# ---- ddr_sa_2ph_cal_ctrl ----
===== src/rtl/ddr_sa_cal_pkg.sv =====
// Shared types and sizing helpers for the 2-phase sense-amp offset calibration controller.
package ddr_sa_cal_pkg;

    localparam int CWIDTH_DEF = 5;

    typedef enum logic [2:0] {
        ST_IDLE   = 3'd0,
        ST_SETTLE = 3'd1,
        ST_SAMPLE = 3'd2,
        ST_EVAL   = 3'd3,
        ST_DONE   = 3'd4
    } cal_state_e;

    // Ones-counter must hold the value NSAMP itself, hence one extra bit.
    function automatic int ones_width(input int nsamp);
        return $clog2(nsamp) + 1;
    endfunction

endpackage


===== src/rtl/ddr_sa_cal_phase_search.sv =====
// One phase of the offset search: data synchronizer, majority vote over a step, and
// the code/polarity/lock/err state that walks the code upward until the output flips.
module ddr_sa_cal_phase_search
    import ddr_sa_cal_pkg::*;
#(
    parameter int CWIDTH = CWIDTH_DEF,
    parameter int NSAMP  = 16
) (
    input  logic              i_clk,
    input  logic              i_rst,
    input  logic              i_data,
    input  logic              i_clr,
    input  logic              i_samp_clr,
    input  logic              i_sample_en,
    input  logic              i_eval,
    output logic [CWIDTH-1:0] o_code,
    output logic              o_dir,
    output logic              o_lock_nxt,
    output logic              o_err
);

    localparam int                OW   = ones_width(NSAMP);
    localparam logic [OW-1:0]     HALF = OW'(NSAMP / 2);
    localparam logic [CWIDTH-1:0] MAXC = '1;

    logic              r_sync1;
    logic              r_sync2;
    logic [OW-1:0]     r_ones;
    logic              r_pol;
    logic [CWIDTH-1:0] r_code;
    logic              r_dir;
    logic              r_lock;
    logic              r_err;
    logic              w_dec;

    assign w_dec = (r_ones > HALF);
    // Lock status as it will be after this cycle, so the FSM can leave EVAL directly.
    assign o_lock_nxt = r_lock | (i_eval & (r_code != '0) & ((w_dec != r_pol) | (r_code == MAXC)));

    // Two-flop synchronizer for the asynchronous sense-amp output.
    always_ff @(posedge i_clk) begin
        if (i_rst) begin
            r_sync1 <= 1'b0;
            r_sync2 <= 1'b0;
        end else begin
            r_sync1 <= i_data;
            r_sync2 <= r_sync1;
        end
    end

    // Ones accumulation and per-step code decision.
    always_ff @(posedge i_clk) begin
        if (i_rst || i_clr) begin
            r_ones <= '0;
            r_pol  <= 1'b0;
            r_code <= '0;
            r_dir  <= 1'b0;
            r_lock <= 1'b0;
            r_err  <= 1'b0;
        end else begin
            if (i_samp_clr) begin
                r_ones <= '0;
            end else if (i_sample_en && !r_lock) begin
                r_ones <= r_ones + OW'(r_sync2);
            end
            if (i_eval && !r_lock) begin
                if (r_code == '0) begin
                    r_pol  <= w_dec;
                    r_dir  <= w_dec;
                    r_code <= CWIDTH'(1);
                end else if (w_dec != r_pol) begin
                    r_lock <= 1'b1;
                end else if (r_code == MAXC) begin
                    r_lock <= 1'b1;
                    r_err  <= 1'b1;
                end else begin
                    r_code <= r_code + CWIDTH'(1);
                end
            end
        end
    end

    assign o_code = r_code;
    assign o_dir  = r_dir;
    assign o_err  = r_err;

endmodule


===== src/rtl/ddr_sa_2ph_cal_ctrl.sv =====
// Offset-calibration controller for a 2-phase sense-amp slice; both phases are
// searched in lockstep by a shared settle/sample/eval sequencer.
module ddr_sa_2ph_cal_ctrl
    import ddr_sa_cal_pkg::*;
#(
    parameter int CWIDTH = CWIDTH_DEF,
    parameter int NSAMP  = 16,
    parameter int SWIDTH = 8
) (
    input  logic              i_clk,
    input  logic              i_rst,
    input  logic              i_start,
    input  logic [SWIDTH-1:0] i_settle_cyc,
    input  logic              i_data_0,
    input  logic              i_data_180,
    output logic              o_sa_en,
    output logic              o_sacal_ena,
    output logic [CWIDTH-1:0] o_cal_code_0,
    output logic              o_cal_dir_0,
    output logic [CWIDTH-1:0] o_cal_code_180,
    output logic              o_cal_dir_180,
    output logic              o_busy,
    output logic              o_done,
    output logic              o_err_0,
    output logic              o_err_180
);

    localparam int              CNTW      = (SWIDTH > $clog2(NSAMP)) ? SWIDTH : $clog2(NSAMP);
    localparam logic [CNTW-1:0] SAMP_LAST = CNTW'(NSAMP - 1);

    cal_state_e        r_state;
    cal_state_e        w_next;
    logic [CNTW-1:0]   r_cnt;
    logic [SWIDTH-1:0] r_settle;
    logic              r_busy;
    logic              r_done;
    logic              w_start_acc;
    logic              w_lock_nxt_0;
    logic              w_lock_nxt_180;
    logic [SWIDTH-1:0] w_settle_in;
    logic [CNTW-1:0]   w_settle_last;
    logic              w_samp_clr;
    logic              w_sample_en;
    logic              w_eval;

    assign w_settle_in   = (i_settle_cyc == '0) ? SWIDTH'(1) : i_settle_cyc;
    assign w_settle_last = CNTW'(r_settle) - CNTW'(1);
    assign w_samp_clr    = (r_state == ST_SETTLE) && (w_next == ST_SAMPLE);
    assign w_sample_en   = (r_state == ST_SAMPLE);
    assign w_eval        = (r_state == ST_EVAL);

    // Next-state decode for the step sequencer.
    always_comb begin
        w_next      = r_state;
        w_start_acc = 1'b0;
        case (r_state)
            ST_IDLE, ST_DONE: begin
                if (i_start) begin
                    w_next      = ST_SETTLE;
                    w_start_acc = 1'b1;
                end else begin
                    w_next = r_state;
                end
            end
            ST_SETTLE: begin
                if (r_cnt == w_settle_last) w_next = ST_SAMPLE;
                else                        w_next = ST_SETTLE;
            end
            ST_SAMPLE: begin
                if (r_cnt == SAMP_LAST) w_next = ST_EVAL;
                else                    w_next = ST_SAMPLE;
            end
            ST_EVAL: begin
                if (w_lock_nxt_0 && w_lock_nxt_180) w_next = ST_DONE;
                else                                w_next = ST_SETTLE;
            end
            default: w_next = ST_IDLE;
        endcase
    end

    // State, shared phase counter, latched settle length and status flags.
    always_ff @(posedge i_clk) begin
        if (i_rst) begin
            r_state  <= ST_IDLE;
            r_cnt    <= '0;
            r_settle <= '0;
            r_busy   <= 1'b0;
            r_done   <= 1'b0;
        end else begin
            r_state <= w_next;
            if (w_next == ST_SETTLE && r_state != ST_SETTLE) begin
                r_settle <= w_settle_in;
            end
            if ((r_state == ST_SETTLE || r_state == ST_SAMPLE) && w_next == r_state) begin
                r_cnt <= r_cnt + CNTW'(1);
            end else begin
                r_cnt <= '0;
            end
            r_busy <= (w_next == ST_SETTLE) || (w_next == ST_SAMPLE) || (w_next == ST_EVAL);
            r_done <= (w_next == ST_DONE);
        end
    end

    ddr_sa_cal_phase_search #(.CWIDTH(CWIDTH), .NSAMP(NSAMP)) u_ph_0 (
        .i_clk       (i_clk),
        .i_rst       (i_rst),
        .i_data      (i_data_0),
        .i_clr       (w_start_acc),
        .i_samp_clr  (w_samp_clr),
        .i_sample_en (w_sample_en),
        .i_eval      (w_eval),
        .o_code      (o_cal_code_0),
        .o_dir       (o_cal_dir_0),
        .o_lock_nxt  (w_lock_nxt_0),
        .o_err       (o_err_0)
    );

    ddr_sa_cal_phase_search #(.CWIDTH(CWIDTH), .NSAMP(NSAMP)) u_ph_180 (
        .i_clk       (i_clk),
        .i_rst       (i_rst),
        .i_data      (i_data_180),
        .i_clr       (w_start_acc),
        .i_samp_clr  (w_samp_clr),
        .i_sample_en (w_sample_en),
        .i_eval      (w_eval),
        .o_code      (o_cal_code_180),
        .o_dir       (o_cal_dir_180),
        .o_lock_nxt  (w_lock_nxt_180),
        .o_err       (o_err_180)
    );

    assign o_sa_en     = r_busy;
    assign o_sacal_ena = r_busy;
    assign o_busy      = r_busy;
    assign o_done      = r_done;

endmodule


===== config.mk =====
export PLATFORM = sky130hd
export DESIGN_NAME = ddr_sa_2ph_cal_ctrl
export DESIGN_NICKNAME = d
export VERILOG_FILES = /design/src/rtl/ddr_sa_cal_pkg.sv /design/src/rtl/ddr_sa_cal_phase_search.sv /design/src/rtl/ddr_sa_2ph_cal_ctrl.sv
export SDC_FILE = /design/constraint.sdc
export NUM_CORES = 1
export LEC_CHECK = 0
export ABC_AREA = 1
export CELL_PAD_IN_SITES_DETAIL_PLACEMENT = 0
export CELL_PAD_IN_SITES_GLOBAL_PLACEMENT = 1
export CORE_MARGIN = 1.5
export CORE_UTILIZATION = 35
export CTS_CLUSTER_DIAMETER = 30
export CTS_CLUSTER_SIZE = 30
export DETAILED_ROUTE_END_ITERATION = 6
export PLACE_DENSITY_LB_ADDON = 0.15
export SYNTH_ARGS = -nofsm -noshare
export SYNTH_HDL_FRONTEND = slang
export SYNTH_SLANG_ARGS = --single-unit

===== constraint.sdc =====
create_clock -name i_clk -period 3.85 [get_ports i_clk]
set_input_delay 0.9625 -clock i_clk [delete_from_list [all_inputs] [get_ports i_clk]]
set_output_delay 0.9625 -clock i_clk [all_outputs]
set_load 0.02 [all_outputs]

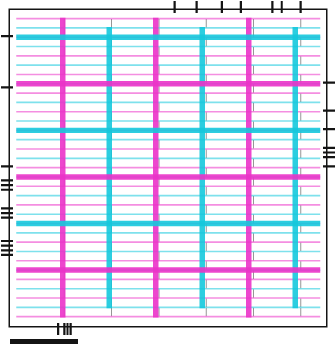
Fig. 1. Floorplan with the power grid (ddr_sa_2ph_cal_ctrl).
Scale bar: 20 um. Pins as bars on the die edge. Tap cells in grey.
| colour | net |
|---|---|
| magenta | VSS |
| cyan | VDD |
met4 straps: 6
tap cells: 102
met5 straps: 6
rows: 32
signal pins: 31
Die Y: 92.3 um
core area: 7730 um2
Die X: 92.3 um

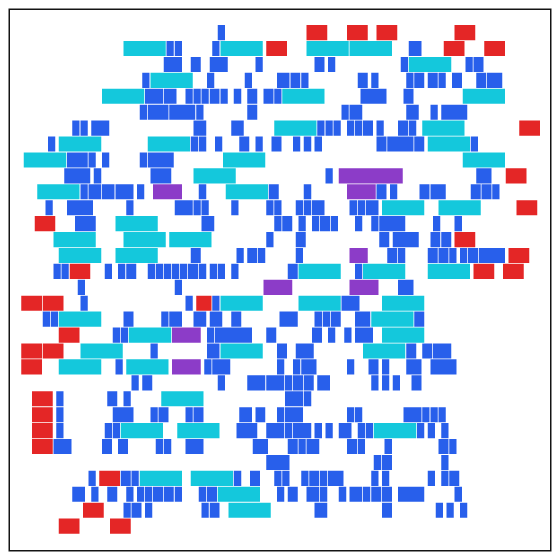
Fig. 2. Placement by cell class (ddr_sa_2ph_cal_ctrl).
| colour | class | cells | share of their area |
|---|---|---|---|
| red | remaining buffers and delay cells | 31 | 9.7% |
| cyan | registers | 51 | 32% |
| purple | clock drivers and dummy loads | 8 | 3.8% |
| blue | remaining logic cells | 333 | 54% |
sequential portion of the cell area: 31.1%
fin util: 42.6%
Final Instance Area: 3290 um2
FP Rows: 32

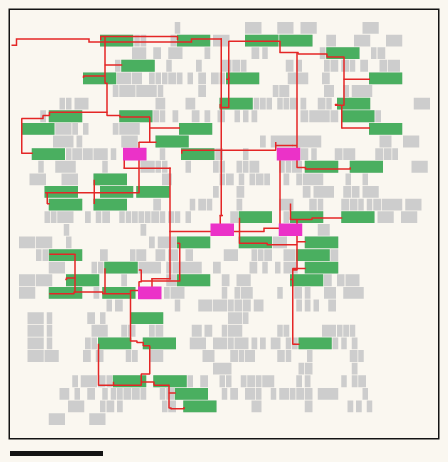
Fig. 3. Clock wires, drivers and flops (ddr_sa_2ph_cal_ctrl).
Scale bar: 20 um.
[magenta] clock-net drivers | count: 5
[green] flip-flops | count: 51
[red] clock wires | length: 653 um
flops lie: spread over the die
routed clock nets: 6
Final Skew: 12.2 ps
Clk power: 0.396 mW
Clock power frac: 34.8%

==> results.txt <==
flow finished, numbers: Pleak 1.34 nW, Psw ~0.31 mW, Crit-path slowest cell clkdlybuf4s50_1, multi-input combinational area share 44.6%, # Taps approximately 100, vias after detailed routing 2406, yosys adder share 5.38%, Synth mux share 1.44%, fin crit period 2340 ps, dpl cell area 3170 um2, worst slew pin tran 515 ps, CP peak stage delay 430 ps, chip area 8510 um2, Top class by area multi-input combinational cells, TritonCTS buffer count 5, crit start category input port, most used flip-flop cell dfxtp_1, Registers, synthesis roughly 51, Min-Delay Startpoint u_ph_0.r_sync1, TritonRoute pass-1 iters 4, depth of the most critical reg-to-reg path 14, Flops 51, WL met1 slightly above 3 mm, Hold Path Class flip-flop to flip-flop, largest power group registers, ys async rst share 0%, CP Buf/Inv Count 2, multi-input gate count 268, maximum fanout along the worst path 8, Hold Path End u_ph_0.r_sync2, outcome finished clean, initial core utilization a little over a third, Sink Count 51, fin crit share 60.9%

# ---- code_lock_core_flat ----
==> config.mk <==
export PLATFORM = sky130hd
export DESIGN_NAME = code_lock_core_flat
export DESIGN_NICKNAME = d
export VERILOG_FILES = /design/src/rtl/code_lock_core_if.sv /design/src/rtl/code_lock_core.sv /design/src/flat_wrapper.sv
export SDC_FILE = /design/constraint.sdc
export NUM_CORES = 1
export LEC_CHECK = 0
export ABC_CLOCK_PERIOD_IN_PS = 2900
export CORE_ASPECT_RATIO = 1.2
export CORE_UTILIZATION = 40
export CTS_CLUSTER_DIAMETER = 80
export CTS_CLUSTER_SIZE = 25
export DETAILED_ROUTE_END_ITERATION = 6
export PLACE_DENSITY = 0.64
export SLEW_MARGIN = 25
export SYNTH_ARGS = -nofsm -noshare
export SYNTH_HDL_FRONTEND = slang
export SYNTH_SLANG_ARGS = --single-unit
==> constraint.sdc <==
create_clock -name hwclk -period 2.9 [get_ports hwclk]
set_clock_uncertainty 0.1 [all_clocks]
set_input_delay 0.29 -clock hwclk [delete_from_list [all_inputs] [get_ports hwclk]]
set_output_delay 0.29 -clock hwclk [all_outputs]
set_load 0.03 [all_outputs]
==> src/rtl/code_lock_core_if.sv <==
// Key-event bus between the keypad scanner and the lock-decision core.
// The scanner drives a one-cycle key_valid strobe alongside a 4-bit key_code.
interface code_lock_core_if;
    logic       key_valid;
    logic [3:0] key_code;

    modport master (output key_valid, output key_code);
    modport slave  (input  key_valid, input  key_code);
endinterface

==> src/rtl/code_lock_core.sv <==
// Lock-decision engine: buffers a DIGITS-long key entry, checks it against a
// programmable user code or a fixed admin code, counts consecutive failures,
// enforces a timed lockout and holds the lock open for a timed window.
module code_lock_core #(
    parameter int unsigned         DIGITS         = 6,
    parameter logic [DIGITS*4-1:0] USER_CODE_INIT = 24'h123456,
    parameter logic [DIGITS*4-1:0] ADMIN_CODE     = 24'h666666,
    parameter int unsigned         MAX_ATTEMPTS   = 3,
    parameter logic [23:0]         OPEN_CYCLES    = 24'd12000000,
    parameter logic [23:0]         LOCKOUT_CYCLES = 24'd12000000
) (
    input  logic                   hwclk,
    input  logic                   reset,
    code_lock_core_if.slave        keys,
    output logic                   unlocked,
    output logic                   fail_pulse,
    output logic                   locked_out,
    output logic                   prog_mode,
    output logic                   code_updated,
    output logic [3:0]             digit_count,
    output logic [3:0]             attempts_left
);

    localparam int unsigned W          = DIGITS * 4;
    localparam logic [3:0]  DIG        = 4'(DIGITS);
    localparam logic [3:0]  DIG_OVF    = 4'(DIGITS + 1);
    localparam logic [3:0]  MAX_A      = 4'(MAX_ATTEMPTS);
    localparam logic [23:0] OPEN_LAST  = OPEN_CYCLES - 24'd1;
    localparam logic [23:0] LOCK_LAST  = LOCKOUT_CYCLES - 24'd1;

    localparam logic [3:0]  KEY_CLEAR  = 4'd10;
    localparam logic [3:0]  KEY_ENTER  = 4'd11;
    localparam logic [3:0]  KEY_MODE   = 4'd12;

    typedef enum logic [2:0] {
        IDLE, CHECK, OPEN, LOCKOUT, PROG_AUTH, PROG_CHECK, PROG_NEW
    } state_t;

    state_t        state, state_nx;
    logic [W-1:0]  buffer, buffer_nx;
    logic [3:0]    count_nx;
    logic          overflow, overflow_nx;
    logic [3:0]    fail_count, fail_count_nx;
    logic [W-1:0]  user_code, user_code_nx;
    logic [23:0]   timer, timer_nx;
    logic          fail_pulse_nx;
    logic          code_updated_nx;

    logic          is_digit, is_clear, is_enter, is_mode;
    logic          entry_state, entry_ok;
    logic [W+3:0]  shifted;

    assign is_digit    = keys.key_valid && (keys.key_code <= 4'd9);
    assign is_clear    = keys.key_valid && (keys.key_code == KEY_CLEAR);
    assign is_enter    = keys.key_valid && (keys.key_code == KEY_ENTER);
    assign is_mode     = keys.key_valid && (keys.key_code == KEY_MODE);
    assign entry_state = (state == IDLE) || (state == PROG_AUTH) || (state == PROG_NEW);
    // Oldest digit falls off the top; written this way so DIGITS=1 needs no special case.
    assign shifted     = {buffer, keys.key_code};
    assign entry_ok    = (digit_count == DIG) && !overflow;

    // Next-state and next-value logic for the FSM and its datapath.
    always_comb begin
        // NOTE: every variable gets a default first so no path leaves one unassigned (no latches).
        state_nx        = state;
        buffer_nx       = buffer;
        count_nx        = digit_count;
        overflow_nx     = overflow;
        fail_count_nx   = fail_count;
        user_code_nx    = user_code;
        timer_nx        = timer;
        fail_pulse_nx   = 1'b0;
        code_updated_nx = 1'b0;

        if (entry_state) begin
            if (is_digit) begin
                buffer_nx = shifted[W-1:0];
                if (digit_count >= DIG) begin
                    overflow_nx = 1'b1;
                    count_nx    = DIG_OVF;
                end else begin
                    count_nx = digit_count + 4'd1;
                end
            end else if (is_clear) begin
                buffer_nx   = '0;
                count_nx    = '0;
                overflow_nx = 1'b0;
            end
        end

        case (state)
            IDLE: begin
                if (is_enter) begin
                    state_nx = CHECK;
                end else if (is_mode && (digit_count == 4'd0)) begin
                    state_nx = PROG_AUTH;
                end
            end

            CHECK, PROG_CHECK: begin
                buffer_nx   = '0;
                count_nx    = '0;
                overflow_nx = 1'b0;
                if (entry_ok && (buffer == ((state == CHECK) ? user_code : ADMIN_CODE))) begin
                    fail_count_nx = '0;
                    timer_nx      = '0;
                    state_nx      = (state == CHECK) ? OPEN : PROG_NEW;
                end else begin
                    fail_pulse_nx = 1'b1;
                    fail_count_nx = fail_count + 4'd1;
                    timer_nx      = '0;
                    state_nx      = ((fail_count + 4'd1) >= MAX_A) ? LOCKOUT : IDLE;
                end
            end

            OPEN: begin
                // Timer expiry wins over a simultaneous key.
                if (timer == OPEN_LAST) begin
                    state_nx = IDLE;
                end else begin
                    timer_nx = timer + 24'd1;
                    if (is_enter) begin
                        state_nx = IDLE;
                    end
                end
            end

            LOCKOUT: begin
                if (timer == LOCK_LAST) begin
                    state_nx      = IDLE;
                    fail_count_nx = '0;
                end else begin
                    timer_nx = timer + 24'd1;
                end
            end

            PROG_AUTH: begin
                if (is_enter) begin
                    state_nx = PROG_CHECK;
                end else if (is_mode) begin
                    state_nx    = IDLE;
                    buffer_nx   = '0;
                    count_nx    = '0;
                    overflow_nx = 1'b0;
                end
            end

            PROG_NEW: begin
                if (is_enter || is_mode) begin
                    state_nx    = IDLE;
                    buffer_nx   = '0;
                    count_nx    = '0;
                    overflow_nx = 1'b0;
                    if (is_enter) begin
                        if (entry_ok) begin
                            user_code_nx    = buffer;
                            code_updated_nx = 1'b1;
                        end else begin
                            fail_pulse_nx = 1'b1;
                        end
                    end
                end
            end

            default: state_nx = IDLE;
        endcase
    end

    // State and datapath registers with synchronous reset.
    always_ff @(posedge hwclk) begin
        // NOTE: sequential state uses non-blocking assignments so all registers update together.
        if (reset) begin
            state        <= IDLE;
            buffer       <= '0;
            digit_count  <= '0;
            overflow     <= 1'b0;
            fail_count   <= '0;
            user_code    <= USER_CODE_INIT;
            timer        <= '0;
            fail_pulse   <= 1'b0;
            code_updated <= 1'b0;
        end else begin
            state        <= state_nx;
            buffer       <= buffer_nx;
            digit_count  <= count_nx;
            overflow     <= overflow_nx;
            fail_count   <= fail_count_nx;
            user_code    <= user_code_nx;
            timer        <= timer_nx;
            fail_pulse   <= fail_pulse_nx;
            code_updated <= code_updated_nx;
        end
    end

    assign unlocked      = (state == OPEN);
    assign locked_out    = (state == LOCKOUT);
    assign prog_mode     = (state == PROG_AUTH) || (state == PROG_NEW);
    assign attempts_left = MAX_A - fail_count;

endmodule

==> src/flat_wrapper.sv <==
// flat-port wrapper written by rule: the top's interface ports become plain ports
module code_lock_core_flat 
#(
    parameter int unsigned         DIGITS         = 6,
    parameter logic [DIGITS*4-1:0] USER_CODE_INIT = 24'h123456,
    parameter logic [DIGITS*4-1:0] ADMIN_CODE     = 24'h666666,
    parameter int unsigned         MAX_ATTEMPTS   = 3,
    parameter logic [23:0]         OPEN_CYCLES    = 24'd12000000,
    parameter logic [23:0]         LOCKOUT_CYCLES = 24'd12000000
)
  (hwclk, reset, unlocked, fail_pulse, locked_out, prog_mode, code_updated, digit_count, attempts_left, keys_key_valid, keys_key_code);
  code_lock_core_if keys_i ();
  input  logic hwclk;
  input  logic reset;
  output logic unlocked;
  output logic fail_pulse;
  output logic locked_out;
  output logic prog_mode;
  output logic code_updated;
  output logic [3:0] digit_count;
  output logic [3:0] attempts_left;
  input wire logic [$bits(keys_i.key_valid)-1:0] keys_key_valid;
  input wire logic [$bits(keys_i.key_code)-1:0] keys_key_code;
  assign keys_i.key_valid = keys_key_valid;
  assign keys_i.key_code = keys_key_code;
  code_lock_core #(.DIGITS(DIGITS), .USER_CODE_INIT(USER_CODE_INIT), .ADMIN_CODE(ADMIN_CODE), .MAX_ATTEMPTS(MAX_ATTEMPTS), .OPEN_CYCLES(OPEN_CYCLES), .LOCKOUT_CYCLES(LOCKOUT_CYCLES)) u_core (.hwclk(hwclk), .reset(reset), .keys(keys_i), .unlocked(unlocked), .fail_pulse(fail_pulse), .locked_out(locked_out), .prog_mode(prog_mode), .code_updated(code_updated), .digit_count(digit_count), .attempts_left(attempts_left));
endmodule
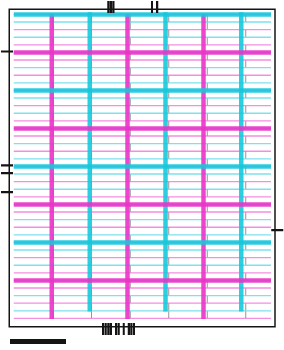
Fig. 4. Floorplan with the power grid (code_lock_core_flat).
Scale bar: 20 um. Pins as bars on the die edge. Tap cells in grey.
| colour | net |
|---|---|
| cyan | VDD |
| magenta | VSS |
tap cells: 126
signal pins: 20
met1 rails: 41
core area: 10000 um2
Die X: 94.6 um

==> results.txt <==
flow finished, numbers: outcome finished clean, largest net degree at the start of global routing 28, Mapped Nets 533, ys async rst share 0%, Worst VDD drop around 0.30 mV, TritonRoute pass-1 iters 5, FP Rows roughly 40, Routed WL 10.6 mm, Area leader share 41.8%, Buffers on Ports 19, post-DP HPWL 7.04 mm, share of cells above drive strength 1 10.1%, antenna violations before repair 0, syn_area_per_cell 7.91 um2, htree depth 3, num ports 20, yosys adder share under 10%, Antenna diodes 0, Ys Warns 0, CTS tree yes, CP endpoint kind flip-flop, r2r setup slk 50 ps, most instantiated logic cells after routing dfxtp_1 (81), nand2_1 (78), nor2_1 (77), a21oi_1 (31), setup TNS 0 ps, Top cell excl fill/tap dfxtp_1, Pint 1.95 mW, # fillers 997, worst slew pin tran 687 ps, Non-Clock Buffer Count 42, Crit-path slowest cell or4b_4, # nets final 561, met3 Use GR 3.90%, max cap viols 0, antenna viol nets, final 0, comb pwr 0.137 mW, Non-Clock Inverter Count 22, Mapped Area 4120 um2, setup bufs post-CTS 0, CTS max path bufs 2, Pleak about 1.7 nW, setup violators final 0, highest metal used met4, crit-path leading delay family simple AND/OR/NAND/NOR gates

# ---- alu_writeback ----
Fig. 5: alu_writeback, signal wires by layer
Scale bar: 20 um. Two of the layers only.
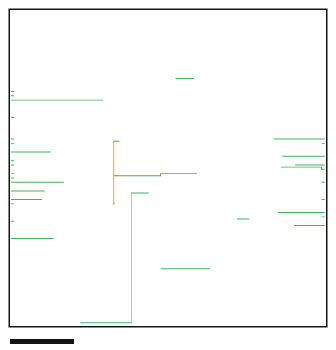
Fig. 6: alu_writeback, floorplan with the power grid
Scale bar: 20 um. Pins as bars on the die edge. Tap cells in grey.
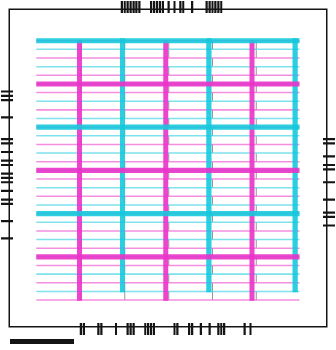
Fig. 7: alu_writeback, clock wires, drivers and flops
Scale bar: 20 um.
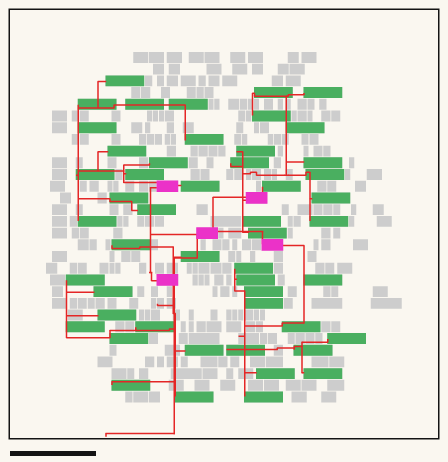
<file path="config.mk">
export PLATFORM = sky130hd
export DESIGN_NAME = alu_writeback
export DESIGN_NICKNAME = d
export VERILOG_FILES = /design/src/rtl/alu_pkg.sv /design/src/rtl/alu_writeback.sv
export SDC_FILE = /design/constraint.sdc
export NUM_CORES = 1
export LEC_CHECK = 0
export ABC_AREA = 1
export CAP_MARGIN = 40
export CORE_MARGIN = 8
export CORE_UTILIZATION = 37
export CTS_CLUSTER_SIZE = 12
export DETAILED_ROUTE_END_ITERATION = 6
export PLACE_DENSITY = 0.68
export SLEW_MARGIN = 20
export SYNTH_ARGS = -nofsm -noshare
export SYNTH_HDL_FRONTEND = slang
export SYNTH_SLANG_ARGS = --single-unit
</file>
<file path="constraint.sdc">
create_clock -name clk -period 3.5 [get_ports clk]
set_clock_uncertainty 0.15 [all_clocks]
set_input_delay 0.525 -clock clk [delete_from_list [all_inputs] [get_ports clk]]
set_output_delay 0.525 -clock clk [all_outputs]
set_load 0.05 [all_outputs]
</file>
<file path="src/rtl/alu_pkg.sv">
// alu_pkg: shared ALU function codes, flag bit positions, writeback FSM states and defaults
package alu_pkg;

    typedef enum logic [3:0] {
        FN_ADD = 4'b0000,
        FN_ADC = 4'b0001,
        FN_SUB = 4'b0010,
        FN_SBC = 4'b0011,
        FN_MUL = 4'b0100,
        FN_MLL = 4'b0101,
        FN_RAS = 4'b0111,
        FN_LSH = 4'b1000,
        FN_RSH = 4'b1001,
        FN_LRT = 4'b1010,
        FN_RRT = 4'b1011,
        FN_AND = 4'b1100,
        FN_OR  = 4'b1101,
        FN_XOR = 4'b1110,
        FN_NOT = 4'b1111
    } func_e;

    localparam int FLAG_C = 3;
    localparam int FLAG_N = 2;
    localparam int FLAG_Z = 1;
    localparam int FLAG_V = 0;

    localparam int A_REG_DEFAULT = 0;

    typedef enum logic [1:0] {
        ST_IDLE = 2'd0,
        ST_WR_Y = 2'd1,
        ST_WR_A = 2'd2
    } wb_state_e;

endpackage

</file>
<file path="src/rtl/alu_writeback.sv">
// alu_writeback: latches an ALU result and sequences register-file writes (two for MUL), owns the flags register
//   in_valid/in_ready            : upstream handshake; accept = in_valid && in_ready
//   in_func/in_y/in_to_a         : ALU function code, result and MUL high half
//   in_flags/in_flags_we/in_dest : {C,N,Z,V}, flag update enable, destination register
//   rf_we/rf_waddr/rf_wdata      : register-file write request, held stable until rf_ready
//   flags                        : architectural flags {C,N,Z,V}
module alu_writeback
    import alu_pkg::*;
#(
    parameter int DATA_W = 16,
    parameter int REG_AW = 3,
    parameter int A_REG  = A_REG_DEFAULT
) (
    input  logic              clk,
    input  logic              rst_n,
    input  logic              in_valid,
    output logic              in_ready,
    input  logic [3:0]        in_func,
    input  logic [DATA_W-1:0] in_y,
    input  logic [DATA_W-1:0] in_to_a,
    input  logic [3:0]        in_flags,
    input  logic              in_flags_we,
    input  logic [REG_AW-1:0] in_dest,
    output logic              rf_we,
    output logic [REG_AW-1:0] rf_waddr,
    output logic [DATA_W-1:0] rf_wdata,
    input  logic              rf_ready,
    output logic [3:0]        flags
);

    wb_state_e         state_q, state_d;
    logic [3:0]        func_q, func_d;
    logic [DATA_W-1:0] y_q, y_d;
    logic [DATA_W-1:0] to_a_q, to_a_d;
    logic [3:0]        nflags_q, nflags_d;
    logic              flags_we_q, flags_we_d;
    logic [REG_AW-1:0] dest_q, dest_d;
    logic [3:0]        flags_q, flags_d;
    logic              accept, commit, dual;

    // Outputs decode straight from the state register, so an async reset drops rf_we at once
    assign dual     = func_q == FN_MUL;
    assign rf_we    = state_q != ST_IDLE;
    assign rf_waddr = state_q == ST_WR_A ? REG_AW'(A_REG) : state_q == ST_WR_Y ? dest_q : '0;
    assign rf_wdata = state_q == ST_WR_A ? to_a_q : state_q == ST_WR_Y ? y_q : '0;
    assign flags    = flags_q;
    assign commit   = rf_we && rf_ready;
    // A MUL in WR_Y still owes its A write, so it cannot take a new op even on commit
    assign in_ready = state_q == ST_IDLE || (state_q == ST_WR_Y && !dual && rf_ready) ||
                      (state_q == ST_WR_A && rf_ready);
    assign accept   = in_valid && in_ready;

    always_comb begin
        state_d    = state_q;
        func_d     = accept ? in_func : func_q;
        y_d        = accept ? in_y : y_q;
        to_a_d     = accept ? in_to_a : to_a_q;
        nflags_d   = accept ? in_flags : nflags_q;
        flags_we_d = accept ? in_flags_we : flags_we_q;
        dest_d     = accept ? in_dest : dest_q;
        // Flags commit with the Y write, using the operands latched before any same-edge accept
        flags_d    = (state_q == ST_WR_Y && commit && flags_we_q) ? nflags_q : flags_q;
        case (state_q)
            ST_IDLE: state_d = accept ? ST_WR_Y : ST_IDLE;
            ST_WR_Y: state_d = !commit ? ST_WR_Y : dual ? ST_WR_A : accept ? ST_WR_Y : ST_IDLE;
            ST_WR_A: state_d = !commit ? ST_WR_A : accept ? ST_WR_Y : ST_IDLE;
            default: state_d = ST_IDLE;
        endcase
    end

    always_ff @(posedge clk or negedge rst_n) begin
        if (!rst_n) begin
            state_q    <= ST_IDLE;
            func_q     <= '0;
            y_q        <= '0;
            to_a_q     <= '0;
            nflags_q   <= '0;
            flags_we_q <= 1'b0;
            dest_q     <= '0;
            flags_q    <= '0;
        end else begin
            state_q    <= state_d;
            func_q     <= func_d;
            y_q        <= y_d;
            to_a_q     <= to_a_d;
            nflags_q   <= nflags_d;
            flags_we_q <= flags_we_d;
            dest_q     <= dest_d;
            flags_q    <= flags_d;
        end
    end

endmodule
</file>
==> results.txt <==
flow finished, numbers: outcome finished clean, antenna violations before repair 0, # nets final 400, r2r setup slk about 1400 ps, post-place setup slack 1040 ps, highest metal used met4, Post-synth seq share roughly 49%, Complex Gates by Area less than 1%, depth of the most critical reg-to-reg path 7, Synth mux share 1.75%, CP endpoint kind primary output, Sink Count 50, Area growth syn-to-layout 30.7%, Gate Area about 1100 um2, Congestion Overflow GR 0, largest power group combinational cells, unrepaired setup endpoints after global routing false, Non-Clock Inverter Count 9
About Fig. 5:
| colour | layer | wire length |
|---|---|---|
| green | M3 | 251 um |
| orange | M4 | 60.5 um |
Routed WL: 6.28 mm
drt wl/cell: 14.5 um
Total GRT Usage: 12.9%
vias after detailed routing: 2036

About Fig. 6:
| colour | net |
|---|---|
| magenta | VSS |
| cyan | VDD |
tap cells: 80
met4 straps: 6
met1 rails: 31
Die X: 99.4 um
Worst VDD drop: 0.365 mV
Die Y: 99.4 um
core area: 6760 um2

About Fig. 7:
[magenta] clock-net drivers | count: 5
[green] flip-flops | count: 50
[red] clock wires | length: 607 um
routed clock nets: 6
Clock power frac: 11.9%
Clock Latency Late Sink: 300 ps


# ---- issue_decoder ----
$ cat config.mk
export PLATFORM = sky130hd
export DESIGN_NAME = issue_decoder
export DESIGN_NICKNAME = d
export VERILOG_FILES = /design/src/rtl/issue_pkg.sv /design/src/rtl/lane_decode.sv /design/src/rtl/issue_decoder.sv
export SDC_FILE = /design/constraint.sdc
export NUM_CORES = 1
export LEC_CHECK = 0
export ABC_CLOCK_PERIOD_IN_PS = 4200
export CAP_MARGIN = 20
export CORE_AREA = 2 2 141 143
export CTS_CLUSTER_SIZE = 24
export DETAILED_ROUTE_END_ITERATION = 8
export DIE_AREA = 0 0 143 145
export GPL_TIMING_DRIVEN = 0
export SYNTH_ARGS = -nofsm -noshare
export SYNTH_HDL_FRONTEND = slang
export SYNTH_SLANG_ARGS = --single-unit
$ cat constraint.sdc
create_clock -name clk -period 4.2 [get_ports clk]
set_clock_uncertainty 0.2 [all_clocks]
set_input_delay 1.05 -clock clk [delete_from_list [all_inputs] [get_ports clk]]
set_output_delay 1.05 -clock clk [all_outputs]
set_load 0.01 [all_outputs]
$ cat src/rtl/issue_pkg.sv
// Shared types and constants for the issue decoder: opcodes, ALU and memory-size codes, the decoded-lane record.
// Latency: none (types and pure functions only).
// Backpressure: not applicable.
package issue_pkg;

  localparam logic [6:0] OP_R      = 7'b0110011;
  localparam logic [6:0] OP_I      = 7'b0010011;
  localparam logic [6:0] OP_LOAD   = 7'b0000011;
  localparam logic [6:0] OP_STORE  = 7'b0100011;
  localparam logic [6:0] OP_BRANCH = 7'b1100011;

  typedef enum logic [4:0] {
    ALU_ADD  = 5'h00, ALU_SUB  = 5'h01, ALU_SLL  = 5'h02, ALU_XOR  = 5'h03,
    ALU_SRL  = 5'h04, ALU_SRA  = 5'h05, ALU_OR   = 5'h06, ALU_AND  = 5'h07,
    ALU_SLT  = 5'h08, ALU_SLTU = 5'h09, ALU_BEQ  = 5'h0A, ALU_BNE  = 5'h0B,
    ALU_BLT  = 5'h0C, ALU_BGE  = 5'h0D, ALU_BLTU = 5'h0E, ALU_BGEU = 5'h0F,
    ALU_NOP  = 5'h1F
  } alu_opr_e;

  typedef enum logic [2:0] {
    MEM_B = 3'd0, MEM_H = 3'd1, MEM_W = 3'd2, MEM_BU = 3'd3, MEM_HU = 3'd4, MEM_D = 3'd5
  } mem_size_e;

  typedef struct packed {
    alu_opr_e  alu_opr;
    logic [4:0] rd;
    logic [4:0] rs1;
    logic [4:0] rs2;
    mem_size_e mem_size;
    logic      reg_write_en;
    logic      rs2_en;
    logic      branch_en;
    logic      mem_read_en;
    logic      mem_write_en;
    logic      illegal;
  } lane_ctl_t;

  typedef enum logic {ST_ISSUE = 1'b0, ST_SPLIT = 1'b1} state_e;

  // Empty lane: NOP opcode, every address and enable zero.
  function automatic lane_ctl_t lane_nop();
    lane_ctl_t l;
    l = '0;
    l.alu_opr = ALU_NOP;
    return l;
  endfunction

  // True when lane b may not issue in the same group as the earlier lane a.
  function automatic logic lanes_conflict(input lane_ctl_t a, input lane_ctl_t b);
    logic raw, waw, mem, br;
    raw = a.reg_write_en && (a.rd != 5'd0) &&
          ((a.rd == b.rs1) || (b.rs2_en && (a.rd == b.rs2)));
    waw = a.reg_write_en && b.reg_write_en && (a.rd == b.rd) && (a.rd != 5'd0);
    mem = (a.mem_read_en || a.mem_write_en) && (b.mem_read_en || b.mem_write_en);
    br  = a.branch_en;
    return !a.illegal && !b.illegal && (raw || waw || mem || br);
  endfunction

endpackage

$ cat src/rtl/lane_decode.sv
// Single-lane RV instruction decoder into a lane_ctl_t record; unknown encodings become an illegal NOP lane.
// Latency: combinational.
// Backpressure: not applicable.
// Ports: i_inst (32-bit instruction), o_lane (decoded controls).
module lane_decode
  import issue_pkg::*;
(
  input  logic [31:0] i_inst,
  output lane_ctl_t   o_lane
);

  logic [6:0] w_opcode;
  logic [2:0] w_funct3;
  logic [6:0] w_funct7;
  lane_ctl_t  w_dec;
  lane_ctl_t  w_bad;
  logic       w_legal;

  assign w_opcode = i_inst[6:0];
  assign w_funct3 = i_inst[14:12];
  assign w_funct7 = i_inst[31:25];

  always_comb begin
    w_bad         = lane_nop();
    w_bad.illegal = 1'b1;
  end

  always_comb begin
    w_dec   = lane_nop();
    w_legal = 1'b1;
    case (w_opcode)
      OP_R: begin
        w_dec.rd           = i_inst[11:7];
        w_dec.rs1          = i_inst[19:15];
        w_dec.rs2          = i_inst[24:20];
        w_dec.rs2_en       = 1'b1;
        w_dec.reg_write_en = 1'b1;
        case ({w_funct7, w_funct3})
          {7'b0000000, 3'b000}: w_dec.alu_opr = ALU_ADD;
          {7'b0100000, 3'b000}: w_dec.alu_opr = ALU_SUB;
          {7'b0000000, 3'b001}: w_dec.alu_opr = ALU_SLL;
          {7'b0000000, 3'b010}: w_dec.alu_opr = ALU_SLT;
          {7'b0000000, 3'b011}: w_dec.alu_opr = ALU_SLTU;
          {7'b0000000, 3'b100}: w_dec.alu_opr = ALU_XOR;
          {7'b0000000, 3'b101}: w_dec.alu_opr = ALU_SRL;
          {7'b0100000, 3'b101}: w_dec.alu_opr = ALU_SRA;
          {7'b0000000, 3'b110}: w_dec.alu_opr = ALU_OR;
          {7'b0000000, 3'b111}: w_dec.alu_opr = ALU_AND;
          default:              w_legal = 1'b0;
        endcase
      end
      OP_I: begin
        w_dec.rd           = i_inst[11:7];
        w_dec.rs1          = i_inst[19:15];
        w_dec.reg_write_en = 1'b1;
        case (w_funct3)
          3'b000: w_dec.alu_opr = ALU_ADD;
          3'b010: w_dec.alu_opr = ALU_SLT;
          3'b011: w_dec.alu_opr = ALU_SLTU;
          3'b100: w_dec.alu_opr = ALU_XOR;
          3'b110: w_dec.alu_opr = ALU_OR;
          3'b111: w_dec.alu_opr = ALU_AND;
          // Shift immediates: the upper immediate bits select logical vs arithmetic.
          3'b001: begin
            w_dec.alu_opr = ALU_SLL;
            w_legal       = (w_funct7 == 7'b0000000);
          end
          default: begin
            if (w_funct7 == 7'b0000000)      w_dec.alu_opr = ALU_SRL;
            else if (w_funct7 == 7'b0100000) w_dec.alu_opr = ALU_SRA;
            else                             w_legal = 1'b0;
          end
        endcase
      end
      OP_LOAD: begin
        w_dec.rd           = i_inst[11:7];
        w_dec.rs1          = i_inst[19:15];
        w_dec.reg_write_en = 1'b1;
        w_dec.mem_read_en  = 1'b1;
        w_dec.alu_opr      = ALU_ADD;
        case (w_funct3)
          3'b000:  w_dec.mem_size = MEM_B;
          3'b001:  w_dec.mem_size = MEM_H;
          3'b010:  w_dec.mem_size = MEM_W;
          3'b011:  w_dec.mem_size = MEM_D;
          3'b100:  w_dec.mem_size = MEM_BU;
          3'b101:  w_dec.mem_size = MEM_HU;
          default: w_legal = 1'b0;
        endcase
      end
      OP_STORE: begin
        w_dec.rs1          = i_inst[19:15];
        w_dec.rs2          = i_inst[24:20];
        w_dec.rs2_en       = 1'b1;
        w_dec.mem_write_en = 1'b1;
        w_dec.alu_opr      = ALU_ADD;
        case (w_funct3)
          3'b000:  w_dec.mem_size = MEM_B;
          3'b001:  w_dec.mem_size = MEM_H;
          3'b010:  w_dec.mem_size = MEM_W;
          3'b011:  w_dec.mem_size = MEM_D;
          default: w_legal = 1'b0;
        endcase
      end
      OP_BRANCH: begin
        w_dec.rs1       = i_inst[19:15];
        w_dec.rs2       = i_inst[24:20];
        w_dec.rs2_en    = 1'b1;
        w_dec.branch_en = 1'b1;
        case (w_funct3)
          3'b000:  w_dec.alu_opr = ALU_BEQ;
          3'b001:  w_dec.alu_opr = ALU_BNE;
          3'b100:  w_dec.alu_opr = ALU_BLT;
          3'b101:  w_dec.alu_opr = ALU_BGE;
          3'b110:  w_dec.alu_opr = ALU_BLTU;
          3'b111:  w_dec.alu_opr = ALU_BGEU;
          default: w_legal = 1'b0;
        endcase
      end
      default: w_legal = 1'b0;
    endcase
  end

  assign o_lane = w_legal ? w_dec : w_bad;

endmodule

$ cat src/rtl/issue_decoder.sv
// Registered LANES-wide decode stage; splits a fetch bundle into hazard-free issue groups.
// Latency: 1 cycle from bundle accept to first group; one extra cycle per additional group.
// Backpressure: output register stalls on !out_ready; in_ready drops while a bundle is being split or during flush.
// Ports: clk/rst_n, flush; in_valid/in_ready/in_inst (bundle in); out_valid/out_ready plus per-lane
//        decoded controls (group out); split_cnt (saturating count of split bundles). LANES legal range 2..4.
module issue_decoder
  import issue_pkg::*;
#(
  parameter int LANES = 2,
  parameter int OPR_W = 5,
  parameter int CNT_W = 16
) (
  input  logic                   clk,
  input  logic                   rst_n,
  input  logic                   flush,
  input  logic                   in_valid,
  output logic                   in_ready,
  input  logic [32*LANES-1:0]    in_inst,
  output logic                   out_valid,
  input  logic                   out_ready,
  output logic [LANES-1:0]       out_lane_valid,
  output logic [OPR_W*LANES-1:0] out_alu_opr,
  output logic [5*LANES-1:0]     out_rd,
  output logic [5*LANES-1:0]     out_rs1,
  output logic [5*LANES-1:0]     out_rs2,
  output logic [3*LANES-1:0]     out_mem_size,
  output logic [LANES-1:0]       out_reg_write_en,
  output logic [LANES-1:0]       out_rs2_en,
  output logic [LANES-1:0]       out_branch_en,
  output logic [LANES-1:0]       out_mem_read_en,
  output logic [LANES-1:0]       out_mem_write_en,
  output logic [LANES-1:0]       out_illegal,
  output logic [CNT_W-1:0]       split_cnt
);

  state_e           r_state, w_state_nxt;
  lane_ctl_t        w_dec  [LANES];
  lane_ctl_t        w_src  [LANES];
  lane_ctl_t        r_hold [LANES];
  lane_ctl_t        r_out  [LANES];
  logic [LANES-1:0] r_hold_mask, r_out_mask;
  logic [LANES-1:0] w_pending, w_conflict, w_issue, w_rem;
  logic             r_out_valid;
  logic [CNT_W-1:0] r_split_cnt;
  logic             w_slot_free, w_accept, w_advance, w_load, w_stop;

  for (genvar j = 0; j < LANES; j++) begin : g_dec
    lane_decode u_lane_decode (
      .i_inst (in_inst[32*j +: 32]),
      .o_lane (w_dec[j])
    );
  end

  assign w_slot_free = !r_out_valid || out_ready;
  assign in_ready    = (r_state == ST_ISSUE) && w_slot_free && !flush;
  assign w_accept    = in_valid && in_ready;
  assign w_advance   = (r_state == ST_SPLIT) && w_slot_free && !flush;
  assign w_load      = w_accept || w_advance;

  // Group selection: the first pending lane that hits any earlier pending lane
  // and everything above it wait; lane positions never move.
  always_comb begin
    w_pending = (r_state == ST_SPLIT) ? r_hold_mask : {LANES{1'b1}};
    for (int j = 0; j < LANES; j++) begin
      w_src[j] = (r_state == ST_SPLIT) ? r_hold[j] : w_dec[j];
    end
    w_conflict = '0;
    for (int j = 1; j < LANES; j++) begin
      for (int i = 0; i < j; i++) begin
        if (w_pending[i] && w_pending[j] && lanes_conflict(w_src[i], w_src[j])) begin
          w_conflict[j] = 1'b1;
        end
      end
    end
    w_stop  = 1'b0;
    w_issue = '0;
    for (int j = 0; j < LANES; j++) begin
      if (w_conflict[j]) w_stop = 1'b1;
      w_issue[j] = w_pending[j] && !w_stop;
    end
    w_rem = w_pending & ~w_issue;
  end

  always_comb begin
    w_state_nxt = r_state;
    if (flush) begin
      w_state_nxt = ST_ISSUE;
    end else begin
      case (r_state)
        ST_ISSUE: if (w_accept && (|w_rem))   w_state_nxt = ST_SPLIT;
        ST_SPLIT: if (w_advance && !(|w_rem)) w_state_nxt = ST_ISSUE;
        default:  w_state_nxt = ST_ISSUE;
      endcase
    end
  end

  always_ff @(posedge clk or negedge rst_n) begin
    if (!rst_n) r_state <= ST_ISSUE;
    else        r_state <= w_state_nxt;
  end

  always_ff @(posedge clk or negedge rst_n) begin
    if (!rst_n) begin
      r_out_valid <= 1'b0;
      r_out_mask  <= '0;
      r_hold_mask <= '0;
      r_split_cnt <= '0;
      for (int j = 0; j < LANES; j++) begin
        r_out[j]  <= lane_nop();
        r_hold[j] <= lane_nop();
      end
    end else begin
      if (flush) begin
        r_out_valid <= 1'b0;
        r_out_mask  <= '0;
        r_hold_mask <= '0;
        for (int j = 0; j < LANES; j++) r_out[j] <= lane_nop();
      end else if (w_load) begin
        r_out_valid <= 1'b1;
        r_out_mask  <= w_issue;
        r_hold_mask <= w_rem;
        for (int j = 0; j < LANES; j++) begin
          r_out[j] <= w_issue[j] ? w_src[j] : lane_nop();
        end
        // Held lanes are captured only when a fresh bundle actually splits.
        if (w_accept && (|w_rem)) begin
          for (int j = 0; j < LANES; j++) r_hold[j] <= w_dec[j];
          if (r_split_cnt != {CNT_W{1'b1}}) r_split_cnt <= r_split_cnt + 1'b1;
        end
      end else if (w_slot_free) begin
        // Slot drained with nothing new: return lanes to the idle NOP pattern.
        r_out_valid <= 1'b0;
        r_out_mask  <= '0;
        for (int j = 0; j < LANES; j++) r_out[j] <= lane_nop();
      end
    end
  end

  assign out_valid      = r_out_valid;
  assign out_lane_valid = r_out_mask;
  assign split_cnt      = r_split_cnt;

  for (genvar j = 0; j < LANES; j++) begin : g_out
    assign out_alu_opr[OPR_W*j +: OPR_W] = OPR_W'(r_out[j].alu_opr);
    assign out_rd[5*j +: 5]              = r_out[j].rd;
    assign out_rs1[5*j +: 5]             = r_out[j].rs1;
    assign out_rs2[5*j +: 5]             = r_out[j].rs2;
    assign out_mem_size[3*j +: 3]        = r_out[j].mem_size;
    assign out_reg_write_en[j]           = r_out[j].reg_write_en;
    assign out_rs2_en[j]                 = r_out[j].rs2_en;
    assign out_branch_en[j]              = r_out[j].branch_en;
    assign out_mem_read_en[j]            = r_out[j].mem_read_en;
    assign out_mem_write_en[j]           = r_out[j].mem_write_en;
    assign out_illegal[j]                = r_out[j].illegal;
  end

endmodule

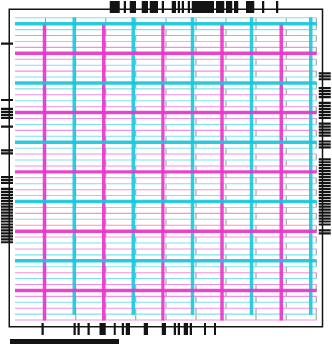
Fig. 8. Floorplan with the power grid (issue_decoder).
Scale bar: 50 um. Pins as bars on the die edge. Tap cells in grey.
| colour | net |
|---|---|
| cyan | VDD |
| magenta | VSS |
met4 straps: 10
met1 rails: 52
met5 straps: 10
rows: 51
tap cells: 265
Die Y: 145 um
Die X: 143 um
Worst VDD drop: 0.228 mV
core area: 19200 um2

==> results.txt <==
flow finished, numbers: # DRC 0, CP Class input port to flip-flop, clkbuf count 19, crit-path leading delay family AND-OR/OR-AND gates, multi-input gate count about 560, Sw Share 24.7%, CTS tree yes, fin crit period 4200 ps, clock slew at reported path FFs ~60 ps, Fin Hold WS 273 ps, Antenna diodes 0, comb pwr roughly 0.26 mW, Achievable Freq around 240 MHz, worst hold stages 2, register area 2950 um2, Clk power approximately 1.6 mW, Min-Delay Startpoint out_lane_valid[0], GP Congestion approximately 0.9, WP depth 13, CP Buf/Inv Count 3, Hold Violations, Final 0, Post-synth seq share ~45%, Congestion Overflow GR 0, largest power group the clock network, critical path cell sequence buf_6, or4_4, nor3_4, a32o_2, o211ai_4, xnor2_2, o32a_1, nor4_4, buf_4, nor3_4, o41a_1, buf_4, a22o_1, Non-Clock Buffer Count 256, headroom to the max-slew limit 35.1%, Crit-path slowest cell or4_4, # fillers roughly 1700, Yosys top cell by area dfrtp_1, # nets final 1036, Flops 117, most used flip-flop cell dfrtp_1, htree depth 4, CP arrival 4310 ps, CP endpoint out_rs2[9], Hold Path Class flip-flop to flip-flop, Clock Latency Late Sink 430 ps, post-DP HPWL between 15 and 20 mm, antenna violations before repair 0, Total GRT Usage approximately 22%, outcome finished clean

# ---- nx_xrfb_fifo_ctrl_flat ----
## src/rtl/nx_xrfb_fifo_ctrl_if.sv

```systemverilog
// Bundle of the FIFO user-side handshake, status flags and the NX_XRFB_64x18 port wiring.
// "slave" is the controller's view; "master" is the environment (user logic plus XRFB).
interface nx_xrfb_fifo_ctrl_if;
  logic        clr;
  logic        push;
  logic [17:0] di;
  logic        pop;
  logic [17:0] dout;
  logic        dout_vld;
  logic        full;
  logic        empty;
  logic        afull;
  logic        aempty;
  logic [6:0]  count;
  logic        ovf;
  logic        udf;
  logic [17:0] xi;
  logic [5:0]  xwa;
  logic        xwe;
  logic        xwea;
  logic [5:0]  xra;
  logic [17:0] xo;

  modport slave (
    input  clr, push, di, pop, xo,
    output dout, dout_vld, full, empty, afull, aempty, count, ovf, udf,
    output xi, xwa, xwe, xwea, xra
  );

  modport master (
    output clr, push, di, pop, xo,
    input  dout, dout_vld, full, empty, afull, aempty, count, ovf, udf,
    input  xi, xwa, xwe, xwea, xra
  );
endinterface

```

## src/rtl/nx_xrfb_fifo_ctrl.sv

```systemverilog
// 64x18 synchronous FIFO controller driving one NX_XRFB_64x18 register file.
// Pointers, occupancy and flags live in fabric flops; the XRFB async read port is registered into dout.
module nx_xrfb_fifo_ctrl #(
  parameter int unsigned AFULL_LVL  = 56,
  parameter int unsigned AEMPTY_LVL = 8
) (
  input  logic                   i_ck,
  input  logic                   i_rst_n,
  nx_xrfb_fifo_ctrl_if.slave     io_fifo
);

  localparam logic [6:0] DEPTH = 7'd64;

  logic [5:0]  r_wptr;
  logic [5:0]  r_rptr;
  logic [6:0]  r_count;
  logic        r_full;
  logic        r_empty;
  logic        r_afull;
  logic        r_aempty;
  logic [17:0] r_do;
  logic        r_do_vld;
  logic        r_ovf;
  logic        r_udf;

  logic        w_push_ok;
  logic        w_pop_ok;
  logic [6:0]  w_count_next;

  // Acceptance uses the registered flags, so a push at FULL is refused even alongside a pop.
  always_comb begin
    w_push_ok    = io_fifo.push & ~r_full  & ~io_fifo.clr;
    w_pop_ok     = io_fifo.pop  & ~r_empty & ~io_fifo.clr;
    w_count_next = r_count;
    if (io_fifo.clr) begin
      w_count_next = 7'd0;
    end else if (w_push_ok && !w_pop_ok) begin
      w_count_next = r_count + 7'd1;
    end else if (w_pop_ok && !w_push_ok) begin
      w_count_next = r_count - 7'd1;
    end
  end

  always_ff @(posedge i_ck or negedge i_rst_n) begin
    if (!i_rst_n) begin
      r_wptr   <= 6'd0;
      r_rptr   <= 6'd0;
      r_count  <= 7'd0;
      r_full   <= 1'b0;
      r_empty  <= 1'b1;
      r_afull  <= 1'b0;
      r_aempty <= 1'b1;
      r_do     <= 18'd0;
      r_do_vld <= 1'b0;
      r_ovf    <= 1'b0;
      r_udf    <= 1'b0;
    end else begin
      r_ovf    <= r_ovf | (io_fifo.push & r_full  & ~io_fifo.clr);
      r_udf    <= r_udf | (io_fifo.pop  & r_empty & ~io_fifo.clr);
      r_count  <= w_count_next;
      r_full   <= (w_count_next == DEPTH);
      r_empty  <= (w_count_next == 7'd0);
      r_afull  <= (w_count_next >= 7'(AFULL_LVL));
      r_aempty <= (w_count_next <= 7'(AEMPTY_LVL));
      r_do_vld <= w_pop_ok;
      if (io_fifo.clr) begin
        r_wptr <= 6'd0;
        r_rptr <= 6'd0;
      end else begin
        if (w_push_ok) begin
          r_wptr <= r_wptr + 6'd1;
        end
        if (w_pop_ok) begin
          r_rptr <= r_rptr + 6'd1;
          r_do   <= io_fifo.xo;
        end
      end
    end
  end

  // Write enable is gated by reset so the XRFB never sees a stray write while held in reset.
  assign io_fifo.xwe      = w_push_ok & i_rst_n;
  assign io_fifo.xwa      = r_wptr;
  assign io_fifo.xi       = io_fifo.di;
  assign io_fifo.xwea     = 1'b1;
  assign io_fifo.xra      = r_rptr;

  assign io_fifo.dout     = r_do;
  assign io_fifo.dout_vld = r_do_vld;
  assign io_fifo.full     = r_full;
  assign io_fifo.empty    = r_empty;
  assign io_fifo.afull    = r_afull;
  assign io_fifo.aempty   = r_aempty;
  assign io_fifo.count    = r_count;
  assign io_fifo.ovf      = r_ovf;
  assign io_fifo.udf      = r_udf;

endmodule

```

## src/flat_wrapper.sv

```systemverilog
// flat-port wrapper written by rule: the top's interface ports become plain ports
module nx_xrfb_fifo_ctrl_flat 
#(
  parameter int unsigned AFULL_LVL  = 56,
  parameter int unsigned AEMPTY_LVL = 8
)
  (i_ck, i_rst_n, io_fifo_clr, io_fifo_push, io_fifo_di, io_fifo_pop, io_fifo_xo, io_fifo_dout, io_fifo_dout_vld, io_fifo_full, io_fifo_empty, io_fifo_afull, io_fifo_aempty, io_fifo_count, io_fifo_ovf, io_fifo_udf, io_fifo_xi, io_fifo_xwa, io_fifo_xwe, io_fifo_xwea, io_fifo_xra);
  nx_xrfb_fifo_ctrl_if io_fifo_i ();
  input  logic i_ck;
  input  logic i_rst_n;
  input wire logic [$bits(io_fifo_i.clr)-1:0] io_fifo_clr;
  input wire logic [$bits(io_fifo_i.push)-1:0] io_fifo_push;
  input wire logic [$bits(io_fifo_i.di)-1:0] io_fifo_di;
  input wire logic [$bits(io_fifo_i.pop)-1:0] io_fifo_pop;
  input wire logic [$bits(io_fifo_i.xo)-1:0] io_fifo_xo;
  output wire logic [$bits(io_fifo_i.dout)-1:0] io_fifo_dout;
  output wire logic [$bits(io_fifo_i.dout_vld)-1:0] io_fifo_dout_vld;
  output wire logic [$bits(io_fifo_i.full)-1:0] io_fifo_full;
  output wire logic [$bits(io_fifo_i.empty)-1:0] io_fifo_empty;
  output wire logic [$bits(io_fifo_i.afull)-1:0] io_fifo_afull;
  output wire logic [$bits(io_fifo_i.aempty)-1:0] io_fifo_aempty;
  output wire logic [$bits(io_fifo_i.count)-1:0] io_fifo_count;
  output wire logic [$bits(io_fifo_i.ovf)-1:0] io_fifo_ovf;
  output wire logic [$bits(io_fifo_i.udf)-1:0] io_fifo_udf;
  output wire logic [$bits(io_fifo_i.xi)-1:0] io_fifo_xi;
  output wire logic [$bits(io_fifo_i.xwa)-1:0] io_fifo_xwa;
  output wire logic [$bits(io_fifo_i.xwe)-1:0] io_fifo_xwe;
  output wire logic [$bits(io_fifo_i.xwea)-1:0] io_fifo_xwea;
  output wire logic [$bits(io_fifo_i.xra)-1:0] io_fifo_xra;
  assign io_fifo_i.clr = io_fifo_clr;
  assign io_fifo_i.push = io_fifo_push;
  assign io_fifo_i.di = io_fifo_di;
  assign io_fifo_i.pop = io_fifo_pop;
  assign io_fifo_i.xo = io_fifo_xo;
  assign io_fifo_dout = io_fifo_i.dout;
  assign io_fifo_dout_vld = io_fifo_i.dout_vld;
  assign io_fifo_full = io_fifo_i.full;
  assign io_fifo_empty = io_fifo_i.empty;
  assign io_fifo_afull = io_fifo_i.afull;
  assign io_fifo_aempty = io_fifo_i.aempty;
  assign io_fifo_count = io_fifo_i.count;
  assign io_fifo_ovf = io_fifo_i.ovf;
  assign io_fifo_udf = io_fifo_i.udf;
  assign io_fifo_xi = io_fifo_i.xi;
  assign io_fifo_xwa = io_fifo_i.xwa;
  assign io_fifo_xwe = io_fifo_i.xwe;
  assign io_fifo_xwea = io_fifo_i.xwea;
  assign io_fifo_xra = io_fifo_i.xra;
  nx_xrfb_fifo_ctrl #(.AFULL_LVL(AFULL_LVL), .AEMPTY_LVL(AEMPTY_LVL)) u_core (.i_ck(i_ck), .i_rst_n(i_rst_n), .io_fifo(io_fifo_i));
endmodule
```

## config.mk

```make
export PLATFORM = sky130hd
export DESIGN_NAME = nx_xrfb_fifo_ctrl_flat
export DESIGN_NICKNAME = d
export VERILOG_FILES = /design/src/rtl/nx_xrfb_fifo_ctrl_if.sv /design/src/rtl/nx_xrfb_fifo_ctrl.sv /design/src/flat_wrapper.sv
export SDC_FILE = /design/constraint.sdc
export NUM_CORES = 1
export LEC_CHECK = 0
export CELL_PAD_IN_SITES_DETAIL_PLACEMENT = 1
export CELL_PAD_IN_SITES_GLOBAL_PLACEMENT = 1
export CORE_ASPECT_RATIO = 2
export CORE_MARGIN = 2
export CORE_UTILIZATION = 25
export CTS_BUF_LIST = sky130_fd_sc_hd__clkbuf_4
export DETAILED_ROUTE_END_ITERATION = 6
export PLACE_DENSITY_LB_ADDON = 0.1
export SYNTH_ARGS = -nofsm -noshare
export SYNTH_HDL_FRONTEND = slang
export SYNTH_SLANG_ARGS = --single-unit
```

## constraint.sdc

```tcl
create_clock -name i_ck -period 1.95 [get_ports i_ck]
set_input_delay 0.39 -clock i_ck [delete_from_list [all_inputs] [get_ports i_ck]]
set_output_delay 0.39 -clock i_ck [all_outputs]
set_load 0.01 [all_outputs]
```

==> results.txt <==
flow finished, numbers: outcome finished clean, antenna viol nets, final 0, largest power group combinational cells, fin crit period 1900 ps, depth of the most critical reg-to-reg path 5, CTS resizes 8, Mapped Nets 231, setup bufs post-CTS 0, Mapped Cells 186, TritonRoute pass-1 iters 4, fin crit share 97.3%, r2r setup slk 50 ps, crit start category flip-flop, top post-synthesis cells by count dfrtp_1 (42), nor2_1 (23), buf_4 (19), mux2_2 (19), nand2_1 (10), sequential portion of the cell area 36.1%, most instantiated logic cells after routing clkdlybuf4s50_1 (63), dfrtp_1 (39), buf_4 (26), nor2_1 (20), mux2_2 (19), multi-input combinational area share between 20% and 30%, Non-Clock Inverter Count 6, crit-path leading delay family simple AND/OR/NAND/NOR gates, min setup slack post-route 52.3 ps, Congestion Overflow GR 0, headroom to the max-slew limit 60.8%, DR iter-0 viols around 40, comb pwr between 1.5 and 2 mW, top post-synthesis cells by area dfrtp_1 (50%), mux2_2 (10%), buf_4 (6.8%), met3 wire len 329 um, register area 1110 um2, max cap viols 0, Antenna diodes 0, Hold Violations, Final 0, Cell Count, Final, Fillers Out 360, setup TNS 0 ps, Registers, synthesis 44, Flops 44, Gate Area 878 um2, Final Instance Area 3060 um2, Mapped Area around 2100 um2, P per Cell Area 1200 nW/um2, worst slew pin tran 588 ps
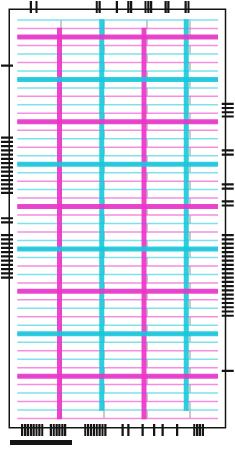
Fig. 9. Floorplan with the power grid (nx_xrfb_fifo_ctrl_flat).
Scale bar: 20 um. Pins as bars on the die edge. Tap cells in grey.
| colour | net |
|---|---|
| cyan | VDD |
| magenta | VSS |
signal pins: 105
met5 straps: 9
Worst VDD drop: 0.632 mV
Die X: 68.9 um
Die Y: 134 um
core area: 8230 um2


# ---- cdb_writeback ----
Fig. 10: cdb_writeback, floorplan with the power grid
Scale bar: 20 um. Pins as bars on the die edge. Tap cells in grey.
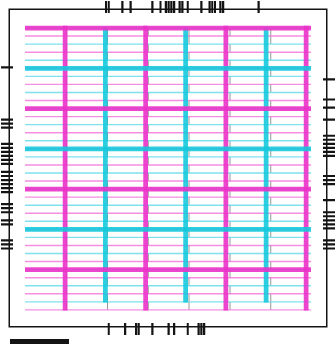
$ cat src/rtl/tomasulo_pkg.sv
// Constants and the CDB result record shared by the writeback stage,
// the reservation stations and the register bank.
package tomasulo_pkg;

  localparam int NREGS = 6;
  localparam int DW    = 16;
  localparam int TW    = 3;

  typedef struct packed {
    logic [TW-1:0] tag;
    logic [3:0]    regnum;
    logic [DW-1:0] data;
  } cdb_entry_t;

endpackage

$ cat src/rtl/wb_fifo.sv
// Synchronous FIFO with occupancy count; ready comes from registered
// state only, so there is no combinational path from the producer's valid.
module wb_fifo #(
  parameter int  DEPTH = 2,
  parameter type T     = logic
) (
  input  logic clock,
  input  logic resetn,
  input  logic push_i,
  input  T     din_i,
  input  logic pop_i,
  output T     head_o,
  output logic ready_o,
  output logic empty_o
);

  localparam int AW = (DEPTH > 1) ? $clog2(DEPTH) : 1;
  localparam int CW = $clog2(DEPTH + 1);

  T              mem_q [DEPTH];
  logic [AW-1:0] wr_ptr_q, rd_ptr_q;
  logic [CW-1:0] count_q, count_d;

  // NOTE: storage has no reset; an entry is only read after its push, and
  // leaving the array unreset keeps it a plain RAM without reset fan-out.
  always_ff @(posedge clock) begin
    if (push_i) mem_q[wr_ptr_q] <= din_i;
  end

  // NOTE: always_comb assigns its output before any branch so no path can
  // leave it unassigned and infer a latch.
  always_comb begin
    count_d = count_q;
    case ({push_i, pop_i})
      2'b10:   count_d = count_q + 1'b1;
      2'b01:   count_d = count_q - 1'b1;
      default: count_d = count_q;
    endcase
  end

  // DEPTH is a power of two, so the pointers wrap by natural overflow.
  always_ff @(posedge clock or negedge resetn) begin
    if (!resetn) begin
      wr_ptr_q <= '0;
      rd_ptr_q <= '0;
      count_q  <= '0;
    end else begin
      if (push_i) wr_ptr_q <= wr_ptr_q + 1'b1;
      if (pop_i)  rd_ptr_q <= rd_ptr_q + 1'b1;
      count_q <= count_d;
    end
  end

  assign head_o  = mem_q[rd_ptr_q];
  assign ready_o = (count_q < CW'(DEPTH));
  assign empty_o = (count_q == '0);

endmodule

$ cat src/rtl/cdb_writeback.sv
// CDB writeback: two result FIFOs, one grant per cycle, registered broadcast.
// Define CDB_FIXED_PRIO_EN to let source 1 (mul/div) always win contention.
module cdb_writeback
  import tomasulo_pkg::cdb_entry_t;
#(
  parameter int DEPTH = 2,
  parameter int DW    = tomasulo_pkg::DW,
  parameter int TW    = tomasulo_pkg::TW,
  parameter int NREGS = tomasulo_pkg::NREGS
) (
  input  logic          clock,
  input  logic          resetn,
  input  logic          s0_valid,
  output logic          s0_ready,
  input  logic [TW-1:0] s0_tag,
  input  logic [3:0]    s0_reg,
  input  logic [DW-1:0] s0_data,
  input  logic          s1_valid,
  output logic          s1_ready,
  input  logic [TW-1:0] s1_tag,
  input  logic [3:0]    s1_reg,
  input  logic [DW-1:0] s1_data,
  output logic          cdb_valid,
  output logic [TW-1:0] cdb_tag,
  output logic          write,
  output logic [3:0]    regnumber,
  output logic [DW-1:0] data
);

  cdb_entry_t in0, in1, head0, head1, sel;
  logic       empty0, empty1, gnt0, gnt1;

  assign in0 = '{tag: s0_tag, regnum: s0_reg, data: s0_data};
  assign in1 = '{tag: s1_tag, regnum: s1_reg, data: s1_data};

  wb_fifo #(.DEPTH(DEPTH), .T(cdb_entry_t)) u_fifo0 (
    .clock   (clock),
    .resetn  (resetn),
    .push_i  (s0_valid && s0_ready),
    .din_i   (in0),
    .pop_i   (gnt0),
    .head_o  (head0),
    .ready_o (s0_ready),
    .empty_o (empty0)
  );

  wb_fifo #(.DEPTH(DEPTH), .T(cdb_entry_t)) u_fifo1 (
    .clock   (clock),
    .resetn  (resetn),
    .push_i  (s1_valid && s1_ready),
    .din_i   (in1),
    .pop_i   (gnt1),
    .head_o  (head1),
    .ready_o (s1_ready),
    .empty_o (empty1)
  );

`ifdef CDB_FIXED_PRIO_EN
  assign gnt1 = !empty1;
  assign gnt0 = !empty0 && empty1;
`else
  // last_q records the most recently granted source; reset value 1 lets
  // source 0 win the first contention.
  logic last_q;

  assign gnt0 = !empty0 && (empty1 || last_q);
  assign gnt1 = !empty1 && (empty0 || !last_q);

  always_ff @(posedge clock or negedge resetn) begin
    if (!resetn)   last_q <= 1'b1;
    else if (gnt0) last_q <= 1'b0;
    else if (gnt1) last_q <= 1'b1;
  end
`endif

  assign sel = gnt1 ? head1 : head0;

  cdb_entry_t out_q;
  logic       valid_q, write_q;

  // NOTE: sequential state uses non-blocking assignments so every register
  // samples pre-edge values regardless of statement order.
  always_ff @(posedge clock or negedge resetn) begin
    if (!resetn) begin
      valid_q <= 1'b0;
      write_q <= 1'b0;
      out_q   <= '0;
    end else if (gnt0 || gnt1) begin
      valid_q <= 1'b1;
      // Register 0 and numbers above NREGS mark broadcast-only results.
      write_q <= (sel.regnum != 4'd0) && (sel.regnum <= 4'(NREGS));
      out_q   <= sel;
    end else begin
      valid_q <= 1'b0;
      write_q <= 1'b0;
    end
  end

  assign cdb_valid = valid_q;
  assign write     = write_q;
  assign cdb_tag   = out_q.tag;
  assign regnumber = out_q.regnum;
  assign data      = out_q.data;

endmodule

$ cat config.mk
export PLATFORM = sky130hd
export DESIGN_NAME = cdb_writeback
export DESIGN_NICKNAME = d
export VERILOG_FILES = /design/src/rtl/tomasulo_pkg.sv /design/src/rtl/wb_fifo.sv /design/src/rtl/cdb_writeback.sv
export SDC_FILE = /design/constraint.sdc
export NUM_CORES = 1
export LEC_CHECK = 0
export ABC_AREA = 1
export CAP_MARGIN = 20
export CORE_MARGIN = 5
export CORE_UTILIZATION = 53
export DETAILED_ROUTE_END_ITERATION = 10
export PLACE_DENSITY = 0.88
export SYNTH_ARGS = -nofsm -noshare
export SYNTH_HDL_FRONTEND = slang
export SYNTH_SLANG_ARGS = --single-unit
$ cat constraint.sdc
create_clock -name clock -period 2.3 [get_ports clock]
set_input_delay 0.23 -clock clock [delete_from_list [all_inputs] [get_ports clock]]
set_output_delay 0.23 -clock clock [all_outputs]
set_load 0.005 [all_outputs]
==> results.txt <==
flow finished, numbers: outcome finished clean, max cap viols 0, TritonCTS buffer count 17, Antenna diodes 0, fin crit period 1810 ps, Simple-Gate Area Share 14.0%, Gate Area 1180 um2, launching point of the worst reg2reg path u_fifo1.count_q[0], Top cell excl fill/tap edfxtp_1, most frequent cell after synthesis edfxtp_1, fin util 69.4%, TritonRoute pass-1 iters 5, most used flip-flop cell edfxtp_1, unrepaired setup endpoints after global routing false, CP most frequent cell nor2_1, vias after detailed routing 3445, Hold Path End u_fifo1.mem_q[0][6], # Taps 111, Vias/cell 5.49, Top class by area flip-flops and latches, fin crit share 78.7%, dpl cell area 5830 um2, initial core utilization 53.9%
About Fig. 10:
| colour | net |
|---|---|
| magenta | VSS |
| cyan | VDD |
met1 rails: 36
met4 straps: 7
Die X: 107 um
Worst VDD drop: 0.688 mV


# ---- event_serializer ----
### config.mk
export PLATFORM = sky130hd
export DESIGN_NAME = event_serializer
export DESIGN_NICKNAME = d
export VERILOG_FILES = /design/src/rtl/ergene_pkg.sv /design/src/rtl/onehot_to_bin.sv /design/src/rtl/event_serializer.sv
export SDC_FILE = /design/constraint.sdc
export NUM_CORES = 1
export LEC_CHECK = 0
export ABC_CLOCK_PERIOD_IN_PS = 2800
export CORE_MARGIN = 10
export CORE_UTILIZATION = 43
export CTS_CLUSTER_DIAMETER = 40
export CTS_CLUSTER_SIZE = 20
export DETAILED_ROUTE_END_ITERATION = 12
export HOLD_SLACK_MARGIN = 0.05
export MAX_ROUTING_LAYER = met4
export PLACE_DENSITY_LB_ADDON = 0.3
export SETUP_SLACK_MARGIN = 0.2
export SLEW_MARGIN = 20
export SYNTH_ARGS = -nofsm -noshare
export SYNTH_HDL_FRONTEND = slang
export SYNTH_SLANG_ARGS = --single-unit
### constraint.sdc
create_clock -name clk_i -period 2.8 [get_ports clk_i]
set_input_delay 0.56 -clock clk_i [delete_from_list [all_inputs] [get_ports clk_i]]
set_output_delay 0.56 -clock clk_i [all_outputs]
set_load 0.005 [all_outputs]
### src/rtl/ergene_pkg.sv
// Shared types and constants for the event serializer readout stage.
package ergene_pkg;

  typedef enum logic [2:0] {
    S_IDLE,
    S_ARM,
    S_SETTLE,
    S_CHECK,
    S_SHIFT,
    S_DUMP,
    S_STOP,
    S_DONE
  } ser_state_t;

  localparam logic MARKER_BIT = 1'b1;
  localparam logic STOP_BIT   = 1'b0;

endpackage

### src/rtl/onehot_to_bin.sv
// One-hot to binary converter that also flags empty and multi-hot selects.
module onehot_to_bin #(
  parameter int N_CH = 16
) (
  input  logic [N_CH-1:0]         onehot,
  output logic [$clog2(N_CH)-1:0] addr,
  output logic                    valid,
  output logic                    multi
);

  localparam int ADDR_W = $clog2(N_CH);

  logic seen;

  // OR-ing indices gives the address when exactly one bit is set; other cases are flagged.
  always_comb begin
    addr  = '0;
    seen  = 1'b0;
    multi = 1'b0;
    for (int i = 0; i < N_CH; i++) begin
      if (onehot[i]) begin
        if (seen) multi = 1'b1;
        seen = 1'b1;
        addr = addr | ADDR_W'(i);
      end
    end
    valid = seen & ~multi;
  end

endmodule

### src/rtl/event_serializer.sv
// Readout frame controller: arms the priority stage, serializes each channel
// address as a marker-prefixed word, and closes the frame with a stop bit.
module event_serializer
  import ergene_pkg::*;
#(
  parameter int N_CH = 16
) (
  input  logic                    clk_i,
  input  logic                    resetn_i,
  input  logic                    start_i,
  input  logic [N_CH-1:0]         ch_sel_i,
  input  logic                    zero_i,
  input  logic                    stall_i,
  output logic                    arm_o,
  output logic                    dump_o,
  output logic                    sdo_o,
  output logic                    sdo_valid_o,
  output logic                    busy_o,
  output logic                    frame_done_o,
  output logic [$clog2(N_CH):0]   event_cnt_o,
  output logic                    err_o
);

  localparam int ADDR_W = $clog2(N_CH);
  localparam int IDX_W  = $clog2(ADDR_W + 1);

  ser_state_t          state, state_next;
  logic [ADDR_W:0]     word;
  logic [IDX_W-1:0]    bit_idx;
  logic [ADDR_W:0]     event_cnt;
  logic                err;

  logic [ADDR_W-1:0]   sel_addr;
  logic                sel_valid;
  logic                sel_multi;

  onehot_to_bin #(.N_CH(N_CH)) u_onehot_to_bin (
    .onehot (ch_sel_i),
    .addr   (sel_addr),
    .valid  (sel_valid),
    .multi  (sel_multi)
  );

  logic last_bit;
  logic cnt_full;
  logic check_ok;
  logic check_err;

  assign last_bit  = (bit_idx == IDX_W'(ADDR_W));
  assign cnt_full  = (event_cnt == (ADDR_W + 1)'(N_CH));
  assign check_ok  = !zero_i && sel_valid && !cnt_full;
  assign check_err = !zero_i && (cnt_full || !sel_valid);

  always_ff @(posedge clk_i or negedge resetn_i) begin
    if (!resetn_i) state <= S_IDLE;
    else           state <= state_next;
  end

  always_comb begin
    state_next   = state;
    arm_o        = 1'b0;
    dump_o       = 1'b0;
    sdo_o        = 1'b0;
    sdo_valid_o  = 1'b0;
    busy_o       = 1'b1;
    frame_done_o = 1'b0;
    case (state)
      S_IDLE: begin
        busy_o = 1'b0;
        if (start_i) state_next = S_ARM;
      end
      S_ARM: begin
        arm_o      = 1'b1;
        state_next = S_SETTLE;
      end
      S_SETTLE: state_next = S_CHECK;
      S_CHECK:  state_next = check_ok ? S_SHIFT : S_STOP;
      S_SHIFT: begin
        sdo_valid_o = 1'b1;
        sdo_o       = word[ADDR_W];
        if (!stall_i && last_bit) state_next = S_DUMP;
      end
      S_DUMP: begin
        dump_o     = 1'b1;
        state_next = S_SETTLE;
      end
      S_STOP: begin
        sdo_valid_o = 1'b1;
        sdo_o       = STOP_BIT;
        if (!stall_i) state_next = S_DONE;
      end
      S_DONE: begin
        frame_done_o = 1'b1;
        state_next   = S_IDLE;
      end
      default: state_next = S_IDLE;
    endcase
  end

  // The word shifts MSB-first so the outgoing bit is always word[ADDR_W].
  always_ff @(posedge clk_i or negedge resetn_i) begin
    if (!resetn_i) begin
      word      <= '0;
      bit_idx   <= '0;
      event_cnt <= '0;
      err       <= 1'b0;
    end else begin
      case (state)
        S_IDLE: begin
          if (start_i) begin
            event_cnt <= '0;
            err       <= 1'b0;
          end
        end
        S_CHECK: begin
          bit_idx <= '0;
          if (check_ok)  word <= {MARKER_BIT, sel_addr};
          if (check_err) err  <= 1'b1;
        end
        S_SHIFT: begin
          if (!stall_i) begin
            word <= {word[ADDR_W-1:0], 1'b0};
            if (last_bit) begin
              bit_idx   <= '0;
              event_cnt <= event_cnt + 1'b1;
            end else begin
              bit_idx <= bit_idx + 1'b1;
            end
          end
        end
        default: ;
      endcase
    end
  end

  assign event_cnt_o = event_cnt;
  assign err_o       = err;

endmodule
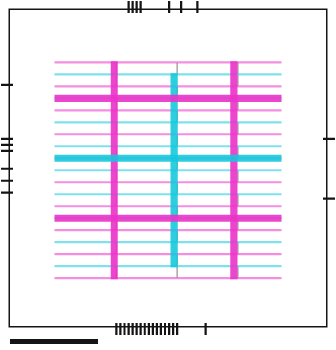
Fig. 11. Floorplan with the power grid (event_serializer).
Scale bar: 20 um. Pins as bars on the die edge. Tap cells in grey.
| colour | net |
|---|---|
| cyan | VDD |
| magenta | VSS |
rows: 18
met5 straps: 3
met1 rails: 19
Die X: 71.7 um
Die Y: 71.7 um

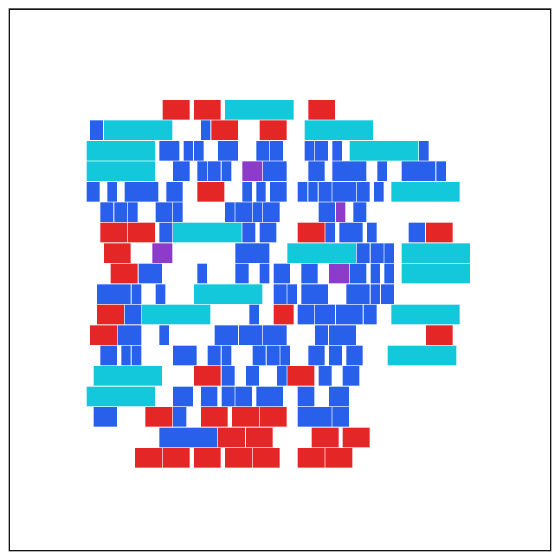
Fig. 12. Placement by cell class (event_serializer).
| colour | class | cells | share of their area |
|---|---|---|---|
| cyan | registers | 17 | 29% |
| blue | remaining logic cells | 117 | 47% |
| red | remaining buffers and delay cells | 33 | 22% |
| purple | clock drivers and dummy loads | 4 | 1.8% |
core area: 2520 um2
FP Rows: 18
Final Instance Area: 1520 um2
fin util: 60.2%
sequential portion of the cell area: 28.0%

==> results.txt <==
flow finished, numbers: P per Cell Area 633 nW/um2, CP arrival 2640 ps, drt wl/cell 15.2 um, Clock Latency Late Sink 290 ps, CTS resizes 0, unrepaired setup endpoints after global routing false, Synth mux share 0.870%, GRT met1 Usage 15.2%, Top class by area multi-input combinational cells, crit path launch ch_sel_i[5], r2r setup slk 810 ps, Clock buf/inv share 1.73%, initial core utilization 45.6%, Data buffer area share 21.6%, # nets final ~200, tool warnings 28, outcome finished clean, Complex Gates by Area 16.5%, Yosys top cell by area dfrtp_1, most used flip-flop cell dfrtp_1

# ---- mul_seq ----
--- src/rtl/mul_seq.sv ---
// Multi-cycle sequencer and accumulator for the ARMv4 multiply / multiply-long family.
// Steers the external multiply unit through capture, low-half and high-half read-back,
// adds the latched accumulator words (carry rippled from low to high) and issues
// register-file write strobes plus N/Z flag updates.
module mul_seq (
    input  logic        CLK,
    input  logic        RST,
    input  logic        START,
    input  logic        L,
    input  logic        U_In,
    input  logic        A,
    input  logic        S,
    input  logic [31:0] Acc_Lo,
    input  logic [31:0] Acc_Hi,
    input  logic [31:0] Prod,
    output logic        LD_MUL,
    output logic        MUL_HiLo,
    output logic        U,
    output logic [31:0] Result,
    output logic        WR_Lo,
    output logic        WR_Hi,
    output logic        FLAG_WE,
    output logic        N,
    output logic        Z,
    output logic        BUSY,
    output logic        DONE
);

    typedef enum logic [2:0] {
        StIdle,
        StMul,
        StLo,
        StHi,
        StDone
    } state_e;

    state_e      r_state;
    logic        r_l;
    logic        r_u;
    logic        r_a;
    logic        r_s;
    logic [31:0] r_acc_lo;
    logic [31:0] r_acc_hi;
    logic        r_carry;
    logic        r_lz;
    logic [31:0] r_result;
    logic        r_wr_lo;
    logic        r_wr_hi;
    logic        r_flag_we;
    logic        r_n;
    logic        r_z;
    logic        r_done;

    logic [32:0] w_sum_lo;
    logic [31:0] w_sum_hi;

    // Accumulate adders; carry out of the low word feeds the high word.
    always_comb begin
        w_sum_lo = {1'b0, Prod} + {1'b0, (r_a ? r_acc_lo : 32'h0)};
        w_sum_hi = Prod + (r_a ? r_acc_hi : 32'h0) + {31'h0, r_carry};
    end

    // Sequencer FSM with registered result, strobes and flags.
    always_ff @(posedge CLK) begin
        if (RST) begin
            r_state   <= StIdle;
            r_l       <= 1'b0;
            r_u       <= 1'b0;
            r_a       <= 1'b0;
            r_s       <= 1'b0;
            r_acc_lo  <= 32'h0;
            r_acc_hi  <= 32'h0;
            r_carry   <= 1'b0;
            r_lz      <= 1'b0;
            r_result  <= 32'h0;
            r_wr_lo   <= 1'b0;
            r_wr_hi   <= 1'b0;
            r_flag_we <= 1'b0;
            r_n       <= 1'b0;
            r_z       <= 1'b0;
            r_done    <= 1'b0;
        end else begin
            // Strobes are single-cycle unless re-asserted below.
            r_wr_lo   <= 1'b0;
            r_wr_hi   <= 1'b0;
            r_flag_we <= 1'b0;
            r_done    <= 1'b0;
            unique case (r_state)
                StIdle: begin
                    if (START) begin
                        r_l      <= L;
                        r_u      <= U_In;
                        r_a      <= A;
                        r_s      <= S;
                        r_acc_lo <= Acc_Lo;
                        r_acc_hi <= Acc_Hi;
                        r_state  <= StMul;
                    end
                end
                StMul: begin
                    r_state <= StLo;
                end
                StLo: begin
                    r_result <= w_sum_lo[31:0];
                    r_carry  <= w_sum_lo[32];
                    r_lz     <= (w_sum_lo[31:0] == 32'h0);
                    r_wr_lo  <= 1'b1;
                    if (r_l) begin
                        r_state <= StHi;
                    end else begin
                        // Short form: low-word carry is discarded, flags come from low word.
                        r_state   <= StDone;
                        r_done    <= 1'b1;
                        r_flag_we <= r_s;
                        r_n       <= w_sum_lo[31];
                        r_z       <= (w_sum_lo[31:0] == 32'h0);
                    end
                end
                StHi: begin
                    r_result  <= w_sum_hi;
                    r_wr_hi   <= 1'b1;
                    r_done    <= 1'b1;
                    r_flag_we <= r_s;
                    r_n       <= w_sum_hi[31];
                    r_z       <= r_lz & (w_sum_hi == 32'h0);
                    r_state   <= StDone;
                end
                StDone: begin
                    r_state <= StIdle;
                end
                default: begin
                    r_state <= StIdle;
                end
            endcase
        end
    end

    assign LD_MUL   = (r_state == StMul);
    assign MUL_HiLo = (r_state == StHi);
    assign BUSY     = (r_state != StIdle);
    assign U        = (r_state != StIdle) & r_u;
    assign Result   = r_result;
    assign WR_Lo    = r_wr_lo;
    assign WR_Hi    = r_wr_hi;
    assign FLAG_WE  = r_flag_we;
    assign N        = r_n;
    assign Z        = r_z;
    assign DONE     = r_done;

endmodule

--- config.mk ---
export PLATFORM = sky130hd
export DESIGN_NAME = mul_seq
export DESIGN_NICKNAME = d
export VERILOG_FILES = /design/src/rtl/mul_seq.sv
export SDC_FILE = /design/constraint.sdc
export NUM_CORES = 1
export LEC_CHECK = 0
export ABC_AREA = 0
export CAP_MARGIN = 25
export CELL_PAD_IN_SITES_DETAIL_PLACEMENT = 1
export CELL_PAD_IN_SITES_GLOBAL_PLACEMENT = 1
export CORE_MARGIN = 1
export CORE_UTILIZATION = 39
export CTS_BUF_LIST = sky130_fd_sc_hd__clkbuf_4 sky130_fd_sc_hd__clkbuf_8 sky130_fd_sc_hd__clkbuf_16
export DETAILED_ROUTE_END_ITERATION = 8
export PLACE_DENSITY_LB_ADDON = 0.1
export SLEW_MARGIN = 20
export SYNTH_ARGS = -nofsm -noshare
export SYNTH_HDL_FRONTEND = slang
export SYNTH_SLANG_ARGS = --single-unit
--- constraint.sdc ---
create_clock -name CLK -period 5 [get_ports CLK]
set_clock_uncertainty 0.15 [all_clocks]
set_input_delay 0.75 -clock CLK [delete_from_list [all_inputs] [get_ports CLK]]
set_output_delay 0.75 -clock CLK [all_outputs]
set_load 0.01 [all_outputs]
==> results.txt <==
flow finished, numbers: Pint 1.56 mW, # nets final 1436, vias after detailed routing between 8000 and 9000, WL met1 15.9 mm, htree depth 3, setup violators final 0, Fin Hold WS 303 ps, setup bufs post-CTS 0, post-DP HPWL 24.2 mm, register area 2220 um2, GRT met1 Usage 41.0%, reg-to-reg critical path endpoint r_lz, CP arrival 4470 ps, WP depth 15, Cell Count, Final, Fillers Out 1550, Ys Warns 0, launching point of the worst reg2reg path r_a, r2r setup slk approximately 760 ps, highest metal used met4, CTS tree yes, Buffers on Ports 144, outcome finished clean, worst hold stages 2, Final Slew Violations 0
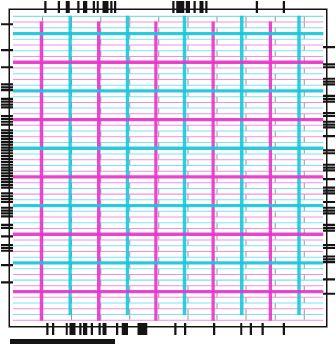
Fig. 13. Floorplan with the power grid (mul_seq).
Scale bar: 50 um. Pins as bars on the die edge. Tap cells in grey.
| colour | net |
|---|---|
| magenta | VSS |
| cyan | VDD |
met1 rails: 54
signal pins: 145
Die X: 150 um
core area: 21200 um2
Worst VDD drop: 0.136 mV
Die Y: 150 um

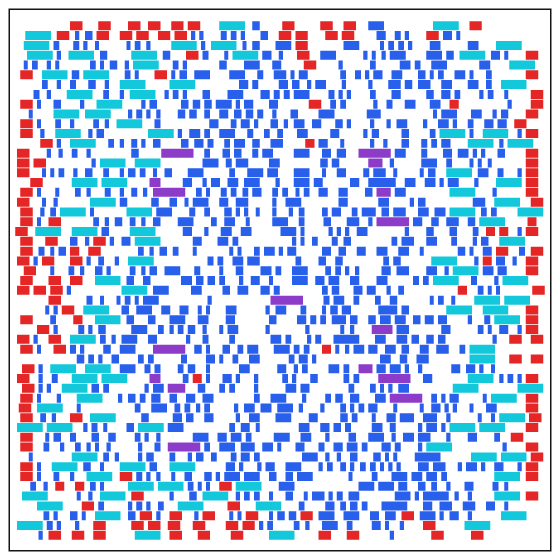
Fig. 14. Placement by cell class (mul_seq).
| colour | class | cells | share of their area |
|---|---|---|---|
| red | remaining buffers and delay cells | 156 | 15% |
| purple | clock drivers and dummy loads | 16 | 3.0% |
| blue | remaining logic cells | 990 | 60% |
| cyan | registers | 111 | 22% |
FP Rows: 53
sequential portion of the cell area: 21.3%
Final Instance Area: 10400 um2
fin util: 49.2%


# ---- beat_sequencer ----
### src/rtl/beat_sequencer.sv
// beat_sequencer: console-mode latch and W1/W2/W3 beat generator for the hardwired controller.
// Optional cycle counter enabled by defining BEAT_SEQ_CYCLE_COUNT_EN; otherwise cyc_cnt is tied to 0.
module beat_sequencer #(
  parameter int SYNC_STAGES = 2,
  parameter int CNT_W = 16
) (
  input  logic             t3,
  input  logic             clr,
  input  logic             qd,
  input  logic             swa,
  input  logic             swb,
  input  logic             swc,
  input  logic             short,
  input  logic             long,
  input  logic             stop,
  input  logic             sst0,
  output logic             w1,
  output logic             w2,
  output logic             w3,
  output logic             st0,
  output logic             running,
  output logic [2:0]       mode,
  output logic             mode_err,
  output logic [CNT_W-1:0] cyc_cnt
);
  typedef enum logic [2:0] {IDLE = 3'b000, W1 = 3'b100, W2 = 3'b010, W3 = 3'b001} state_t;
  state_t state, nxt;
  logic [SYNC_STAGES-1:0] sync;
  logic dly, start, legal, fin;
  logic [2:0] sw;
  assign sw = {swc, swb, swa};
  assign legal = sw <= 3'd4;
  assign start = sync[SYNC_STAGES-1] & ~dly;
  assign {w1, w2, w3} = state;
  assign running = |state;
  always_ff @(posedge t3 or negedge clr)
    if (!clr) begin
      sync <= '0;
      dly <= 1'b0;
    end else begin
      sync <= {sync[SYNC_STAGES-2:0], qd};
      dly <= sync[SYNC_STAGES-1];
    end
  // fin marks the edge that leaves the final beat of a machine cycle
  always_comb begin
    nxt = state;
    fin = 1'b0;
    unique case (state)
      IDLE: nxt = (start && legal) ? W1 : IDLE;
      W1: begin
        fin = short;
        nxt = W2;
      end
      W2: begin
        fin = !long;
        nxt = W3;
      end
      W3: fin = 1'b1;
      default: nxt = IDLE;
    endcase
    if (fin) nxt = stop ? IDLE : W1;
  end
  always_ff @(posedge t3 or negedge clr)
    if (!clr) begin
      state <= IDLE;
      st0 <= 1'b0;
      mode <= 3'b000;
      mode_err <= 1'b0;
    end else begin
      state <= nxt;
      if (fin && sst0) st0 <= 1'b1;
      if (state == IDLE && start) begin
        mode <= sw;
        mode_err <= !legal;
      end
    end
`ifdef BEAT_SEQ_CYCLE_COUNT_EN
  always_ff @(posedge t3 or negedge clr)
    if (!clr) cyc_cnt <= '0;
    else if (fin) cyc_cnt <= cyc_cnt + 1'b1;
`else
  assign cyc_cnt = '0;
`endif
endmodule

### config.mk
export PLATFORM = sky130hd
export DESIGN_NAME = beat_sequencer
export DESIGN_NICKNAME = d
export VERILOG_FILES = /design/src/rtl/beat_sequencer.sv
export SDC_FILE = /design/constraint.sdc
export NUM_CORES = 1
export LEC_CHECK = 0
export ABC_AREA = 1
export CAP_MARGIN = 5
export CORE_MARGIN = 2
export CORE_UTILIZATION = 35
export CTS_CLUSTER_DIAMETER = 60
export DETAILED_ROUTE_END_ITERATION = 8
export MAX_ROUTING_LAYER = met4
export PLACE_DENSITY = 0.84
export SLEW_MARGIN = 0
export SYNTH_ARGS = -nofsm -noshare
export SYNTH_HDL_FRONTEND = slang
export SYNTH_SLANG_ARGS = --single-unit
### constraint.sdc
create_clock -name t3 -period 1.4 [get_ports t3]
set_clock_uncertainty 0.2 [all_clocks]
set_input_delay 0.28 -clock t3 [delete_from_list [all_inputs] [get_ports t3]]
set_output_delay 0.28 -clock t3 [all_outputs]
set_load 0.03 [all_outputs]
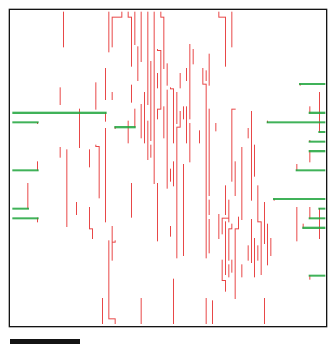
Fig. 15. Signal wires by layer (beat_sequencer).
Scale bar: 10 um. Two of the layers only.
| colour | layer | wire length |
|---|---|---|
| green | M3 | 65.5 um |
| red | M2 | 587 um |
drt wl/cell: 9.49 um
Routed WL: 1.03 mm

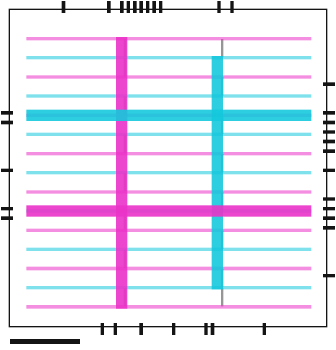
Fig. 16. Floorplan with the power grid (beat_sequencer).
Scale bar: 10 um. Pins as bars on the die edge. Tap cells in grey.
| colour | net |
|---|---|
| magenta | VSS |
| cyan | VDD |
rows: 14
met5 straps: 2
signal pins: 35
met4 straps: 2
tap cells: 16
Die X: 44.9 um
core area: 1540 um2

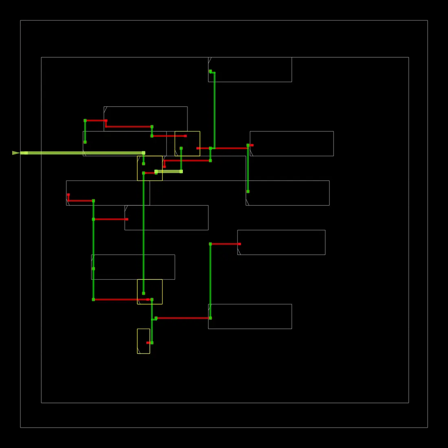
Fig. 17. Clock routing (beat_sequencer).
Clk power: 0.211 mW
Clock Latency Late Sink: 260 ps
Flops: 11
TritonCTS buffer count: 3

==> results.txt <==
flow finished, numbers: min setup slack post-route -52.0 ps, Complex Gates by Area under 10%, outcome finished with violations, post-place setup slack -212 ps, placed cell count 104, Top logic family buffers and inverters, CP peak stage delay 410 ps, # DRC 0, setup violators final 3, fin crit share 104%, CTS tree yes, failing checks setup timing, Non-Clock Inverter Count 11, P per Cell Area 2050 nW/um2, tool warnings 28, Registers, synthesis 11, vias after detailed routing 455, CP Buf/Inv Count 1, CP arrival 970 ps, ys async rst share 100%, Yosys cell types 14, setup TNS -114 ps, # nets final 104, Yosys top cell by area dfrtp_1, Sink Count 11, Synth mux share 0%, Seq pwr share around 28%, clock root cell clkbuf_4, Final Instance Area 802 um2, Top class by area flip-flops and latches, Sw Share ~44%, Congestion Overflow GR 0, largest registers mode: 3 flops, state: 3 flops, sync: 2 flops, most instantiated logic cells after routing conb_1 (16), inv_1 (11), buf_4 (11), dfrtp_1 (10)

# ---- display_timings ----
### src/rtl/display_timings.sv
// Raster timing generator: free-running x/y position counters that
// advance on a pixel strobe, with sync, data-enable and start flags.
// Ports: i_pix_clk clock, i_rst sync active-high reset,
//   i_pix_stb pixel strobe, o_x/o_y 16-bit position,
//   o_hs/o_vs syncs at H_POL/V_POL, o_de active area,
//   o_line start of line, o_frame start of frame.
module display_timings #(
  parameter int H_RES  = 640,
  parameter int H_FP   = 16,
  parameter int H_SYNC = 96,
  parameter int H_BP   = 48,
  parameter int V_RES  = 480,
  parameter int V_FP   = 10,
  parameter int V_SYNC = 2,
  parameter int V_BP   = 33,
  parameter bit H_POL  = 1'b0,
  parameter bit V_POL  = 1'b0
) (
  input  logic        i_pix_clk,
  input  logic        i_rst,
  input  logic        i_pix_stb,
  output logic [15:0] o_x,
  output logic [15:0] o_y,
  output logic        o_hs,
  output logic        o_vs,
  output logic        o_de,
  output logic        o_line,
  output logic        o_frame
);

  localparam logic [15:0] H_TOTAL =
    16'(H_RES + H_FP + H_SYNC + H_BP);
  localparam logic [15:0] V_TOTAL =
    16'(V_RES + V_FP + V_SYNC + V_BP);

  localparam logic [15:0] H_ACT = 16'(H_RES);
  localparam logic [15:0] V_ACT = 16'(V_RES);
  localparam logic [15:0] HS_BEG = 16'(H_RES + H_FP);
  localparam logic [15:0] HS_END =
    16'(H_RES + H_FP + H_SYNC);
  localparam logic [15:0] VS_BEG = 16'(V_RES + V_FP);
  localparam logic [15:0] VS_END =
    16'(V_RES + V_FP + V_SYNC);

  localparam logic [15:0] H_LAST = H_TOTAL - 16'd1;
  localparam logic [15:0] V_LAST = V_TOTAL - 16'd1;

  logic x_wrap;
  logic y_wrap;

  assign x_wrap = (o_x == H_LAST);
  assign y_wrap = (o_y == V_LAST);

  // y only moves on the strobe where x wraps, so the
  // last pixel of the frame rolls straight to (0,0).
  always_ff @(posedge i_pix_clk) begin
    if (i_rst) begin
      o_x <= '0;
      o_y <= '0;
    end else if (i_pix_stb) begin
      if (x_wrap) begin
        o_x <= '0;
        o_y <= y_wrap ? '0 : o_y + 16'd1;
      end else begin
        o_x <= o_x + 16'd1;
      end
    end
  end

  logic h_act;
  logic v_act;
  logic h_syn;
  logic v_syn;

  always_comb begin
    h_act   = 1'b0;
    v_act   = 1'b0;
    h_syn   = 1'b0;
    v_syn   = 1'b0;
    o_de    = 1'b0;
    o_hs    = ~H_POL;
    o_vs    = ~V_POL;
    o_line  = 1'b0;
    o_frame = 1'b0;

    h_act = (o_x < H_ACT);
    v_act = (o_y < V_ACT);
    h_syn = (o_x >= HS_BEG) && (o_x < HS_END);
    v_syn = (o_y >= VS_BEG) && (o_y < VS_END);

    o_de    = h_act && v_act;
    o_hs    = h_syn ? H_POL : ~H_POL;
    o_vs    = v_syn ? V_POL : ~V_POL;
    o_line  = (o_x == 16'd0);
    o_frame = (o_x == 16'd0) && (o_y == 16'd0);
  end

endmodule

### config.mk
export PLATFORM = sky130hd
export DESIGN_NAME = display_timings
export DESIGN_NICKNAME = d
export VERILOG_FILES = /design/src/rtl/display_timings.sv
export SDC_FILE = /design/constraint.sdc
export NUM_CORES = 1
export LEC_CHECK = 0
export CAP_MARGIN = 20
export CORE_AREA = 4 4 75 77
export DETAILED_ROUTE_END_ITERATION = 10
export DIE_AREA = 0 0 79 81
export SLEW_MARGIN = 15
export SYNTH_ARGS = -nofsm -noshare
export SYNTH_HDL_FRONTEND = slang
export SYNTH_SLANG_ARGS = --single-unit
### constraint.sdc
create_clock -name i_pix_clk -period 2.7 [get_ports i_pix_clk]
set_clock_uncertainty 0.1 [all_clocks]
set_input_delay 0.81 -clock i_pix_clk [delete_from_list [all_inputs] [get_ports i_pix_clk]]
set_output_delay 0.81 -clock i_pix_clk [all_outputs]
set_load 0.02 [all_outputs]
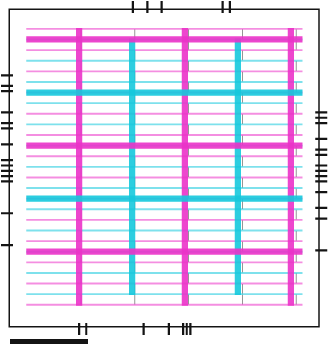
Fig. 18. Floorplan with the power grid (display_timings).
Scale bar: 20 um. Pins as bars on the die edge. Tap cells in grey.
| colour | net |
|---|---|
| magenta | VSS |
| cyan | VDD |
signal pins: 40
met1 rails: 27
Die X: 79 um
Die Y: 81 um
Worst VDD drop: 0.219 mV

==> results.txt <==
flow finished, numbers: Clock power frac 35.4%, outcome finished with violations, min setup slack post-route -177 ps, placed cell count 360, multi-input gate count 167, Buffers on Ports 39, GP Congestion 0.810, Mapped Area 1730 um2, largest registers o_x: 16 flops, o_y: 16 flops, Total GRT Usage 16.7%, antenna viol nets, final 0, Final Slew Violations 0, met2 Use GR 27.4%, Gate Area 1070 um2, Clock Latency Late Sink 280 ps, failing checks setup timing, Crit-path slowest cell or4_4, Complex Gates by Area 11.1%, setup bufs post-CTS 3, setup violators final 3, multi-input combinational area share between 40 and 50%
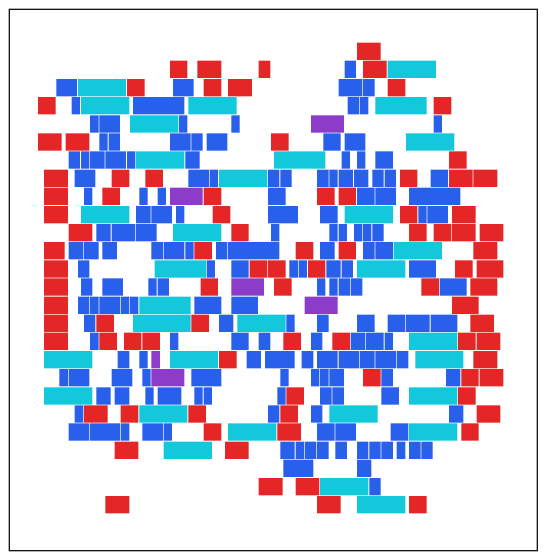
Fig. 19. Placement by cell class (display_timings).
| colour | class | cells | share of their area |
|---|---|---|---|
| cyan | registers | 32 | 25% |
| blue | remaining logic cells | 173 | 43% |
| purple | clock drivers and dummy loads | 6 | 2.8% |
| red | remaining buffers and delay cells | 88 | 29% |
core area: 5010 um2
FP Rows: 26
Final Instance Area: 2660 um2


# ---- if_id_queue ----
`config.mk`:
```
export PLATFORM = sky130hd
export DESIGN_NAME = if_id_queue
export DESIGN_NICKNAME = d
export VERILOG_FILES = /design/src/rtl/if_id_queue.sv
export SDC_FILE = /design/constraint.sdc
export NUM_CORES = 1
export LEC_CHECK = 0
export ABC_AREA = 1
export CAP_MARGIN = 20
export CELL_PAD_IN_SITES_DETAIL_PLACEMENT = 1
export CELL_PAD_IN_SITES_GLOBAL_PLACEMENT = 1
export CORE_MARGIN = 2
export CORE_UTILIZATION = 45
export DETAILED_ROUTE_END_ITERATION = 6
export PLACE_DENSITY = 0.84
export SLEW_MARGIN = 10
export SYNTH_ARGS = -nofsm -noshare
export SYNTH_HDL_FRONTEND = slang
export SYNTH_SLANG_ARGS = --single-unit
```
`constraint.sdc`:
```
create_clock -name clk -period 16.5 [get_ports clk]
set_input_delay 3.3 -clock clk [delete_from_list [all_inputs] [get_ports clk]]
set_output_delay 3.3 -clock clk [all_outputs]
set_load 0.01 [all_outputs]
```
`src/rtl/if_id_queue.sv`:
```
// IF/ID instruction queue: circular buffer of {pc, ir, ra} triples between
// fetch and decode. It presents the oldest entry to ID with a valid/ready
// handshake, stalls IF when full, and empties in one cycle on a flush.
module if_id_queue #(
  parameter int unsigned DEPTH = 4,
  parameter logic [31:0] NOP   = 32'h0000_0013
) (
  input  logic                     clk,
  input  logic                     rst,
  input  logic                     in_valid,
  input  logic [31:0]              in_pc,
  input  logic [31:0]              in_ir,
  input  logic [31:0]              in_ra,
  output logic                     stall_if,
  output logic                     out_valid,
  output logic [31:0]              out_pc,
  output logic [31:0]              out_ir,
  output logic [31:0]              out_ra,
  input  logic                     out_ready,
  input  logic                     flush,
  output logic [$clog2(DEPTH):0]   count
);

  localparam int unsigned PTR_W = $clog2(DEPTH);
  localparam int unsigned CNT_W = PTR_W + 1;

  typedef struct packed {
    logic [31:0] pc;
    logic [31:0] ir;
    logic [31:0] ra;
  } entry_t;

  entry_t             mem [DEPTH];
  logic [PTR_W-1:0]   wr_ptr;
  logic [PTR_W-1:0]   rd_ptr;
  logic               full;
  logic               empty;
  logic               push;
  logic               pop;

  // Occupancy flags and handshake qualifiers; full depends only on count so
  // the IF stall never sees a combinational path from ID's ready.
  always_comb begin
    full  = (count == CNT_W'(DEPTH));
    empty = (count == '0);
    push  = in_valid & ~full & ~flush;
    pop   = ~empty & out_ready & ~flush;
  end

  // Pointer and occupancy registers; reset beats flush beats push/pop.
  always_ff @(posedge clk) begin
    if (rst) begin
      wr_ptr <= '0;
      rd_ptr <= '0;
      count  <= '0;
    end else if (flush) begin
      wr_ptr <= '0;
      rd_ptr <= '0;
      count  <= '0;
    end else begin
      if (push) wr_ptr <= wr_ptr + PTR_W'(1);
      if (pop)  rd_ptr <= rd_ptr + PTR_W'(1);
      if (push && !pop)      count <= count + CNT_W'(1);
      else if (pop && !push) count <= count - CNT_W'(1);
    end
  end

  // Entry storage; contents are left untouched by reset and flush.
  always_ff @(posedge clk) begin
    if (push) begin
      mem[wr_ptr] <= '{pc: in_pc, ir: in_ir, ra: in_ra};
    end
  end

  // Head-of-queue view; an empty queue presents a NOP bubble to ID.
  always_comb begin
    stall_if  = full;
    out_valid = ~empty;
    out_pc    = '0;
    out_ir    = NOP;
    out_ra    = '0;
    if (!empty) begin
      out_pc = mem[rd_ptr].pc;
      out_ir = mem[rd_ptr].ir;
      out_ra = mem[rd_ptr].ra;
    end
  end

endmodule

```
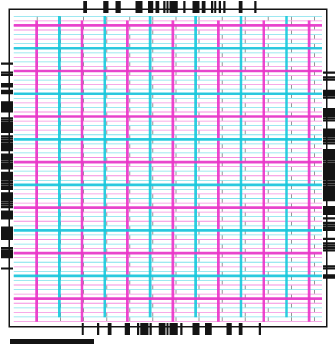
Fig. 20. Floorplan with the power grid (if_id_queue).
Scale bar: 50 um. Pins as bars on the die edge. Tap cells in grey.
| colour | net |
|---|---|
| cyan | VDD |
| magenta | VSS |
met5 straps: 13
met1 rails: 68
met4 straps: 13
tap cells: 448
core area: 33500 um2
Die Y: 189 um

==> results.txt <==
flow finished, numbers: outcome finished clean, Mapped Area 15400 um2, worst hold stages 2, worst slew pin tran 962 ps, initial core utilization 45.8%, met3 Use GR between 4 and 5%, # DRC 0, multi-input gate count 719, maximum fanout along the worst path 86, Gate Area between 3000 and 4000 um2, CTS resizes 0, Final Skew 17.8 ps, seq pwr 1.12 mW, Cell Count, Final, Fillers Out 1873, reg-to-reg critical path endpoint mem[3][8], Crit-path slowest cell buf_4, Top class by area flip-flops and latches, Area leader share between 70% and 80%, met3 wire len 2.28 mm, Registers, synthesis 393, Worst VDD drop 0.0892 mV, Ys Warns 0, top post-synthesis cells by area edfxtp_1 (75%), nor2_1 (9.5%), o21ai_0 (5.3%), Yosys cell types 20, DR iter-0 viols 700, antenna violations before repair 6, clock slew at reported path FFs about 60 ps, Data buffer area share 11.3%, clock root cell clkbuf_16, highest metal used met5, CP arrival 4070 ps, GP Congestion 0.736, crit start category flip-flop, Complex Gates by Area a little under a tenth, Simple-Gate Area Share just over 10%, htree depth 2, Vias/cell 5.44, Top Usage Layer GRT met2, Psw roughly 0.46 mW, yosys cell count about 1200, dpl cell area 17600 um2, # hold bufs at CTS 0, largest power group registers, setup TNS 0 ps

# ---- if_id_decode_stage ----
Fig. 21: if_id_decode_stage, floorplan with the power grid
Scale bar: 20 um. Pins as bars on the die edge. Tap cells in grey.
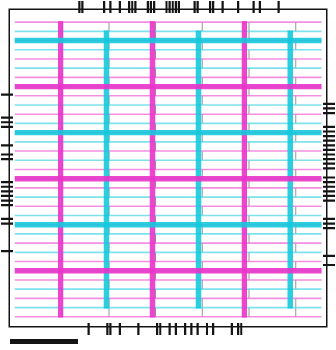
Fig. 22: if_id_decode_stage, placement by cell class
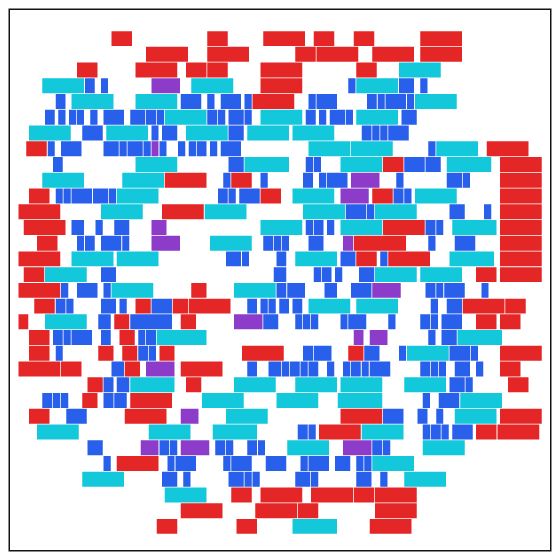
**src/rtl/if_id_decode_stage_pkg.sv**
```systemverilog
// ============================================================================
// Module : if_id_decode_stage_pkg
// Brief  : RISC-Z ISA opcodes, field positions and decoded-field record.
// Rev    : 1.0  initial release
// ============================================================================
`default_nettype none

package if_id_decode_stage_pkg;

    localparam logic [3:0] OPC_ALU_LAST = 4'h7;
    localparam logic [3:0] OPC_LOAD     = 4'h8;

    localparam int OPC_LSB = 12;
    localparam int RD_LSB  = 8;
    localparam int RS_LSB  = 4;
    localparam int RT_LSB  = 0;
    localparam int IMM_LSB = 0;

    typedef struct packed {
        logic [3:0] opcode;
        logic [3:0] rd;
        logic [3:0] rs;
        logic [3:0] rt;
        logic [7:0] imm8;
        logic       mov_op;
        logic       mov_en;
        logic       reg_we;
    } dec_fields_t;

endpackage

`default_nettype wire

```
**src/rtl/if_id_decode_stage_instr_field_decode.sv**
```systemverilog
// ============================================================================
// Module : if_id_decode_stage_instr_field_decode
// Brief  : Combinational field split and control decode of one instruction.
// Rev    : 1.0  initial release
// ============================================================================
`default_nettype none

module if_id_decode_stage_instr_field_decode
    import if_id_decode_stage_pkg::*;
#(
    parameter logic [3:0] OPC_MOVH = 4'hA,
    parameter logic [3:0] OPC_MOVL = 4'hB
) (
    input  logic [15:0] instr,
    output dec_fields_t fields
);

    logic [3:0] w_opcode;
    logic       w_is_mov;

    assign w_opcode = instr[OPC_LSB +: 4];
    assign w_is_mov = (w_opcode == OPC_MOVH) || (w_opcode == OPC_MOVL);

    always_comb begin
        fields        = '0;
        fields.opcode = w_opcode;
        fields.rd     = instr[RD_LSB +: 4];
        fields.rs     = instr[RS_LSB +: 4];
        fields.rt     = instr[RT_LSB +: 4];
        fields.imm8   = instr[IMM_LSB +: 8];
        fields.mov_en = w_is_mov;
        fields.mov_op = (w_opcode == OPC_MOVL);
        // Store, branch/jump and NOP are the only non-writing classes
        fields.reg_we = (w_opcode <= OPC_ALU_LAST) || (w_opcode == OPC_LOAD) || w_is_mov;
    end

endmodule

`default_nettype wire

```
**src/rtl/if_id_decode_stage.sv**
```systemverilog
// ============================================================================
// Module : if_id_decode_stage
// Brief  : IF->ID stage, decode at input, main + skid buffer with flush.
// Rev    : 1.0  initial release
// ============================================================================
`default_nettype none

module if_id_decode_stage
    import if_id_decode_stage_pkg::*;
#(
    parameter int          PC_W     = 16,
    parameter logic [3:0]  OPC_MOVH = 4'hA,
    parameter logic [3:0]  OPC_MOVL = 4'hB
) (
    input  logic            clk,
    input  logic            reset,
    input  logic            flush,
    input  logic            in_valid,
    output logic            in_ready,
    input  logic [15:0]     in_instr,
    input  logic [PC_W-1:0] in_pc,
    output logic            out_valid,
    input  logic            out_ready,
    output logic [PC_W-1:0] out_pc,
    output logic [3:0]      opcode,
    output logic [3:0]      rd,
    output logic [3:0]      rs,
    output logic [3:0]      rt,
    output logic [7:0]      imm8,
    output logic            mov_op,
    output logic            mov_en,
    output logic            reg_we
);

    dec_fields_t     w_dec;
    logic            w_in_fire;

    dec_fields_t     r_main;
    logic [PC_W-1:0] r_main_pc;
    logic            r_main_valid;
    dec_fields_t     r_skid;
    logic [PC_W-1:0] r_skid_pc;
    logic            r_skid_valid;

    if_id_decode_stage_instr_field_decode #(
        .OPC_MOVH (OPC_MOVH),
        .OPC_MOVL (OPC_MOVL)
    ) u_decode (
        .instr  (in_instr),
        .fields (w_dec)
    );

    assign in_ready  = !r_skid_valid && !reset;
    assign w_in_fire = in_valid && in_ready;

    always_ff @(posedge clk) begin
        if (reset) begin
            r_main       <= '0;
            r_main_pc    <= '0;
            r_main_valid <= 1'b0;
            r_skid       <= '0;
            r_skid_pc    <= '0;
            r_skid_valid <= 1'b0;
        end else if (flush) begin
            // Data fields are left stale; only the valid flags are cleared
            r_main_valid <= 1'b0;
            r_skid_valid <= 1'b0;
        end else if (r_skid_valid) begin
            if (out_ready) begin
                r_main       <= r_skid;
                r_main_pc    <= r_skid_pc;
                r_skid_valid <= 1'b0;
            end
        end else if (w_in_fire) begin
            if (!r_main_valid || out_ready) begin
                r_main       <= w_dec;
                r_main_pc    <= in_pc;
                r_main_valid <= 1'b1;
            end else begin
                r_skid       <= w_dec;
                r_skid_pc    <= in_pc;
                r_skid_valid <= 1'b1;
            end
        end else if (r_main_valid && out_ready) begin
            r_main_valid <= 1'b0;
        end
    end

    assign out_valid = r_main_valid;
    assign out_pc    = r_main_pc;
    assign opcode    = r_main.opcode;
    assign rd        = r_main.rd;
    assign rs        = r_main.rs;
    assign rt        = r_main.rt;
    assign imm8      = r_main.imm8;
    assign mov_op    = r_main.mov_op;
    assign mov_en    = r_main.mov_en;
    assign reg_we    = r_main.reg_we;

endmodule

`default_nettype wire

```
**config.mk**
```make
export PLATFORM = sky130hd
export DESIGN_NAME = if_id_decode_stage
export DESIGN_NICKNAME = d
export VERILOG_FILES = /design/src/rtl/if_id_decode_stage_pkg.sv /design/src/rtl/if_id_decode_stage_instr_field_decode.sv /design/src/rtl/if_id_decode_stage.sv
export SDC_FILE = /design/constraint.sdc
export NUM_CORES = 1
export LEC_CHECK = 0
export CAP_MARGIN = 20
export CORE_UTILIZATION = 35
export DETAILED_ROUTE_END_ITERATION = 8
export MAX_ROUTING_LAYER = met4
export PLACE_DENSITY = 0.64
export SYNTH_ARGS = -nofsm -noshare
export SYNTH_HDL_FRONTEND = slang
export SYNTH_SLANG_ARGS = --single-unit
```
**constraint.sdc**
```tcl
create_clock -name clk -period 1.6 [get_ports clk]
set_input_delay 0.24 -clock clk [delete_from_list [all_inputs] [get_ports clk]]
set_output_delay 0.24 -clock clk [all_outputs]
set_load 0.1 [all_outputs]
```
==> results.txt <==
flow finished, numbers: Buffers on Ports 81, Area leader share 49.4%, highest metal used met4, flip-flops with a built-in enable 0, outcome finished clean, placed cell count about 500, initial core utilization 37.0%, number of global-route vias before repair 2282, Sink Count 72, antenna viol nets, final 0, depth of the most critical reg-to-reg path 6, Final Skew 11.9 ps, core area 7890 um2, largest net degree at the start of global routing 43, Sw Share 33.0%, setup TNS 0 ps, # fillers 685, Psw 1.38 mW, Achievable Freq 658 MHz, min setup slack post-route 81.3 ps, ys async rst share 0%, worst slew pin tran 458 ps, Req. time, crit path 1810 ps, Clock power frac 30.2%, fin crit period 1520 ps, combinational share of power 24.1%
## Picture notes: Fig. 21
| colour | net |
|---|---|
| cyan | VDD |
| magenta | VSS |
met1 rails: 33
met5 straps: 6
tap cells: 102
Die Y: 93.3 um
Die X: 93.3 um

## Picture notes: Fig. 22
| colour | class | cells | share of their area |
|---|---|---|---|
| blue | remaining logic cells | 231 | 30% |
| cyan | registers | 72 | 33% |
| red | remaining buffers and delay cells | 99 | 33% |
| purple | clock drivers and dummy loads | 16 | 3.9% |
fin util: 57.1%
sequential portion of the cell area: 32.4%
FP Rows: 32


# ---- ps2_frame_receiver ----
**config.mk**
```make
export PLATFORM = sky130hd
export DESIGN_NAME = ps2_frame_receiver
export DESIGN_NICKNAME = d
export VERILOG_FILES = /design/src/rtl/ps2_frame_receiver.sv
export SDC_FILE = /design/constraint.sdc
export NUM_CORES = 1
export LEC_CHECK = 0
export ABC_CLOCK_PERIOD_IN_PS = 1760
export CORE_UTILIZATION = 52
export DETAILED_ROUTE_END_ITERATION = 6
export HOLD_SLACK_MARGIN = 0.03
export PLACE_DENSITY = 0.75
export SYNTH_ARGS = -nofsm -noshare
export SYNTH_HDL_FRONTEND = slang
export SYNTH_SLANG_ARGS = --single-unit
```
**constraint.sdc**
```tcl
create_clock -name CLK -period 1.76 [get_ports CLK]
set_input_delay 0.352 -clock CLK [delete_from_list [all_inputs] [get_ports CLK]]
set_output_delay 0.352 -clock CLK [all_outputs]
set_load 0.005 [all_outputs]
```
**src/rtl/ps2_frame_receiver.sv**
```systemverilog
// PS/2 frame receiver: synchronises and de-glitches the PS/2 clock/data lines,
// deserialises 11-bit frames and presents each good byte as a one-cycle strobe.
module ps2_frame_receiver #(
  parameter int FILTER_LEN     = 4,
  parameter int TIMEOUT_CYCLES = 5000
) (
  input  logic       CLK,
  input  logic       Resetn,
  input  logic       ps2_clk,
  input  logic       ps2_data,
  output logic [7:0] data_out,
  output logic       data_valid,
  output logic       frame_err,
  output logic [1:0] err_code,
  output logic       busy
);

  localparam logic [3:0]  FILT_LAST  = 4'(FILTER_LEN - 1);
  localparam logic [15:0] TIMER_LAST = 16'(TIMEOUT_CYCLES - 1);

  localparam logic [1:0] ERR_PARITY  = 2'b01;
  localparam logic [1:0] ERR_STOP    = 2'b10;
  localparam logic [1:0] ERR_TIMEOUT = 2'b11;

  typedef enum logic [1:0] {IDLE, DATA, PARITY, STOP} state_t;

  logic                  clk_meta, clk_sync;
  logic                  dat_meta, dat_sync;
  logic [3:0]            filt_cnt;
  logic                  filt_clk, filt_clk_d;
  logic [FILTER_LEN-1:0] dat_dly;
  logic                  fall;
  logic                  bit_in;

  state_t                state;
  logic [2:0]            bit_cnt;
  logic [7:0]            shreg;
  logic                  par;
  logic [15:0]           timer;

  // Both lines idle high, so the conditioning chain resets to 1 to avoid
  // manufacturing a falling edge as reset is released.
  // NOTE: reset here is synchronous, so it lives inside the clocked branch;
  // all state uses non-blocking assignments so every register sees pre-edge values.
  always_ff @(posedge CLK) begin
    if (!Resetn) begin
      clk_meta   <= 1'b1;
      clk_sync   <= 1'b1;
      dat_meta   <= 1'b1;
      dat_sync   <= 1'b1;
      filt_cnt   <= '0;
      filt_clk   <= 1'b1;
      filt_clk_d <= 1'b1;
    end else begin
      clk_meta   <= ps2_clk;
      clk_sync   <= clk_meta;
      dat_meta   <= ps2_data;
      dat_sync   <= dat_meta;
      filt_clk_d <= filt_clk;
      if (clk_sync == filt_clk) begin
        filt_cnt <= '0;
      end else if (filt_cnt == FILT_LAST) begin
        filt_clk <= clk_sync;
        filt_cnt <= '0;
      end else begin
        filt_cnt <= filt_cnt + 4'd1;
      end
    end
  end

  // Data is delayed by the filter length so the bit sampled on a filtered
  // fall is the one that was on the line when the raw clock fell.
  // NOTE: this shift line is small and resettable; larger storage arrays
  // would normally be left without reset.
  always_ff @(posedge CLK) begin
    if (!Resetn) begin
      dat_dly <= '1;
    end else begin
      dat_dly[0] <= dat_sync;
      for (int i = 1; i < FILTER_LEN; i++) begin
        dat_dly[i] <= dat_dly[i-1];
      end
    end
  end

  assign fall   = filt_clk_d & ~filt_clk;
  assign bit_in = dat_dly[FILTER_LEN-1];

  always_ff @(posedge CLK) begin
    if (!Resetn) begin
      state      <= IDLE;
      bit_cnt    <= '0;
      shreg      <= '0;
      par        <= 1'b0;
      timer      <= '0;
      data_out   <= '0;
      data_valid <= 1'b0;
      frame_err  <= 1'b0;
      err_code   <= '0;
      busy       <= 1'b0;
    end else begin
      data_valid <= 1'b0;
      frame_err  <= 1'b0;

      if (state == IDLE || fall) begin
        timer <= '0;
      end else begin
        timer <= timer + 16'd1;
      end

      // Timeout wins over a coincident fall, which is dropped.
      if (state != IDLE && timer == TIMER_LAST) begin
        state     <= IDLE;
        busy      <= 1'b0;
        timer     <= '0;
        frame_err <= 1'b1;
        err_code  <= ERR_TIMEOUT;
      end else if (fall) begin
        case (state)
          IDLE: begin
            if (!bit_in) begin
              state   <= DATA;
              bit_cnt <= '0;
              busy    <= 1'b1;
            end
          end
          DATA: begin
            shreg   <= {bit_in, shreg[7:1]};
            bit_cnt <= bit_cnt + 3'd1;
            if (bit_cnt == 3'd7) begin
              state <= PARITY;
            end
          end
          PARITY: begin
            par   <= bit_in;
            state <= STOP;
          end
          STOP: begin
            state <= IDLE;
            busy  <= 1'b0;
            if (!(^{shreg, par})) begin
              frame_err <= 1'b1;
              err_code  <= ERR_PARITY;
            end else if (!bit_in) begin
              frame_err <= 1'b1;
              err_code  <= ERR_STOP;
            end else begin
              data_out   <= shreg;
              data_valid <= 1'b1;
            end
          end
          default: begin
            state <= IDLE;
            busy  <= 1'b0;
          end
        endcase
      end
    end
  end

endmodule

```
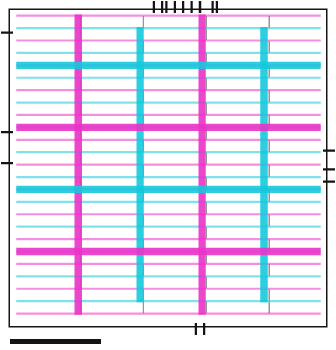
Fig. 23. Floorplan with the power grid (ps2_frame_receiver).
Scale bar: 20 um. Pins as bars on the die edge. Tap cells in grey.
| colour | net |
|---|---|
| magenta | VSS |
| cyan | VDD |
met4 straps: 4
rows: 24
met1 rails: 25
signal pins: 17
Die X: 69.2 um
Die Y: 69.2 um
core area: 4350 um2
Worst VDD drop: 0.915 mV

==> results.txt <==
flow finished, numbers: TritonRoute pass-1 iters 4, Pleak 1.22 nW, Seq pwr share 51.4%, # DRC 0, CP Buf/Inv Count 1, initial core utilization between 50 and 60%, first-pass GRT wire length ~7.4 mm, outcome finished clean, most used flip-flop cell dfxtp_1, number of global-route vias before repair about 1700, placed cell count 334, Top cell excl fill/tap dfxtp_1, Ys Warns 0, top post-synthesis cells by area dfxtp_1 (49%), mux2i_1 (8.1%), nor2_1 (6.2%), drt wl/cell 12.5 um, max cap viols 0, Hold Path End dat_dly[2], most frequent cell after synthesis dfxtp_1, register area 1150 um2, comb pwr 0.0332 mW, unrepaired setup endpoints after global routing true, fin crit share 98.7%, crit path launch shreg[5]

# ---- uart_alu_interface ----
Fig. 24: uart_alu_interface, floorplan with the power grid
Scale bar: 20 um. Pins as bars on the die edge. Tap cells in grey.
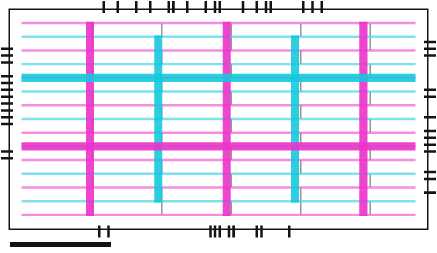
Fig. 25: uart_alu_interface, placement by cell class
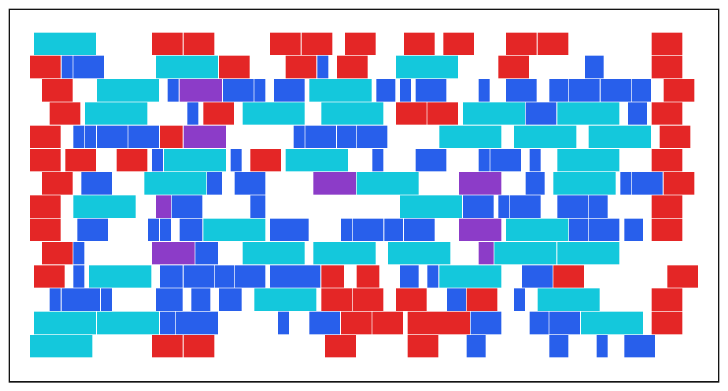
### src/rtl/uart_alu_interface.sv
// Sequencer between UART RX, ALU and UART TX: collects operand A, operand B and
// opcode, presents them to the ALU, then sends the result and waits for TX done.
module uart_alu_interface #(
   parameter int unsigned NB_DATA = 8,
   parameter int unsigned NB_OP   = 6
) (
   input  logic               i_clk,
   input  logic               i_rst,
   input  logic [NB_DATA-1:0] i_rx_data,
   input  logic               i_rx_done,
   input  logic [NB_DATA-1:0] i_alu_result,
   input  logic               i_tx_done,
   output logic [NB_DATA-1:0] o_reg_a,
   output logic [NB_DATA-1:0] o_reg_b,
   output logic [NB_OP-1:0]   o_op,
   output logic [NB_DATA-1:0] o_tx_data,
   output logic               o_tx_start,
   output logic               o_busy,
   output logic               o_overrun
);

   typedef enum logic [2:0] {
      ST_GET_A,
      ST_GET_B,
      ST_GET_OP,
      ST_LOAD,
      ST_WAIT_TX
   } state_t;

   state_t             r_state,    w_state_next;
   logic [NB_DATA-1:0] r_reg_a,    w_reg_a_next;
   logic [NB_DATA-1:0] r_reg_b,    w_reg_b_next;
   logic [NB_OP-1:0]   r_op,       w_op_next;
   logic [NB_DATA-1:0] r_tx_data,  w_tx_data_next;
   logic               r_tx_start, w_tx_start_next;
   logic               r_busy,     w_busy_next;
   logic               r_overrun,  w_overrun_next;

   // State and output registers; reset wins over everything, discarding partial frames
   always_ff @(posedge i_clk) begin
      if (i_rst) begin
         r_state    <= ST_GET_A;
         r_reg_a    <= '0;
         r_reg_b    <= '0;
         r_op       <= '0;
         r_tx_data  <= '0;
         r_tx_start <= 1'b0;
         r_busy     <= 1'b0;
         r_overrun  <= 1'b0;
      end else begin
         r_state    <= w_state_next;
         r_reg_a    <= w_reg_a_next;
         r_reg_b    <= w_reg_b_next;
         r_op       <= w_op_next;
         r_tx_data  <= w_tx_data_next;
         r_tx_start <= w_tx_start_next;
         r_busy     <= w_busy_next;
         r_overrun  <= w_overrun_next;
      end
   end

   // Next-state and next-output logic
   always_comb begin
      w_state_next    = r_state;
      w_reg_a_next    = r_reg_a;
      w_reg_b_next    = r_reg_b;
      w_op_next       = r_op;
      w_tx_data_next  = r_tx_data;
      w_tx_start_next = 1'b0;
      w_overrun_next  = r_overrun;

      case (r_state)
         ST_GET_A: begin
            if (i_rx_done) begin
               w_reg_a_next = i_rx_data;
               w_state_next = ST_GET_B;
            end
         end
         ST_GET_B: begin
            if (i_rx_done) begin
               w_reg_b_next = i_rx_data;
               w_state_next = ST_GET_OP;
            end
         end
         ST_GET_OP: begin
            if (i_rx_done) begin
               w_op_next    = i_rx_data[NB_OP-1:0];
               w_state_next = ST_LOAD;
            end
         end
         ST_LOAD: begin
            // ALU has had one cycle to settle on the new opcode
            w_tx_data_next  = i_alu_result;
            w_tx_start_next = 1'b1;
            w_state_next    = ST_WAIT_TX;
            if (i_rx_done) begin
               w_overrun_next = 1'b1;
            end
         end
         ST_WAIT_TX: begin
            if (i_tx_done && i_rx_done) begin
               w_reg_a_next = i_rx_data;
               w_state_next = ST_GET_B;
            end else if (i_tx_done) begin
               w_state_next = ST_GET_A;
            end else if (i_rx_done) begin
               w_overrun_next = 1'b1;
            end
         end
         default: begin
            w_state_next = ST_GET_A;
         end
      endcase

      // Registered busy tracks the state being entered, so it matches the state exactly
      w_busy_next = (w_state_next == ST_LOAD) || (w_state_next == ST_WAIT_TX);
   end

   assign o_reg_a    = r_reg_a;
   assign o_reg_b    = r_reg_b;
   assign o_op       = r_op;
   assign o_tx_data  = r_tx_data;
   assign o_tx_start = r_tx_start;
   assign o_busy     = r_busy;
   assign o_overrun  = r_overrun;

endmodule

### config.mk
export PLATFORM = sky130hd
export DESIGN_NAME = uart_alu_interface
export DESIGN_NICKNAME = d
export VERILOG_FILES = /design/src/rtl/uart_alu_interface.sv
export SDC_FILE = /design/constraint.sdc
export NUM_CORES = 1
export LEC_CHECK = 0
export CAP_MARGIN = 20
export CORE_ASPECT_RATIO = 0.5
export CORE_MARGIN = 2
export CORE_UTILIZATION = 45
export DETAILED_ROUTE_END_ITERATION = 8
export PLACE_DENSITY_LB_ADDON = 0.08
export SYNTH_ARGS = -nofsm -noshare
export SYNTH_HDL_FRONTEND = slang
export SYNTH_SLANG_ARGS = --single-unit
### constraint.sdc
create_clock -name i_clk -period 1.9 [get_ports i_clk]
set_input_delay 0.19 -clock i_clk [delete_from_list [all_inputs] [get_ports i_clk]]
set_output_delay 0.19 -clock i_clk [all_outputs]
set_load 0.03 [all_outputs]
==> results.txt <==
flow finished, numbers: outcome finished clean, # nets final 209, Final Skew 4.87 ps, Tot Pwr 1.59 mW, Registers, synthesis 36, multi-input combinational area share a little under a third, Sink Count 36, GP Congestion 0.675, met3 wire len 194 um, Antenna diodes 0, seq pwr roughly 0.8 mW, Total GRT Usage between 10% and 20%, highest metal used met3, Seq pwr share 50.4%, Non-Clock Inverter Count 3, Buffers on Ports 52, Mapped Area 1400 um2, vias after detailed routing 1083, Top logic family multiplexers, headroom to the max-slew limit 77.6%, CTS resizes 0, TritonRoute pass-1 iters 4, post-place setup slack a little over 200 ps, most frequent cell after synthesis dfxtp_1, Non-Clock Buffer Count approximately 56, Yosys top cell by area dfxtp_1, first-pass GRT wire length 4.60 mm, Achievable Freq 669 MHz, multi-input gate count 87, flip-flops with a built-in enable 0, CTS max path bufs 2, top post-synthesis cells by area dfxtp_1 (52%), mux2i_1 (22%), nand2b_1 (7.2%), Yosys cell types 19, top post-synthesis cells by count dfxtp_1 (36), mux2i_1 (31), nor2_1 (25), nand2b_1 (16), setup TNS 0 ps, chip area 3590 um2, r2r setup slk 520 ps, CTS tree yes, Flops 36, yosys cell count 134, met3 Use GR 6.88%, Area growth syn-to-layout 48.5%
About Fig. 24:
| colour | net |
|---|---|
| cyan | VDD |
| magenta | VSS |
tap cells: 40
rows: 14
met5 straps: 2
met1 rails: 15
signal pins: 53
core area: 2980 um2
Die Y: 43.4 um
Worst VDD drop: 0.476 mV
Die X: 82.8 um

About Fig. 25:
| colour | class | cells | share of their area |
|---|---|---|---|
| cyan | registers | 36 | 36% |
| blue | remaining logic cells | 90 | 32% |
| red | remaining buffers and delay cells | 56 | 28% |
| purple | clock drivers and dummy loads | 8 | 4.6% |
fin util: 69.6%
sequential portion of the cell area: 34.8%
FP Rows: 14


# ---- dec_onehot_scan ----
**config.mk**
```make
export PLATFORM = sky130hd
export DESIGN_NAME = dec_onehot_scan
export DESIGN_NICKNAME = d
export VERILOG_FILES = /design/src/rtl/dec_onehot_scan.sv
export SDC_FILE = /design/constraint.sdc
export NUM_CORES = 1
export LEC_CHECK = 0
export CAP_MARGIN = 30
export CORE_MARGIN = 4
export CORE_UTILIZATION = 52
export DETAILED_ROUTE_END_ITERATION = 7
export PLACE_DENSITY = 0.88
export SLEW_MARGIN = 5
export SYNTH_ARGS = -nofsm -noshare
export SYNTH_HDL_FRONTEND = slang
export SYNTH_SLANG_ARGS = --single-unit
export TNS_END_PERCENT = 5
```
**constraint.sdc**
```tcl
create_clock -name clock -period 3.9 [get_ports clock]
set_input_delay 0.78 -clock clock [delete_from_list [all_inputs] [get_ports clock]]
set_output_delay 0.78 -clock clock [all_outputs]
set_load 0.02 [all_outputs]
```
**src/rtl/dec_onehot_scan.sv**
```systemverilog
// dec_onehot_scan: registered SEL_W-to-2**SEL_W one-hot decoder with a
// self-timed scan sweep that visits every output position once.
// Direct mode decodes sel when en is high. A scan_start request in IDLE
// sweeps positions 0..OUT_W-1, one per cycle, and then pulses done.
// MASK_ZERO=1 keeps out[0] low in every mode, so register 0 reads as zero.
// Optional build macro DEC_SCAN_REV_EN adds a scan_dir input. When
// scan_dir is 1 at the start request, the sweep runs from OUT_W-1 down to 0.
module dec_onehot_scan #(
    parameter int SEL_W     = 3,
    parameter int MASK_ZERO = 0
) (
    input  logic                  clock,
    input  logic                  reset,
    input  logic                  en,
    input  logic [SEL_W-1:0]      sel,
    input  logic                  scan_start,
`ifdef DEC_SCAN_REV_EN
    input  logic                  scan_dir,
`endif
    output logic [2**SEL_W-1:0]   out,
    output logic [SEL_W-1:0]      out_idx,
    output logic                  busy,
    output logic                  done
);

    localparam int OUT_W = 2**SEL_W;

    localparam logic [SEL_W-1:0] POS_FIRST = {SEL_W{1'b0}};
    localparam logic [SEL_W-1:0] POS_LAST  = {SEL_W{1'b1}};
    localparam logic [SEL_W-1:0] POS_STEP  = SEL_W'(1);
    localparam logic [OUT_W-1:0] OUT_ZERO  = {OUT_W{1'b0}};
    localparam logic [OUT_W-1:0] OUT_ONE   = {{(OUT_W-1){1'b0}}, 1'b1};

    typedef enum logic [1:0] {
        ST_IDLE = 2'b00,
        ST_SCAN = 2'b01,
        ST_DONE = 2'b10
    } state_t;

    state_t           state_r;
    logic [SEL_W-1:0] cnt_r;
    logic             dir_r;
    logic [OUT_W-1:0] out_r;
    logic [SEL_W-1:0] idx_r;
    logic             busy_r;
    logic             done_r;

    logic             start_dir_s;
    logic [SEL_W-1:0] start_pos_s;
    logic [SEL_W-1:0] next_pos_s;
    logic [SEL_W-1:0] term_pos_s;

    // One-hot decode of a position. Position 0 yields all-zero when it is masked.
    function automatic logic [OUT_W-1:0] decode_f(input logic [SEL_W-1:0] pos);
        logic [OUT_W-1:0] vec;
        if ((MASK_ZERO != 0) && (pos == POS_FIRST)) begin
            vec = OUT_ZERO;
        end else begin
            vec = OUT_ONE << pos;
        end
        return vec;
    endfunction

    // Sweep direction selection: start point, step and terminal position.
    always_comb begin
`ifdef DEC_SCAN_REV_EN
        start_dir_s = scan_dir;
`else
        start_dir_s = 1'b0;
`endif
        if (start_dir_s) begin
            start_pos_s = POS_LAST;
        end else begin
            start_pos_s = POS_FIRST;
        end
        if (dir_r) begin
            next_pos_s = cnt_r - POS_STEP;
            term_pos_s = POS_FIRST;
        end else begin
            next_pos_s = cnt_r + POS_STEP;
            term_pos_s = POS_LAST;
        end
    end

    // Control FSM with registered decode and status outputs.
    always_ff @(posedge clock) begin
        if (reset) begin
            state_r <= ST_IDLE;
            cnt_r   <= POS_FIRST;
            dir_r   <= 1'b0;
            out_r   <= OUT_ZERO;
            idx_r   <= POS_FIRST;
            busy_r  <= 1'b0;
            done_r  <= 1'b0;
        end else begin
            case (state_r)
                ST_IDLE: begin
                    done_r <= 1'b0;
                    if (scan_start) begin
                        // A sweep request overrides direct decode for this cycle.
                        state_r <= ST_SCAN;
                        cnt_r   <= start_pos_s;
                        dir_r   <= start_dir_s;
                        out_r   <= decode_f(start_pos_s);
                        idx_r   <= start_pos_s;
                        busy_r  <= 1'b1;
                    end else begin
                        busy_r <= 1'b0;
                        if (en) begin
                            out_r <= decode_f(sel);
                            idx_r <= sel;
                        end else begin
                            out_r <= OUT_ZERO;
                        end
                    end
                end
                ST_SCAN: begin
                    if (cnt_r == term_pos_s) begin
                        // Terminal compare happens before the counter can wrap.
                        state_r <= ST_DONE;
                        cnt_r   <= POS_FIRST;
                        out_r   <= OUT_ZERO;
                        idx_r   <= POS_FIRST;
                        busy_r  <= 1'b0;
                        done_r  <= 1'b1;
                    end else begin
                        cnt_r <= next_pos_s;
                        out_r <= decode_f(next_pos_s);
                        idx_r <= next_pos_s;
                    end
                end
                ST_DONE: begin
                    state_r <= ST_IDLE;
                    out_r   <= OUT_ZERO;
                    busy_r  <= 1'b0;
                    done_r  <= 1'b0;
                end
                default: begin
                    state_r <= ST_IDLE;
                    cnt_r   <= POS_FIRST;
                    dir_r   <= 1'b0;
                    out_r   <= OUT_ZERO;
                    idx_r   <= POS_FIRST;
                    busy_r  <= 1'b0;
                    done_r  <= 1'b0;
                end
            endcase
        end
    end

    assign out     = out_r;
    assign out_idx = idx_r;
    assign busy    = busy_r;
    assign done    = done_r;

endmodule

```
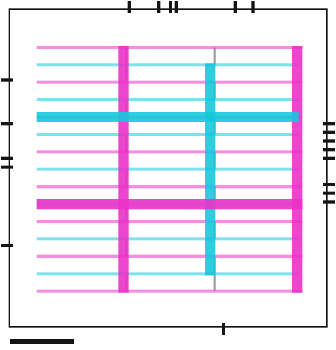
Fig. 26. Floorplan with the power grid (dec_onehot_scan).
Scale bar: 10 um. Pins as bars on the die edge. Tap cells in grey.
| colour | net |
|---|---|
| magenta | VSS |
| cyan | VDD |
tap cells: 16
signal pins: 20
rows: 14
met1 rails: 15
Die Y: 49.4 um
core area: 1560 um2
Worst VDD drop: 0.305 mV
Die X: 49.4 um

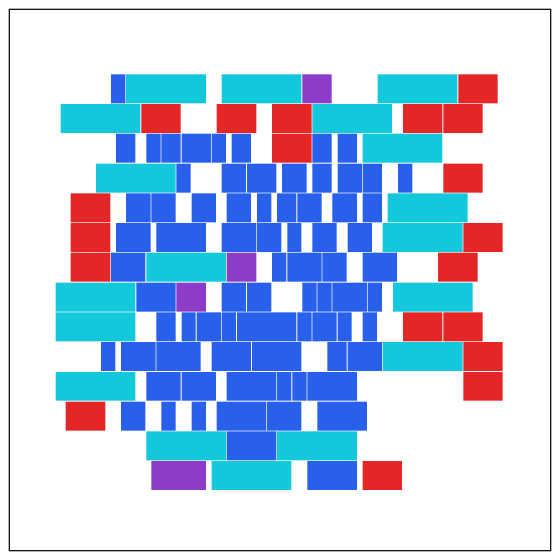
Fig. 27. Placement by cell class (dec_onehot_scan).
| colour | class | cells | share of their area |
|---|---|---|---|
| purple | clock drivers and dummy loads | 4 | 3.3% |
| cyan | registers | 18 | 33% |
| red | remaining buffers and delay cells | 19 | 17% |
| blue | remaining logic cells | 75 | 46% |
FP Rows: 14
Final Instance Area: 1110 um2
sequential portion of the cell area: 32.4%

==> results.txt <==
flow finished, numbers: ys async rst share 0%, outcome finished clean, Min-Delay Startpoint out_idx[0], share of cells above drive strength 1 8.62%, antenna violations before repair 0, Non-Clock Inverter Count 6, htree depth 1, Top cell excl fill/tap clkdlybuf4s50_1, setup bufs post-CTS 0, Synth mux share 0%, Simple-Gate Area Share between 20 and 30%, Clock power frac 31.2%, Data buffer area share 17.1%, Mapped Cells 97, dpl cell area 1070 um2, Final Skew 3.81 ps, CP peak stage delay a little over 600 ps, Congestion Overflow GR 0, yosys cell count 97, multi-input gate count 69, Post-synth seq share 40.5%, r2r setup slk ~2000 ps, reg-to-reg critical path endpoint out[0], Mapped Area between 800 and 900 um2, P per Cell Area 330 nW/um2, yosys adder share 9.85%, DR iter-0 viols 43, min setup slack post-route 1860 ps, critical path cell sequence clkdlybuf4s50_1, Registers, synthesis 18, Hold Path End out_idx[0], # DRC 0, chip area ~2400 um2, Clock Latency Late Sink 300 ps, clock root cell clkbuf_4, CP endpoint out_idx[1], Clock buf/inv share 3.27%, most frequent cell after synthesis dfxtp_1, Req. time, crit path 3120 ps, Tot Pwr 0.367 mW, Complex Gates by Area 15.3%, depth of the most critical reg-to-reg path 5, post-place setup slack ~1700 ps

# ---- dff_bit_deserializer_flat ----
Fig. 28: dff_bit_deserializer_flat, floorplan with the power grid
Scale bar: 20 um. Pins as bars on the die edge. Tap cells in grey.
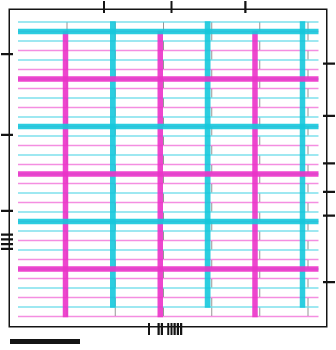
`config.mk`:
```
export PLATFORM = sky130hd
export DESIGN_NAME = dff_bit_deserializer_flat
export DESIGN_NICKNAME = d
export VERILOG_FILES = /design/src/rtl/dff_bit_deserializer_if.sv /design/src/rtl/dff_bit_deserializer.sv /design/src/flat_wrapper.sv
export SDC_FILE = /design/constraint.sdc
export NUM_CORES = 1
export LEC_CHECK = 0
export CORE_MARGIN = 2
export CORE_UTILIZATION = 40
export CTS_BUF_LIST = sky130_fd_sc_hd__clkbuf_8
export DETAILED_ROUTE_END_ITERATION = 16
export SLEW_MARGIN = 30
export SYNTH_ARGS = -nofsm -noshare
export SYNTH_HDL_FRONTEND = slang
export SYNTH_SLANG_ARGS = --single-unit
export TNS_END_PERCENT = 5
```
`constraint.sdc`:
```
create_clock -name clk -period 3.1 [get_ports clk]
set_input_delay 0.62 -clock clk [delete_from_list [all_inputs] [get_ports clk]]
set_output_delay 0.62 -clock clk [all_outputs]
set_load 0.05 [all_outputs]
```
`src/rtl/dff_bit_deserializer_if.sv`:
```
// Bit-stream in / word-stream out bundle for the flop-output deserializer.
// master = stimulus/consumer side, slave = deserializer side.
interface dff_bit_deserializer_if #(
  parameter int WIDTH = 8,
  parameter int DEPTH = 4
);
  localparam int CW = $clog2(WIDTH) + 1;
  localparam int LW = $clog2(DEPTH) + 1;

  logic             bit_valid;
  logic             bit_in;
  logic             sync;
  logic             word_ready;
  logic             clr_ovf;
  logic             word_valid;
  logic [WIDTH-1:0] word_data;
  logic [LW-1:0]    level;
  logic [CW-1:0]    bit_count;
  logic             overflow;

  modport master (
    output bit_valid, bit_in, sync, word_ready, clr_ovf,
    input  word_valid, word_data, level, bit_count, overflow
  );

  modport slave (
    input  bit_valid, bit_in, sync, word_ready, clr_ovf,
    output word_valid, word_data, level, bit_count, overflow
  );
endinterface

```
`src/rtl/dff_bit_deserializer.sv`:
```
// Serial-to-word deserializer for the D flop's dout stream. Bits are placed
// into a WIDTH-bit word, completed words land in a DEPTH-entry FIFO drained
// by a valid/ready handshake. All outputs come straight from registers.
module dff_bit_deserializer #(
  parameter int WIDTH     = 8,
  parameter int DEPTH     = 4,
  parameter int MSB_FIRST = 1
) (
  input logic                   clk,
  input logic                   rst,
  dff_bit_deserializer_if.slave bus
);
  localparam int CW = $clog2(WIDTH) + 1;
  localparam int AW = $clog2(DEPTH);
  localparam int LW = AW + 1;
  localparam logic [WIDTH-1:0] LSB1 = WIDTH'(1);
  localparam logic [WIDTH-1:0] MSB1 = LSB1 << (WIDTH - 1);

  logic [WIDTH-1:0] sreg, base, word_nxt, head;
  logic [CW-1:0]    bcnt, idx;
  logic [WIDTH-1:0] mem [DEPTH];
  logic [AW-1:0]    wptr, rptr, rnext;
  logic [LW-1:0]    lvl;
  logic             ovf;
  logic             done, empty, full, pop, push, drop;

  // Next partial word: sync restarts from an empty word at bit position 0.
  always_comb begin
    base     = bus.sync ? '0 : sreg;
    idx      = bus.sync ? '0 : bcnt;
    word_nxt = base;
    if (bus.bit_valid && bus.bit_in)
      word_nxt = base | ((MSB_FIRST != 0) ? (MSB1 >> idx) : (LSB1 << idx));
    done  = bus.bit_valid && (idx == CW'(WIDTH - 1));
    empty = (lvl == '0);
    full  = (lvl == LW'(DEPTH));
    pop   = !empty && bus.word_ready;
    // A same-cycle pop frees the slot, so a full FIFO can still accept.
    push  = done && (!full || pop);
    drop  = done && !push;
    rnext = rptr + AW'(1);
  end

  // Partial-word shift register and bit counter; wraps to 0 on completion.
  always_ff @(posedge clk or negedge rst) begin
    if (!rst) begin
      sreg <= '0;
      bcnt <= '0;
    end else if (done) begin
      sreg <= '0;
      bcnt <= '0;
    end else if (bus.bit_valid || bus.sync) begin
      sreg <= word_nxt;
      bcnt <= idx + CW'(bus.bit_valid);
    end
  end

  // FIFO storage; cleared on reset so no X can reach word_data.
  always_ff @(posedge clk or negedge rst) begin
    if (!rst) begin
      for (int i = 0; i < DEPTH; i++) mem[i] <= '0;
    end else if (push) begin
      mem[wptr] <= word_nxt;
    end
  end

  // Pointers wrap modulo DEPTH; level alone tells full from empty.
  always_ff @(posedge clk or negedge rst) begin
    if (!rst) begin
      wptr <= '0;
      rptr <= '0;
      lvl  <= '0;
    end else begin
      if (push) wptr <= wptr + AW'(1);
      if (pop)  rptr <= rnext;
      case ({push, pop})
        2'b10:   lvl <= lvl + LW'(1);
        2'b01:   lvl <= lvl - LW'(1);
        default: lvl <= lvl;
      endcase
    end
  end

  // Registered head word: tracks the next head, holds the last one when empty.
  always_ff @(posedge clk or negedge rst) begin
    if (!rst) begin
      head <= '0;
    end else if (pop) begin
      if (lvl > LW'(1))  head <= mem[rnext];
      else if (push)     head <= word_nxt;
    end else if (empty && push) begin
      head <= word_nxt;
    end
  end

  // Sticky drop flag; a new drop beats a simultaneous clear.
  always_ff @(posedge clk or negedge rst) begin
    if (!rst)             ovf <= 1'b0;
    else if (drop)        ovf <= 1'b1;
    else if (bus.clr_ovf) ovf <= 1'b0;
  end

  assign bus.word_valid = !empty;
  assign bus.word_data  = head;
  assign bus.level      = lvl;
  assign bus.bit_count  = bcnt;
  assign bus.overflow   = ovf;
endmodule

```
`src/flat_wrapper.sv`:
```
// flat-port wrapper written by rule: the top's interface ports become plain ports
module dff_bit_deserializer_flat 
#(
  parameter int WIDTH     = 8,
  parameter int DEPTH     = 4,
  parameter int MSB_FIRST = 1
)
  (clk, rst, bus_bit_valid, bus_bit_in, bus_sync, bus_word_ready, bus_clr_ovf, bus_word_valid, bus_word_data, bus_level, bus_bit_count, bus_overflow);
  dff_bit_deserializer_if #(.WIDTH(WIDTH), .DEPTH(DEPTH)) bus_i ();
  input logic clk;
  input logic rst;
  input wire logic [$bits(bus_i.bit_valid)-1:0] bus_bit_valid;
  input wire logic [$bits(bus_i.bit_in)-1:0] bus_bit_in;
  input wire logic [$bits(bus_i.sync)-1:0] bus_sync;
  input wire logic [$bits(bus_i.word_ready)-1:0] bus_word_ready;
  input wire logic [$bits(bus_i.clr_ovf)-1:0] bus_clr_ovf;
  output wire logic [$bits(bus_i.word_valid)-1:0] bus_word_valid;
  output wire logic [$bits(bus_i.word_data)-1:0] bus_word_data;
  output wire logic [$bits(bus_i.level)-1:0] bus_level;
  output wire logic [$bits(bus_i.bit_count)-1:0] bus_bit_count;
  output wire logic [$bits(bus_i.overflow)-1:0] bus_overflow;
  assign bus_i.bit_valid = bus_bit_valid;
  assign bus_i.bit_in = bus_bit_in;
  assign bus_i.sync = bus_sync;
  assign bus_i.word_ready = bus_word_ready;
  assign bus_i.clr_ovf = bus_clr_ovf;
  assign bus_word_valid = bus_i.word_valid;
  assign bus_word_data = bus_i.word_data;
  assign bus_level = bus_i.level;
  assign bus_bit_count = bus_i.bit_count;
  assign bus_overflow = bus_i.overflow;
  dff_bit_deserializer #(.WIDTH(WIDTH), .DEPTH(DEPTH), .MSB_FIRST(MSB_FIRST)) u_core (.clk(clk), .rst(rst), .bus(bus_i));
endmodule
```
==> results.txt <==
flow finished, numbers: Complex Gates by Area 6.49%, critical path cell sequence inv_1, ha_1, nand2b_1, clkdlybuf4s50_1, WL met1 around 3.1 mm, worst slew pin tran slightly below 700 ps, initial core utilization 41.2%, TritonRoute pass-1 iters 4, fin util 49.2%, unrepaired setup endpoints after global routing false, min setup slack post-route approximately 420 ps, largest power group registers, vias after detailed routing 1834, # hold bufs at CTS 0, P per Cell Area 651 nW/um2, crit-path leading delay family buffers and inverters, outcome finished clean, r2r setup slk 710 ps, Data buffer area share 8.35%, sequential portion of the cell area a little over two fifths, Final Slew Violations 0, Routed WL about 6.2 mm, # nets final 268, Area leader share between 50 and 60%, CP arrival 2060 ps
## Picture notes: Fig. 28
| colour | net |
|---|---|
| magenta | VSS |
| cyan | VDD |
tap cells: 99
signal pins: 24
met1 rails: 32
met4 straps: 6
Die X: 90.5 um
Die Y: 90.5 um
core area: 7250 um2


# ---- adder_arbiter ----
===== src/rtl/adder_arb_pkg.sv =====
// Shared types and defaults for the adder_arbiter slice: the pipeline tag,
// default geometry, and the width of the inflight counter.
package adder_arb_pkg;

  localparam int DSIZE_DEF = 64;
  localparam int NREQ_DEF  = 4;
  localparam int LAT_DEF   = 2;

  // Tag id is sized for the largest supported requester count (16).
  localparam int MAX_IDW = 4;

  typedef struct packed {
    logic               vld;
    logic [MAX_IDW-1:0] id;
  } tag_t;

  // Counter must hold LAT tag stages plus the optional output stage.
  function automatic int inflight_width(input int lat);
    return $clog2(lat + 2);
  endfunction

endpackage


===== src/rtl/adder_arbiter_rr.sv =====
// Reusable round-robin arbiter: combinational grant searched from the stored
// last grant + 1; the pointer moves only when advance_i reports a transfer.
module rr_arbiter #(
  parameter int NREQ = 4
) (
  input  logic                    clk,
  input  logic                    rst_n,
  input  logic [NREQ-1:0]         req_i,
  input  logic                    en_i,
  input  logic                    advance_i,
  output logic [NREQ-1:0]         grant_o,
  output logic [$clog2(NREQ)-1:0] grant_id_o
);

  localparam int IDW = $clog2(NREQ);

  logic [IDW-1:0] last_q, last_d;

  always_comb begin
    logic           found;
    logic [IDW-1:0] idx;
    found      = 1'b0;
    idx        = '0;
    grant_o    = '0;
    grant_id_o = '0;
    for (int k = 1; k <= NREQ; k++) begin
      idx = IDW'((int'(last_q) + k) % NREQ);
      if (en_i && !found && req_i[idx]) begin
        found        = 1'b1;
        grant_o[idx] = 1'b1;
        grant_id_o   = idx;
      end
    end
  end

  assign last_d = advance_i ? grant_id_o : last_q;

  // Reset to the top index so requester 0 wins the first search.
  always_ff @(posedge clk or negedge rst_n) begin
    if (!rst_n) last_q <= IDW'(NREQ - 1);
    else        last_q <= last_d;
  end

endmodule


===== src/rtl/adder_arbiter.sv =====
// Shares one LAT-cycle 4-operand adder among NREQ requesters; tags ride
// alongside the adder and steer each sum back. ADDER_ARB_OUTREG_EN adds an output register.
module adder_arbiter
  import adder_arb_pkg::*;
#(
  parameter int DSIZE = DSIZE_DEF,
  parameter int NREQ  = NREQ_DEF,
  parameter int LAT   = LAT_DEF
) (
  input  logic                            clk,
  input  logic                            rst_n,
  input  logic [NREQ-1:0]                 req_valid_i,
  output logic [NREQ-1:0]                 req_ready_o,
  input  logic [NREQ*DSIZE-1:0]           req_a_i,
  input  logic [NREQ*DSIZE-1:0]           req_b_i,
  input  logic [NREQ*DSIZE-1:0]           req_c_i,
  input  logic [NREQ*DSIZE-1:0]           req_d_i,
  input  logic                            cfg_pause_i,
  output logic [DSIZE-1:0]                add_a_o,
  output logic [DSIZE-1:0]                add_b_o,
  output logic [DSIZE-1:0]                add_c_o,
  output logic [DSIZE-1:0]                add_d_o,
  input  logic [DSIZE-1:0]                add_sum_i,
  output logic [NREQ-1:0]                 rsp_valid_o,
  output logic [DSIZE-1:0]                rsp_sum_o,
  output logic [inflight_width(LAT)-1:0]  inflight_o,
  output logic                            idle_o
);

  localparam int IDW = $clog2(NREQ);
  localparam int IFW = inflight_width(LAT);

  logic [NREQ-1:0]  grant;
  logic [IDW-1:0]   gid;
  logic             transfer;
  logic             retire;

  rr_arbiter #(.NREQ(NREQ)) u_rr (
    .clk        (clk),
    .rst_n      (rst_n),
    .req_i      (req_valid_i),
    .en_i       (!cfg_pause_i),
    .advance_i  (transfer),
    .grant_o    (grant),
    .grant_id_o (gid)
  );

  assign req_ready_o = grant;
  assign transfer    = |(req_valid_i & grant);

  logic [DSIZE-1:0] a_arr [NREQ];
  logic [DSIZE-1:0] b_arr [NREQ];
  logic [DSIZE-1:0] c_arr [NREQ];
  logic [DSIZE-1:0] d_arr [NREQ];

  for (genvar gi = 0; gi < NREQ; gi++) begin : g_unpack
    assign a_arr[gi] = req_a_i[gi*DSIZE +: DSIZE];
    assign b_arr[gi] = req_b_i[gi*DSIZE +: DSIZE];
    assign c_arr[gi] = req_c_i[gi*DSIZE +: DSIZE];
    assign d_arr[gi] = req_d_i[gi*DSIZE +: DSIZE];
  end

  assign add_a_o = transfer ? a_arr[gid] : '0;
  assign add_b_o = transfer ? b_arr[gid] : '0;
  assign add_c_o = transfer ? c_arr[gid] : '0;
  assign add_d_o = transfer ? d_arr[gid] : '0;

  // Tag pipe mirrors the adder latency exactly; it never stalls.
  tag_t tag_q [LAT];
  tag_t tag_d;
  tag_t tag_last;

  assign tag_d.vld = transfer;
  assign tag_d.id  = MAX_IDW'(gid);
  assign tag_last  = tag_q[LAT-1];

  always_ff @(posedge clk or negedge rst_n) begin
    if (!rst_n) begin
      for (int s = 0; s < LAT; s++) tag_q[s] <= '0;
    end else begin
      tag_q[0] <= tag_d;
      for (int s = 1; s < LAT; s++) tag_q[s] <= tag_q[s-1];
    end
  end

  logic [NREQ-1:0]  rsp_valid_d;
  logic [DSIZE-1:0] rsp_sum_d;

  always_comb begin
    rsp_valid_d = '0;
    rsp_sum_d   = '0;
    if (tag_last.vld) begin
      rsp_sum_d = add_sum_i;
      for (int r = 0; r < NREQ; r++) rsp_valid_d[r] = (tag_last.id == MAX_IDW'(r));
    end
  end

`ifdef ADDER_ARB_OUTREG_EN
  logic [NREQ-1:0]  rsp_valid_q;
  logic [DSIZE-1:0] rsp_sum_q;

  always_ff @(posedge clk or negedge rst_n) begin
    if (!rst_n) begin
      rsp_valid_q <= '0;
      rsp_sum_q   <= '0;
    end else begin
      rsp_valid_q <= rsp_valid_d;
      rsp_sum_q   <= rsp_sum_d;
    end
  end

  assign rsp_valid_o = rsp_valid_q;
  assign rsp_sum_o   = rsp_sum_q;
  assign retire      = |rsp_valid_q;
`else
  assign rsp_valid_o = rsp_valid_d;
  assign rsp_sum_o   = rsp_sum_d;
  assign retire      = tag_last.vld;
`endif

  // A request leaves the count in the cycle after its response is presented.
  logic [IFW-1:0] inflight_q, inflight_d;

  assign inflight_d = inflight_q + IFW'(transfer) - IFW'(retire);

  always_ff @(posedge clk or negedge rst_n) begin
    if (!rst_n) inflight_q <= '0;
    else        inflight_q <= inflight_d;
  end

  assign inflight_o = inflight_q;
  assign idle_o     = (inflight_q == '0) && !(|req_valid_i);

endmodule


===== config.mk =====
export PLATFORM = sky130hd
export DESIGN_NAME = adder_arbiter
export DESIGN_NICKNAME = d
export VERILOG_FILES = /design/src/rtl/adder_arb_pkg.sv /design/src/rtl/adder_arbiter_rr.sv /design/src/rtl/adder_arbiter.sv
export SDC_FILE = /design/constraint.sdc
export NUM_CORES = 1
export LEC_CHECK = 0
export ABC_AREA = 1
export CORE_AREA = 2 2 548 550
export DETAILED_ROUTE_END_ITERATION = 7
export DIE_AREA = 0 0 550 552
export PLACE_DENSITY = 0.31
export SLEW_MARGIN = 20
export SYNTH_ARGS = -nofsm -noshare
export SYNTH_HDL_FRONTEND = slang
export SYNTH_SLANG_ARGS = --single-unit

===== constraint.sdc =====
create_clock -name clk -period 5.3 [get_ports clk]
set_input_delay 0.53 -clock clk [delete_from_list [all_inputs] [get_ports clk]]
set_output_delay 0.53 -clock clk [all_outputs]
set_load 0.1 [all_outputs]

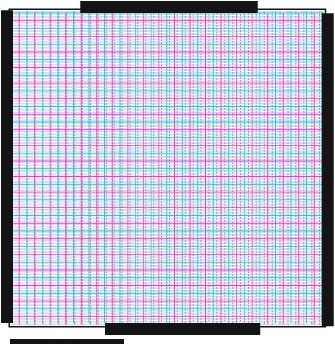
Fig. 29. Floorplan with the power grid (adder_arbiter).
Scale bar: 200 um. Pins as bars on the die edge. Tap cells in grey.
| colour | net |
|---|---|
| cyan | VDD |
| magenta | VSS |
met4 straps: 40
met1 rails: 202
tap cells: 3958
met5 straps: 40
signal pins: 1426
Die X: 550 um
Worst VDD drop: 0.338 mV
core area: 298000 um2
Die Y: 552 um

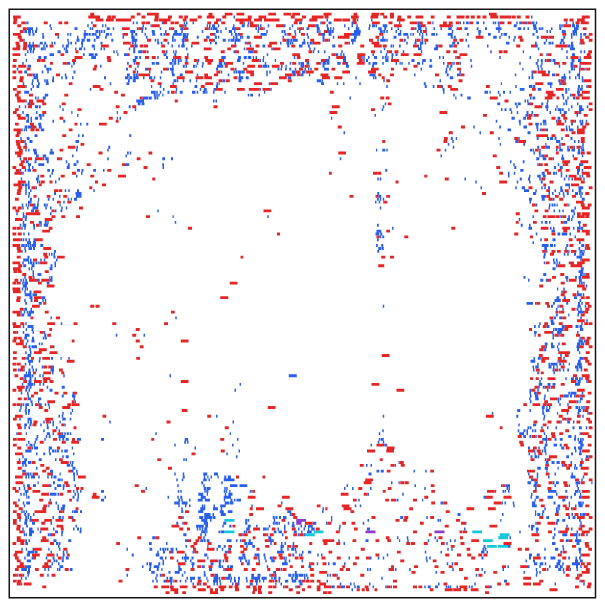
Fig. 30. Placement by cell class (adder_arbiter).
| colour | class | cells | share of their area |
|---|---|---|---|
| cyan | registers | 10 | 0.77% |
| purple | clock drivers and dummy loads | 4 | 0.27% |
| red | remaining buffers and delay cells | 1543 | 54% |
| blue | remaining logic cells | 3318 | 45% |
sequential portion of the cell area: 0.671%
fin util: 12.6%
Final Instance Area: 37700 um2

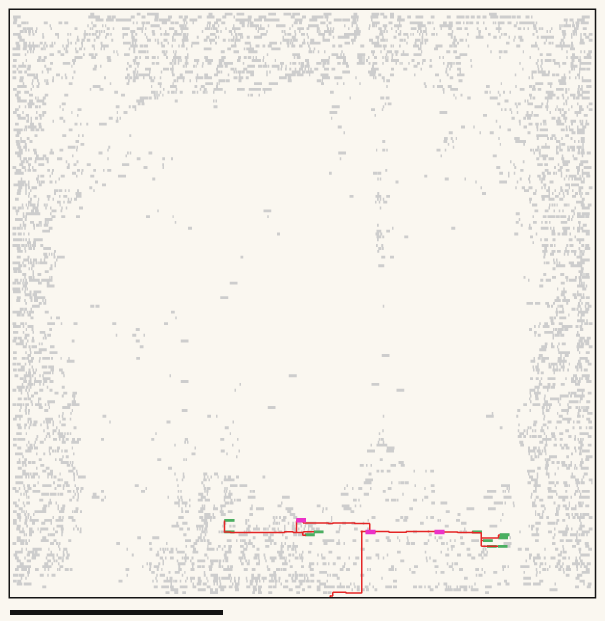
Fig. 31. Clock wires, drivers and flops (adder_arbiter).
Scale bar: 200 um.
[magenta] clock-net drivers | count: 3
[red] clock wires | length: 445 um
[green] flip-flops | count: 10
routed clock nets: 4
Clock power frac: 0.6%
Clk power: 0.168 mW
Clock Latency Late Sink: 260 ps
Final Skew: 6.49 ps

==> results.txt <==
flow finished, numbers: Hold Path End tag_last[1], min setup slack post-route between 400 and 500 ps, clkbuf count 4, Achievable Freq slightly above 200 MHz, antenna violations before repair 85, highest metal used met5, comb pwr 27.1 mW, fin crit share ~90%, crit path launch u_rr.last_q[1], DR iter-0 viols 1531, Non-Clock Inverter Count 1105, Yosys top cell by area nand2_1, Pint about 8 mW, met3 wire len 15.5 mm, crit-path leading delay family simple AND/OR/NAND/NOR gates, outcome finished clean, crit start category flip-flop, htree depth 1, most frequent cell after synthesis nand2_1, # DRC 0, Pleak a little under 20 nW, Registers, synthesis 10, Total GRT Usage 12.9%, WL met1 a little over 90 mm, CP endpoint add_d_o[13], CP endpoint kind primary output, GRT met1 Usage 16.9%, vias after detailed routing about 27000, fin crit period 4900 ps, depth of the most critical reg-to-reg path 13, P per Cell Area 729 nW/um2, antenna viol nets, final 0, CP most frequent cell nand2_1, Top class by area non-clock buffers

# ---- lut_interpolator ----
[src/rtl/lut_interp_pkg.sv]
// Shared widths and types for the activation-LUT interpolator.
// The integer and fractional fields of x must exactly fill DATA_W.
package lut_interp_pkg;

   localparam int unsigned DATA_W = 8;
   localparam int unsigned ADDR_W = 4;
   localparam int unsigned FRAC_W = 4;

   typedef logic signed [DATA_W-1:0]        data_t;
   typedef logic        [ADDR_W-1:0]        addr_t;
   typedef logic        [FRAC_W-1:0]        frac_t;
   typedef logic signed [DATA_W:0]          diff_t;
   typedef logic signed [DATA_W+FRAC_W+1:0] prod_t;
   typedef logic signed [DATA_W+1:0]        sum_t;

endpackage

[src/rtl/lut_interp_mac.sv]
// Combinational interpolation datapath: base + (next - base) * frac / 2^FRAC_W.
// Build option: define LUT_INTERP_ROUND_EN for round-half-up; otherwise the
// arithmetic shift truncates toward minus infinity.
module lut_interp_mac
   import lut_interp_pkg::*;
(
   input  logic [DATA_W-1:0] lut_base,
   input  logic [DATA_W-1:0] lut_next,
   input  logic [FRAC_W-1:0] frac,
   output logic [DATA_W+1:0] sum
);

`ifdef LUT_INTERP_ROUND_EN
   localparam int unsigned RND_VAL = 1 << (FRAC_W - 1);
`else
   localparam int unsigned RND_VAL = 0;
`endif
   localparam prod_t RND = prod_t'(RND_VAL);

   data_t                    base_s;
   data_t                    next_s;
   logic signed [FRAC_W:0]   frac_s;
   diff_t                    diff;
   prod_t                    prod;
   prod_t                    prod_rnd;
   prod_t                    shifted;
   sum_t                     sum_s;

   // Signed difference, weighted by the unsigned fraction, rescaled onto base.
   always_comb begin
      base_s   = lut_base;
      next_s   = lut_next;
      frac_s   = {1'b0, frac};
      diff     = diff_t'(next_s) - diff_t'(base_s);
      prod     = prod_t'(diff) * prod_t'(frac_s);
      prod_rnd = prod + RND;
      shifted  = prod_rnd >>> FRAC_W;
      // |shifted| never exceeds |diff|, so narrowing to sum_t is lossless
      sum_s    = sum_t'(base_s) + sum_t'(shifted);
   end

   assign sum = sum_s;

endmodule

[src/rtl/lut_interpolator.sv]
// Two-stage LUT interpolator: S1 registers the LUT address and fraction,
// S2 registers the interpolated result. One global advance signal stalls
// both stages together under downstream back-pressure.
// Build option: LUT_INTERP_ROUND_EN selects rounding in lut_interp_mac.
module lut_interpolator
   import lut_interp_pkg::*;
(
   input  logic              clk,
   input  logic              rst,
   input  logic              in_valid,
   output logic              in_ready,
   input  logic [DATA_W-1:0] in_x,
   output logic [ADDR_W-1:0] lut_addr,
   input  logic [DATA_W-1:0] lut_base,
   input  logic [DATA_W-1:0] lut_next,
   output logic              out_valid,
   input  logic              out_ready,
   output logic [DATA_W-1:0] out_y
);

   if (DATA_W != ADDR_W + FRAC_W) begin : g_width_check
      $error("lut_interpolator: DATA_W must equal ADDR_W + FRAC_W");
   end

   logic              adv;
   addr_t             addr_q;
   frac_t             frac_q;
   logic              v1_q;
   logic              out_valid_q;
   data_t             y_q;
   logic [DATA_W+1:0] sum;

   assign adv       = !out_valid_q | out_ready;
   assign in_ready  = adv;
   assign lut_addr  = addr_q;
   assign out_valid = out_valid_q;
   assign out_y     = y_q;

   // S1: capture the split input; addr/frac only reload on a real accept.
   always_ff @(posedge clk or posedge rst) begin
      if (rst) begin
         v1_q   <= 1'b0;
         addr_q <= '0;
         frac_q <= '0;
      end else if (adv) begin
         v1_q <= in_valid;
         if (in_valid) begin
            addr_q <= in_x[DATA_W-1:FRAC_W];
            frac_q <= in_x[FRAC_W-1:0];
         end
      end
   end

   lut_interp_mac u_mac (
      .lut_base (lut_base),
      .lut_next (lut_next),
      .frac     (frac_q),
      .sum      (sum)
   );

   // S2: register the interpolated value alongside the forwarded valid.
   always_ff @(posedge clk or posedge rst) begin
      if (rst) begin
         out_valid_q <= 1'b0;
         y_q         <= '0;
      end else if (adv) begin
         out_valid_q <= v1_q;
         y_q         <= sum[DATA_W-1:0];
      end
   end

   // The result must lie between base and next, so the top bits are pure sign.
   sum_fits: assert property (@(posedge clk) disable iff (rst)
      v1_q |-> (sum[DATA_W+1:DATA_W-1] == {3{sum[DATA_W-1]}}));

endmodule

[config.mk]
export PLATFORM = sky130hd
export DESIGN_NAME = lut_interpolator
export DESIGN_NICKNAME = d
export VERILOG_FILES = /design/src/rtl/lut_interp_pkg.sv /design/src/rtl/lut_interp_mac.sv /design/src/rtl/lut_interpolator.sv
export SDC_FILE = /design/constraint.sdc
export NUM_CORES = 1
export LEC_CHECK = 0
export CAP_MARGIN = 0
export CORE_ASPECT_RATIO = 1.4
export CORE_UTILIZATION = 35
export CTS_CLUSTER_SIZE = 12
export DETAILED_ROUTE_END_ITERATION = 10
export PLACE_DENSITY_LB_ADDON = 0.12
export REMOVE_ABC_BUFFERS = 1
export SYNTH_ARGS = -nofsm -noshare
export SYNTH_HDL_FRONTEND = slang
export SYNTH_SLANG_ARGS = --single-unit
[constraint.sdc]
create_clock -name clk -period 12.7 [get_ports clk]
set_input_delay 2.54 -clock clk [delete_from_list [all_inputs] [get_ports clk]]
set_output_delay 2.54 -clock clk [all_outputs]
set_load 0.02 [all_outputs]
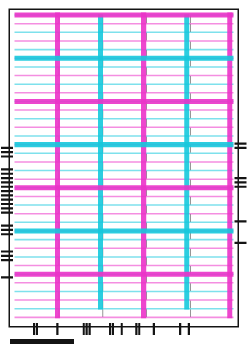
Fig. 32. Floorplan with the power grid (lut_interpolator).
Scale bar: 20 um. Pins as bars on the die edge. Tap cells in grey.
| colour | net |
|---|---|
| magenta | VSS |
| cyan | VDD |
signal pins: 42
met5 straps: 7
met1 rails: 36
core area: 6570 um2
Die X: 71.7 um
Worst VDD drop: 0.135 mV
Die Y: 99.5 um

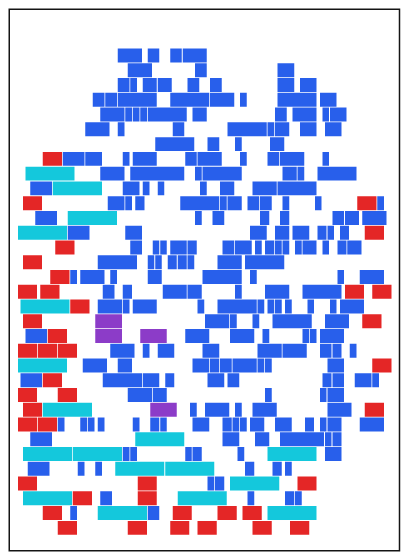
Fig. 33. Placement by cell class (lut_interpolator).
| colour | class | cells | share of their area |
|---|---|---|---|
| red | remaining buffers and delay cells | 41 | 15% |
| purple | clock drivers and dummy loads | 4 | 2.0% |
| blue | remaining logic cells | 241 | 67% |
| cyan | registers | 18 | 16% |
FP Rows: 35
fin util: 44.3%
Final Instance Area: 2910 um2

==> results.txt <==
flow finished, numbers: outcome finished clean, Fin Hold WS 465 ps, YS chip area 2380 um2, clock slew at reported path FFs 70 ps, Data buffer area share 14.1%, DR iter-0 viols approximately 60, flip-flops with a built-in enable 0, Top class by area multi-input combinational cells, Routed WL approximately 5 mm, register area 450 um2, CP endpoint kind flip-flop, htree depth 1, Sw Share 46.0%, syn_area_per_cell 9.00 um2, WP depth 28, Complex Gates by Area 11.0%, most frequent cell after synthesis inv_1, worst hold stages 1, met3 wire len 165 um, vias after detailed routing 1830, crit path launch lut_base[1], num ports between 40 and 50, dpl cell area ~2900 um2, clock root cell clkbuf_8, Top logic family adder cells, yosys adder share 32.2%, CP Class input port to flip-flop, Achievable Freq around 120 MHz, Sink Count 18, Psw 0.345 mW, placed cell count 374, met2 Use GR a little over a quarter, combinational share of power 80.9%, Clock buf/inv share 1.89%, worst slew pin tran 694 ps, GRT met1 Usage approximately 18%, # DRC 0, maximum fanout along the worst path 4, clkbuf count 4, Ys Warns 0, # Taps approximately 74, Crit-path slowest cell clkdlybuf4s50_1, launching point of the worst reg2reg path frac_q[3], Top cell excl fill/tap inv_1
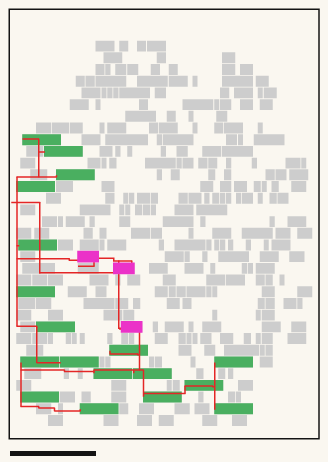
Fig. 34. Clock wires, drivers and flops (lut_interpolator).
Scale bar: 20 um.
[red] clock wires | length: 282 um
[green] flip-flops | count: 18
[magenta] clock-net drivers | count: 3
routed clock nets: 4
Clk power: 0.0480 mW
Clock Latency Late Sink: 260 ps
Final Skew: 2.63 ps
Clock power frac: 6.4%


# ---- grid_peel_engine ----
Fig. 35: grid_peel_engine, floorplan with the power grid
Scale bar: 50 um. Pins as bars on the die edge. Tap cells in grey.
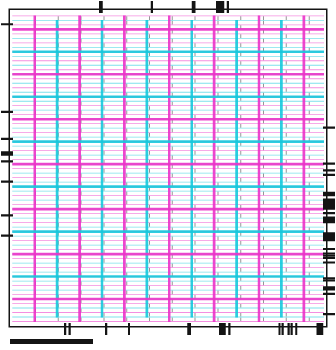
### src/rtl/grid_pkg.sv
// Shared types and width helpers for the grid peeling engine.
package grid_pkg;

  typedef enum logic [2:0] {
    ST_IDLE,
    ST_LOAD,
    ST_SWEEP,
    ST_CHECK,
    ST_DONE
  } state_t;

  function automatic int cnt_w(input int w, input int d);
    return $clog2(w * d + 1);
  endfunction

  function automatic int pass_w(input int max_passes);
    return $clog2(max_passes + 1);
  endfunction

endpackage

### src/rtl/grid_row_peel.sv
// Combinational single-row peel: clears occupied cells whose 8-neighbour count
// falls below THRESHOLD, using the pre-pass rows above and below.
module grid_row_peel #(
  parameter int WIDTH     = 16,
  parameter int THRESHOLD = 4,
  parameter int OUT_W     = 5
) (
  input  logic [WIDTH-1:0] i_above,
  input  logic [WIDTH-1:0] i_row,
  input  logic [WIDTH-1:0] i_below,
  output logic [WIDTH-1:0] o_row,
  output logic [OUT_W-1:0] o_removed
);

  // One zero column on each side so edge cells see out-of-grid neighbours as empty.
  logic [WIDTH+1:0] w_a;
  logic [WIDTH+1:0] w_r;
  logic [WIDTH+1:0] w_b;

  assign w_a = {1'b0, i_above, 1'b0};
  assign w_r = {1'b0, i_row, 1'b0};
  assign w_b = {1'b0, i_below, 1'b0};

  function automatic logic [3:0] nbr_count(input logic [WIDTH+1:0] a,
                                           input logic [WIDTH+1:0] r,
                                           input logic [WIDTH+1:0] b,
                                           input int j);
    return 4'(a[j]) + 4'(a[j+1]) + 4'(a[j+2]) +
           4'(r[j])              + 4'(r[j+2]) +
           4'(b[j]) + 4'(b[j+1]) + 4'(b[j+2]);
  endfunction

  always_comb begin
    o_row     = i_row;
    o_removed = '0;
    for (int j = 0; j < WIDTH; j++) begin
      if (i_row[j] && (int'(nbr_count(w_a, w_r, w_b, j)) < THRESHOLD)) begin
        o_row[j]  = 1'b0;
        o_removed = o_removed + OUT_W'(1);
      end
    end
  end

endmodule

### src/rtl/grid_peel_engine.sv
// Row-serial occupancy grid peeler: loads a grid one row per beat, then runs
// Jacobi-style peel passes (single or to fixpoint, capped) and reports counts.
module grid_peel_engine
  import grid_pkg::*;
#(
  parameter  int WIDTH      = 16,
  parameter  int DEPTH      = 16,
  parameter  int THRESHOLD  = 4,
  parameter  int MAX_PASSES = 255,
  localparam int CNT_W      = cnt_w(WIDTH, DEPTH),
  localparam int PASS_W     = pass_w(MAX_PASSES),
  localparam int AW         = $clog2(DEPTH)
) (
  input  logic              i_clk,
  input  logic              i_rst_n,
  input  logic              i_start,
  input  logic              i_mode,
  input  logic              i_load_valid,
  output logic              o_load_ready,
  input  logic [WIDTH-1:0]  i_load_row,
  input  logic [AW-1:0]     i_rd_addr,
  output logic [WIDTH-1:0]  o_rd_row,
  output logic [CNT_W-1:0]  o_pass_removed,
  output logic [CNT_W-1:0]  o_total_removed,
  output logic [PASS_W-1:0] o_pass_count,
  output logic              o_busy,
  output logic              o_done
);

  state_t              r_state;
  logic                r_mode;
  logic [AW-1:0]       r_ptr;
  logic [WIDTH-1:0]    r_grid [DEPTH];
  logic [WIDTH-1:0]    r_prev;
  logic [CNT_W-1:0]    r_pass_removed;
  logic [CNT_W-1:0]    r_total_removed;
  logic [PASS_W-1:0]   r_pass_count;
  logic                r_load_ready;
  logic                r_busy;
  logic                r_done;

  logic                w_last_row;
  logic [WIDTH-1:0]    w_cur;
  logic [WIDTH-1:0]    w_below;
  logic [WIDTH-1:0]    w_new;
  logic [CNT_W-1:0]    w_removed;
  logic [PASS_W-1:0]   w_pc_next;
  logic                w_stop;

  assign w_last_row = (r_ptr == AW'(DEPTH - 1));
  assign w_cur      = r_grid[r_ptr];
  assign w_below    = w_last_row ? '0 : r_grid[r_ptr + AW'(1)];
  assign w_pc_next  = r_pass_count + PASS_W'(1);
  assign w_stop     = !r_mode || (r_pass_removed == '0) ||
                      (w_pc_next == PASS_W'(MAX_PASSES));

  // r_prev carries the pre-update copy of row r-1, so every decision in a pass
  // sees the grid as it stood when the pass began.
  grid_row_peel #(
    .WIDTH    (WIDTH),
    .THRESHOLD(THRESHOLD),
    .OUT_W    (CNT_W)
  ) u_row_peel (
    .i_above  (r_prev),
    .i_row    (w_cur),
    .i_below  (w_below),
    .o_row    (w_new),
    .o_removed(w_removed)
  );

  always_ff @(posedge i_clk or negedge i_rst_n) begin
    if (!i_rst_n) begin
      r_state         <= ST_IDLE;
      r_mode          <= 1'b0;
      r_ptr           <= '0;
      r_prev          <= '0;
      r_pass_removed  <= '0;
      r_total_removed <= '0;
      r_pass_count    <= '0;
      r_load_ready    <= 1'b0;
      r_busy          <= 1'b0;
      r_done          <= 1'b0;
      for (int i = 0; i < DEPTH; i++) r_grid[i] <= '0;
    end else begin
      case (r_state)
        ST_IDLE, ST_DONE: begin
          if (i_start) begin
            r_mode          <= i_mode;
            r_ptr           <= '0;
            r_pass_removed  <= '0;
            r_total_removed <= '0;
            r_pass_count    <= '0;
            r_load_ready    <= 1'b1;
            r_busy          <= 1'b1;
            r_done          <= 1'b0;
            r_state         <= ST_LOAD;
          end
        end
        ST_LOAD: begin
          if (i_load_valid) begin
            r_grid[r_ptr] <= i_load_row;
            if (w_last_row) begin
              r_ptr        <= '0;
              r_prev       <= '0;
              r_load_ready <= 1'b0;
              r_state      <= ST_SWEEP;
            end else begin
              r_ptr <= r_ptr + AW'(1);
            end
          end
        end
        ST_SWEEP: begin
          r_grid[r_ptr]  <= w_new;
          r_prev         <= w_cur;
          r_pass_removed <= r_pass_removed + w_removed;
          if (w_last_row) begin
            r_ptr   <= '0;
            r_state <= ST_CHECK;
          end else begin
            r_ptr <= r_ptr + AW'(1);
          end
        end
        ST_CHECK: begin
          r_total_removed <= r_total_removed + r_pass_removed;
          r_pass_count    <= w_pc_next;
          if (w_stop) begin
            r_busy  <= 1'b0;
            r_done  <= 1'b1;
            r_state <= ST_DONE;
          end else begin
            r_pass_removed <= '0;
            r_prev         <= '0;
            r_state        <= ST_SWEEP;
          end
        end
        default: r_state <= ST_IDLE;
      endcase
    end
  end

  assign o_rd_row        = (int'(i_rd_addr) < DEPTH) ? r_grid[i_rd_addr] : '0;
  assign o_load_ready    = r_load_ready;
  assign o_pass_removed  = r_pass_removed;
  assign o_total_removed = r_total_removed;
  assign o_pass_count    = r_pass_count;
  assign o_busy          = r_busy;
  assign o_done          = r_done;

endmodule

### config.mk
export PLATFORM = sky130hd
export DESIGN_NAME = grid_peel_engine
export DESIGN_NICKNAME = d
export VERILOG_FILES = /design/src/rtl/grid_pkg.sv /design/src/rtl/grid_row_peel.sv /design/src/rtl/grid_peel_engine.sv
export SDC_FILE = /design/constraint.sdc
export NUM_CORES = 1
export LEC_CHECK = 0
export CORE_UTILIZATION = 63
export CTS_BUF_LIST = sky130_fd_sc_hd__clkbuf_4 sky130_fd_sc_hd__clkbuf_8 sky130_fd_sc_hd__clkbuf_16
export CTS_CLUSTER_DIAMETER = 40
export DETAILED_ROUTE_END_ITERATION = 12
export GPL_ROUTABILITY_DRIVEN = 1
export GPL_TIMING_DRIVEN = 0
export PLACE_DENSITY_LB_ADDON = 0.15
export SETUP_SLACK_MARGIN = 0.15
export SLEW_MARGIN = 20
export SYNTH_ARGS = -nofsm -noshare
export SYNTH_HDL_FRONTEND = slang
export SYNTH_SLANG_ARGS = --single-unit
### constraint.sdc
create_clock -name i_clk -period 17.3 [get_ports i_clk]
set_input_delay 3.46 -clock i_clk [delete_from_list [all_inputs] [get_ports i_clk]]
set_output_delay 3.46 -clock i_clk [all_outputs]
set_load 0.1 [all_outputs]
==> results.txt <==
flow finished, numbers: Ys Warns 0, drt wl/cell between 20 and 30 um, depth of the most critical reg-to-reg path 73, placed cell count 2667, Buffers on Ports 65, min setup slack post-route 978 ps, # Taps about 460, Mapped Cells 2143, post-place setup slack -1580 ps, WP depth 73, Data buffer area share 5.81%, fin crit period 16320 ps, CP arrival 16770 ps, htree depth 2, # DRC 0, antenna viol nets, final 0, dpl cell area 23900 um2, CP Class flip-flop to flip-flop, initial core utilization 64.6%, met3 Use GR 20.0%, Yosys cell types around 98, multi-input gate count 1588, outcome finished clean, clock slew at reported path FFs around 50 ps
Notes on Fig. 35 above:
| colour | net |
|---|---|
| cyan | VDD |
| magenta | VSS |
signal pins: 70
met4 straps: 13
met5 straps: 13
met1 rails: 69
Die X: 191 um
core area: 34900 um2
Die Y: 191 um


# ---- ram_seq_ctrl ----
Fig. 36: ram_seq_ctrl, floorplan with the power grid
Scale bar: 20 um. Pins as bars on the die edge. Tap cells in grey.
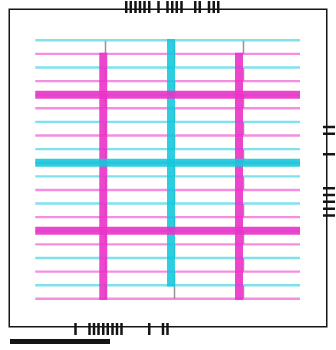
Fig. 37: ram_seq_ctrl, placement by cell class
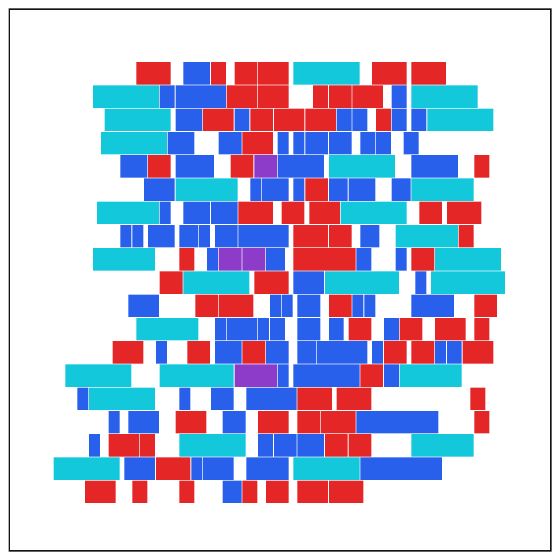
**src/rtl/ram_seq_ctrl.sv**
```systemverilog
// Command/fill sequencer driving a single-port RAM (addr/din/write/select).
// Optional macro RAM_SEQ_CTRL_STATS_EN adds saturating wr_count/rd_count outputs.
module ram_seq_ctrl #(
    parameter int unsigned AW        = 4,
    parameter int unsigned DW        = 4,
    parameter int unsigned FILL_STEP = 2
) (
    input  logic          clk,
    input  logic          rst_n,
    input  logic          cmd_valid,
    output logic          cmd_ready,
    input  logic          cmd_write,
    input  logic [AW-1:0] cmd_addr,
    input  logic [DW-1:0] cmd_wdata,
    output logic          rsp_valid,
    input  logic          rsp_ready,
    output logic [DW-1:0] rsp_rdata,
    input  logic          fill_start,
    output logic          busy,
    output logic          fill_done,
    output logic [AW-1:0] ram_addr,
    output logic [DW-1:0] ram_din,
    output logic          ram_write,
    output logic          ram_select,
    input  logic [DW-1:0] ram_dout
`ifdef RAM_SEQ_CTRL_STATS_EN
    ,
    output logic [15:0]   wr_count,
    output logic [15:0]   rd_count
`endif
);

    typedef enum logic [2:0] {IDLE, WR, RD, RD_CAP, RSP, FILL} state_t;

    state_t        state_q, state_d;
    logic [AW:0]   fill_cnt_q, fill_cnt_d;
    logic          cmd_ready_q, cmd_ready_d;
    logic          rsp_valid_q, rsp_valid_d;
    logic [DW-1:0] rsp_rdata_q, rsp_rdata_d;
    logic          busy_q, busy_d;
    logic          fill_done_q, fill_done_d;
    logic [AW-1:0] ram_addr_q, ram_addr_d;
    logic [DW-1:0] ram_din_q, ram_din_d;
    logic          ram_write_q, ram_write_d;
    logic          ram_select_q, ram_select_d;

    function automatic logic [DW-1:0] fill_pat(input logic [AW-1:0] k);
        return DW'(32'(k) * FILL_STEP);
    endfunction

    // Outputs are registered, so each branch sets the values for the state being entered.
    always_comb begin
        state_d      = state_q;
        fill_cnt_d   = fill_cnt_q;
        rsp_valid_d  = rsp_valid_q;
        rsp_rdata_d  = rsp_rdata_q;
        fill_done_d  = 1'b0;
        ram_addr_d   = ram_addr_q;
        ram_din_d    = ram_din_q;
        ram_write_d  = 1'b0;
        ram_select_d = 1'b0;
        case (state_q)
            IDLE: begin
                if (fill_start) begin
                    state_d      = FILL;
                    fill_cnt_d   = (AW+1)'(1);
                    ram_addr_d   = '0;
                    ram_din_d    = fill_pat('0);
                    ram_write_d  = 1'b1;
                    ram_select_d = 1'b1;
                end else if (cmd_valid && cmd_ready_q) begin
                    ram_addr_d   = cmd_addr;
                    ram_select_d = 1'b1;
                    if (cmd_write) begin
                        state_d     = WR;
                        ram_din_d   = cmd_wdata;
                        ram_write_d = 1'b1;
                    end else begin
                        state_d = RD;
                    end
                end
            end
            WR:     state_d = IDLE;
            RD:     state_d = RD_CAP;
            RD_CAP: begin
                rsp_rdata_d = ram_dout;
                rsp_valid_d = 1'b1;
                state_d     = RSP;
            end
            RSP: begin
                if (rsp_ready) begin
                    rsp_valid_d = 1'b0;
                    state_d     = IDLE;
                end
            end
            FILL: begin
                // Counter is one bit wider so the top bit flags "all locations written".
                if (fill_cnt_q[AW]) begin
                    state_d     = IDLE;
                    fill_done_d = 1'b1;
                end else begin
                    ram_addr_d   = fill_cnt_q[AW-1:0];
                    ram_din_d    = fill_pat(fill_cnt_q[AW-1:0]);
                    ram_write_d  = 1'b1;
                    ram_select_d = 1'b1;
                    fill_cnt_d   = fill_cnt_q + 1'b1;
                end
            end
            default: state_d = IDLE;
        endcase
        cmd_ready_d = (state_d == IDLE);
        busy_d      = (state_d != IDLE);
    end

    always_ff @(posedge clk) begin
        if (!rst_n) begin
            state_q      <= IDLE;
            fill_cnt_q   <= '0;
            cmd_ready_q  <= 1'b0;
            rsp_valid_q  <= 1'b0;
            rsp_rdata_q  <= '0;
            busy_q       <= 1'b0;
            fill_done_q  <= 1'b0;
            ram_addr_q   <= '0;
            ram_din_q    <= '0;
            ram_write_q  <= 1'b0;
            ram_select_q <= 1'b0;
        end else begin
            state_q      <= state_d;
            fill_cnt_q   <= fill_cnt_d;
            cmd_ready_q  <= cmd_ready_d;
            rsp_valid_q  <= rsp_valid_d;
            rsp_rdata_q  <= rsp_rdata_d;
            busy_q       <= busy_d;
            fill_done_q  <= fill_done_d;
            ram_addr_q   <= ram_addr_d;
            ram_din_q    <= ram_din_d;
            ram_write_q  <= ram_write_d;
            ram_select_q <= ram_select_d;
        end
    end

    assign cmd_ready  = cmd_ready_q;
    assign rsp_valid  = rsp_valid_q;
    assign rsp_rdata  = rsp_rdata_q;
    assign busy       = busy_q;
    assign fill_done  = fill_done_q;
    assign ram_addr   = ram_addr_q;
    assign ram_din    = ram_din_q;
    assign ram_write  = ram_write_q;
    assign ram_select = ram_select_q;

`ifdef RAM_SEQ_CTRL_STATS_EN
    logic [15:0] wr_count_q, wr_count_d;
    logic [15:0] rd_count_q, rd_count_d;

    // A registered write strobe marks exactly one WR cycle or one fill write.
    always_comb begin
        wr_count_d = wr_count_q;
        rd_count_d = rd_count_q;
        if (ram_write_q && (wr_count_q != 16'hFFFF))
            wr_count_d = wr_count_q + 16'd1;
        if ((state_q == RSP) && rsp_ready && (rd_count_q != 16'hFFFF))
            rd_count_d = rd_count_q + 16'd1;
    end

    always_ff @(posedge clk) begin
        if (!rst_n) begin
            wr_count_q <= '0;
            rd_count_q <= '0;
        end else begin
            wr_count_q <= wr_count_d;
            rd_count_q <= rd_count_d;
        end
    end

    assign wr_count = wr_count_q;
    assign rd_count = rd_count_q;
`endif

endmodule

```
**config.mk**
```make
export PLATFORM = sky130hd
export DESIGN_NAME = ram_seq_ctrl
export DESIGN_NICKNAME = d
export VERILOG_FILES = /design/src/rtl/ram_seq_ctrl.sv
export SDC_FILE = /design/constraint.sdc
export NUM_CORES = 1
export LEC_CHECK = 0
export ABC_CLOCK_PERIOD_IN_PS = 1350
export CORE_MARGIN = 5
export CORE_UTILIZATION = 40
export DETAILED_ROUTE_END_ITERATION = 8
export PLACE_DENSITY = 0.73
export SETUP_SLACK_MARGIN = 0.4
export SLEW_MARGIN = 20
export SYNTH_ARGS = -nofsm -noshare
export SYNTH_HDL_FRONTEND = slang
export SYNTH_SLANG_ARGS = --single-unit
```
**constraint.sdc**
```tcl
create_clock -name clk -period 1.35 [get_ports clk]
set_input_delay 0.27 -clock clk [delete_from_list [all_inputs] [get_ports clk]]
set_output_delay 0.27 -clock clk [all_outputs]
set_load 0.005 [all_outputs]
```
==> results.txt <==
flow finished, numbers: Total GRT Usage between 10% and 20%, clock slew at reported path FFs 160 ps, GP Congestion 0.835, # fillers 206, Routed WL approximately 3.5 mm, Seq pwr share 42.3%, most instantiated logic cells after routing buf_4 (25), nor2_1 (17), clkdlybuf4s50_1 (17), dfxtp_2 (15), largest net degree at the start of global routing 15, CTS max path bufs 2, WP depth 5, Congestion Overflow GR 0, failing checks setup timing, CP Buf/Inv Count 1, CP peak stage delay 400 ps, antenna viol nets, final 0, Top class by area multi-input combinational cells, combinational share of power between 30% and 40%, Pint around 1.6 mW, Yosys cell types 38, depth of the most critical reg-to-reg path 5, YS chip area 1130 um2, ys async rst share 0%, Non-Clock Buffer Count 69, setup bufs post-CTS 6, largest power group registers, outcome finished with violations, antenna violations before repair 0, Non-Clock Inverter Count 2, setup violators final 12, min setup slack post-route -129 ps, Top cell excl fill/tap buf_4, Ys Warns 0, critical path cell sequence and4bb_4, a2bb2oi_4, buf_12, nor2_1, a311oi_2, Vias/cell 5.35
Notes on Fig. 36 above:
| colour | net |
|---|---|
| magenta | VSS |
| cyan | VDD |
met1 rails: 20
met5 straps: 3
tap cells: 31
signal pins: 36
core area: 2730 um2
Worst VDD drop: 0.911 mV
Die X: 63.2 um
Die Y: 63.2 um

Notes on Fig. 37 above:
| colour | class | cells | share of their area |
|---|---|---|---|
| red | remaining buffers and delay cells | 69 | 32% |
| blue | remaining logic cells | 90 | 37% |
| purple | clock drivers and dummy loads | 4 | 2.0% |
| cyan | registers | 26 | 30% |
sequential portion of the cell area: 29.1%
fin util: 69.2%
Final Instance Area: 1890 um2
FP Rows: 19


# ---- mux_n1_stream_flat ----
## config.mk

```make
export PLATFORM = sky130hd
export DESIGN_NAME = mux_n1_stream_flat
export DESIGN_NICKNAME = d
export VERILOG_FILES = /design/src/rtl/mux_n1_stream_if.sv /design/src/rtl/mux_n1_stream.sv /design/src/flat_wrapper.sv
export SDC_FILE = /design/constraint.sdc
export NUM_CORES = 1
export LEC_CHECK = 0
export ABC_AREA = 1
export CAP_MARGIN = 30
export CORE_MARGIN = 2
export CORE_UTILIZATION = 42
export CTS_BUF_LIST = sky130_fd_sc_hd__clkbuf_8
export DETAILED_ROUTE_END_ITERATION = 8
export GPL_ROUTABILITY_DRIVEN = 0
export PLACE_DENSITY_LB_ADDON = 0.05
export SKIP_LAST_GASP = 1
export SYNTH_ARGS = -nofsm -noshare
export SYNTH_HDL_FRONTEND = slang
export SYNTH_SLANG_ARGS = --single-unit
```

## constraint.sdc

```tcl
create_clock -name I_CLK -period 2.3 [get_ports I_CLK]
set_input_delay 0.345 -clock I_CLK [delete_from_list [all_inputs] [get_ports I_CLK]]
set_output_delay 0.345 -clock I_CLK [all_outputs]
set_load 0.005 [all_outputs]
```

## src/rtl/mux_n1_stream_if.sv

```systemverilog
// Bus bundle for mux_n1_stream: N input channels, one registered output channel.
// Optional O_XFER_COUNT exists only when MUX_XFER_COUNT_EN is defined.
interface mux_n1_stream_if #(
   parameter int WIDTH     = 16,
   parameter int CHANNELS  = 4,
   parameter int SEL_WIDTH = 2
);
   logic [CHANNELS*WIDTH-1:0] I_DATA;
   logic [CHANNELS-1:0]       I_VALID;
   logic [CHANNELS-1:0]       O_READY;
   logic                      I_MODE;
   logic [SEL_WIDTH-1:0]      I_SEL;
   logic [WIDTH-1:0]          O_DATA;
   logic                      O_VALID;
   logic                      I_READY;
   logic [SEL_WIDTH-1:0]      O_SEL;
`ifdef MUX_XFER_COUNT_EN
   logic [15:0]               O_XFER_COUNT;
`endif

   // master drives the mux inputs and consumes its output; slave is the mux itself
   modport master (
      output I_DATA, I_VALID, I_MODE, I_SEL, I_READY,
      input  O_READY, O_DATA, O_VALID, O_SEL
`ifdef MUX_XFER_COUNT_EN
      , input O_XFER_COUNT
`endif
   );

   modport slave (
      input  I_DATA, I_VALID, I_MODE, I_SEL, I_READY,
      output O_READY, O_DATA, O_VALID, O_SEL
`ifdef MUX_XFER_COUNT_EN
      , output O_XFER_COUNT
`endif
   );
endinterface

```

## src/rtl/mux_n1_stream.sv

```systemverilog
// N-to-1 registered stream mux with fixed or round-robin channel select.
// Define MUX_XFER_COUNT_EN to add the 16-bit output handshake counter O_XFER_COUNT.
module mux_n1_stream #(
   parameter int WIDTH     = 16,
   parameter int CHANNELS  = 4,
   parameter int SEL_WIDTH = 2
) (
   input  logic             I_CLK,
   input  logic             I_RESET,
   mux_n1_stream_if.slave   bus
);
   localparam int                 IDXW   = SEL_WIDTH + 1;
   localparam logic [IDXW-1:0]    CH_W   = IDXW'(CHANNELS);
   localparam logic [IDXW-1:0]    LAST_W = IDXW'(CHANNELS - 1);

   // Handshake: a word moves on any channel in a cycle where its valid and ready are both 1;
   // the producer holds data stable while valid is high and ready is low.
   logic [WIDTH-1:0]     data_q, data_d;
   logic [SEL_WIDTH-1:0] sel_q, sel_d;
   logic                 valid_q, valid_d;
   logic [SEL_WIDTH-1:0] ptr_q, ptr_d;

   logic                 accept;
   logic                 grant_vld;
   logic [SEL_WIDTH-1:0] grant;
   logic [IDXW-1:0]      idx;
   logic                 xfer;
   logic [CHANNELS-1:0]  ready;

   always_comb begin
      accept    = !valid_q || bus.I_READY;
      grant_vld = 1'b0;
      grant     = '0;
      idx       = '0;
      if (!bus.I_MODE) begin
         if ({1'b0, bus.I_SEL} < CH_W) begin
            grant     = bus.I_SEL;
            grant_vld = bus.I_VALID[bus.I_SEL];
         end
      end else begin
         // Search upward from the pointer; explicit wrap keeps non-power-of-two counts correct
         for (int i = 0; i < CHANNELS; i++) begin
            idx = {1'b0, ptr_q} + IDXW'(i);
            if (idx >= CH_W) idx = idx - CH_W;
            if (!grant_vld && bus.I_VALID[idx[SEL_WIDTH-1:0]]) begin
               grant_vld = 1'b1;
               grant     = idx[SEL_WIDTH-1:0];
            end
         end
      end
      xfer  = accept && grant_vld;
      ready = '0;
      if (xfer) ready[grant] = 1'b1;

      data_d  = data_q;
      sel_d   = sel_q;
      valid_d = valid_q;
      ptr_d   = ptr_q;
      if (xfer) begin
         data_d  = bus.I_DATA[grant*WIDTH +: WIDTH];
         sel_d   = grant;
         valid_d = 1'b1;
         if (bus.I_MODE) ptr_d = ({1'b0, grant} == LAST_W) ? '0 : grant + SEL_WIDTH'(1);
      end else if (bus.I_READY) begin
         valid_d = 1'b0;
      end
   end

   always_ff @(posedge I_CLK) begin
      if (I_RESET) begin
         data_q  <= '0;
         sel_q   <= '0;
         valid_q <= 1'b0;
         ptr_q   <= '0;
      end else begin
         data_q  <= data_d;
         sel_q   <= sel_d;
         valid_q <= valid_d;
         ptr_q   <= ptr_d;
      end
   end

   assign bus.O_READY = ready;
   assign bus.O_DATA  = data_q;
   assign bus.O_SEL   = sel_q;
   assign bus.O_VALID = valid_q;

`ifdef MUX_XFER_COUNT_EN
   logic [15:0] cnt_q, cnt_d;

   always_comb begin
      cnt_d = cnt_q;
      if (valid_q && bus.I_READY) cnt_d = cnt_q + 16'd1;
   end

   always_ff @(posedge I_CLK) begin
      if (I_RESET) cnt_q <= '0;
      else         cnt_q <= cnt_d;
   end

   assign bus.O_XFER_COUNT = cnt_q;
`endif
endmodule

```

## src/flat_wrapper.sv

```systemverilog
// flat-port wrapper written by rule: the top's interface ports become plain ports
module mux_n1_stream_flat 
#(
   parameter int WIDTH     = 16,
   parameter int CHANNELS  = 4,
   parameter int SEL_WIDTH = 2
)
  (I_CLK, I_RESET, bus_I_DATA, bus_I_VALID, bus_I_MODE, bus_I_SEL, bus_I_READY, bus_O_READY, bus_O_DATA, bus_O_VALID, bus_O_SEL);
  mux_n1_stream_if #(.WIDTH(WIDTH), .CHANNELS(CHANNELS), .SEL_WIDTH(SEL_WIDTH)) bus_i ();
  input  logic I_CLK;
  input  logic I_RESET;
  input wire logic [$bits(bus_i.I_DATA)-1:0] bus_I_DATA;
  input wire logic [$bits(bus_i.I_VALID)-1:0] bus_I_VALID;
  input wire logic [$bits(bus_i.I_MODE)-1:0] bus_I_MODE;
  input wire logic [$bits(bus_i.I_SEL)-1:0] bus_I_SEL;
  input wire logic [$bits(bus_i.I_READY)-1:0] bus_I_READY;
  output wire logic [$bits(bus_i.O_READY)-1:0] bus_O_READY;
  output wire logic [$bits(bus_i.O_DATA)-1:0] bus_O_DATA;
  output wire logic [$bits(bus_i.O_VALID)-1:0] bus_O_VALID;
  output wire logic [$bits(bus_i.O_SEL)-1:0] bus_O_SEL;
  assign bus_i.I_DATA = bus_I_DATA;
  assign bus_i.I_VALID = bus_I_VALID;
  assign bus_i.I_MODE = bus_I_MODE;
  assign bus_i.I_SEL = bus_I_SEL;
  assign bus_i.I_READY = bus_I_READY;
  assign bus_O_READY = bus_i.O_READY;
  assign bus_O_DATA = bus_i.O_DATA;
  assign bus_O_VALID = bus_i.O_VALID;
  assign bus_O_SEL = bus_i.O_SEL;
  mux_n1_stream #(.WIDTH(WIDTH), .CHANNELS(CHANNELS), .SEL_WIDTH(SEL_WIDTH)) u_core (.I_CLK(I_CLK), .I_RESET(I_RESET), .bus(bus_i));
endmodule
```

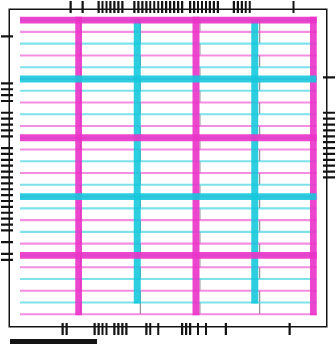
Fig. 38. Floorplan with the power grid (mux_n1_stream_flat).
Scale bar: 20 um. Pins as bars on the die edge. Tap cells in grey.
| colour | net |
|---|---|
| magenta | VSS |
| cyan | VDD |
tap cells: 54
met1 rails: 26
met4 straps: 5
Worst VDD drop: 0.365 mV
Die X: 73.1 um

==> results.txt <==
flow finished, numbers: Mapped Area 2000 um2, Mapped Cells around 350, outcome finished clean, Post-synth seq share a little over a fifth, register area 425 um2, setup violators final 0, post-DP HPWL about 4.3 mm, Pint 1.02 mW, combinational share of power 57.4%, Hold Path End u_core.bus.O_SEL[0], Complex Gates by Area between 8 and 9%, Buffers on Ports 96, Area leader share 21.4%, Tot Pwr 1.66 mW, CTS resizes 32, htree depth 1, Clock power frac about 15%, Req. time, crit path just under 2000 ps, Gate Area 1280 um2, clock root cell clkbuf_8, Sink Count 21, Data buffer area share 35.7%, multi-input combinational area share 40.5%, Non-Clock Inverter Count 55
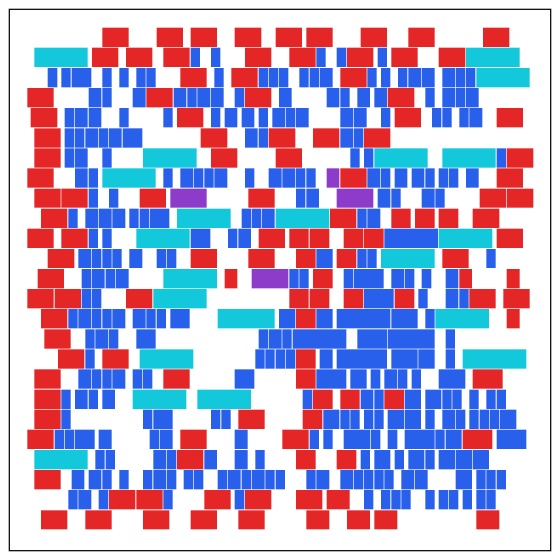
Fig. 39. Placement by cell class (mux_n1_stream_flat).
| colour | class | cells | share of their area |
|---|---|---|---|
| red | remaining buffers and delay cells | 121 | 36% |
| blue | remaining logic cells | 310 | 48% |
| purple | clock drivers and dummy loads | 4 | 1.5% |
| cyan | registers | 21 | 14% |
sequential portion of the cell area: 13.4%
FP Rows: 25
core area: 4660 um2
fin util: 67.9%
Final Instance Area: 3160 um2


# ---- bus_mux_reg ----
==> src/rtl/bus_pkg.sv <==
// Shared bus constants: source indices and widths for the single-bus register mux.
package bus_pkg;

  localparam int BUS_W = 32;
  localparam int SEL_W = 5;
  localparam int CNT_W = 16;

  localparam logic [SEL_W-1:0] R0     = 5'd0;
  localparam logic [SEL_W-1:0] R1     = 5'd1;
  localparam logic [SEL_W-1:0] R2     = 5'd2;
  localparam logic [SEL_W-1:0] R3     = 5'd3;
  localparam logic [SEL_W-1:0] R4     = 5'd4;
  localparam logic [SEL_W-1:0] R5     = 5'd5;
  localparam logic [SEL_W-1:0] R6     = 5'd6;
  localparam logic [SEL_W-1:0] R7     = 5'd7;
  localparam logic [SEL_W-1:0] R8     = 5'd8;
  localparam logic [SEL_W-1:0] R9     = 5'd9;
  localparam logic [SEL_W-1:0] R10    = 5'd10;
  localparam logic [SEL_W-1:0] R11    = 5'd11;
  localparam logic [SEL_W-1:0] R12    = 5'd12;
  localparam logic [SEL_W-1:0] R13    = 5'd13;
  localparam logic [SEL_W-1:0] R14    = 5'd14;
  localparam logic [SEL_W-1:0] R15    = 5'd15;
  localparam logic [SEL_W-1:0] HI     = 5'd16;
  localparam logic [SEL_W-1:0] LO     = 5'd17;
  localparam logic [SEL_W-1:0] ZHI    = 5'd18;
  localparam logic [SEL_W-1:0] ZLO    = 5'd19;
  localparam logic [SEL_W-1:0] PC     = 5'd20;
  localparam logic [SEL_W-1:0] MDR    = 5'd21;
  localparam logic [SEL_W-1:0] INPORT = 5'd22;
  localparam logic [SEL_W-1:0] CSIGN  = 5'd23;

endpackage

==> src/rtl/bus_src_encoder.sv <==
// Fixed-priority encoder over the drive requests (index 0 wins) with multi-driver detect.
module bus_src_encoder
  import bus_pkg::*;
#(
  parameter int NSRC = 24
) (
  input  logic [NSRC-1:0]  src,
  output logic [SEL_W-1:0] idx,
  output logic             any,
  output logic             multi
);

  always_comb begin
    idx = '0;
    // Scan downward so the lowest set index is the last one written.
    for (int i = NSRC - 1; i >= 0; i--) begin
      if (src[i]) idx = SEL_W'(i);
    end
  end

  assign any   = |src;
  // Clearing the lowest set bit leaves something only if two or more were set.
  assign multi = |(src & (src - NSRC'(1)));

endmodule

==> src/rtl/bus_mux_reg.sv <==
// Registered single-bus multiplexer with transfer counter and conflict reporting.
module bus_mux_reg
  import bus_pkg::*;
#(
  parameter int WIDTH     = BUS_W,
  parameter int NSRC      = 24,
  parameter int HOLD_LAST = 1
) (
  input  logic                  clk,
  input  logic                  clr,
  input  logic [NSRC*WIDTH-1:0] src_data,
  input  logic [NSRC-1:0]       src_out,
  input  logic                  conflict_clr,
  output logic [WIDTH-1:0]      bus_q,
  output logic                  bus_valid,
  output logic [SEL_W-1:0]      sel_q,
  output logic                  conflict,
  output logic                  conflict_sticky,
  output logic [CNT_W-1:0]      xfer_count
);

  function automatic logic [CNT_W-1:0] sat_inc(input logic [CNT_W-1:0] c);
    return (c == {CNT_W{1'b1}}) ? c : c + CNT_W'(1);
  endfunction

  logic [SEL_W-1:0] idx_p0;
  logic             any_p0;
  logic             multi_p0;
  logic [WIDTH-1:0] data_p0;

  bus_src_encoder #(.NSRC(NSRC)) u_enc (
    .src   (src_out),
    .idx   (idx_p0),
    .any   (any_p0),
    .multi (multi_p0)
  );

  always_comb begin
    data_p0 = '0;
    for (int i = 0; i < NSRC; i++) begin
      if (idx_p0 == SEL_W'(i)) data_p0 = src_data[i*WIDTH +: WIDTH];
    end
  end

  // p0 -> p1: capture stage, every output comes straight from these registers
  logic [WIDTH-1:0] bus_p1;
  logic [SEL_W-1:0] sel_p1;
  logic             vld_p1;
  logic             conf_p1;
  logic             sticky_p1;
  logic [CNT_W-1:0] cnt_p1;

  always_ff @(posedge clk or negedge clr) begin
    if (!clr) begin
      bus_p1    <= '0;
      sel_p1    <= '0;
      vld_p1    <= 1'b0;
      conf_p1   <= 1'b0;
      sticky_p1 <= 1'b0;
      cnt_p1    <= '0;
    end else begin
      vld_p1  <= any_p0;
      conf_p1 <= multi_p0;
      if (any_p0) begin
        bus_p1 <= data_p0;
        sel_p1 <= idx_p0;
        cnt_p1 <= sat_inc(cnt_p1);
      end else if (HOLD_LAST == 0) begin
        bus_p1 <= '0;
      end
      if (multi_p0)          sticky_p1 <= 1'b1;
      else if (conflict_clr) sticky_p1 <= 1'b0;
    end
  end

  assign bus_q           = bus_p1;
  assign sel_q           = sel_p1;
  assign bus_valid       = vld_p1;
  assign conflict        = conf_p1;
  assign conflict_sticky = sticky_p1;
  assign xfer_count      = cnt_p1;

endmodule

==> config.mk <==
export PLATFORM = sky130hd
export DESIGN_NAME = bus_mux_reg
export DESIGN_NICKNAME = d
export VERILOG_FILES = /design/src/rtl/bus_pkg.sv /design/src/rtl/bus_src_encoder.sv /design/src/rtl/bus_mux_reg.sv
export SDC_FILE = /design/constraint.sdc
export NUM_CORES = 1
export LEC_CHECK = 0
export CORE_AREA = 2 2 329 331
export DETAILED_ROUTE_END_ITERATION = 8
export DIE_AREA = 0 0 331 333
export SLEW_MARGIN = 5
export SYNTH_ARGS = -nofsm -noshare
export SYNTH_HDL_FRONTEND = slang
export SYNTH_SLANG_ARGS = --single-unit
==> constraint.sdc <==
create_clock -name clk -period 2.3 [get_ports clk]
set_input_delay 0.575 -clock clk [delete_from_list [all_inputs] [get_ports clk]]
set_output_delay 0.575 -clock clk [all_outputs]
set_load 0.02 [all_outputs]
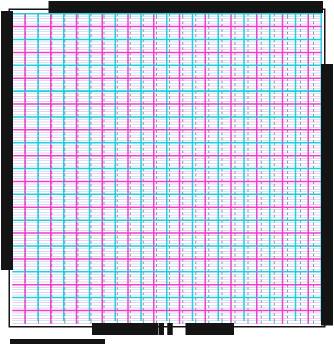
Fig. 40. Floorplan with the power grid (bus_mux_reg).
Scale bar: 100 um. Pins as bars on the die edge. Tap cells in grey.
| colour | net |
|---|---|
| magenta | VSS |
| cyan | VDD |
met4 straps: 24
rows: 120
core area: 107000 um2
Die X: 331 um

==> results.txt <==
flow finished, numbers: Sink Count ~56, fin util 26.1%, Antenna diodes 28, Area growth syn-to-layout 211%, WL met1 55.9 mm, failing checks setup timing, # DRC 0, WP depth 14, Hold Path Class input port to asynchronous set/reset pin, Tot Pwr 6.06 mW, Area leader share 15.7%, post-place setup slack -2640 ps, setup bufs post-CTS 151, P per Cell Area 218 nW/um2, most used flip-flop cell dfrtp_1, Mapped Cells 1265, crit start category input port, critical path cell sequence buf_8, or4_4, or3_4, a31o_4, buf_8, nand2_4, buf_6, buf_6, nor3_4, buf_6, a221oi_4, o2bb2ai_4, o211ai_1, a21o_1, Buffers on Ports 850, largest net degree at the start of global routing 32, Top class by area non-clock buffers, outcome finished with violations, Pleak 10.8 nW, fin crit period 3420 ps, antenna violations before repair 73, Post-synth seq share 15.7%, # nets final roughly 3400, combinational share of power 64.5%, Crit-path slowest cell or4_4, GP Congestion 0.955, Registers, synthesis ~56, antenna viol nets, final 0, yosys adder share less than 1%, sequential portion of the cell area 5.03%, setup violators final 52, most frequent cell after synthesis nand2_1, Mapped Area 8950 um2, worst slew pin tran just under 800 ps, number of global-route vias before repair roughly 18000, Non-Clock Inverter Count 20, min setup slack post-route -1120 ps

# ---- jts16_map_arb ----
Fig. 41: jts16_map_arb, clock routing
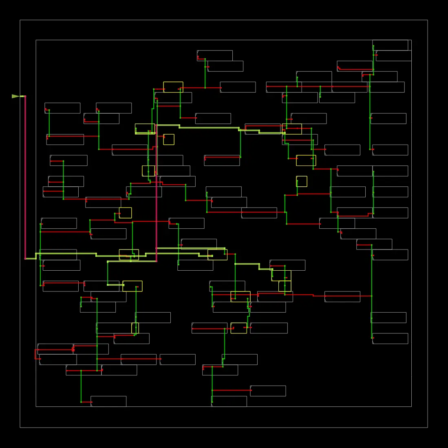
Fig. 42: jts16_map_arb, floorplan with the power grid
Scale bar: 20 um. Pins as bars on the die edge. Tap cells in grey.
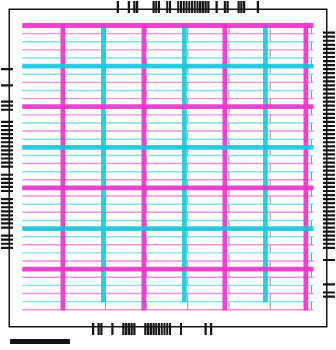
<file path="src/rtl/jts16_map_slot.sv">
// jts16_map_slot: one-entry map word cache with hit compare, fill write and CPU-write snoop merge
module jts16_map_slot (
    input  logic        clk,
    input  logic        rst_n,
    input  logic [14:0] addr,
    input  logic        fill,
    input  logic        kill,
    input  logic [14:0] fill_addr,
    input  logic [15:0] fill_data,
    input  logic        vram_we,
    input  logic [14:0] vram_addr,
    input  logic [15:0] vram_dout,
    input  logic [1:0]  vram_dsn,
    output logic [15:0] data,
    output logic        ok
);
    logic [14:0] tag;
    logic        vld;
    logic        snoop;

    assign ok    = vld && tag == addr;
    assign snoop = vram_we && vld && tag == vram_addr;

    // a killed fill invalidates, a fill overwrites, otherwise a CPU write is merged byte by byte
    always_ff @(posedge clk or negedge rst_n) begin
        if (!rst_n) begin
            tag  <= 15'd0;
            data <= 16'd0;
            vld  <= 1'b0;
        end else if (kill) begin
            vld <= 1'b0;
        end else if (fill) begin
            tag  <= fill_addr;
            data <= fill_data;
            vld  <= 1'b1;
        end else if (snoop) begin
            data <= {vram_dsn[1] ? data[15:8] : vram_dout[15:8],
                     vram_dsn[0] ? data[7:0]  : vram_dout[7:0]};
        end
    end
endmodule

</file>
<file path="src/rtl/jts16_map_arb.sv">
// jts16_map_arb: merges two cached tile-map fetch ports onto one SDRAM read slot
module jts16_map_arb #(
    parameter logic [21:0] BASE = 22'h0
) (
    input  logic        clk,
    input  logic        rst_n,
    input  logic        map1_cs,
    input  logic [14:0] map1_addr,
    output logic [15:0] map1_data,
    output logic        map1_ok,
    input  logic        map2_cs,
    input  logic [14:0] map2_addr,
    output logic [15:0] map2_data,
    output logic        map2_ok,
    input  logic        vram_we,
    input  logic [14:0] vram_addr,
    input  logic [15:0] vram_dout,
    input  logic [1:0]  vram_dsn,
    output logic        sdram_req,
    output logic [21:0] sdram_addr,
    input  logic        sdram_rdy,
    input  logic [15:0] sdram_din
);
    typedef enum logic {IDLE, BUSY} state_t;

    state_t      state;
    logic        owner;
    logic        last;
    logic        stale;
    logic [14:0] req_addr;
    logic        miss1, miss2, both, gnt, hit_req, fill, fill_ok;

    assign miss1   = map1_cs && !map1_ok;
    assign miss2   = map2_cs && !map2_ok;
    assign both    = miss1 && miss2;
    assign gnt     = both ? !last : miss2;
    assign hit_req = vram_we && vram_addr == req_addr;
    assign fill    = state == BUSY && sdram_rdy;
    assign fill_ok = fill && !stale && !hit_req;

    // grant a missing port, hold the request until rdy; last only tracks contended grants
    always_ff @(posedge clk or negedge rst_n) begin
        if (!rst_n) begin
            state      <= IDLE;
            owner      <= 1'b0;
            last       <= 1'b1;
            stale      <= 1'b0;
            req_addr   <= 15'd0;
            sdram_req  <= 1'b0;
            sdram_addr <= 22'd0;
        end else if (state == IDLE) begin
            if (miss1 || miss2) begin
                state      <= BUSY;
                owner      <= gnt;
                last       <= both ? gnt : last;
                stale      <= 1'b0;
                req_addr   <= gnt ? map2_addr : map1_addr;
                sdram_addr <= BASE + {7'd0, gnt ? map2_addr : map1_addr};
                sdram_req  <= 1'b1;
            end
        end else begin
            stale <= stale || hit_req;
            if (sdram_rdy) begin
                state     <= IDLE;
                sdram_req <= 1'b0;
            end
        end
    end

    jts16_map_slot u_slot1 (
        .clk       (clk),
        .rst_n     (rst_n),
        .addr      (map1_addr),
        .fill      (fill_ok && !owner),
        .kill      (fill && hit_req && !owner),
        .fill_addr (req_addr),
        .fill_data (sdram_din),
        .vram_we   (vram_we),
        .vram_addr (vram_addr),
        .vram_dout (vram_dout),
        .vram_dsn  (vram_dsn),
        .data      (map1_data),
        .ok        (map1_ok)
    );

    jts16_map_slot u_slot2 (
        .clk       (clk),
        .rst_n     (rst_n),
        .addr      (map2_addr),
        .fill      (fill_ok && owner),
        .kill      (fill && hit_req && owner),
        .fill_addr (req_addr),
        .fill_data (sdram_din),
        .vram_we   (vram_we),
        .vram_addr (vram_addr),
        .vram_dout (vram_dout),
        .vram_dsn  (vram_dsn),
        .data      (map2_data),
        .ok        (map2_ok)
    );
endmodule

</file>
<file path="config.mk">
export PLATFORM = sky130hd
export DESIGN_NAME = jts16_map_arb
export DESIGN_NICKNAME = d
export VERILOG_FILES = /design/src/rtl/jts16_map_slot.sv /design/src/rtl/jts16_map_arb.sv
export SDC_FILE = /design/constraint.sdc
export NUM_CORES = 1
export LEC_CHECK = 0
export ABC_CLOCK_PERIOD_IN_PS = 2640
export CAP_MARGIN = 20
export CORE_MARGIN = 4
export CORE_UTILIZATION = 50
export CTS_CLUSTER_DIAMETER = 200
export DETAILED_ROUTE_END_ITERATION = 12
export DONT_BUFFER_PORTS = 1
export HOLD_SLACK_MARGIN = 0.03
export PLACE_DENSITY = 0.79
export SLEW_MARGIN = 20
export SYNTH_ARGS = -nofsm -noshare
export SYNTH_HDL_FRONTEND = slang
export SYNTH_SLANG_ARGS = --single-unit
export TNS_END_PERCENT = 10
</file>
<file path="constraint.sdc">
create_clock -name clk -period 2.64 [get_ports clk]
set_clock_uncertainty 0.15 [all_clocks]
set_input_delay 0.528 -clock clk [delete_from_list [all_inputs] [get_ports clk]]
set_output_delay 0.528 -clock clk [all_outputs]
set_load 0.03 [all_outputs]
</file>
==> results.txt <==
flow finished, numbers: Final Instance Area between 5000 and 6000 um2, Psw 2.56 mW, register area 2110 um2, antenna violations before repair 0, fin crit share 99.7%, Ys Warns 0, combinational share of power 37.6%, top post-synthesis cells by area dfrtp_1 (43%), mux2_2 (23%), xnor2_1 (13%), Tot Pwr 6.06 mW, most instantiated logic cells after routing mux2_2 (96), dfrtp_1 (77), xnor2_1 (58), buf_4 (38), nand4_1 (22), TritonRoute pass-1 iters 5, Post-Synth XOR/XNOR Area 13.9%, Sink Count 84, multi-input gate count 265, number of global-route vias before repair between 3000 and 4000, CTS tree yes, r2r setup slk 9 ps, outcome finished clean, dpl cell area a little over 5000 um2, Top Usage Layer GRT met2
Notes on Fig. 41 above:
TritonCTS buffer count: 9
Clock Latency Late Sink: 360 ps
Clk power: 0.874 mW
Flops: 84
clkbuf count: 9

Notes on Fig. 42 above:
| colour | net |
|---|---|
| cyan | VDD |
| magenta | VSS |
tap cells: 129
rows: 35
met4 straps: 7
met1 rails: 36
Die Y: 106 um
Die X: 106 um
Worst VDD drop: 0.522 mV


# ---- fetch_stage ----
File: src/rtl/fetch_stage.sv
// Instruction-fetch stage: owns the PC, addresses instruction memory and
// fills the IF/ID pipeline register. Handles stall, redirect and halt.
module fetch_stage #(
  parameter int               INS_ADDRESS = 9,
  parameter int               INS_W       = 32,
  parameter logic [31:0]      RESET_PC    = 32'h00000000,
  parameter logic [INS_W-1:0] NOP_INSTR   = 32'h00000013
) (
  input  logic                   clk,
  input  logic                   rst_n,
  output logic [INS_ADDRESS-1:0] imem_ra,
  input  logic [INS_W-1:0]       imem_rd,
  input  logic                   stall,
  input  logic                   redirect_valid,
  input  logic [31:0]            redirect_pc,
  input  logic                   halt_req,
  output logic [31:0]            if_id_pc,
  output logic [INS_W-1:0]       if_id_instr,
  output logic                   if_id_valid,
  output logic                   pc_oob,
  output logic [31:0]            fetch_count,
  output logic                   halted
);

  typedef enum logic [1:0] {
    S_BOOT = 2'd0,
    S_RUN  = 2'd1,
    S_HALT = 2'd2
  } state_t;

  state_t           state, state_next;
  logic [31:0]      pc, pc_next;
  logic [31:0]      if_id_pc_next;
  logic [INS_W-1:0] if_id_instr_next;
  logic             if_id_valid_next;
  logic [31:0]      fetch_count_next;
  logic [31:0]      redirect_aligned;

  // Branch targets are forced onto a word boundary before they reach the PC.
  assign redirect_aligned = redirect_pc & ~32'h3;

  // The memory address simply truncates the PC, so out-of-range PCs alias.
  assign imem_ra = pc[INS_ADDRESS-1:0];
  assign pc_oob  = (pc >> INS_ADDRESS) != 32'd0;
  assign halted  = (state == S_HALT);

  // State, PC and IF/ID register update; reset returns everything at once.
  always_ff @(posedge clk or negedge rst_n) begin
    if (!rst_n) begin
      state       <= S_BOOT;
      pc          <= RESET_PC;
      if_id_pc    <= 32'd0;
      if_id_instr <= NOP_INSTR;
      if_id_valid <= 1'b0;
      fetch_count <= 32'd0;
    end else begin
      state       <= state_next;
      pc          <= pc_next;
      if_id_pc    <= if_id_pc_next;
      if_id_instr <= if_id_instr_next;
      if_id_valid <= if_id_valid_next;
      fetch_count <= fetch_count_next;
    end
  end

  // Next-state logic; redirect beats halt, halt beats stall, stall beats fetch.
  always_comb begin
    state_next       = state;
    pc_next          = pc;
    if_id_pc_next    = if_id_pc;
    if_id_instr_next = if_id_instr;
    if_id_valid_next = if_id_valid;
    fetch_count_next = fetch_count;
    case (state)
      S_BOOT: begin
        state_next       = S_RUN;
        if_id_instr_next = NOP_INSTR;
        if_id_valid_next = 1'b0;
      end
      S_RUN: begin
        if (redirect_valid) begin
          pc_next          = redirect_aligned;
          if_id_instr_next = NOP_INSTR;
          if_id_valid_next = 1'b0;
        end else if (halt_req) begin
          state_next       = S_HALT;
          if_id_instr_next = NOP_INSTR;
          if_id_valid_next = 1'b0;
        end else if (!stall) begin
          if_id_pc_next    = pc;
          if_id_instr_next = imem_rd;
          if_id_valid_next = 1'b1;
          pc_next          = pc + 32'd4;
          fetch_count_next = fetch_count + 32'd1;
        end
      end
      S_HALT: begin
        if_id_instr_next = NOP_INSTR;
        if_id_valid_next = 1'b0;
        if (redirect_valid) begin
          pc_next    = redirect_aligned;
          state_next = S_RUN;
        end
      end
      default: begin
        state_next = S_BOOT;
      end
    endcase
  end

endmodule

File: config.mk
export PLATFORM = sky130hd
export DESIGN_NAME = fetch_stage
export DESIGN_NICKNAME = d
export VERILOG_FILES = /design/src/rtl/fetch_stage.sv
export SDC_FILE = /design/constraint.sdc
export NUM_CORES = 1
export LEC_CHECK = 0
export CAP_MARGIN = 20
export CORE_ASPECT_RATIO = 1.25
export CORE_UTILIZATION = 43
export DETAILED_ROUTE_END_ITERATION = 12
export GPL_ROUTABILITY_DRIVEN = 0
export HOLD_SLACK_MARGIN = 0.1
export PLACE_DENSITY = 0.8
export SLEW_MARGIN = 20
export SYNTH_ARGS = -nofsm -noshare
export SYNTH_HDL_FRONTEND = slang
export SYNTH_SLANG_ARGS = --single-unit
File: constraint.sdc
create_clock -name clk -period 1.8 [get_ports clk]
set_input_delay 0.36 -clock clk [delete_from_list [all_inputs] [get_ports clk]]
set_output_delay 0.36 -clock clk [all_outputs]
set_load 0.03 [all_outputs]
==> results.txt <==
flow finished, numbers: core area 13800 um2, antenna violations before repair 0, vias after detailed routing 6030, failing checks setup timing, Req. time, crit path between 1000 and 1500 ps, Top Usage Layer GRT met2, DR iter-0 viols 529, Total GRT Usage 26.6%, clock root cell clkbuf_16, WP depth 4, Min-Delay Startpoint if_id_pc[26], largest net degree at the start of global routing 69, Top logic family simple AND/OR/NAND/NOR gates, Sink Count ~130, yosys cell count 602, htree depth 4, Achievable Freq 498 MHz, Final Instance Area between 9000 and 10000 um2, reg-to-reg critical path endpoint pc[30], outcome finished with violations, Yosys cell types roughly 60, setup violators final 8, crit path launch pc[28], min setup slack post-route -207 ps, Sw Share 36.3%, CTS resizes 114, met2 wire len approximately 9.9 mm, CP Class flip-flop to primary output, Pleak around 4.8 nW, drt wl/cell 18.5 um, chip area 14500 um2, Clock power frac around 31%, clkbuf count 18, setup bufs post-CTS 13
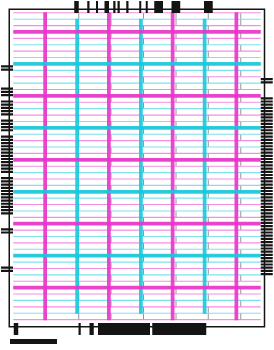
Fig. 43. Floorplan with the power grid (fetch_stage).
Scale bar: 20 um. Pins as bars on the die edge. Tap cells in grey.
| colour | net |
|---|---|
| magenta | VSS |
| cyan | VDD |
met1 rails: 49
signal pins: 177
rows: 48
met4 straps: 7
Die X: 108 um
Die Y: 134 um

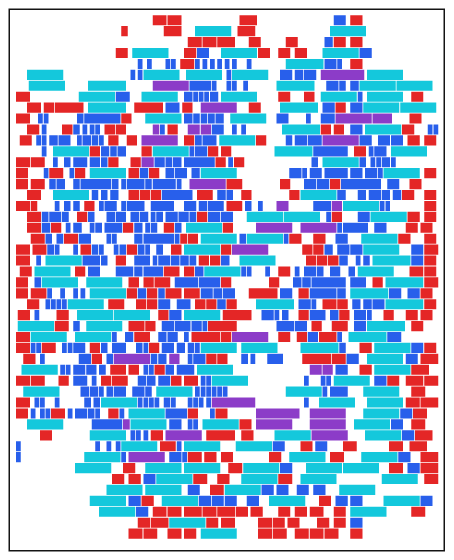
Fig. 44. Placement by cell class (fetch_stage).
| colour | class | cells | share of their area |
|---|---|---|---|
| cyan | registers | 127 | 35% |
| blue | remaining logic cells | 429 | 31% |
| purple | clock drivers and dummy loads | 31 | 6.5% |
| red | remaining buffers and delay cells | 282 | 28% |
sequential portion of the cell area: 33.7%
fin util: 68.9%
FP Rows: 48


# ---- pipe_stage_reg ----
<file path="config.mk">
export PLATFORM = sky130hd
export DESIGN_NAME = pipe_stage_reg
export DESIGN_NICKNAME = d
export VERILOG_FILES = /design/src/rtl/pipe_stage_reg.sv
export SDC_FILE = /design/constraint.sdc
export NUM_CORES = 1
export LEC_CHECK = 0
export CORE_ASPECT_RATIO = 0.75
export CORE_UTILIZATION = 49
export DETAILED_ROUTE_END_ITERATION = 8
export GPL_TIMING_DRIVEN = 0
export PLACE_DENSITY_LB_ADDON = 0.25
export SLEW_MARGIN = 20
export SYNTH_ARGS = -nofsm -noshare
export SYNTH_HDL_FRONTEND = slang
export SYNTH_SLANG_ARGS = --single-unit
</file>
<file path="constraint.sdc">
create_clock -name clk_i -period 2.3 [get_ports clk_i]
set_clock_uncertainty 0.1 [all_clocks]
set_input_delay 0.345 -clock clk_i [delete_from_list [all_inputs] [get_ports clk_i]]
set_output_delay 0.345 -clock clk_i [all_outputs]
set_load 0.01 [all_outputs]
</file>
<file path="src/rtl/pipe_stage_reg.sv">
// Pipeline stage register with valid/ready handshake, optional one-entry skid buffer,
// stall hold, flush-to-bubble and a saturating back-pressure counter.
module pipe_stage_reg #(
  parameter int unsigned DATA_W = 64,
  parameter int unsigned ADDR_W = 5,
  parameter int unsigned CTRL_W = 5,
  parameter int unsigned SKID   = 1,
  parameter int unsigned CNT_W  = 16
) (
  input  logic              clk_i,
  input  logic              rst_i,
  input  logic              flush_i,
  input  logic              stall_i,
  input  logic              in_valid_i,
  output logic              in_ready_o,
  input  logic [DATA_W-1:0] data_i,
  input  logic [ADDR_W-1:0] rd_i,
  input  logic [CTRL_W-1:0] ctrl_i,
  output logic              out_valid_o,
  input  logic              out_ready_i,
  output logic [DATA_W-1:0] data_o,
  output logic [ADDR_W-1:0] rd_o,
  output logic [CTRL_W-1:0] ctrl_o,
  output logic [CNT_W-1:0]  stall_cnt_o
);

  logic              w_rdy_eff;
  logic              w_in_fire;
  logic              w_out_fire;
  logic              w_main_free;

  logic              r_m_valid;
  logic [DATA_W-1:0] r_m_data;
  logic [ADDR_W-1:0] r_m_rd;
  logic [CTRL_W-1:0] r_m_ctrl;

  logic              r_s_valid;
  logic [DATA_W-1:0] r_s_data;
  logic [ADDR_W-1:0] r_s_rd;
  logic [CTRL_W-1:0] r_s_ctrl;

  logic [CNT_W-1:0]  r_stall_cnt;

  assign w_rdy_eff   = out_ready_i & ~stall_i;
  assign w_out_fire  = r_m_valid & w_rdy_eff;
  assign w_main_free = ~r_m_valid | w_out_fire;
  assign w_in_fire   = in_valid_i & in_ready_o;

  // With a skid entry the ready is purely register driven; without one it is a
  // combinational pass-through of downstream readiness.
  generate
    if (SKID != 0) begin : g_skid
      assign in_ready_o = ~r_s_valid;
    end else begin : g_no_skid
      assign in_ready_o = w_main_free;
    end
  endgenerate

  always_ff @(posedge clk_i) begin
    if (rst_i) begin
      r_m_valid <= 1'b0;
      r_m_data  <= '0;
      r_m_rd    <= '0;
      r_m_ctrl  <= '0;
      r_s_valid <= 1'b0;
      r_s_data  <= '0;
      r_s_rd    <= '0;
      r_s_ctrl  <= '0;
    end else if (flush_i) begin
      r_m_valid <= 1'b0;
      r_s_valid <= 1'b0;
    end else if (w_main_free) begin
      // Skid always drains ahead of new input; in_ready is low while it is held.
      if (r_s_valid) begin
        r_m_valid <= 1'b1;
        r_m_data  <= r_s_data;
        r_m_rd    <= r_s_rd;
        r_m_ctrl  <= r_s_ctrl;
        r_s_valid <= 1'b0;
      end else if (w_in_fire) begin
        r_m_valid <= 1'b1;
        r_m_data  <= data_i;
        r_m_rd    <= rd_i;
        r_m_ctrl  <= ctrl_i;
      end else begin
        r_m_valid <= 1'b0;
      end
    end else if ((SKID != 0) && w_in_fire) begin
      r_s_valid <= 1'b1;
      r_s_data  <= data_i;
      r_s_rd    <= rd_i;
      r_s_ctrl  <= ctrl_i;
    end
  end

  always_ff @(posedge clk_i) begin
    if (rst_i) begin
      r_stall_cnt <= '0;
    end else if (r_m_valid && !w_rdy_eff && !flush_i && (r_stall_cnt != {CNT_W{1'b1}})) begin
      r_stall_cnt <= r_stall_cnt + 1'b1;
    end
  end

  assign out_valid_o = r_m_valid;
  assign data_o      = r_m_data;
  assign rd_o        = r_m_rd;
  assign ctrl_o      = r_m_ctrl & {CTRL_W{r_m_valid}};
  assign stall_cnt_o = r_stall_cnt;

endmodule

</file>
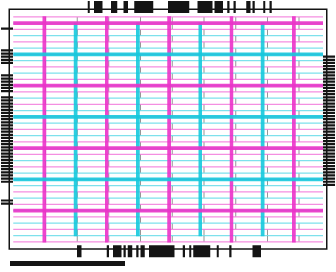
Fig. 45. Floorplan with the power grid (pipe_stage_reg).
Scale bar: 50 um. Pins as bars on the die edge. Tap cells in grey.
| colour | net |
|---|---|
| magenta | VSS |
| cyan | VDD |
rows: 36
signal pins: 172
met4 straps: 9
met5 straps: 7
met1 rails: 37
core area: 13200 um2
Die X: 138 um
Die Y: 104 um
Worst VDD drop: 0.550 mV

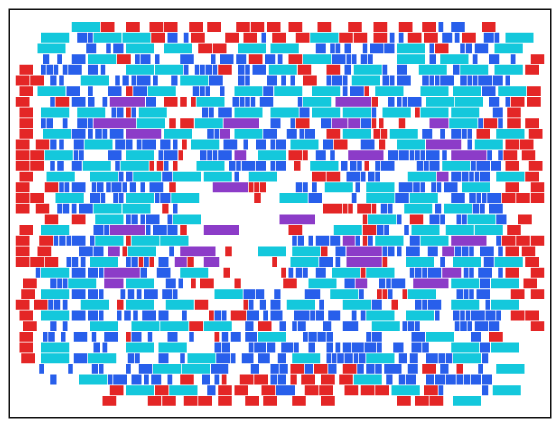
Fig. 46. Placement by cell class (pipe_stage_reg).
| colour | class | cells | share of their area |
|---|---|---|---|
| purple | clock drivers and dummy loads | 32 | 6.6% |
| cyan | registers | 166 | 37% |
| blue | remaining logic cells | 547 | 35% |
| red | remaining buffers and delay cells | 232 | 22% |
sequential portion of the cell area: 35.8%
fin util: 70.3%
FP Rows: 36

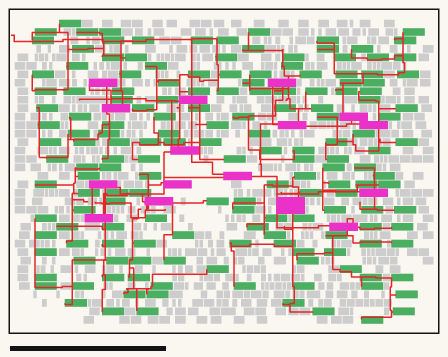
Fig. 47. Clock wires, drivers and flops (pipe_stage_reg).
Scale bar: 50 um.
[red] clock wires | length: 1880 um
[green] flip-flops | count: 166
[magenta] clock-net drivers | count: 17
routed clock nets: 18
flops lie: spread over the die
Clock power frac: 42.9%
Clock Latency Late Sink: 420 ps
Clk power: 2.85 mW

==> results.txt <==
flow finished, numbers: vias after detailed routing 6179, Hold Violations, Final 0, chip area 14200 um2, first-pass GRT wire length 28.4 mm, Hold Path Class input port to flip-flop, worst slew pin tran around 830 ps, num ports 172, max cap viols 0, WL met1 around 8.4 mm, drt wl/cell 15.8 um, Yosys cell types 38, DR iter-0 viols between 300 and 400, Min-Delay Startpoint rst_i, tool warnings 26, CTS tree yes, crit path launch out_valid_o, clock root cell clkbuf_16, outcome finished clean, Simple-Gate Area Share about 18%, flip-flops with a built-in enable 0, crit-path leading delay family buffers and inverters, largest power group registers

# ---- ycr2_router_n ----
Fig. 48: ycr2_router_n, floorplan with the power grid
Scale bar: 50 um. Pins as bars on the die edge. Tap cells in grey.
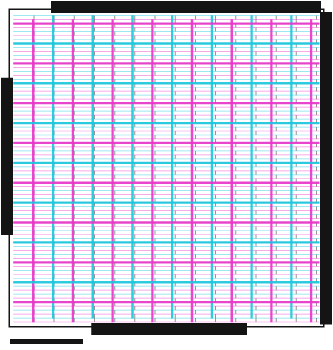
Fig. 49: ycr2_router_n, placement by cell class
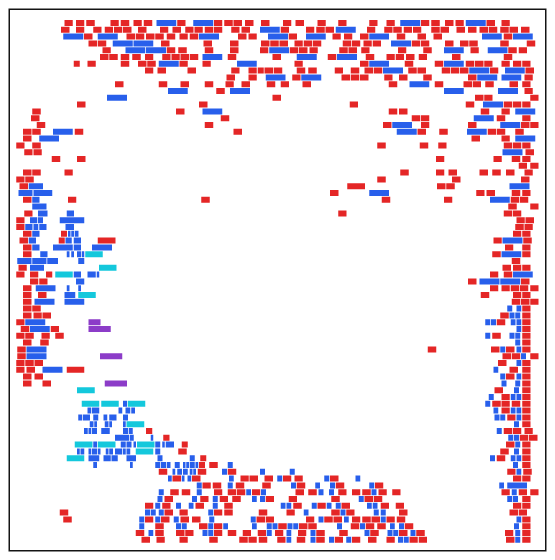
===== config.mk =====
export PLATFORM = sky130hd
export DESIGN_NAME = ycr2_router_n
export DESIGN_NICKNAME = d
export VERILOG_FILES = /design/src/rtl/ycr2_router_n.sv
export SDC_FILE = /design/constraint.sdc
export NUM_CORES = 1
export LEC_CHECK = 0
export CAP_MARGIN = 0
export CORE_AREA = 2 2 212 214
export DETAILED_ROUTE_END_ITERATION = 12
export DIE_AREA = 0 0 214 216
export SYNTH_ARGS = -nofsm -noshare
export SYNTH_HDL_FRONTEND = slang
export SYNTH_SLANG_ARGS = --single-unit

===== constraint.sdc =====
create_clock -name clk -period 4.45 [get_ports clk]
set_input_delay 0.89 -clock clk [delete_from_list [all_inputs] [get_ports clk]]
set_output_delay 0.89 -clock clk [all_outputs]
set_load 0.02 [all_outputs]

===== src/rtl/ycr2_router_n.sv =====
// N-master to 1-slave memory router: filters requests by target id, arbitrates
// (round-robin or fixed priority), holds the grant until LOK/ER, and guards BUSY with a watchdog.
module ycr2_router_n #(
  parameter int NM       = 4,
  parameter int AW       = 32,
  parameter int DW       = 32,
  parameter int BW       = 3,
  parameter int TIDW     = 3,
  parameter int ARB_MODE = 0,
  parameter int TMO      = 256
) (
  input  logic              clk,
  input  logic              rst,
  input  logic [TIDW-1:0]   target_id,
  input  logic [NM-1:0]     m_req,
  input  logic [NM*TIDW-1:0] m_tid,
  input  logic [NM-1:0]     m_cmd,
  input  logic [NM*2-1:0]   m_width,
  input  logic [NM*AW-1:0]  m_addr,
  input  logic [NM*BW-1:0]  m_bl,
  input  logic [NM*DW-1:0]  m_wdata,
  output logic [NM-1:0]     m_req_ack,
  output logic [NM-1:0]     m_lack,
  output logic [NM*DW-1:0]  m_rdata,
  output logic [NM*2-1:0]   m_resp,
  output logic              core_req,
  output logic              core_cmd,
  output logic [1:0]        core_width,
  output logic [AW-1:0]     core_addr,
  output logic [BW-1:0]     core_bl,
  output logic [DW-1:0]     core_wdata,
  input  logic              core_req_ack,
  input  logic [DW-1:0]     core_rdata,
  input  logic [1:0]        core_resp
);

  localparam int GW = (NM > 1) ? $clog2(NM) : 1;
  localparam int CW = (TMO > 1) ? $clog2(TMO) : 1;

  localparam logic [1:0] RESP_NOTRDY = 2'd0;
  localparam logic [1:0] RESP_ER     = 2'd2;
  localparam logic [1:0] RESP_LOK    = 2'd3;

  typedef enum logic [1:0] {
    IDLE = 2'd0,
    BUSY = 2'd1,
    ERR  = 2'd2
  } state_t;

  state_t         state;
  logic [GW-1:0]  gidx;
  logic [GW-1:0]  rr_ptr;
  logic [CW-1:0]  wd_cnt;

  logic [NM-1:0]  req_t;
  logic           any_req;
  logic [GW-1:0]  pick;
  logic           found;
  logic [GW:0]    cand_sum;
  logic [GW-1:0]  cand;
  logic [GW-1:0]  sel;
  logic           busy;
  logic           err;
  logic           activity;
  logic           wd_hit;

  logic           cmd_a   [NM];
  logic [1:0]     width_a [NM];
  logic [AW-1:0]  addr_a  [NM];
  logic [BW-1:0]  bl_a    [NM];
  logic [DW-1:0]  wdata_a [NM];

  assign busy     = (state == BUSY);
  assign err      = (state == ERR);
  assign any_req  = |req_t;
  assign activity = core_req_ack || (core_resp != RESP_NOTRDY);
  assign wd_hit   = (TMO != 0) && (wd_cnt == CW'(TMO - 1));

  // Per-master filtering, field unpacking and response steering
  genvar gi;
  generate
    for (gi = 0; gi < NM; gi++) begin : g_m
      logic hit;

      assign req_t[gi]   = m_req[gi] && (m_tid[gi*TIDW +: TIDW] == target_id);
      assign cmd_a[gi]   = m_cmd[gi];
      assign width_a[gi] = m_width[gi*2 +: 2];
      assign addr_a[gi]  = m_addr[gi*AW +: AW];
      assign bl_a[gi]    = m_bl[gi*BW +: BW];
      assign wdata_a[gi] = m_wdata[gi*DW +: DW];

      assign hit = (gidx == GW'(gi));

      assign m_req_ack[gi]         = busy && hit && core_req_ack;
      assign m_lack[gi]            = hit && ((busy && (core_resp == RESP_LOK)) || err);
      assign m_rdata[gi*DW +: DW]  = (busy && hit) ? core_rdata : '0;
      assign m_resp[gi*2 +: 2]     = !hit ? RESP_NOTRDY :
                                     busy ? core_resp   :
                                     err  ? RESP_ER     : RESP_NOTRDY;
    end
  endgenerate

  // Arbitration: candidate order starts at rr_ptr (RR) or at 0 (fixed priority)
  always_comb begin
    pick     = '0;
    found    = 1'b0;
    cand_sum = '0;
    cand     = '0;
    for (int k = 0; k < NM; k++) begin
      if (ARB_MODE == 1) begin
        cand_sum = (GW+1)'(k);
      end else begin
        cand_sum = {1'b0, rr_ptr} + (GW+1)'(k);
        if (cand_sum >= (GW+1)'(NM)) begin
          cand_sum = cand_sum - (GW+1)'(NM);
        end
      end
      cand = cand_sum[GW-1:0];
      if (!found && req_t[cand]) begin
        pick  = cand;
        found = 1'b1;
      end
    end
  end

  // Slave-side mux; in IDLE the fields follow rr_ptr and core_req stays low
  assign sel        = (state == IDLE) ? rr_ptr : gidx;
  assign core_req   = busy && req_t[gidx];
  assign core_cmd   = cmd_a[sel];
  assign core_width = width_a[sel];
  assign core_addr  = addr_a[sel];
  assign core_bl    = bl_a[sel];
  assign core_wdata = wdata_a[sel];

  always_ff @(posedge clk) begin
    if (rst) begin
      state  <= IDLE;
      gidx   <= '0;
      rr_ptr <= '0;
      wd_cnt <= '0;
    end else begin
      case (state)
        IDLE: begin
          if (any_req) begin
            state  <= BUSY;
            gidx   <= pick;
            wd_cnt <= '0;
            if (ARB_MODE == 0) begin
              rr_ptr <= (pick == GW'(NM - 1)) ? '0 : pick + GW'(1);
            end
          end
        end
        BUSY: begin
          if (core_resp == RESP_LOK || core_resp == RESP_ER) begin
            state <= IDLE;
          end else if (activity) begin
            wd_cnt <= '0;
          end else if (wd_hit) begin
            state <= ERR;
          end else if (TMO != 0) begin
            wd_cnt <= wd_cnt + CW'(1);
          end
        end
        ERR: begin
          state <= IDLE;
        end
        default: begin
          state <= IDLE;
        end
      endcase
    end
  end

endmodule


==> results.txt <==
flow finished, numbers: outcome finished clean, top post-synthesis cells by area mux4_2 (43%), and2_1 (23%), dfxtp_1 (7.6%), antenna violations before repair 15, highest metal used met5, P per Cell Area 164 nW/um2, Area leader share 43.3%, Post-synth seq share roughly 7.6%, yosys cell count approximately 360, num ports 551, Top class by area non-clock buffers, reg-to-reg critical path endpoint wd_cnt[2], Top Usage Layer GRT met2, fin crit period 4220 ps, Req. time, crit path 3560 ps, met2 Use GR 19.6%, Non-Clock Buffer Count around 560, Mapped Nets ~700, most frequent cell after synthesis and2_1, CTS resizes 0, comb pwr 1.31 mW, met2 wire len 13.8 mm, # Taps 592, Final Slew Violations 0, Clock buf/inv share 0.886%, Congestion Overflow GR 0, CP Class input port to primary output, Pint 1.02 mW, Mapped Area 3690 um2, multi-input combinational area share 32.6%, register bank with the most flops wd_cnt, GRT met1 Usage 16.2%, Fin Hold WS 482 ps, syn_area_per_cell 10.1 um2, setup violators final 0, Largest register FFs 8, CP Buf/Inv Count 2, drt wl/cell approximately 20 um, # hold bufs at CTS 0, htree depth 1, Sw Share between 30% and 40%, TritonRoute pass-1 iters 4, post-DP HPWL 26.7 mm, GP Congestion 0.851, CP endpoint kind primary output
Notes on Fig. 48 above:
| colour | net |
|---|---|
| magenta | VSS |
| cyan | VDD |
met4 straps: 15
met5 straps: 15
met1 rails: 78
rows: 77
signal pins: 551
core area: 43800 um2
Worst VDD drop: 0.100 mV
Die X: 214 um

Notes on Fig. 49 above:
| colour | class | cells | share of their area |
|---|---|---|---|
| purple | clock drivers and dummy loads | 4 | 0.96% |
| cyan | registers | 14 | 3.0% |
| red | remaining buffers and delay cells | 563 | 61% |
| blue | remaining logic cells | 317 | 35% |
sequential portion of the cell area: 2.80%
Final Instance Area: 10000 um2
FP Rows: 77
fin util: 22.9%


# ---- dmiss_req_seq_flat ----
Fig. 50: dmiss_req_seq_flat, floorplan with the power grid
Scale bar: 20 um. Pins as bars on the die edge. Tap cells in grey.
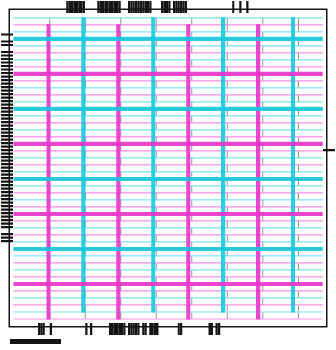
## config.mk

```make
export PLATFORM = sky130hd
export DESIGN_NAME = dmiss_req_seq_flat
export DESIGN_NICKNAME = d
export VERILOG_FILES = /design/src/rtl/dmiss_req_seq_pkg.sv /design/src/rtl/dmiss_req_seq_if.sv /design/src/rtl/dmiss_req_seq_rr_pick.sv /design/src/rtl/dmiss_req_seq.sv /design/src/flat_wrapper.sv
export SDC_FILE = /design/constraint.sdc
export NUM_CORES = 1
export LEC_CHECK = 0
export CAP_MARGIN = 20
export CELL_PAD_IN_SITES_DETAIL_PLACEMENT = 0
export CELL_PAD_IN_SITES_GLOBAL_PLACEMENT = 1
export CORE_UTILIZATION = 39
export DETAILED_ROUTE_END_ITERATION = 10
export GPL_ROUTABILITY_DRIVEN = 0
export GPL_TIMING_DRIVEN = 0
export HOLD_SLACK_MARGIN = 0.05
export PLACE_DENSITY_LB_ADDON = 0.1
export SLEW_MARGIN = 0
export SYNTH_ARGS = -nofsm -noshare
export SYNTH_HDL_FRONTEND = slang
export SYNTH_SLANG_ARGS = --single-unit
```

## constraint.sdc

```tcl
create_clock -name clk -period 6.05 [get_ports clk]
set_input_delay 1.5125 -clock clk [delete_from_list [all_inputs] [get_ports clk]]
set_output_delay 1.5125 -clock clk [all_outputs]
set_load 0.05 [all_outputs]
```

## src/rtl/dmiss_req_seq_pkg.sv

```systemverilog
// rtl/dmiss_req_seq_pkg.sv - shared types and constants for the miss-request sequencer
//
// Contents:
//   ENTRIES       miss-buffer count (matches the dmisscam entry count)
//   DMISS_TAG_W   tag / entry-index width, log2(ENTRIES)
//   DMISS_ADDR_W  line address width
//   dmiss_tag_t   L2 request tag / CAM entry index
//   dmiss_addr_t  line address
//   dmiss_state_e unlock FSM states
package dmiss_req_seq_pkg;

    localparam int ENTRIES      = 16;
    localparam int DMISS_TAG_W  = 4;
    localparam int DMISS_ADDR_W = 37;

    typedef logic [DMISS_TAG_W-1:0]  dmiss_tag_t;
    typedef logic [DMISS_ADDR_W-1:0] dmiss_addr_t;

    typedef enum logic [1:0] {
        RUN    = 2'd0,
        REPLAY = 2'd1,
        UNLK   = 2'd2
    } dmiss_state_e;

endpackage

```

## src/rtl/dmiss_req_seq_if.sv

```systemverilog
// rtl/dmiss_req_seq_if.sv - L2 line request / fill response bundle
//
// Signals:
//   l2_req_valid  request valid            (sequencer -> L2)
//   l2_req_addr   request line address     (sequencer -> L2)
//   l2_req_tag    request tag = entry idx  (sequencer -> L2)
//   l2_req_ready  L2 accepts the request   (L2 -> sequencer)
//   l2_rsp_valid  fill response valid      (L2 -> sequencer)
//   l2_rsp_tag    tag of returned fill     (L2 -> sequencer)
// Modports: master = sequencer side, slave = L2 side.
interface dmiss_req_seq_if
    import dmiss_req_seq_pkg::*;
#(
    parameter int TAG_W  = DMISS_TAG_W,
    parameter int ADDR_W = DMISS_ADDR_W
);

    logic              l2_req_valid;
    logic [ADDR_W-1:0] l2_req_addr;
    logic [TAG_W-1:0]  l2_req_tag;
    logic              l2_req_ready;
    logic              l2_rsp_valid;
    logic [TAG_W-1:0]  l2_rsp_tag;

    modport master (
        output l2_req_valid,
        output l2_req_addr,
        output l2_req_tag,
        input  l2_req_ready,
        input  l2_rsp_valid,
        input  l2_rsp_tag
    );

    modport slave (
        input  l2_req_valid,
        input  l2_req_addr,
        input  l2_req_tag,
        output l2_req_ready,
        output l2_rsp_valid,
        output l2_rsp_tag
    );

endinterface

```

## src/rtl/dmiss_req_seq_rr_pick.sv

```systemverilog
// rtl/dmiss_req_seq_rr_pick.sv - round-robin first-set-bit picker
//
// Ports:
//   pend_i    in   ENTRIES  candidate entries
//   rr_ptr_i  in   TAG_W    search start position
//   found_o   out  1        any candidate set
//   idx_o     out  TAG_W    first set bit at or above rr_ptr_i, wrapping
module dmiss_rr_pick
    import dmiss_req_seq_pkg::*;
#(
    parameter int ENTRIES = dmiss_req_seq_pkg::ENTRIES,
    parameter int TAG_W   = DMISS_TAG_W
) (
    input  logic [ENTRIES-1:0] pend_i,
    input  logic [TAG_W-1:0]   rr_ptr_i,
    output logic               found_o,
    output logic [TAG_W-1:0]   idx_o
);

    logic [TAG_W-1:0] pos;

    // Walk the rotated view from the far end down so the entry nearest
    // rr_ptr_i is the last one written. The TAG_W-wide add is the unrotate
    // and gives the wrap past ENTRIES-1 for free (ENTRIES == 2**TAG_W).
    always_comb begin
        found_o = 1'b0;
        idx_o   = '0;
        pos     = '0;
        for (int i = ENTRIES - 1; i >= 0; i--) begin
            pos = rr_ptr_i + TAG_W'(i);
            if (pend_i[pos]) begin
                found_o = 1'b1;
                idx_o   = pos;
            end
        end
    end

endmodule

```

## src/rtl/dmiss_req_seq.sv

```systemverilog
// rtl/dmiss_req_seq.sv - L1D miss-request sequencer between dmisscam and the L2
//
// Optional feature macro: DMISS_TIMEOUT_EN (outstanding-response watchdog).
//
// Ports:
//   clk           in   1        clock
//   rst           in   1        synchronous active-high reset
//   miss_filled   in   ENTRIES  per-entry filled bits from the CAM
//   ins_addr_i    in   ADDR_W   CAM line address for ins_req
//   ins_en        out  1        CAM extract strobe (combinational)
//   ins_req       out  TAG_W    entry being extracted (combinational)
//   l2            master       L2 request / response bundle (registered request)
//   begin_replay  in   1        CAM replay start
//   replay_done   in   1        CAM replay has caught up with the write index
//   unlock        out  1        one-cycle buffer release pulse (registered)
//   outstanding   out  ENTRIES  tags accepted by the L2 and not yet answered
//   err_spurious  out  1        sticky: response for a tag not outstanding
//   err_timeout   out  1        sticky watchdog flag (0 without DMISS_TIMEOUT_EN)
module dmiss_req_seq
    import dmiss_req_seq_pkg::*;
#(
    parameter int ENTRIES = dmiss_req_seq_pkg::ENTRIES,
    parameter int TAG_W   = DMISS_TAG_W,
    parameter int ADDR_W  = DMISS_ADDR_W,
    parameter int TIMEOUT = 1023
) (
    input  logic               clk,
    input  logic               rst,
    input  logic [ENTRIES-1:0] miss_filled,
    input  logic [ADDR_W-1:0]  ins_addr_i,
    output logic               ins_en,
    output logic [TAG_W-1:0]   ins_req,
    dmiss_req_seq_if.master    l2,
    input  logic               begin_replay,
    input  logic               replay_done,
    output logic               unlock,
    output logic [ENTRIES-1:0] outstanding,
    output logic               err_spurious,
    output logic               err_timeout
);

    if (ENTRIES != (1 << TAG_W)) begin : g_bad_entries
        $error("dmiss_req_seq: ENTRIES must equal 2**TAG_W");
    end
    if (TIMEOUT < 1) begin : g_bad_timeout
        $error("dmiss_req_seq: TIMEOUT must be at least 1");
    end

    logic               req_valid_q;
    logic [ADDR_W-1:0]  req_addr_q;
    logic [TAG_W-1:0]   req_tag_q;
    logic [TAG_W-1:0]   rr_ptr_q;
    logic [ENTRIES-1:0] outstanding_q, outstanding_d;
    logic               err_spurious_q, err_spurious_d;
    dmiss_state_e       state_q;
    logic               unlock_q;

    logic               can_load;
    logic               accept;
    logic [ENTRIES-1:0] pend;
    logic               pick_found;
    logic [TAG_W-1:0]   pick_idx;

    // The request register may reload when empty or when drained this cycle.
    assign can_load = ~req_valid_q | l2.l2_req_ready;
    assign accept   = req_valid_q & l2.l2_req_ready;
    assign pend     = miss_filled & ~outstanding_q;

    dmiss_rr_pick #(
        .ENTRIES (ENTRIES),
        .TAG_W   (TAG_W)
    ) u_pick (
        .pend_i   (pend),
        .rr_ptr_i (rr_ptr_q),
        .found_o  (pick_found),
        .idx_o    (pick_idx)
    );

    assign ins_en  = can_load & pick_found;
    assign ins_req = pick_idx;

    // Response clear is evaluated first so a same-tag accept overrides it.
    always_comb begin
        outstanding_d  = outstanding_q;
        err_spurious_d = err_spurious_q;
        if (l2.l2_rsp_valid) begin
            if (outstanding_q[l2.l2_rsp_tag]) begin
                outstanding_d[l2.l2_rsp_tag] = 1'b0;
            end else begin
                err_spurious_d = 1'b1;
            end
        end
        if (accept) begin
            outstanding_d[req_tag_q] = 1'b1;
        end
    end

    always_ff @(posedge clk) begin
        if (rst) begin
            req_valid_q    <= 1'b0;
            req_addr_q     <= '0;
            req_tag_q      <= '0;
            rr_ptr_q       <= '0;
            outstanding_q  <= '0;
            err_spurious_q <= 1'b0;
        end else begin
            if (ins_en) begin
                req_valid_q <= 1'b1;
                req_addr_q  <= ins_addr_i;
                req_tag_q   <= pick_idx;
                rr_ptr_q    <= pick_idx + TAG_W'(1);
            end else if (accept) begin
                req_valid_q <= 1'b0;
            end
            outstanding_q  <= outstanding_d;
            err_spurious_q <= err_spurious_d;
        end
    end

    // Unlock only once the replay has drained and nothing is still in flight
    // to the L2, otherwise a late fill could land in a released buffer.
    always_ff @(posedge clk) begin
        if (rst) begin
            state_q  <= RUN;
            unlock_q <= 1'b0;
        end else begin
            unlock_q <= 1'b0;
            case (state_q)
                RUN: begin
                    if (begin_replay) begin
                        state_q <= REPLAY;
                    end
                end
                REPLAY: begin
                    if (replay_done && (outstanding_q == '0) && !req_valid_q) begin
                        state_q  <= UNLK;
                        unlock_q <= 1'b1;
                    end
                end
                UNLK: begin
                    state_q <= RUN;
                end
                default: begin
                    state_q <= RUN;
                end
            endcase
        end
    end

`ifdef DMISS_TIMEOUT_EN
    localparam int CNT_W = $clog2(TIMEOUT + 1);
    localparam logic [CNT_W-1:0] CNT_MAX  = CNT_W'(TIMEOUT);
    localparam logic [CNT_W-1:0] CNT_LAST = CNT_W'(TIMEOUT - 1);

    logic [CNT_W-1:0] to_cnt_q;
    logic             err_timeout_q;

    // The flag is raised on the same edge the counter reaches TIMEOUT;
    // the counter then saturates until a response or an empty set.
    always_ff @(posedge clk) begin
        if (rst) begin
            to_cnt_q      <= '0;
            err_timeout_q <= 1'b0;
        end else if (l2.l2_rsp_valid || (outstanding_q == '0)) begin
            to_cnt_q <= '0;
        end else if (to_cnt_q != CNT_MAX) begin
            to_cnt_q <= to_cnt_q + CNT_W'(1);
            if (to_cnt_q == CNT_LAST) begin
                err_timeout_q <= 1'b1;
            end
        end
    end

    assign err_timeout = err_timeout_q;
`else
    assign err_timeout = 1'b0;
`endif

    assign l2.l2_req_valid = req_valid_q;
    assign l2.l2_req_addr  = req_addr_q;
    assign l2.l2_req_tag   = req_tag_q;
    assign unlock          = unlock_q;
    assign outstanding     = outstanding_q;
    assign err_spurious    = err_spurious_q;

endmodule

```

## src/flat_wrapper.sv

```systemverilog
// flat-port wrapper written by rule: the top's interface ports become plain ports
module dmiss_req_seq_flat import dmiss_req_seq_pkg::*;
#(
    parameter int ENTRIES = dmiss_req_seq_pkg::ENTRIES,
    parameter int TAG_W   = DMISS_TAG_W,
    parameter int ADDR_W  = DMISS_ADDR_W,
    parameter int TIMEOUT = 1023
)
  (clk, rst, miss_filled, ins_addr_i, ins_en, ins_req, begin_replay, replay_done, unlock, outstanding, err_spurious, err_timeout, l2_l2_req_valid, l2_l2_req_addr, l2_l2_req_tag, l2_l2_req_ready, l2_l2_rsp_valid, l2_l2_rsp_tag);
  dmiss_req_seq_if #(.TAG_W(TAG_W), .ADDR_W(ADDR_W)) l2_i ();
  input  logic clk;
  input  logic rst;
  input  logic [ENTRIES-1:0] miss_filled;
  input  logic [ADDR_W-1:0] ins_addr_i;
  output logic ins_en;
  output logic [TAG_W-1:0] ins_req;
  input  logic begin_replay;
  input  logic replay_done;
  output logic unlock;
  output logic [ENTRIES-1:0] outstanding;
  output logic err_spurious;
  output logic err_timeout;
  output wire logic [$bits(l2_i.l2_req_valid)-1:0] l2_l2_req_valid;
  output wire logic [$bits(l2_i.l2_req_addr)-1:0] l2_l2_req_addr;
  output wire logic [$bits(l2_i.l2_req_tag)-1:0] l2_l2_req_tag;
  input wire logic [$bits(l2_i.l2_req_ready)-1:0] l2_l2_req_ready;
  input wire logic [$bits(l2_i.l2_rsp_valid)-1:0] l2_l2_rsp_valid;
  input wire logic [$bits(l2_i.l2_rsp_tag)-1:0] l2_l2_rsp_tag;
  assign l2_l2_req_valid = l2_i.l2_req_valid;
  assign l2_l2_req_addr = l2_i.l2_req_addr;
  assign l2_l2_req_tag = l2_i.l2_req_tag;
  assign l2_i.l2_req_ready = l2_l2_req_ready;
  assign l2_i.l2_rsp_valid = l2_l2_rsp_valid;
  assign l2_i.l2_rsp_tag = l2_l2_rsp_tag;
  dmiss_req_seq #(.ENTRIES(ENTRIES), .TAG_W(TAG_W), .ADDR_W(ADDR_W), .TIMEOUT(TIMEOUT)) u_core (.clk(clk), .rst(rst), .miss_filled(miss_filled), .ins_addr_i(ins_addr_i), .ins_en(ins_en), .ins_req(ins_req), .l2(l2_i), .begin_replay(begin_replay), .replay_done(replay_done), .unlock(unlock), .outstanding(outstanding), .err_spurious(err_spurious), .err_timeout(err_timeout));
endmodule
```

==> results.txt <==
flow finished, numbers: Cell Count, Final, Fillers Out 946, register area around 1300 um2, Ys Warns 0, placed cell count between 900 and 1000, Mapped Area 5690 um2, Top class by area multi-input combinational cells, Top Usage Layer GRT met2, drt wl/cell 21.0 um, clock root cell clkbuf_16, antenna violations before repair 0, htree depth 3, launching point of the worst reg2reg path u_core.rr_ptr_q[0], Mapped Nets 674, initial core utilization 40.5%, outcome finished clean, GRT met1 Usage between 30% and 40%, Data buffer area share 21.9%, Pleak roughly 3.3 nW, ys async rst share 0%, FP Rows 43, first-pass GRT wire length 30.2 mm, top post-synthesis cells by area dfxtp_1 (23%), mux4_2 (10%), mux2i_1 (9.5%), multi-input combinational area share 53.8%, Buffers on Ports approximately 120, chip area 15100 um2, Yosys top cell by area dfxtp_1, clock slew at reported path FFs 60 ps, Final Skew 6.93 ps, largest power group combinational cells, Achievable Freq about 170 MHz, Flops 66, Min-Delay Startpoint u_core.state_q[1], Fin Hold WS 459 ps, Hold Violations, Final 0, Top logic family multiplexers, highest metal used met4, clkbuf count 10, Area leader share 23.2%, maximum fanout along the worst path 13, Clk power 0.564 mW, sequential portion of the cell area roughly 17%, Antenna diodes 0, setup TNS 0 ps, Registers, synthesis 66
About Fig. 50:
| colour | net |
|---|---|
| cyan | VDD |
| magenta | VSS |
met1 rails: 44
met4 straps: 8
met5 straps: 8
signal pins: 129
rows: 43
Die X: 123 um
Worst VDD drop: 0.367 mV


# ---- token_field_decoder ----
Fig. 51: token_field_decoder, floorplan with the power grid
Scale bar: 20 um. Pins as bars on the die edge. Tap cells in grey.
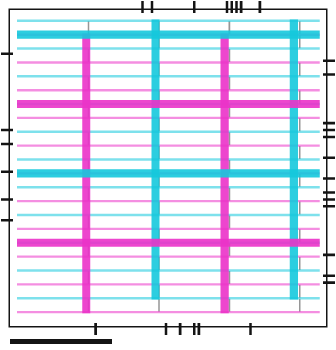
File: src/rtl/usb_sie_pkg.sv
// Shared definitions for the SIE receive path (pid_block, token_field_decoder)
// and the transmit-side token generator.
package usb_sie_pkg;

  // PID codes (4-bit PID, check nibble handled in pid_block)
  localparam logic [3:0] PID_OUT   = 4'b0001;
  localparam logic [3:0] PID_IN    = 4'b1001;
  localparam logic [3:0] PID_SOF   = 4'b0101;
  localparam logic [3:0] PID_SETUP = 4'b1101;
  localparam logic [3:0] PID_DATA0 = 4'b0011;
  localparam logic [3:0] PID_DATA1 = 4'b1011;
  localparam logic [3:0] PID_ACK   = 4'b0010;
  localparam logic [3:0] PID_NAK   = 4'b1010;
  localparam logic [3:0] PID_STALL = 4'b1110;

  // Token geometry
  localparam int FIELD_BITS = 11;
  localparam int CRC_BITS   = 5;

  // CRC5: x^5 + x^2 + 1, bit i = coefficient of x^i
  localparam logic [4:0] CRC5_POLY     = 5'b00101;
  localparam logic [4:0] CRC5_RESIDUAL = 5'b01100;
  localparam logic [4:0] CRC5_INIT     = 5'b11111;

  // Token decoder state encoding
  typedef enum logic [1:0] {
    IDLE  = 2'd0,
    SHIFT = 2'd1,
    CHECK = 2'd2
  } tfd_state_e;

  // One serial CRC5 step: feedback is the incoming bit XOR the register MSB
  function automatic logic [4:0] crc5_step(input logic [4:0] crc, input logic din);
    logic fb;
    fb = din ^ crc[4];
    return {crc[3:0], 1'b0} ^ (fb ? CRC5_POLY : 5'b00000);
  endfunction

endpackage

File: src/rtl/crc5_serial.sv
// Bit-serial CRC5 engine; init has priority over en.
module crc5_serial
  import usb_sie_pkg::*;
(
  input  logic       CLOCK,
  input  logic       RST,
  input  logic       init,
  input  logic       en,
  input  logic       din,
  output logic [4:0] crc
);

  // Seed on init, otherwise advance one bit whenever en is high
  always_ff @(posedge CLOCK or negedge RST) begin
    if (!RST) begin
      crc <= CRC5_INIT;
    end else if (init) begin
      crc <= CRC5_INIT;
    end else if (en) begin
      crc <= crc5_step(crc, din);
    end
  end

endmodule

File: src/rtl/token_field_decoder.sv
// Collects the 16 bits following a token PID, checks CRC5 and presents the
// qualified address/endpoint or frame number with a one-cycle pulse.
module token_field_decoder
  import usb_sie_pkg::*;
(
  input  logic        CLOCK,
  input  logic        RST,
  input  logic        DATA_IN,
  input  logic        TOKEN_START,
  input  logic        IS_SOF,
  input  logic        EOP,
  output logic [6:0]  ADDR,
  output logic [3:0]  ENDP,
  output logic [10:0] FRAME,
  output logic        TOKEN_VALID,
  output logic        SOF_VALID,
  output logic        CRC_ERROR,
  output logic        LEN_ERROR,
  output logic        BUSY
);

  localparam logic [3:0] LAST_BIT  = 4'd15;
  localparam logic [3:0] FIELD_CNT = 4'(FIELD_BITS);

  tfd_state_e              state, state_next;
  logic [3:0]              cnt;
  logic [FIELD_BITS-1:0]   field_sreg;
  logic                    is_sof_q;
  logic [4:0]              crc;
  logic                    start_token;
  logic                    shift_en;
  logic                    token_valid_next;
  logic                    sof_valid_next;
  logic                    crc_error_next;
  logic                    len_error_next;

  crc5_serial u_crc5 (
    .CLOCK (CLOCK),
    .RST   (RST),
    .init  (start_token),
    .en    (shift_en),
    .din   (DATA_IN),
    .crc   (crc)
  );

  // Next state and pulse decode; a new TOKEN_START always restarts collection
  always_comb begin
    state_next       = state;
    start_token      = 1'b0;
    shift_en         = 1'b0;
    token_valid_next = 1'b0;
    sof_valid_next   = 1'b0;
    crc_error_next   = 1'b0;
    len_error_next   = 1'b0;
    case (state)
      IDLE: begin
        if (TOKEN_START) begin
          start_token = 1'b1;
          state_next  = SHIFT;
        end
      end
      SHIFT: begin
        if (TOKEN_START) begin
          start_token = 1'b1;
        end else begin
          shift_en = 1'b1;
          if (cnt == LAST_BIT) begin
            state_next = CHECK;
          end else if (EOP) begin
            len_error_next = 1'b1;
            state_next     = IDLE;
          end
        end
      end
      CHECK: begin
        if (TOKEN_START) begin
          start_token = 1'b1;
          state_next  = SHIFT;
        end else begin
          state_next = IDLE;
          if (crc == CRC5_RESIDUAL) begin
            sof_valid_next   = is_sof_q;
            token_valid_next = !is_sof_q;
          end else begin
            crc_error_next = 1'b1;
          end
        end
      end
      default: state_next = IDLE;
    endcase
  end

  // State register and registered result pulses
  always_ff @(posedge CLOCK or negedge RST) begin
    if (!RST) begin
      state       <= IDLE;
      TOKEN_VALID <= 1'b0;
      SOF_VALID   <= 1'b0;
      CRC_ERROR   <= 1'b0;
      LEN_ERROR   <= 1'b0;
    end else begin
      state       <= state_next;
      TOKEN_VALID <= token_valid_next;
      SOF_VALID   <= sof_valid_next;
      CRC_ERROR   <= crc_error_next;
      LEN_ERROR   <= len_error_next;
    end
  end

  // Bit counter and field capture; the CRC bits only feed the CRC engine,
  // so just the first 11 bits are kept, landing LSB-first in field_sreg
  always_ff @(posedge CLOCK or negedge RST) begin
    if (!RST) begin
      cnt        <= 4'd0;
      field_sreg <= '0;
      is_sof_q   <= 1'b0;
    end else if (start_token) begin
      cnt      <= 4'd0;
      is_sof_q <= IS_SOF;
    end else if (shift_en) begin
      cnt <= cnt + 4'd1;
      if (cnt < FIELD_CNT) begin
        field_sreg <= {DATA_IN, field_sreg[FIELD_BITS-1:1]};
      end
    end
  end

  // Result registers change only together with a good-token pulse
  always_ff @(posedge CLOCK or negedge RST) begin
    if (!RST) begin
      ADDR  <= 7'd0;
      ENDP  <= 4'd0;
      FRAME <= 11'd0;
    end else begin
      if (token_valid_next) begin
        ADDR <= field_sreg[6:0];
        ENDP <= field_sreg[10:7];
      end
      if (sof_valid_next) begin
        FRAME <= field_sreg;
      end
    end
  end

  assign BUSY = (state == SHIFT);

endmodule

File: config.mk
export PLATFORM = sky130hd
export DESIGN_NAME = token_field_decoder
export DESIGN_NICKNAME = d
export VERILOG_FILES = /design/src/rtl/usb_sie_pkg.sv /design/src/rtl/crc5_serial.sv /design/src/rtl/token_field_decoder.sv
export SDC_FILE = /design/constraint.sdc
export NUM_CORES = 1
export LEC_CHECK = 0
export CORE_MARGIN = 1
export CORE_UTILIZATION = 59
export DETAILED_ROUTE_END_ITERATION = 8
export DONT_BUFFER_PORTS = 1
export PLACE_DENSITY = 0.79
export SKIP_LAST_GASP = 1
export SLEW_MARGIN = 20
export SYNTH_ARGS = -nofsm -noshare
export SYNTH_HDL_FRONTEND = slang
export SYNTH_HIERARCHICAL = 1
export SYNTH_SLANG_ARGS = --single-unit
File: constraint.sdc
create_clock -name CLOCK -period 1.9 [get_ports CLOCK]
set_input_delay 0.19 -clock CLOCK [delete_from_list [all_inputs] [get_ports CLOCK]]
set_output_delay 0.19 -clock CLOCK [all_outputs]
set_load 0.03 [all_outputs]
==> results.txt <==
flow finished, numbers: r2r setup slk between 100 and 150 ps, Final Instance Area roughly 2300 um2, maximum fanout along the worst path 12, Mapped Nets 136, CP endpoint FRAME[5], Mapped Area approximately 2100 um2, yosys adder share less than 1%, Clk power 0.607 mW, largest registers FRAME: 11 flops, field_sreg: 11 flops, ADDR: 7 flops, DR iter-0 viols 46, Clock buf/inv share 3.62%, min setup slack post-route about 100 ps, placed cell count 174, Total GRT Usage 19.5%, Die X 62.0 um, setup bufs post-CTS 0, Yosys cell types 35, Top logic family multiplexers, Clock power frac 27.4%, Non-Clock Inverter Count 3, met3 wire len 163 um, CP peak stage delay roughly 590 ps, Synth mux share about 24%, highest metal used met4, Top class by area flip-flops and latches, outcome finished clean, fin util 68.3%, CP Buf/Inv Count 0, Antenna diodes 0, Sink Count 49, Flops 49, clock root cell clkbuf_4, # hold bufs at CTS 6, crit path launch u_crc5/crc[2], WL met1 1.50 mm, Data buffer area share 4.32%
About Fig. 51:
| colour | net |
|---|---|
| cyan | VDD |
| magenta | VSS |
met1 rails: 22
met4 straps: 4
rows: 21
signal pins: 33
met5 straps: 4
core area: 3390 um2
Worst VDD drop: 0.496 mV



==> notes/layouts.md <==
Pictures saved along the way, in no particular order.

Signal wires by layer.
(a)
Scale bar: 20 um. Two of the layers only.
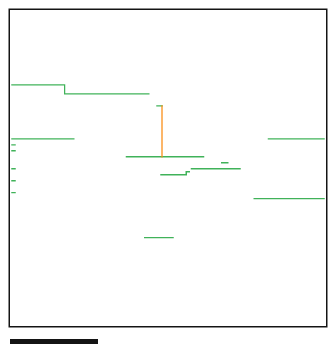
(b)
Scale bar: 200 um. Two of the layers only.
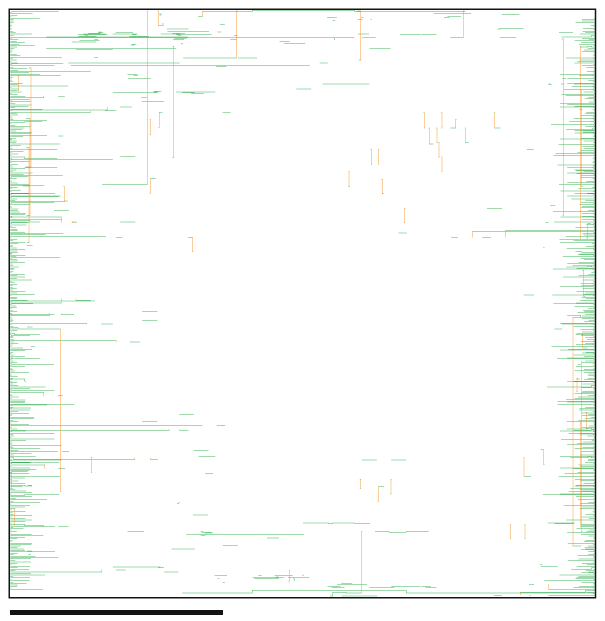
(c)
Scale bar: 20 um. Two of the layers only.
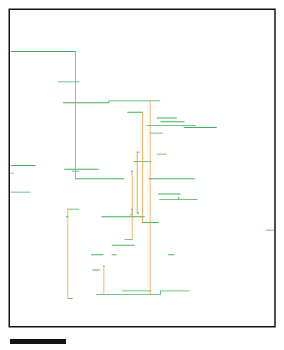
(d)
Scale bar: 20 um. Two of the layers only.
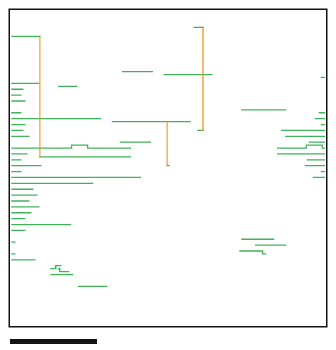
(e)
Scale bar: 20 um. Two of the layers only.
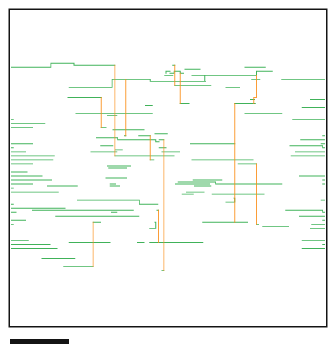
(f)
Scale bar: 20 um. Two of the layers only.
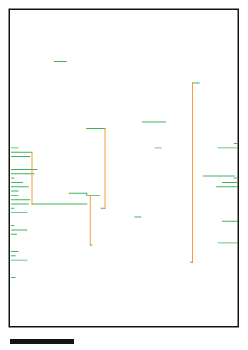
adder_arbiter: (b)
event_serializer: (a)
mux_n1_stream_flat: (d)
code_lock_core_flat: (c)
cdb_writeback: (e)
lut_interpolator: (f)
Of these, largest die: (b)
Of these, least wire: (a)

Key to (c):
| colour | layer | wire length |
|---|---|---|
| green | M3 | 312 um |
| orange | M4 | 243 um |


==> screenshots <==
Clock wires, drivers and flops.
Scale bar: 20 um.
panel A
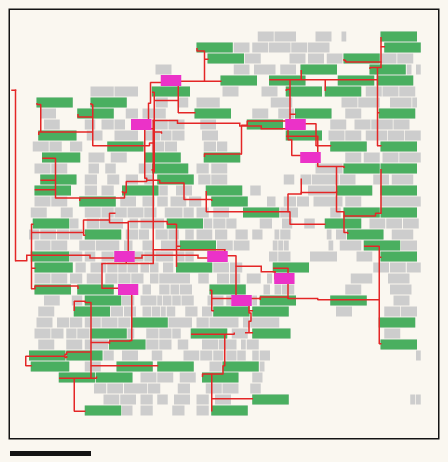
panel B
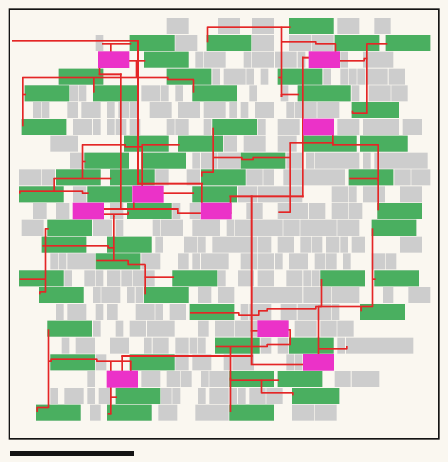
panel C
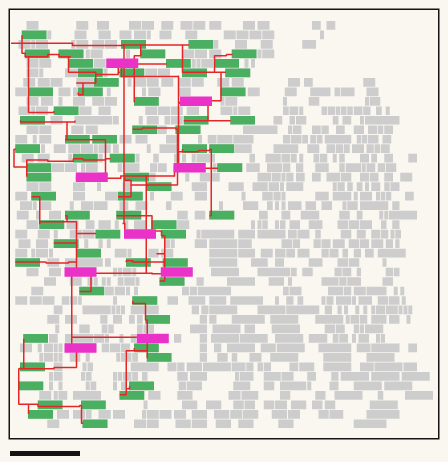
panel D
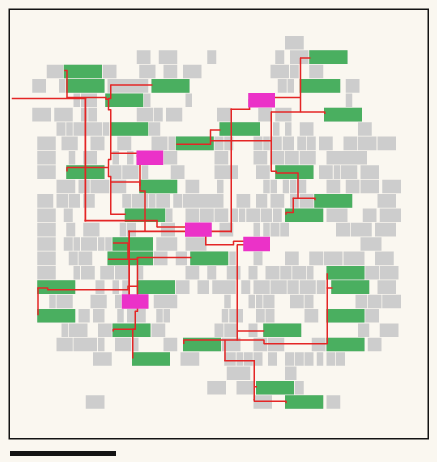
panel E
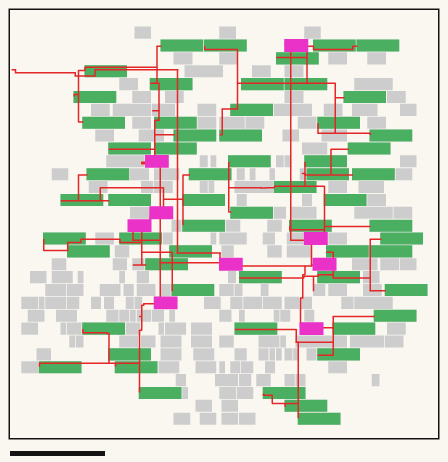
panel F
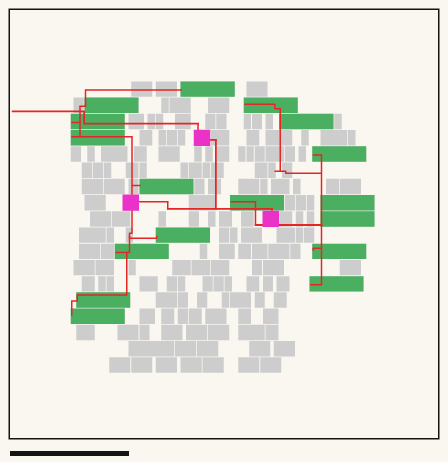
dmiss_req_seq_flat -> panel C
dff_bit_deserializer_flat -> panel E
display_timings -> panel D
ps2_frame_receiver -> panel B
event_serializer -> panel F
jts16_map_arb -> panel A

No activity file was given, so power comes from the tool's default toggle rates.
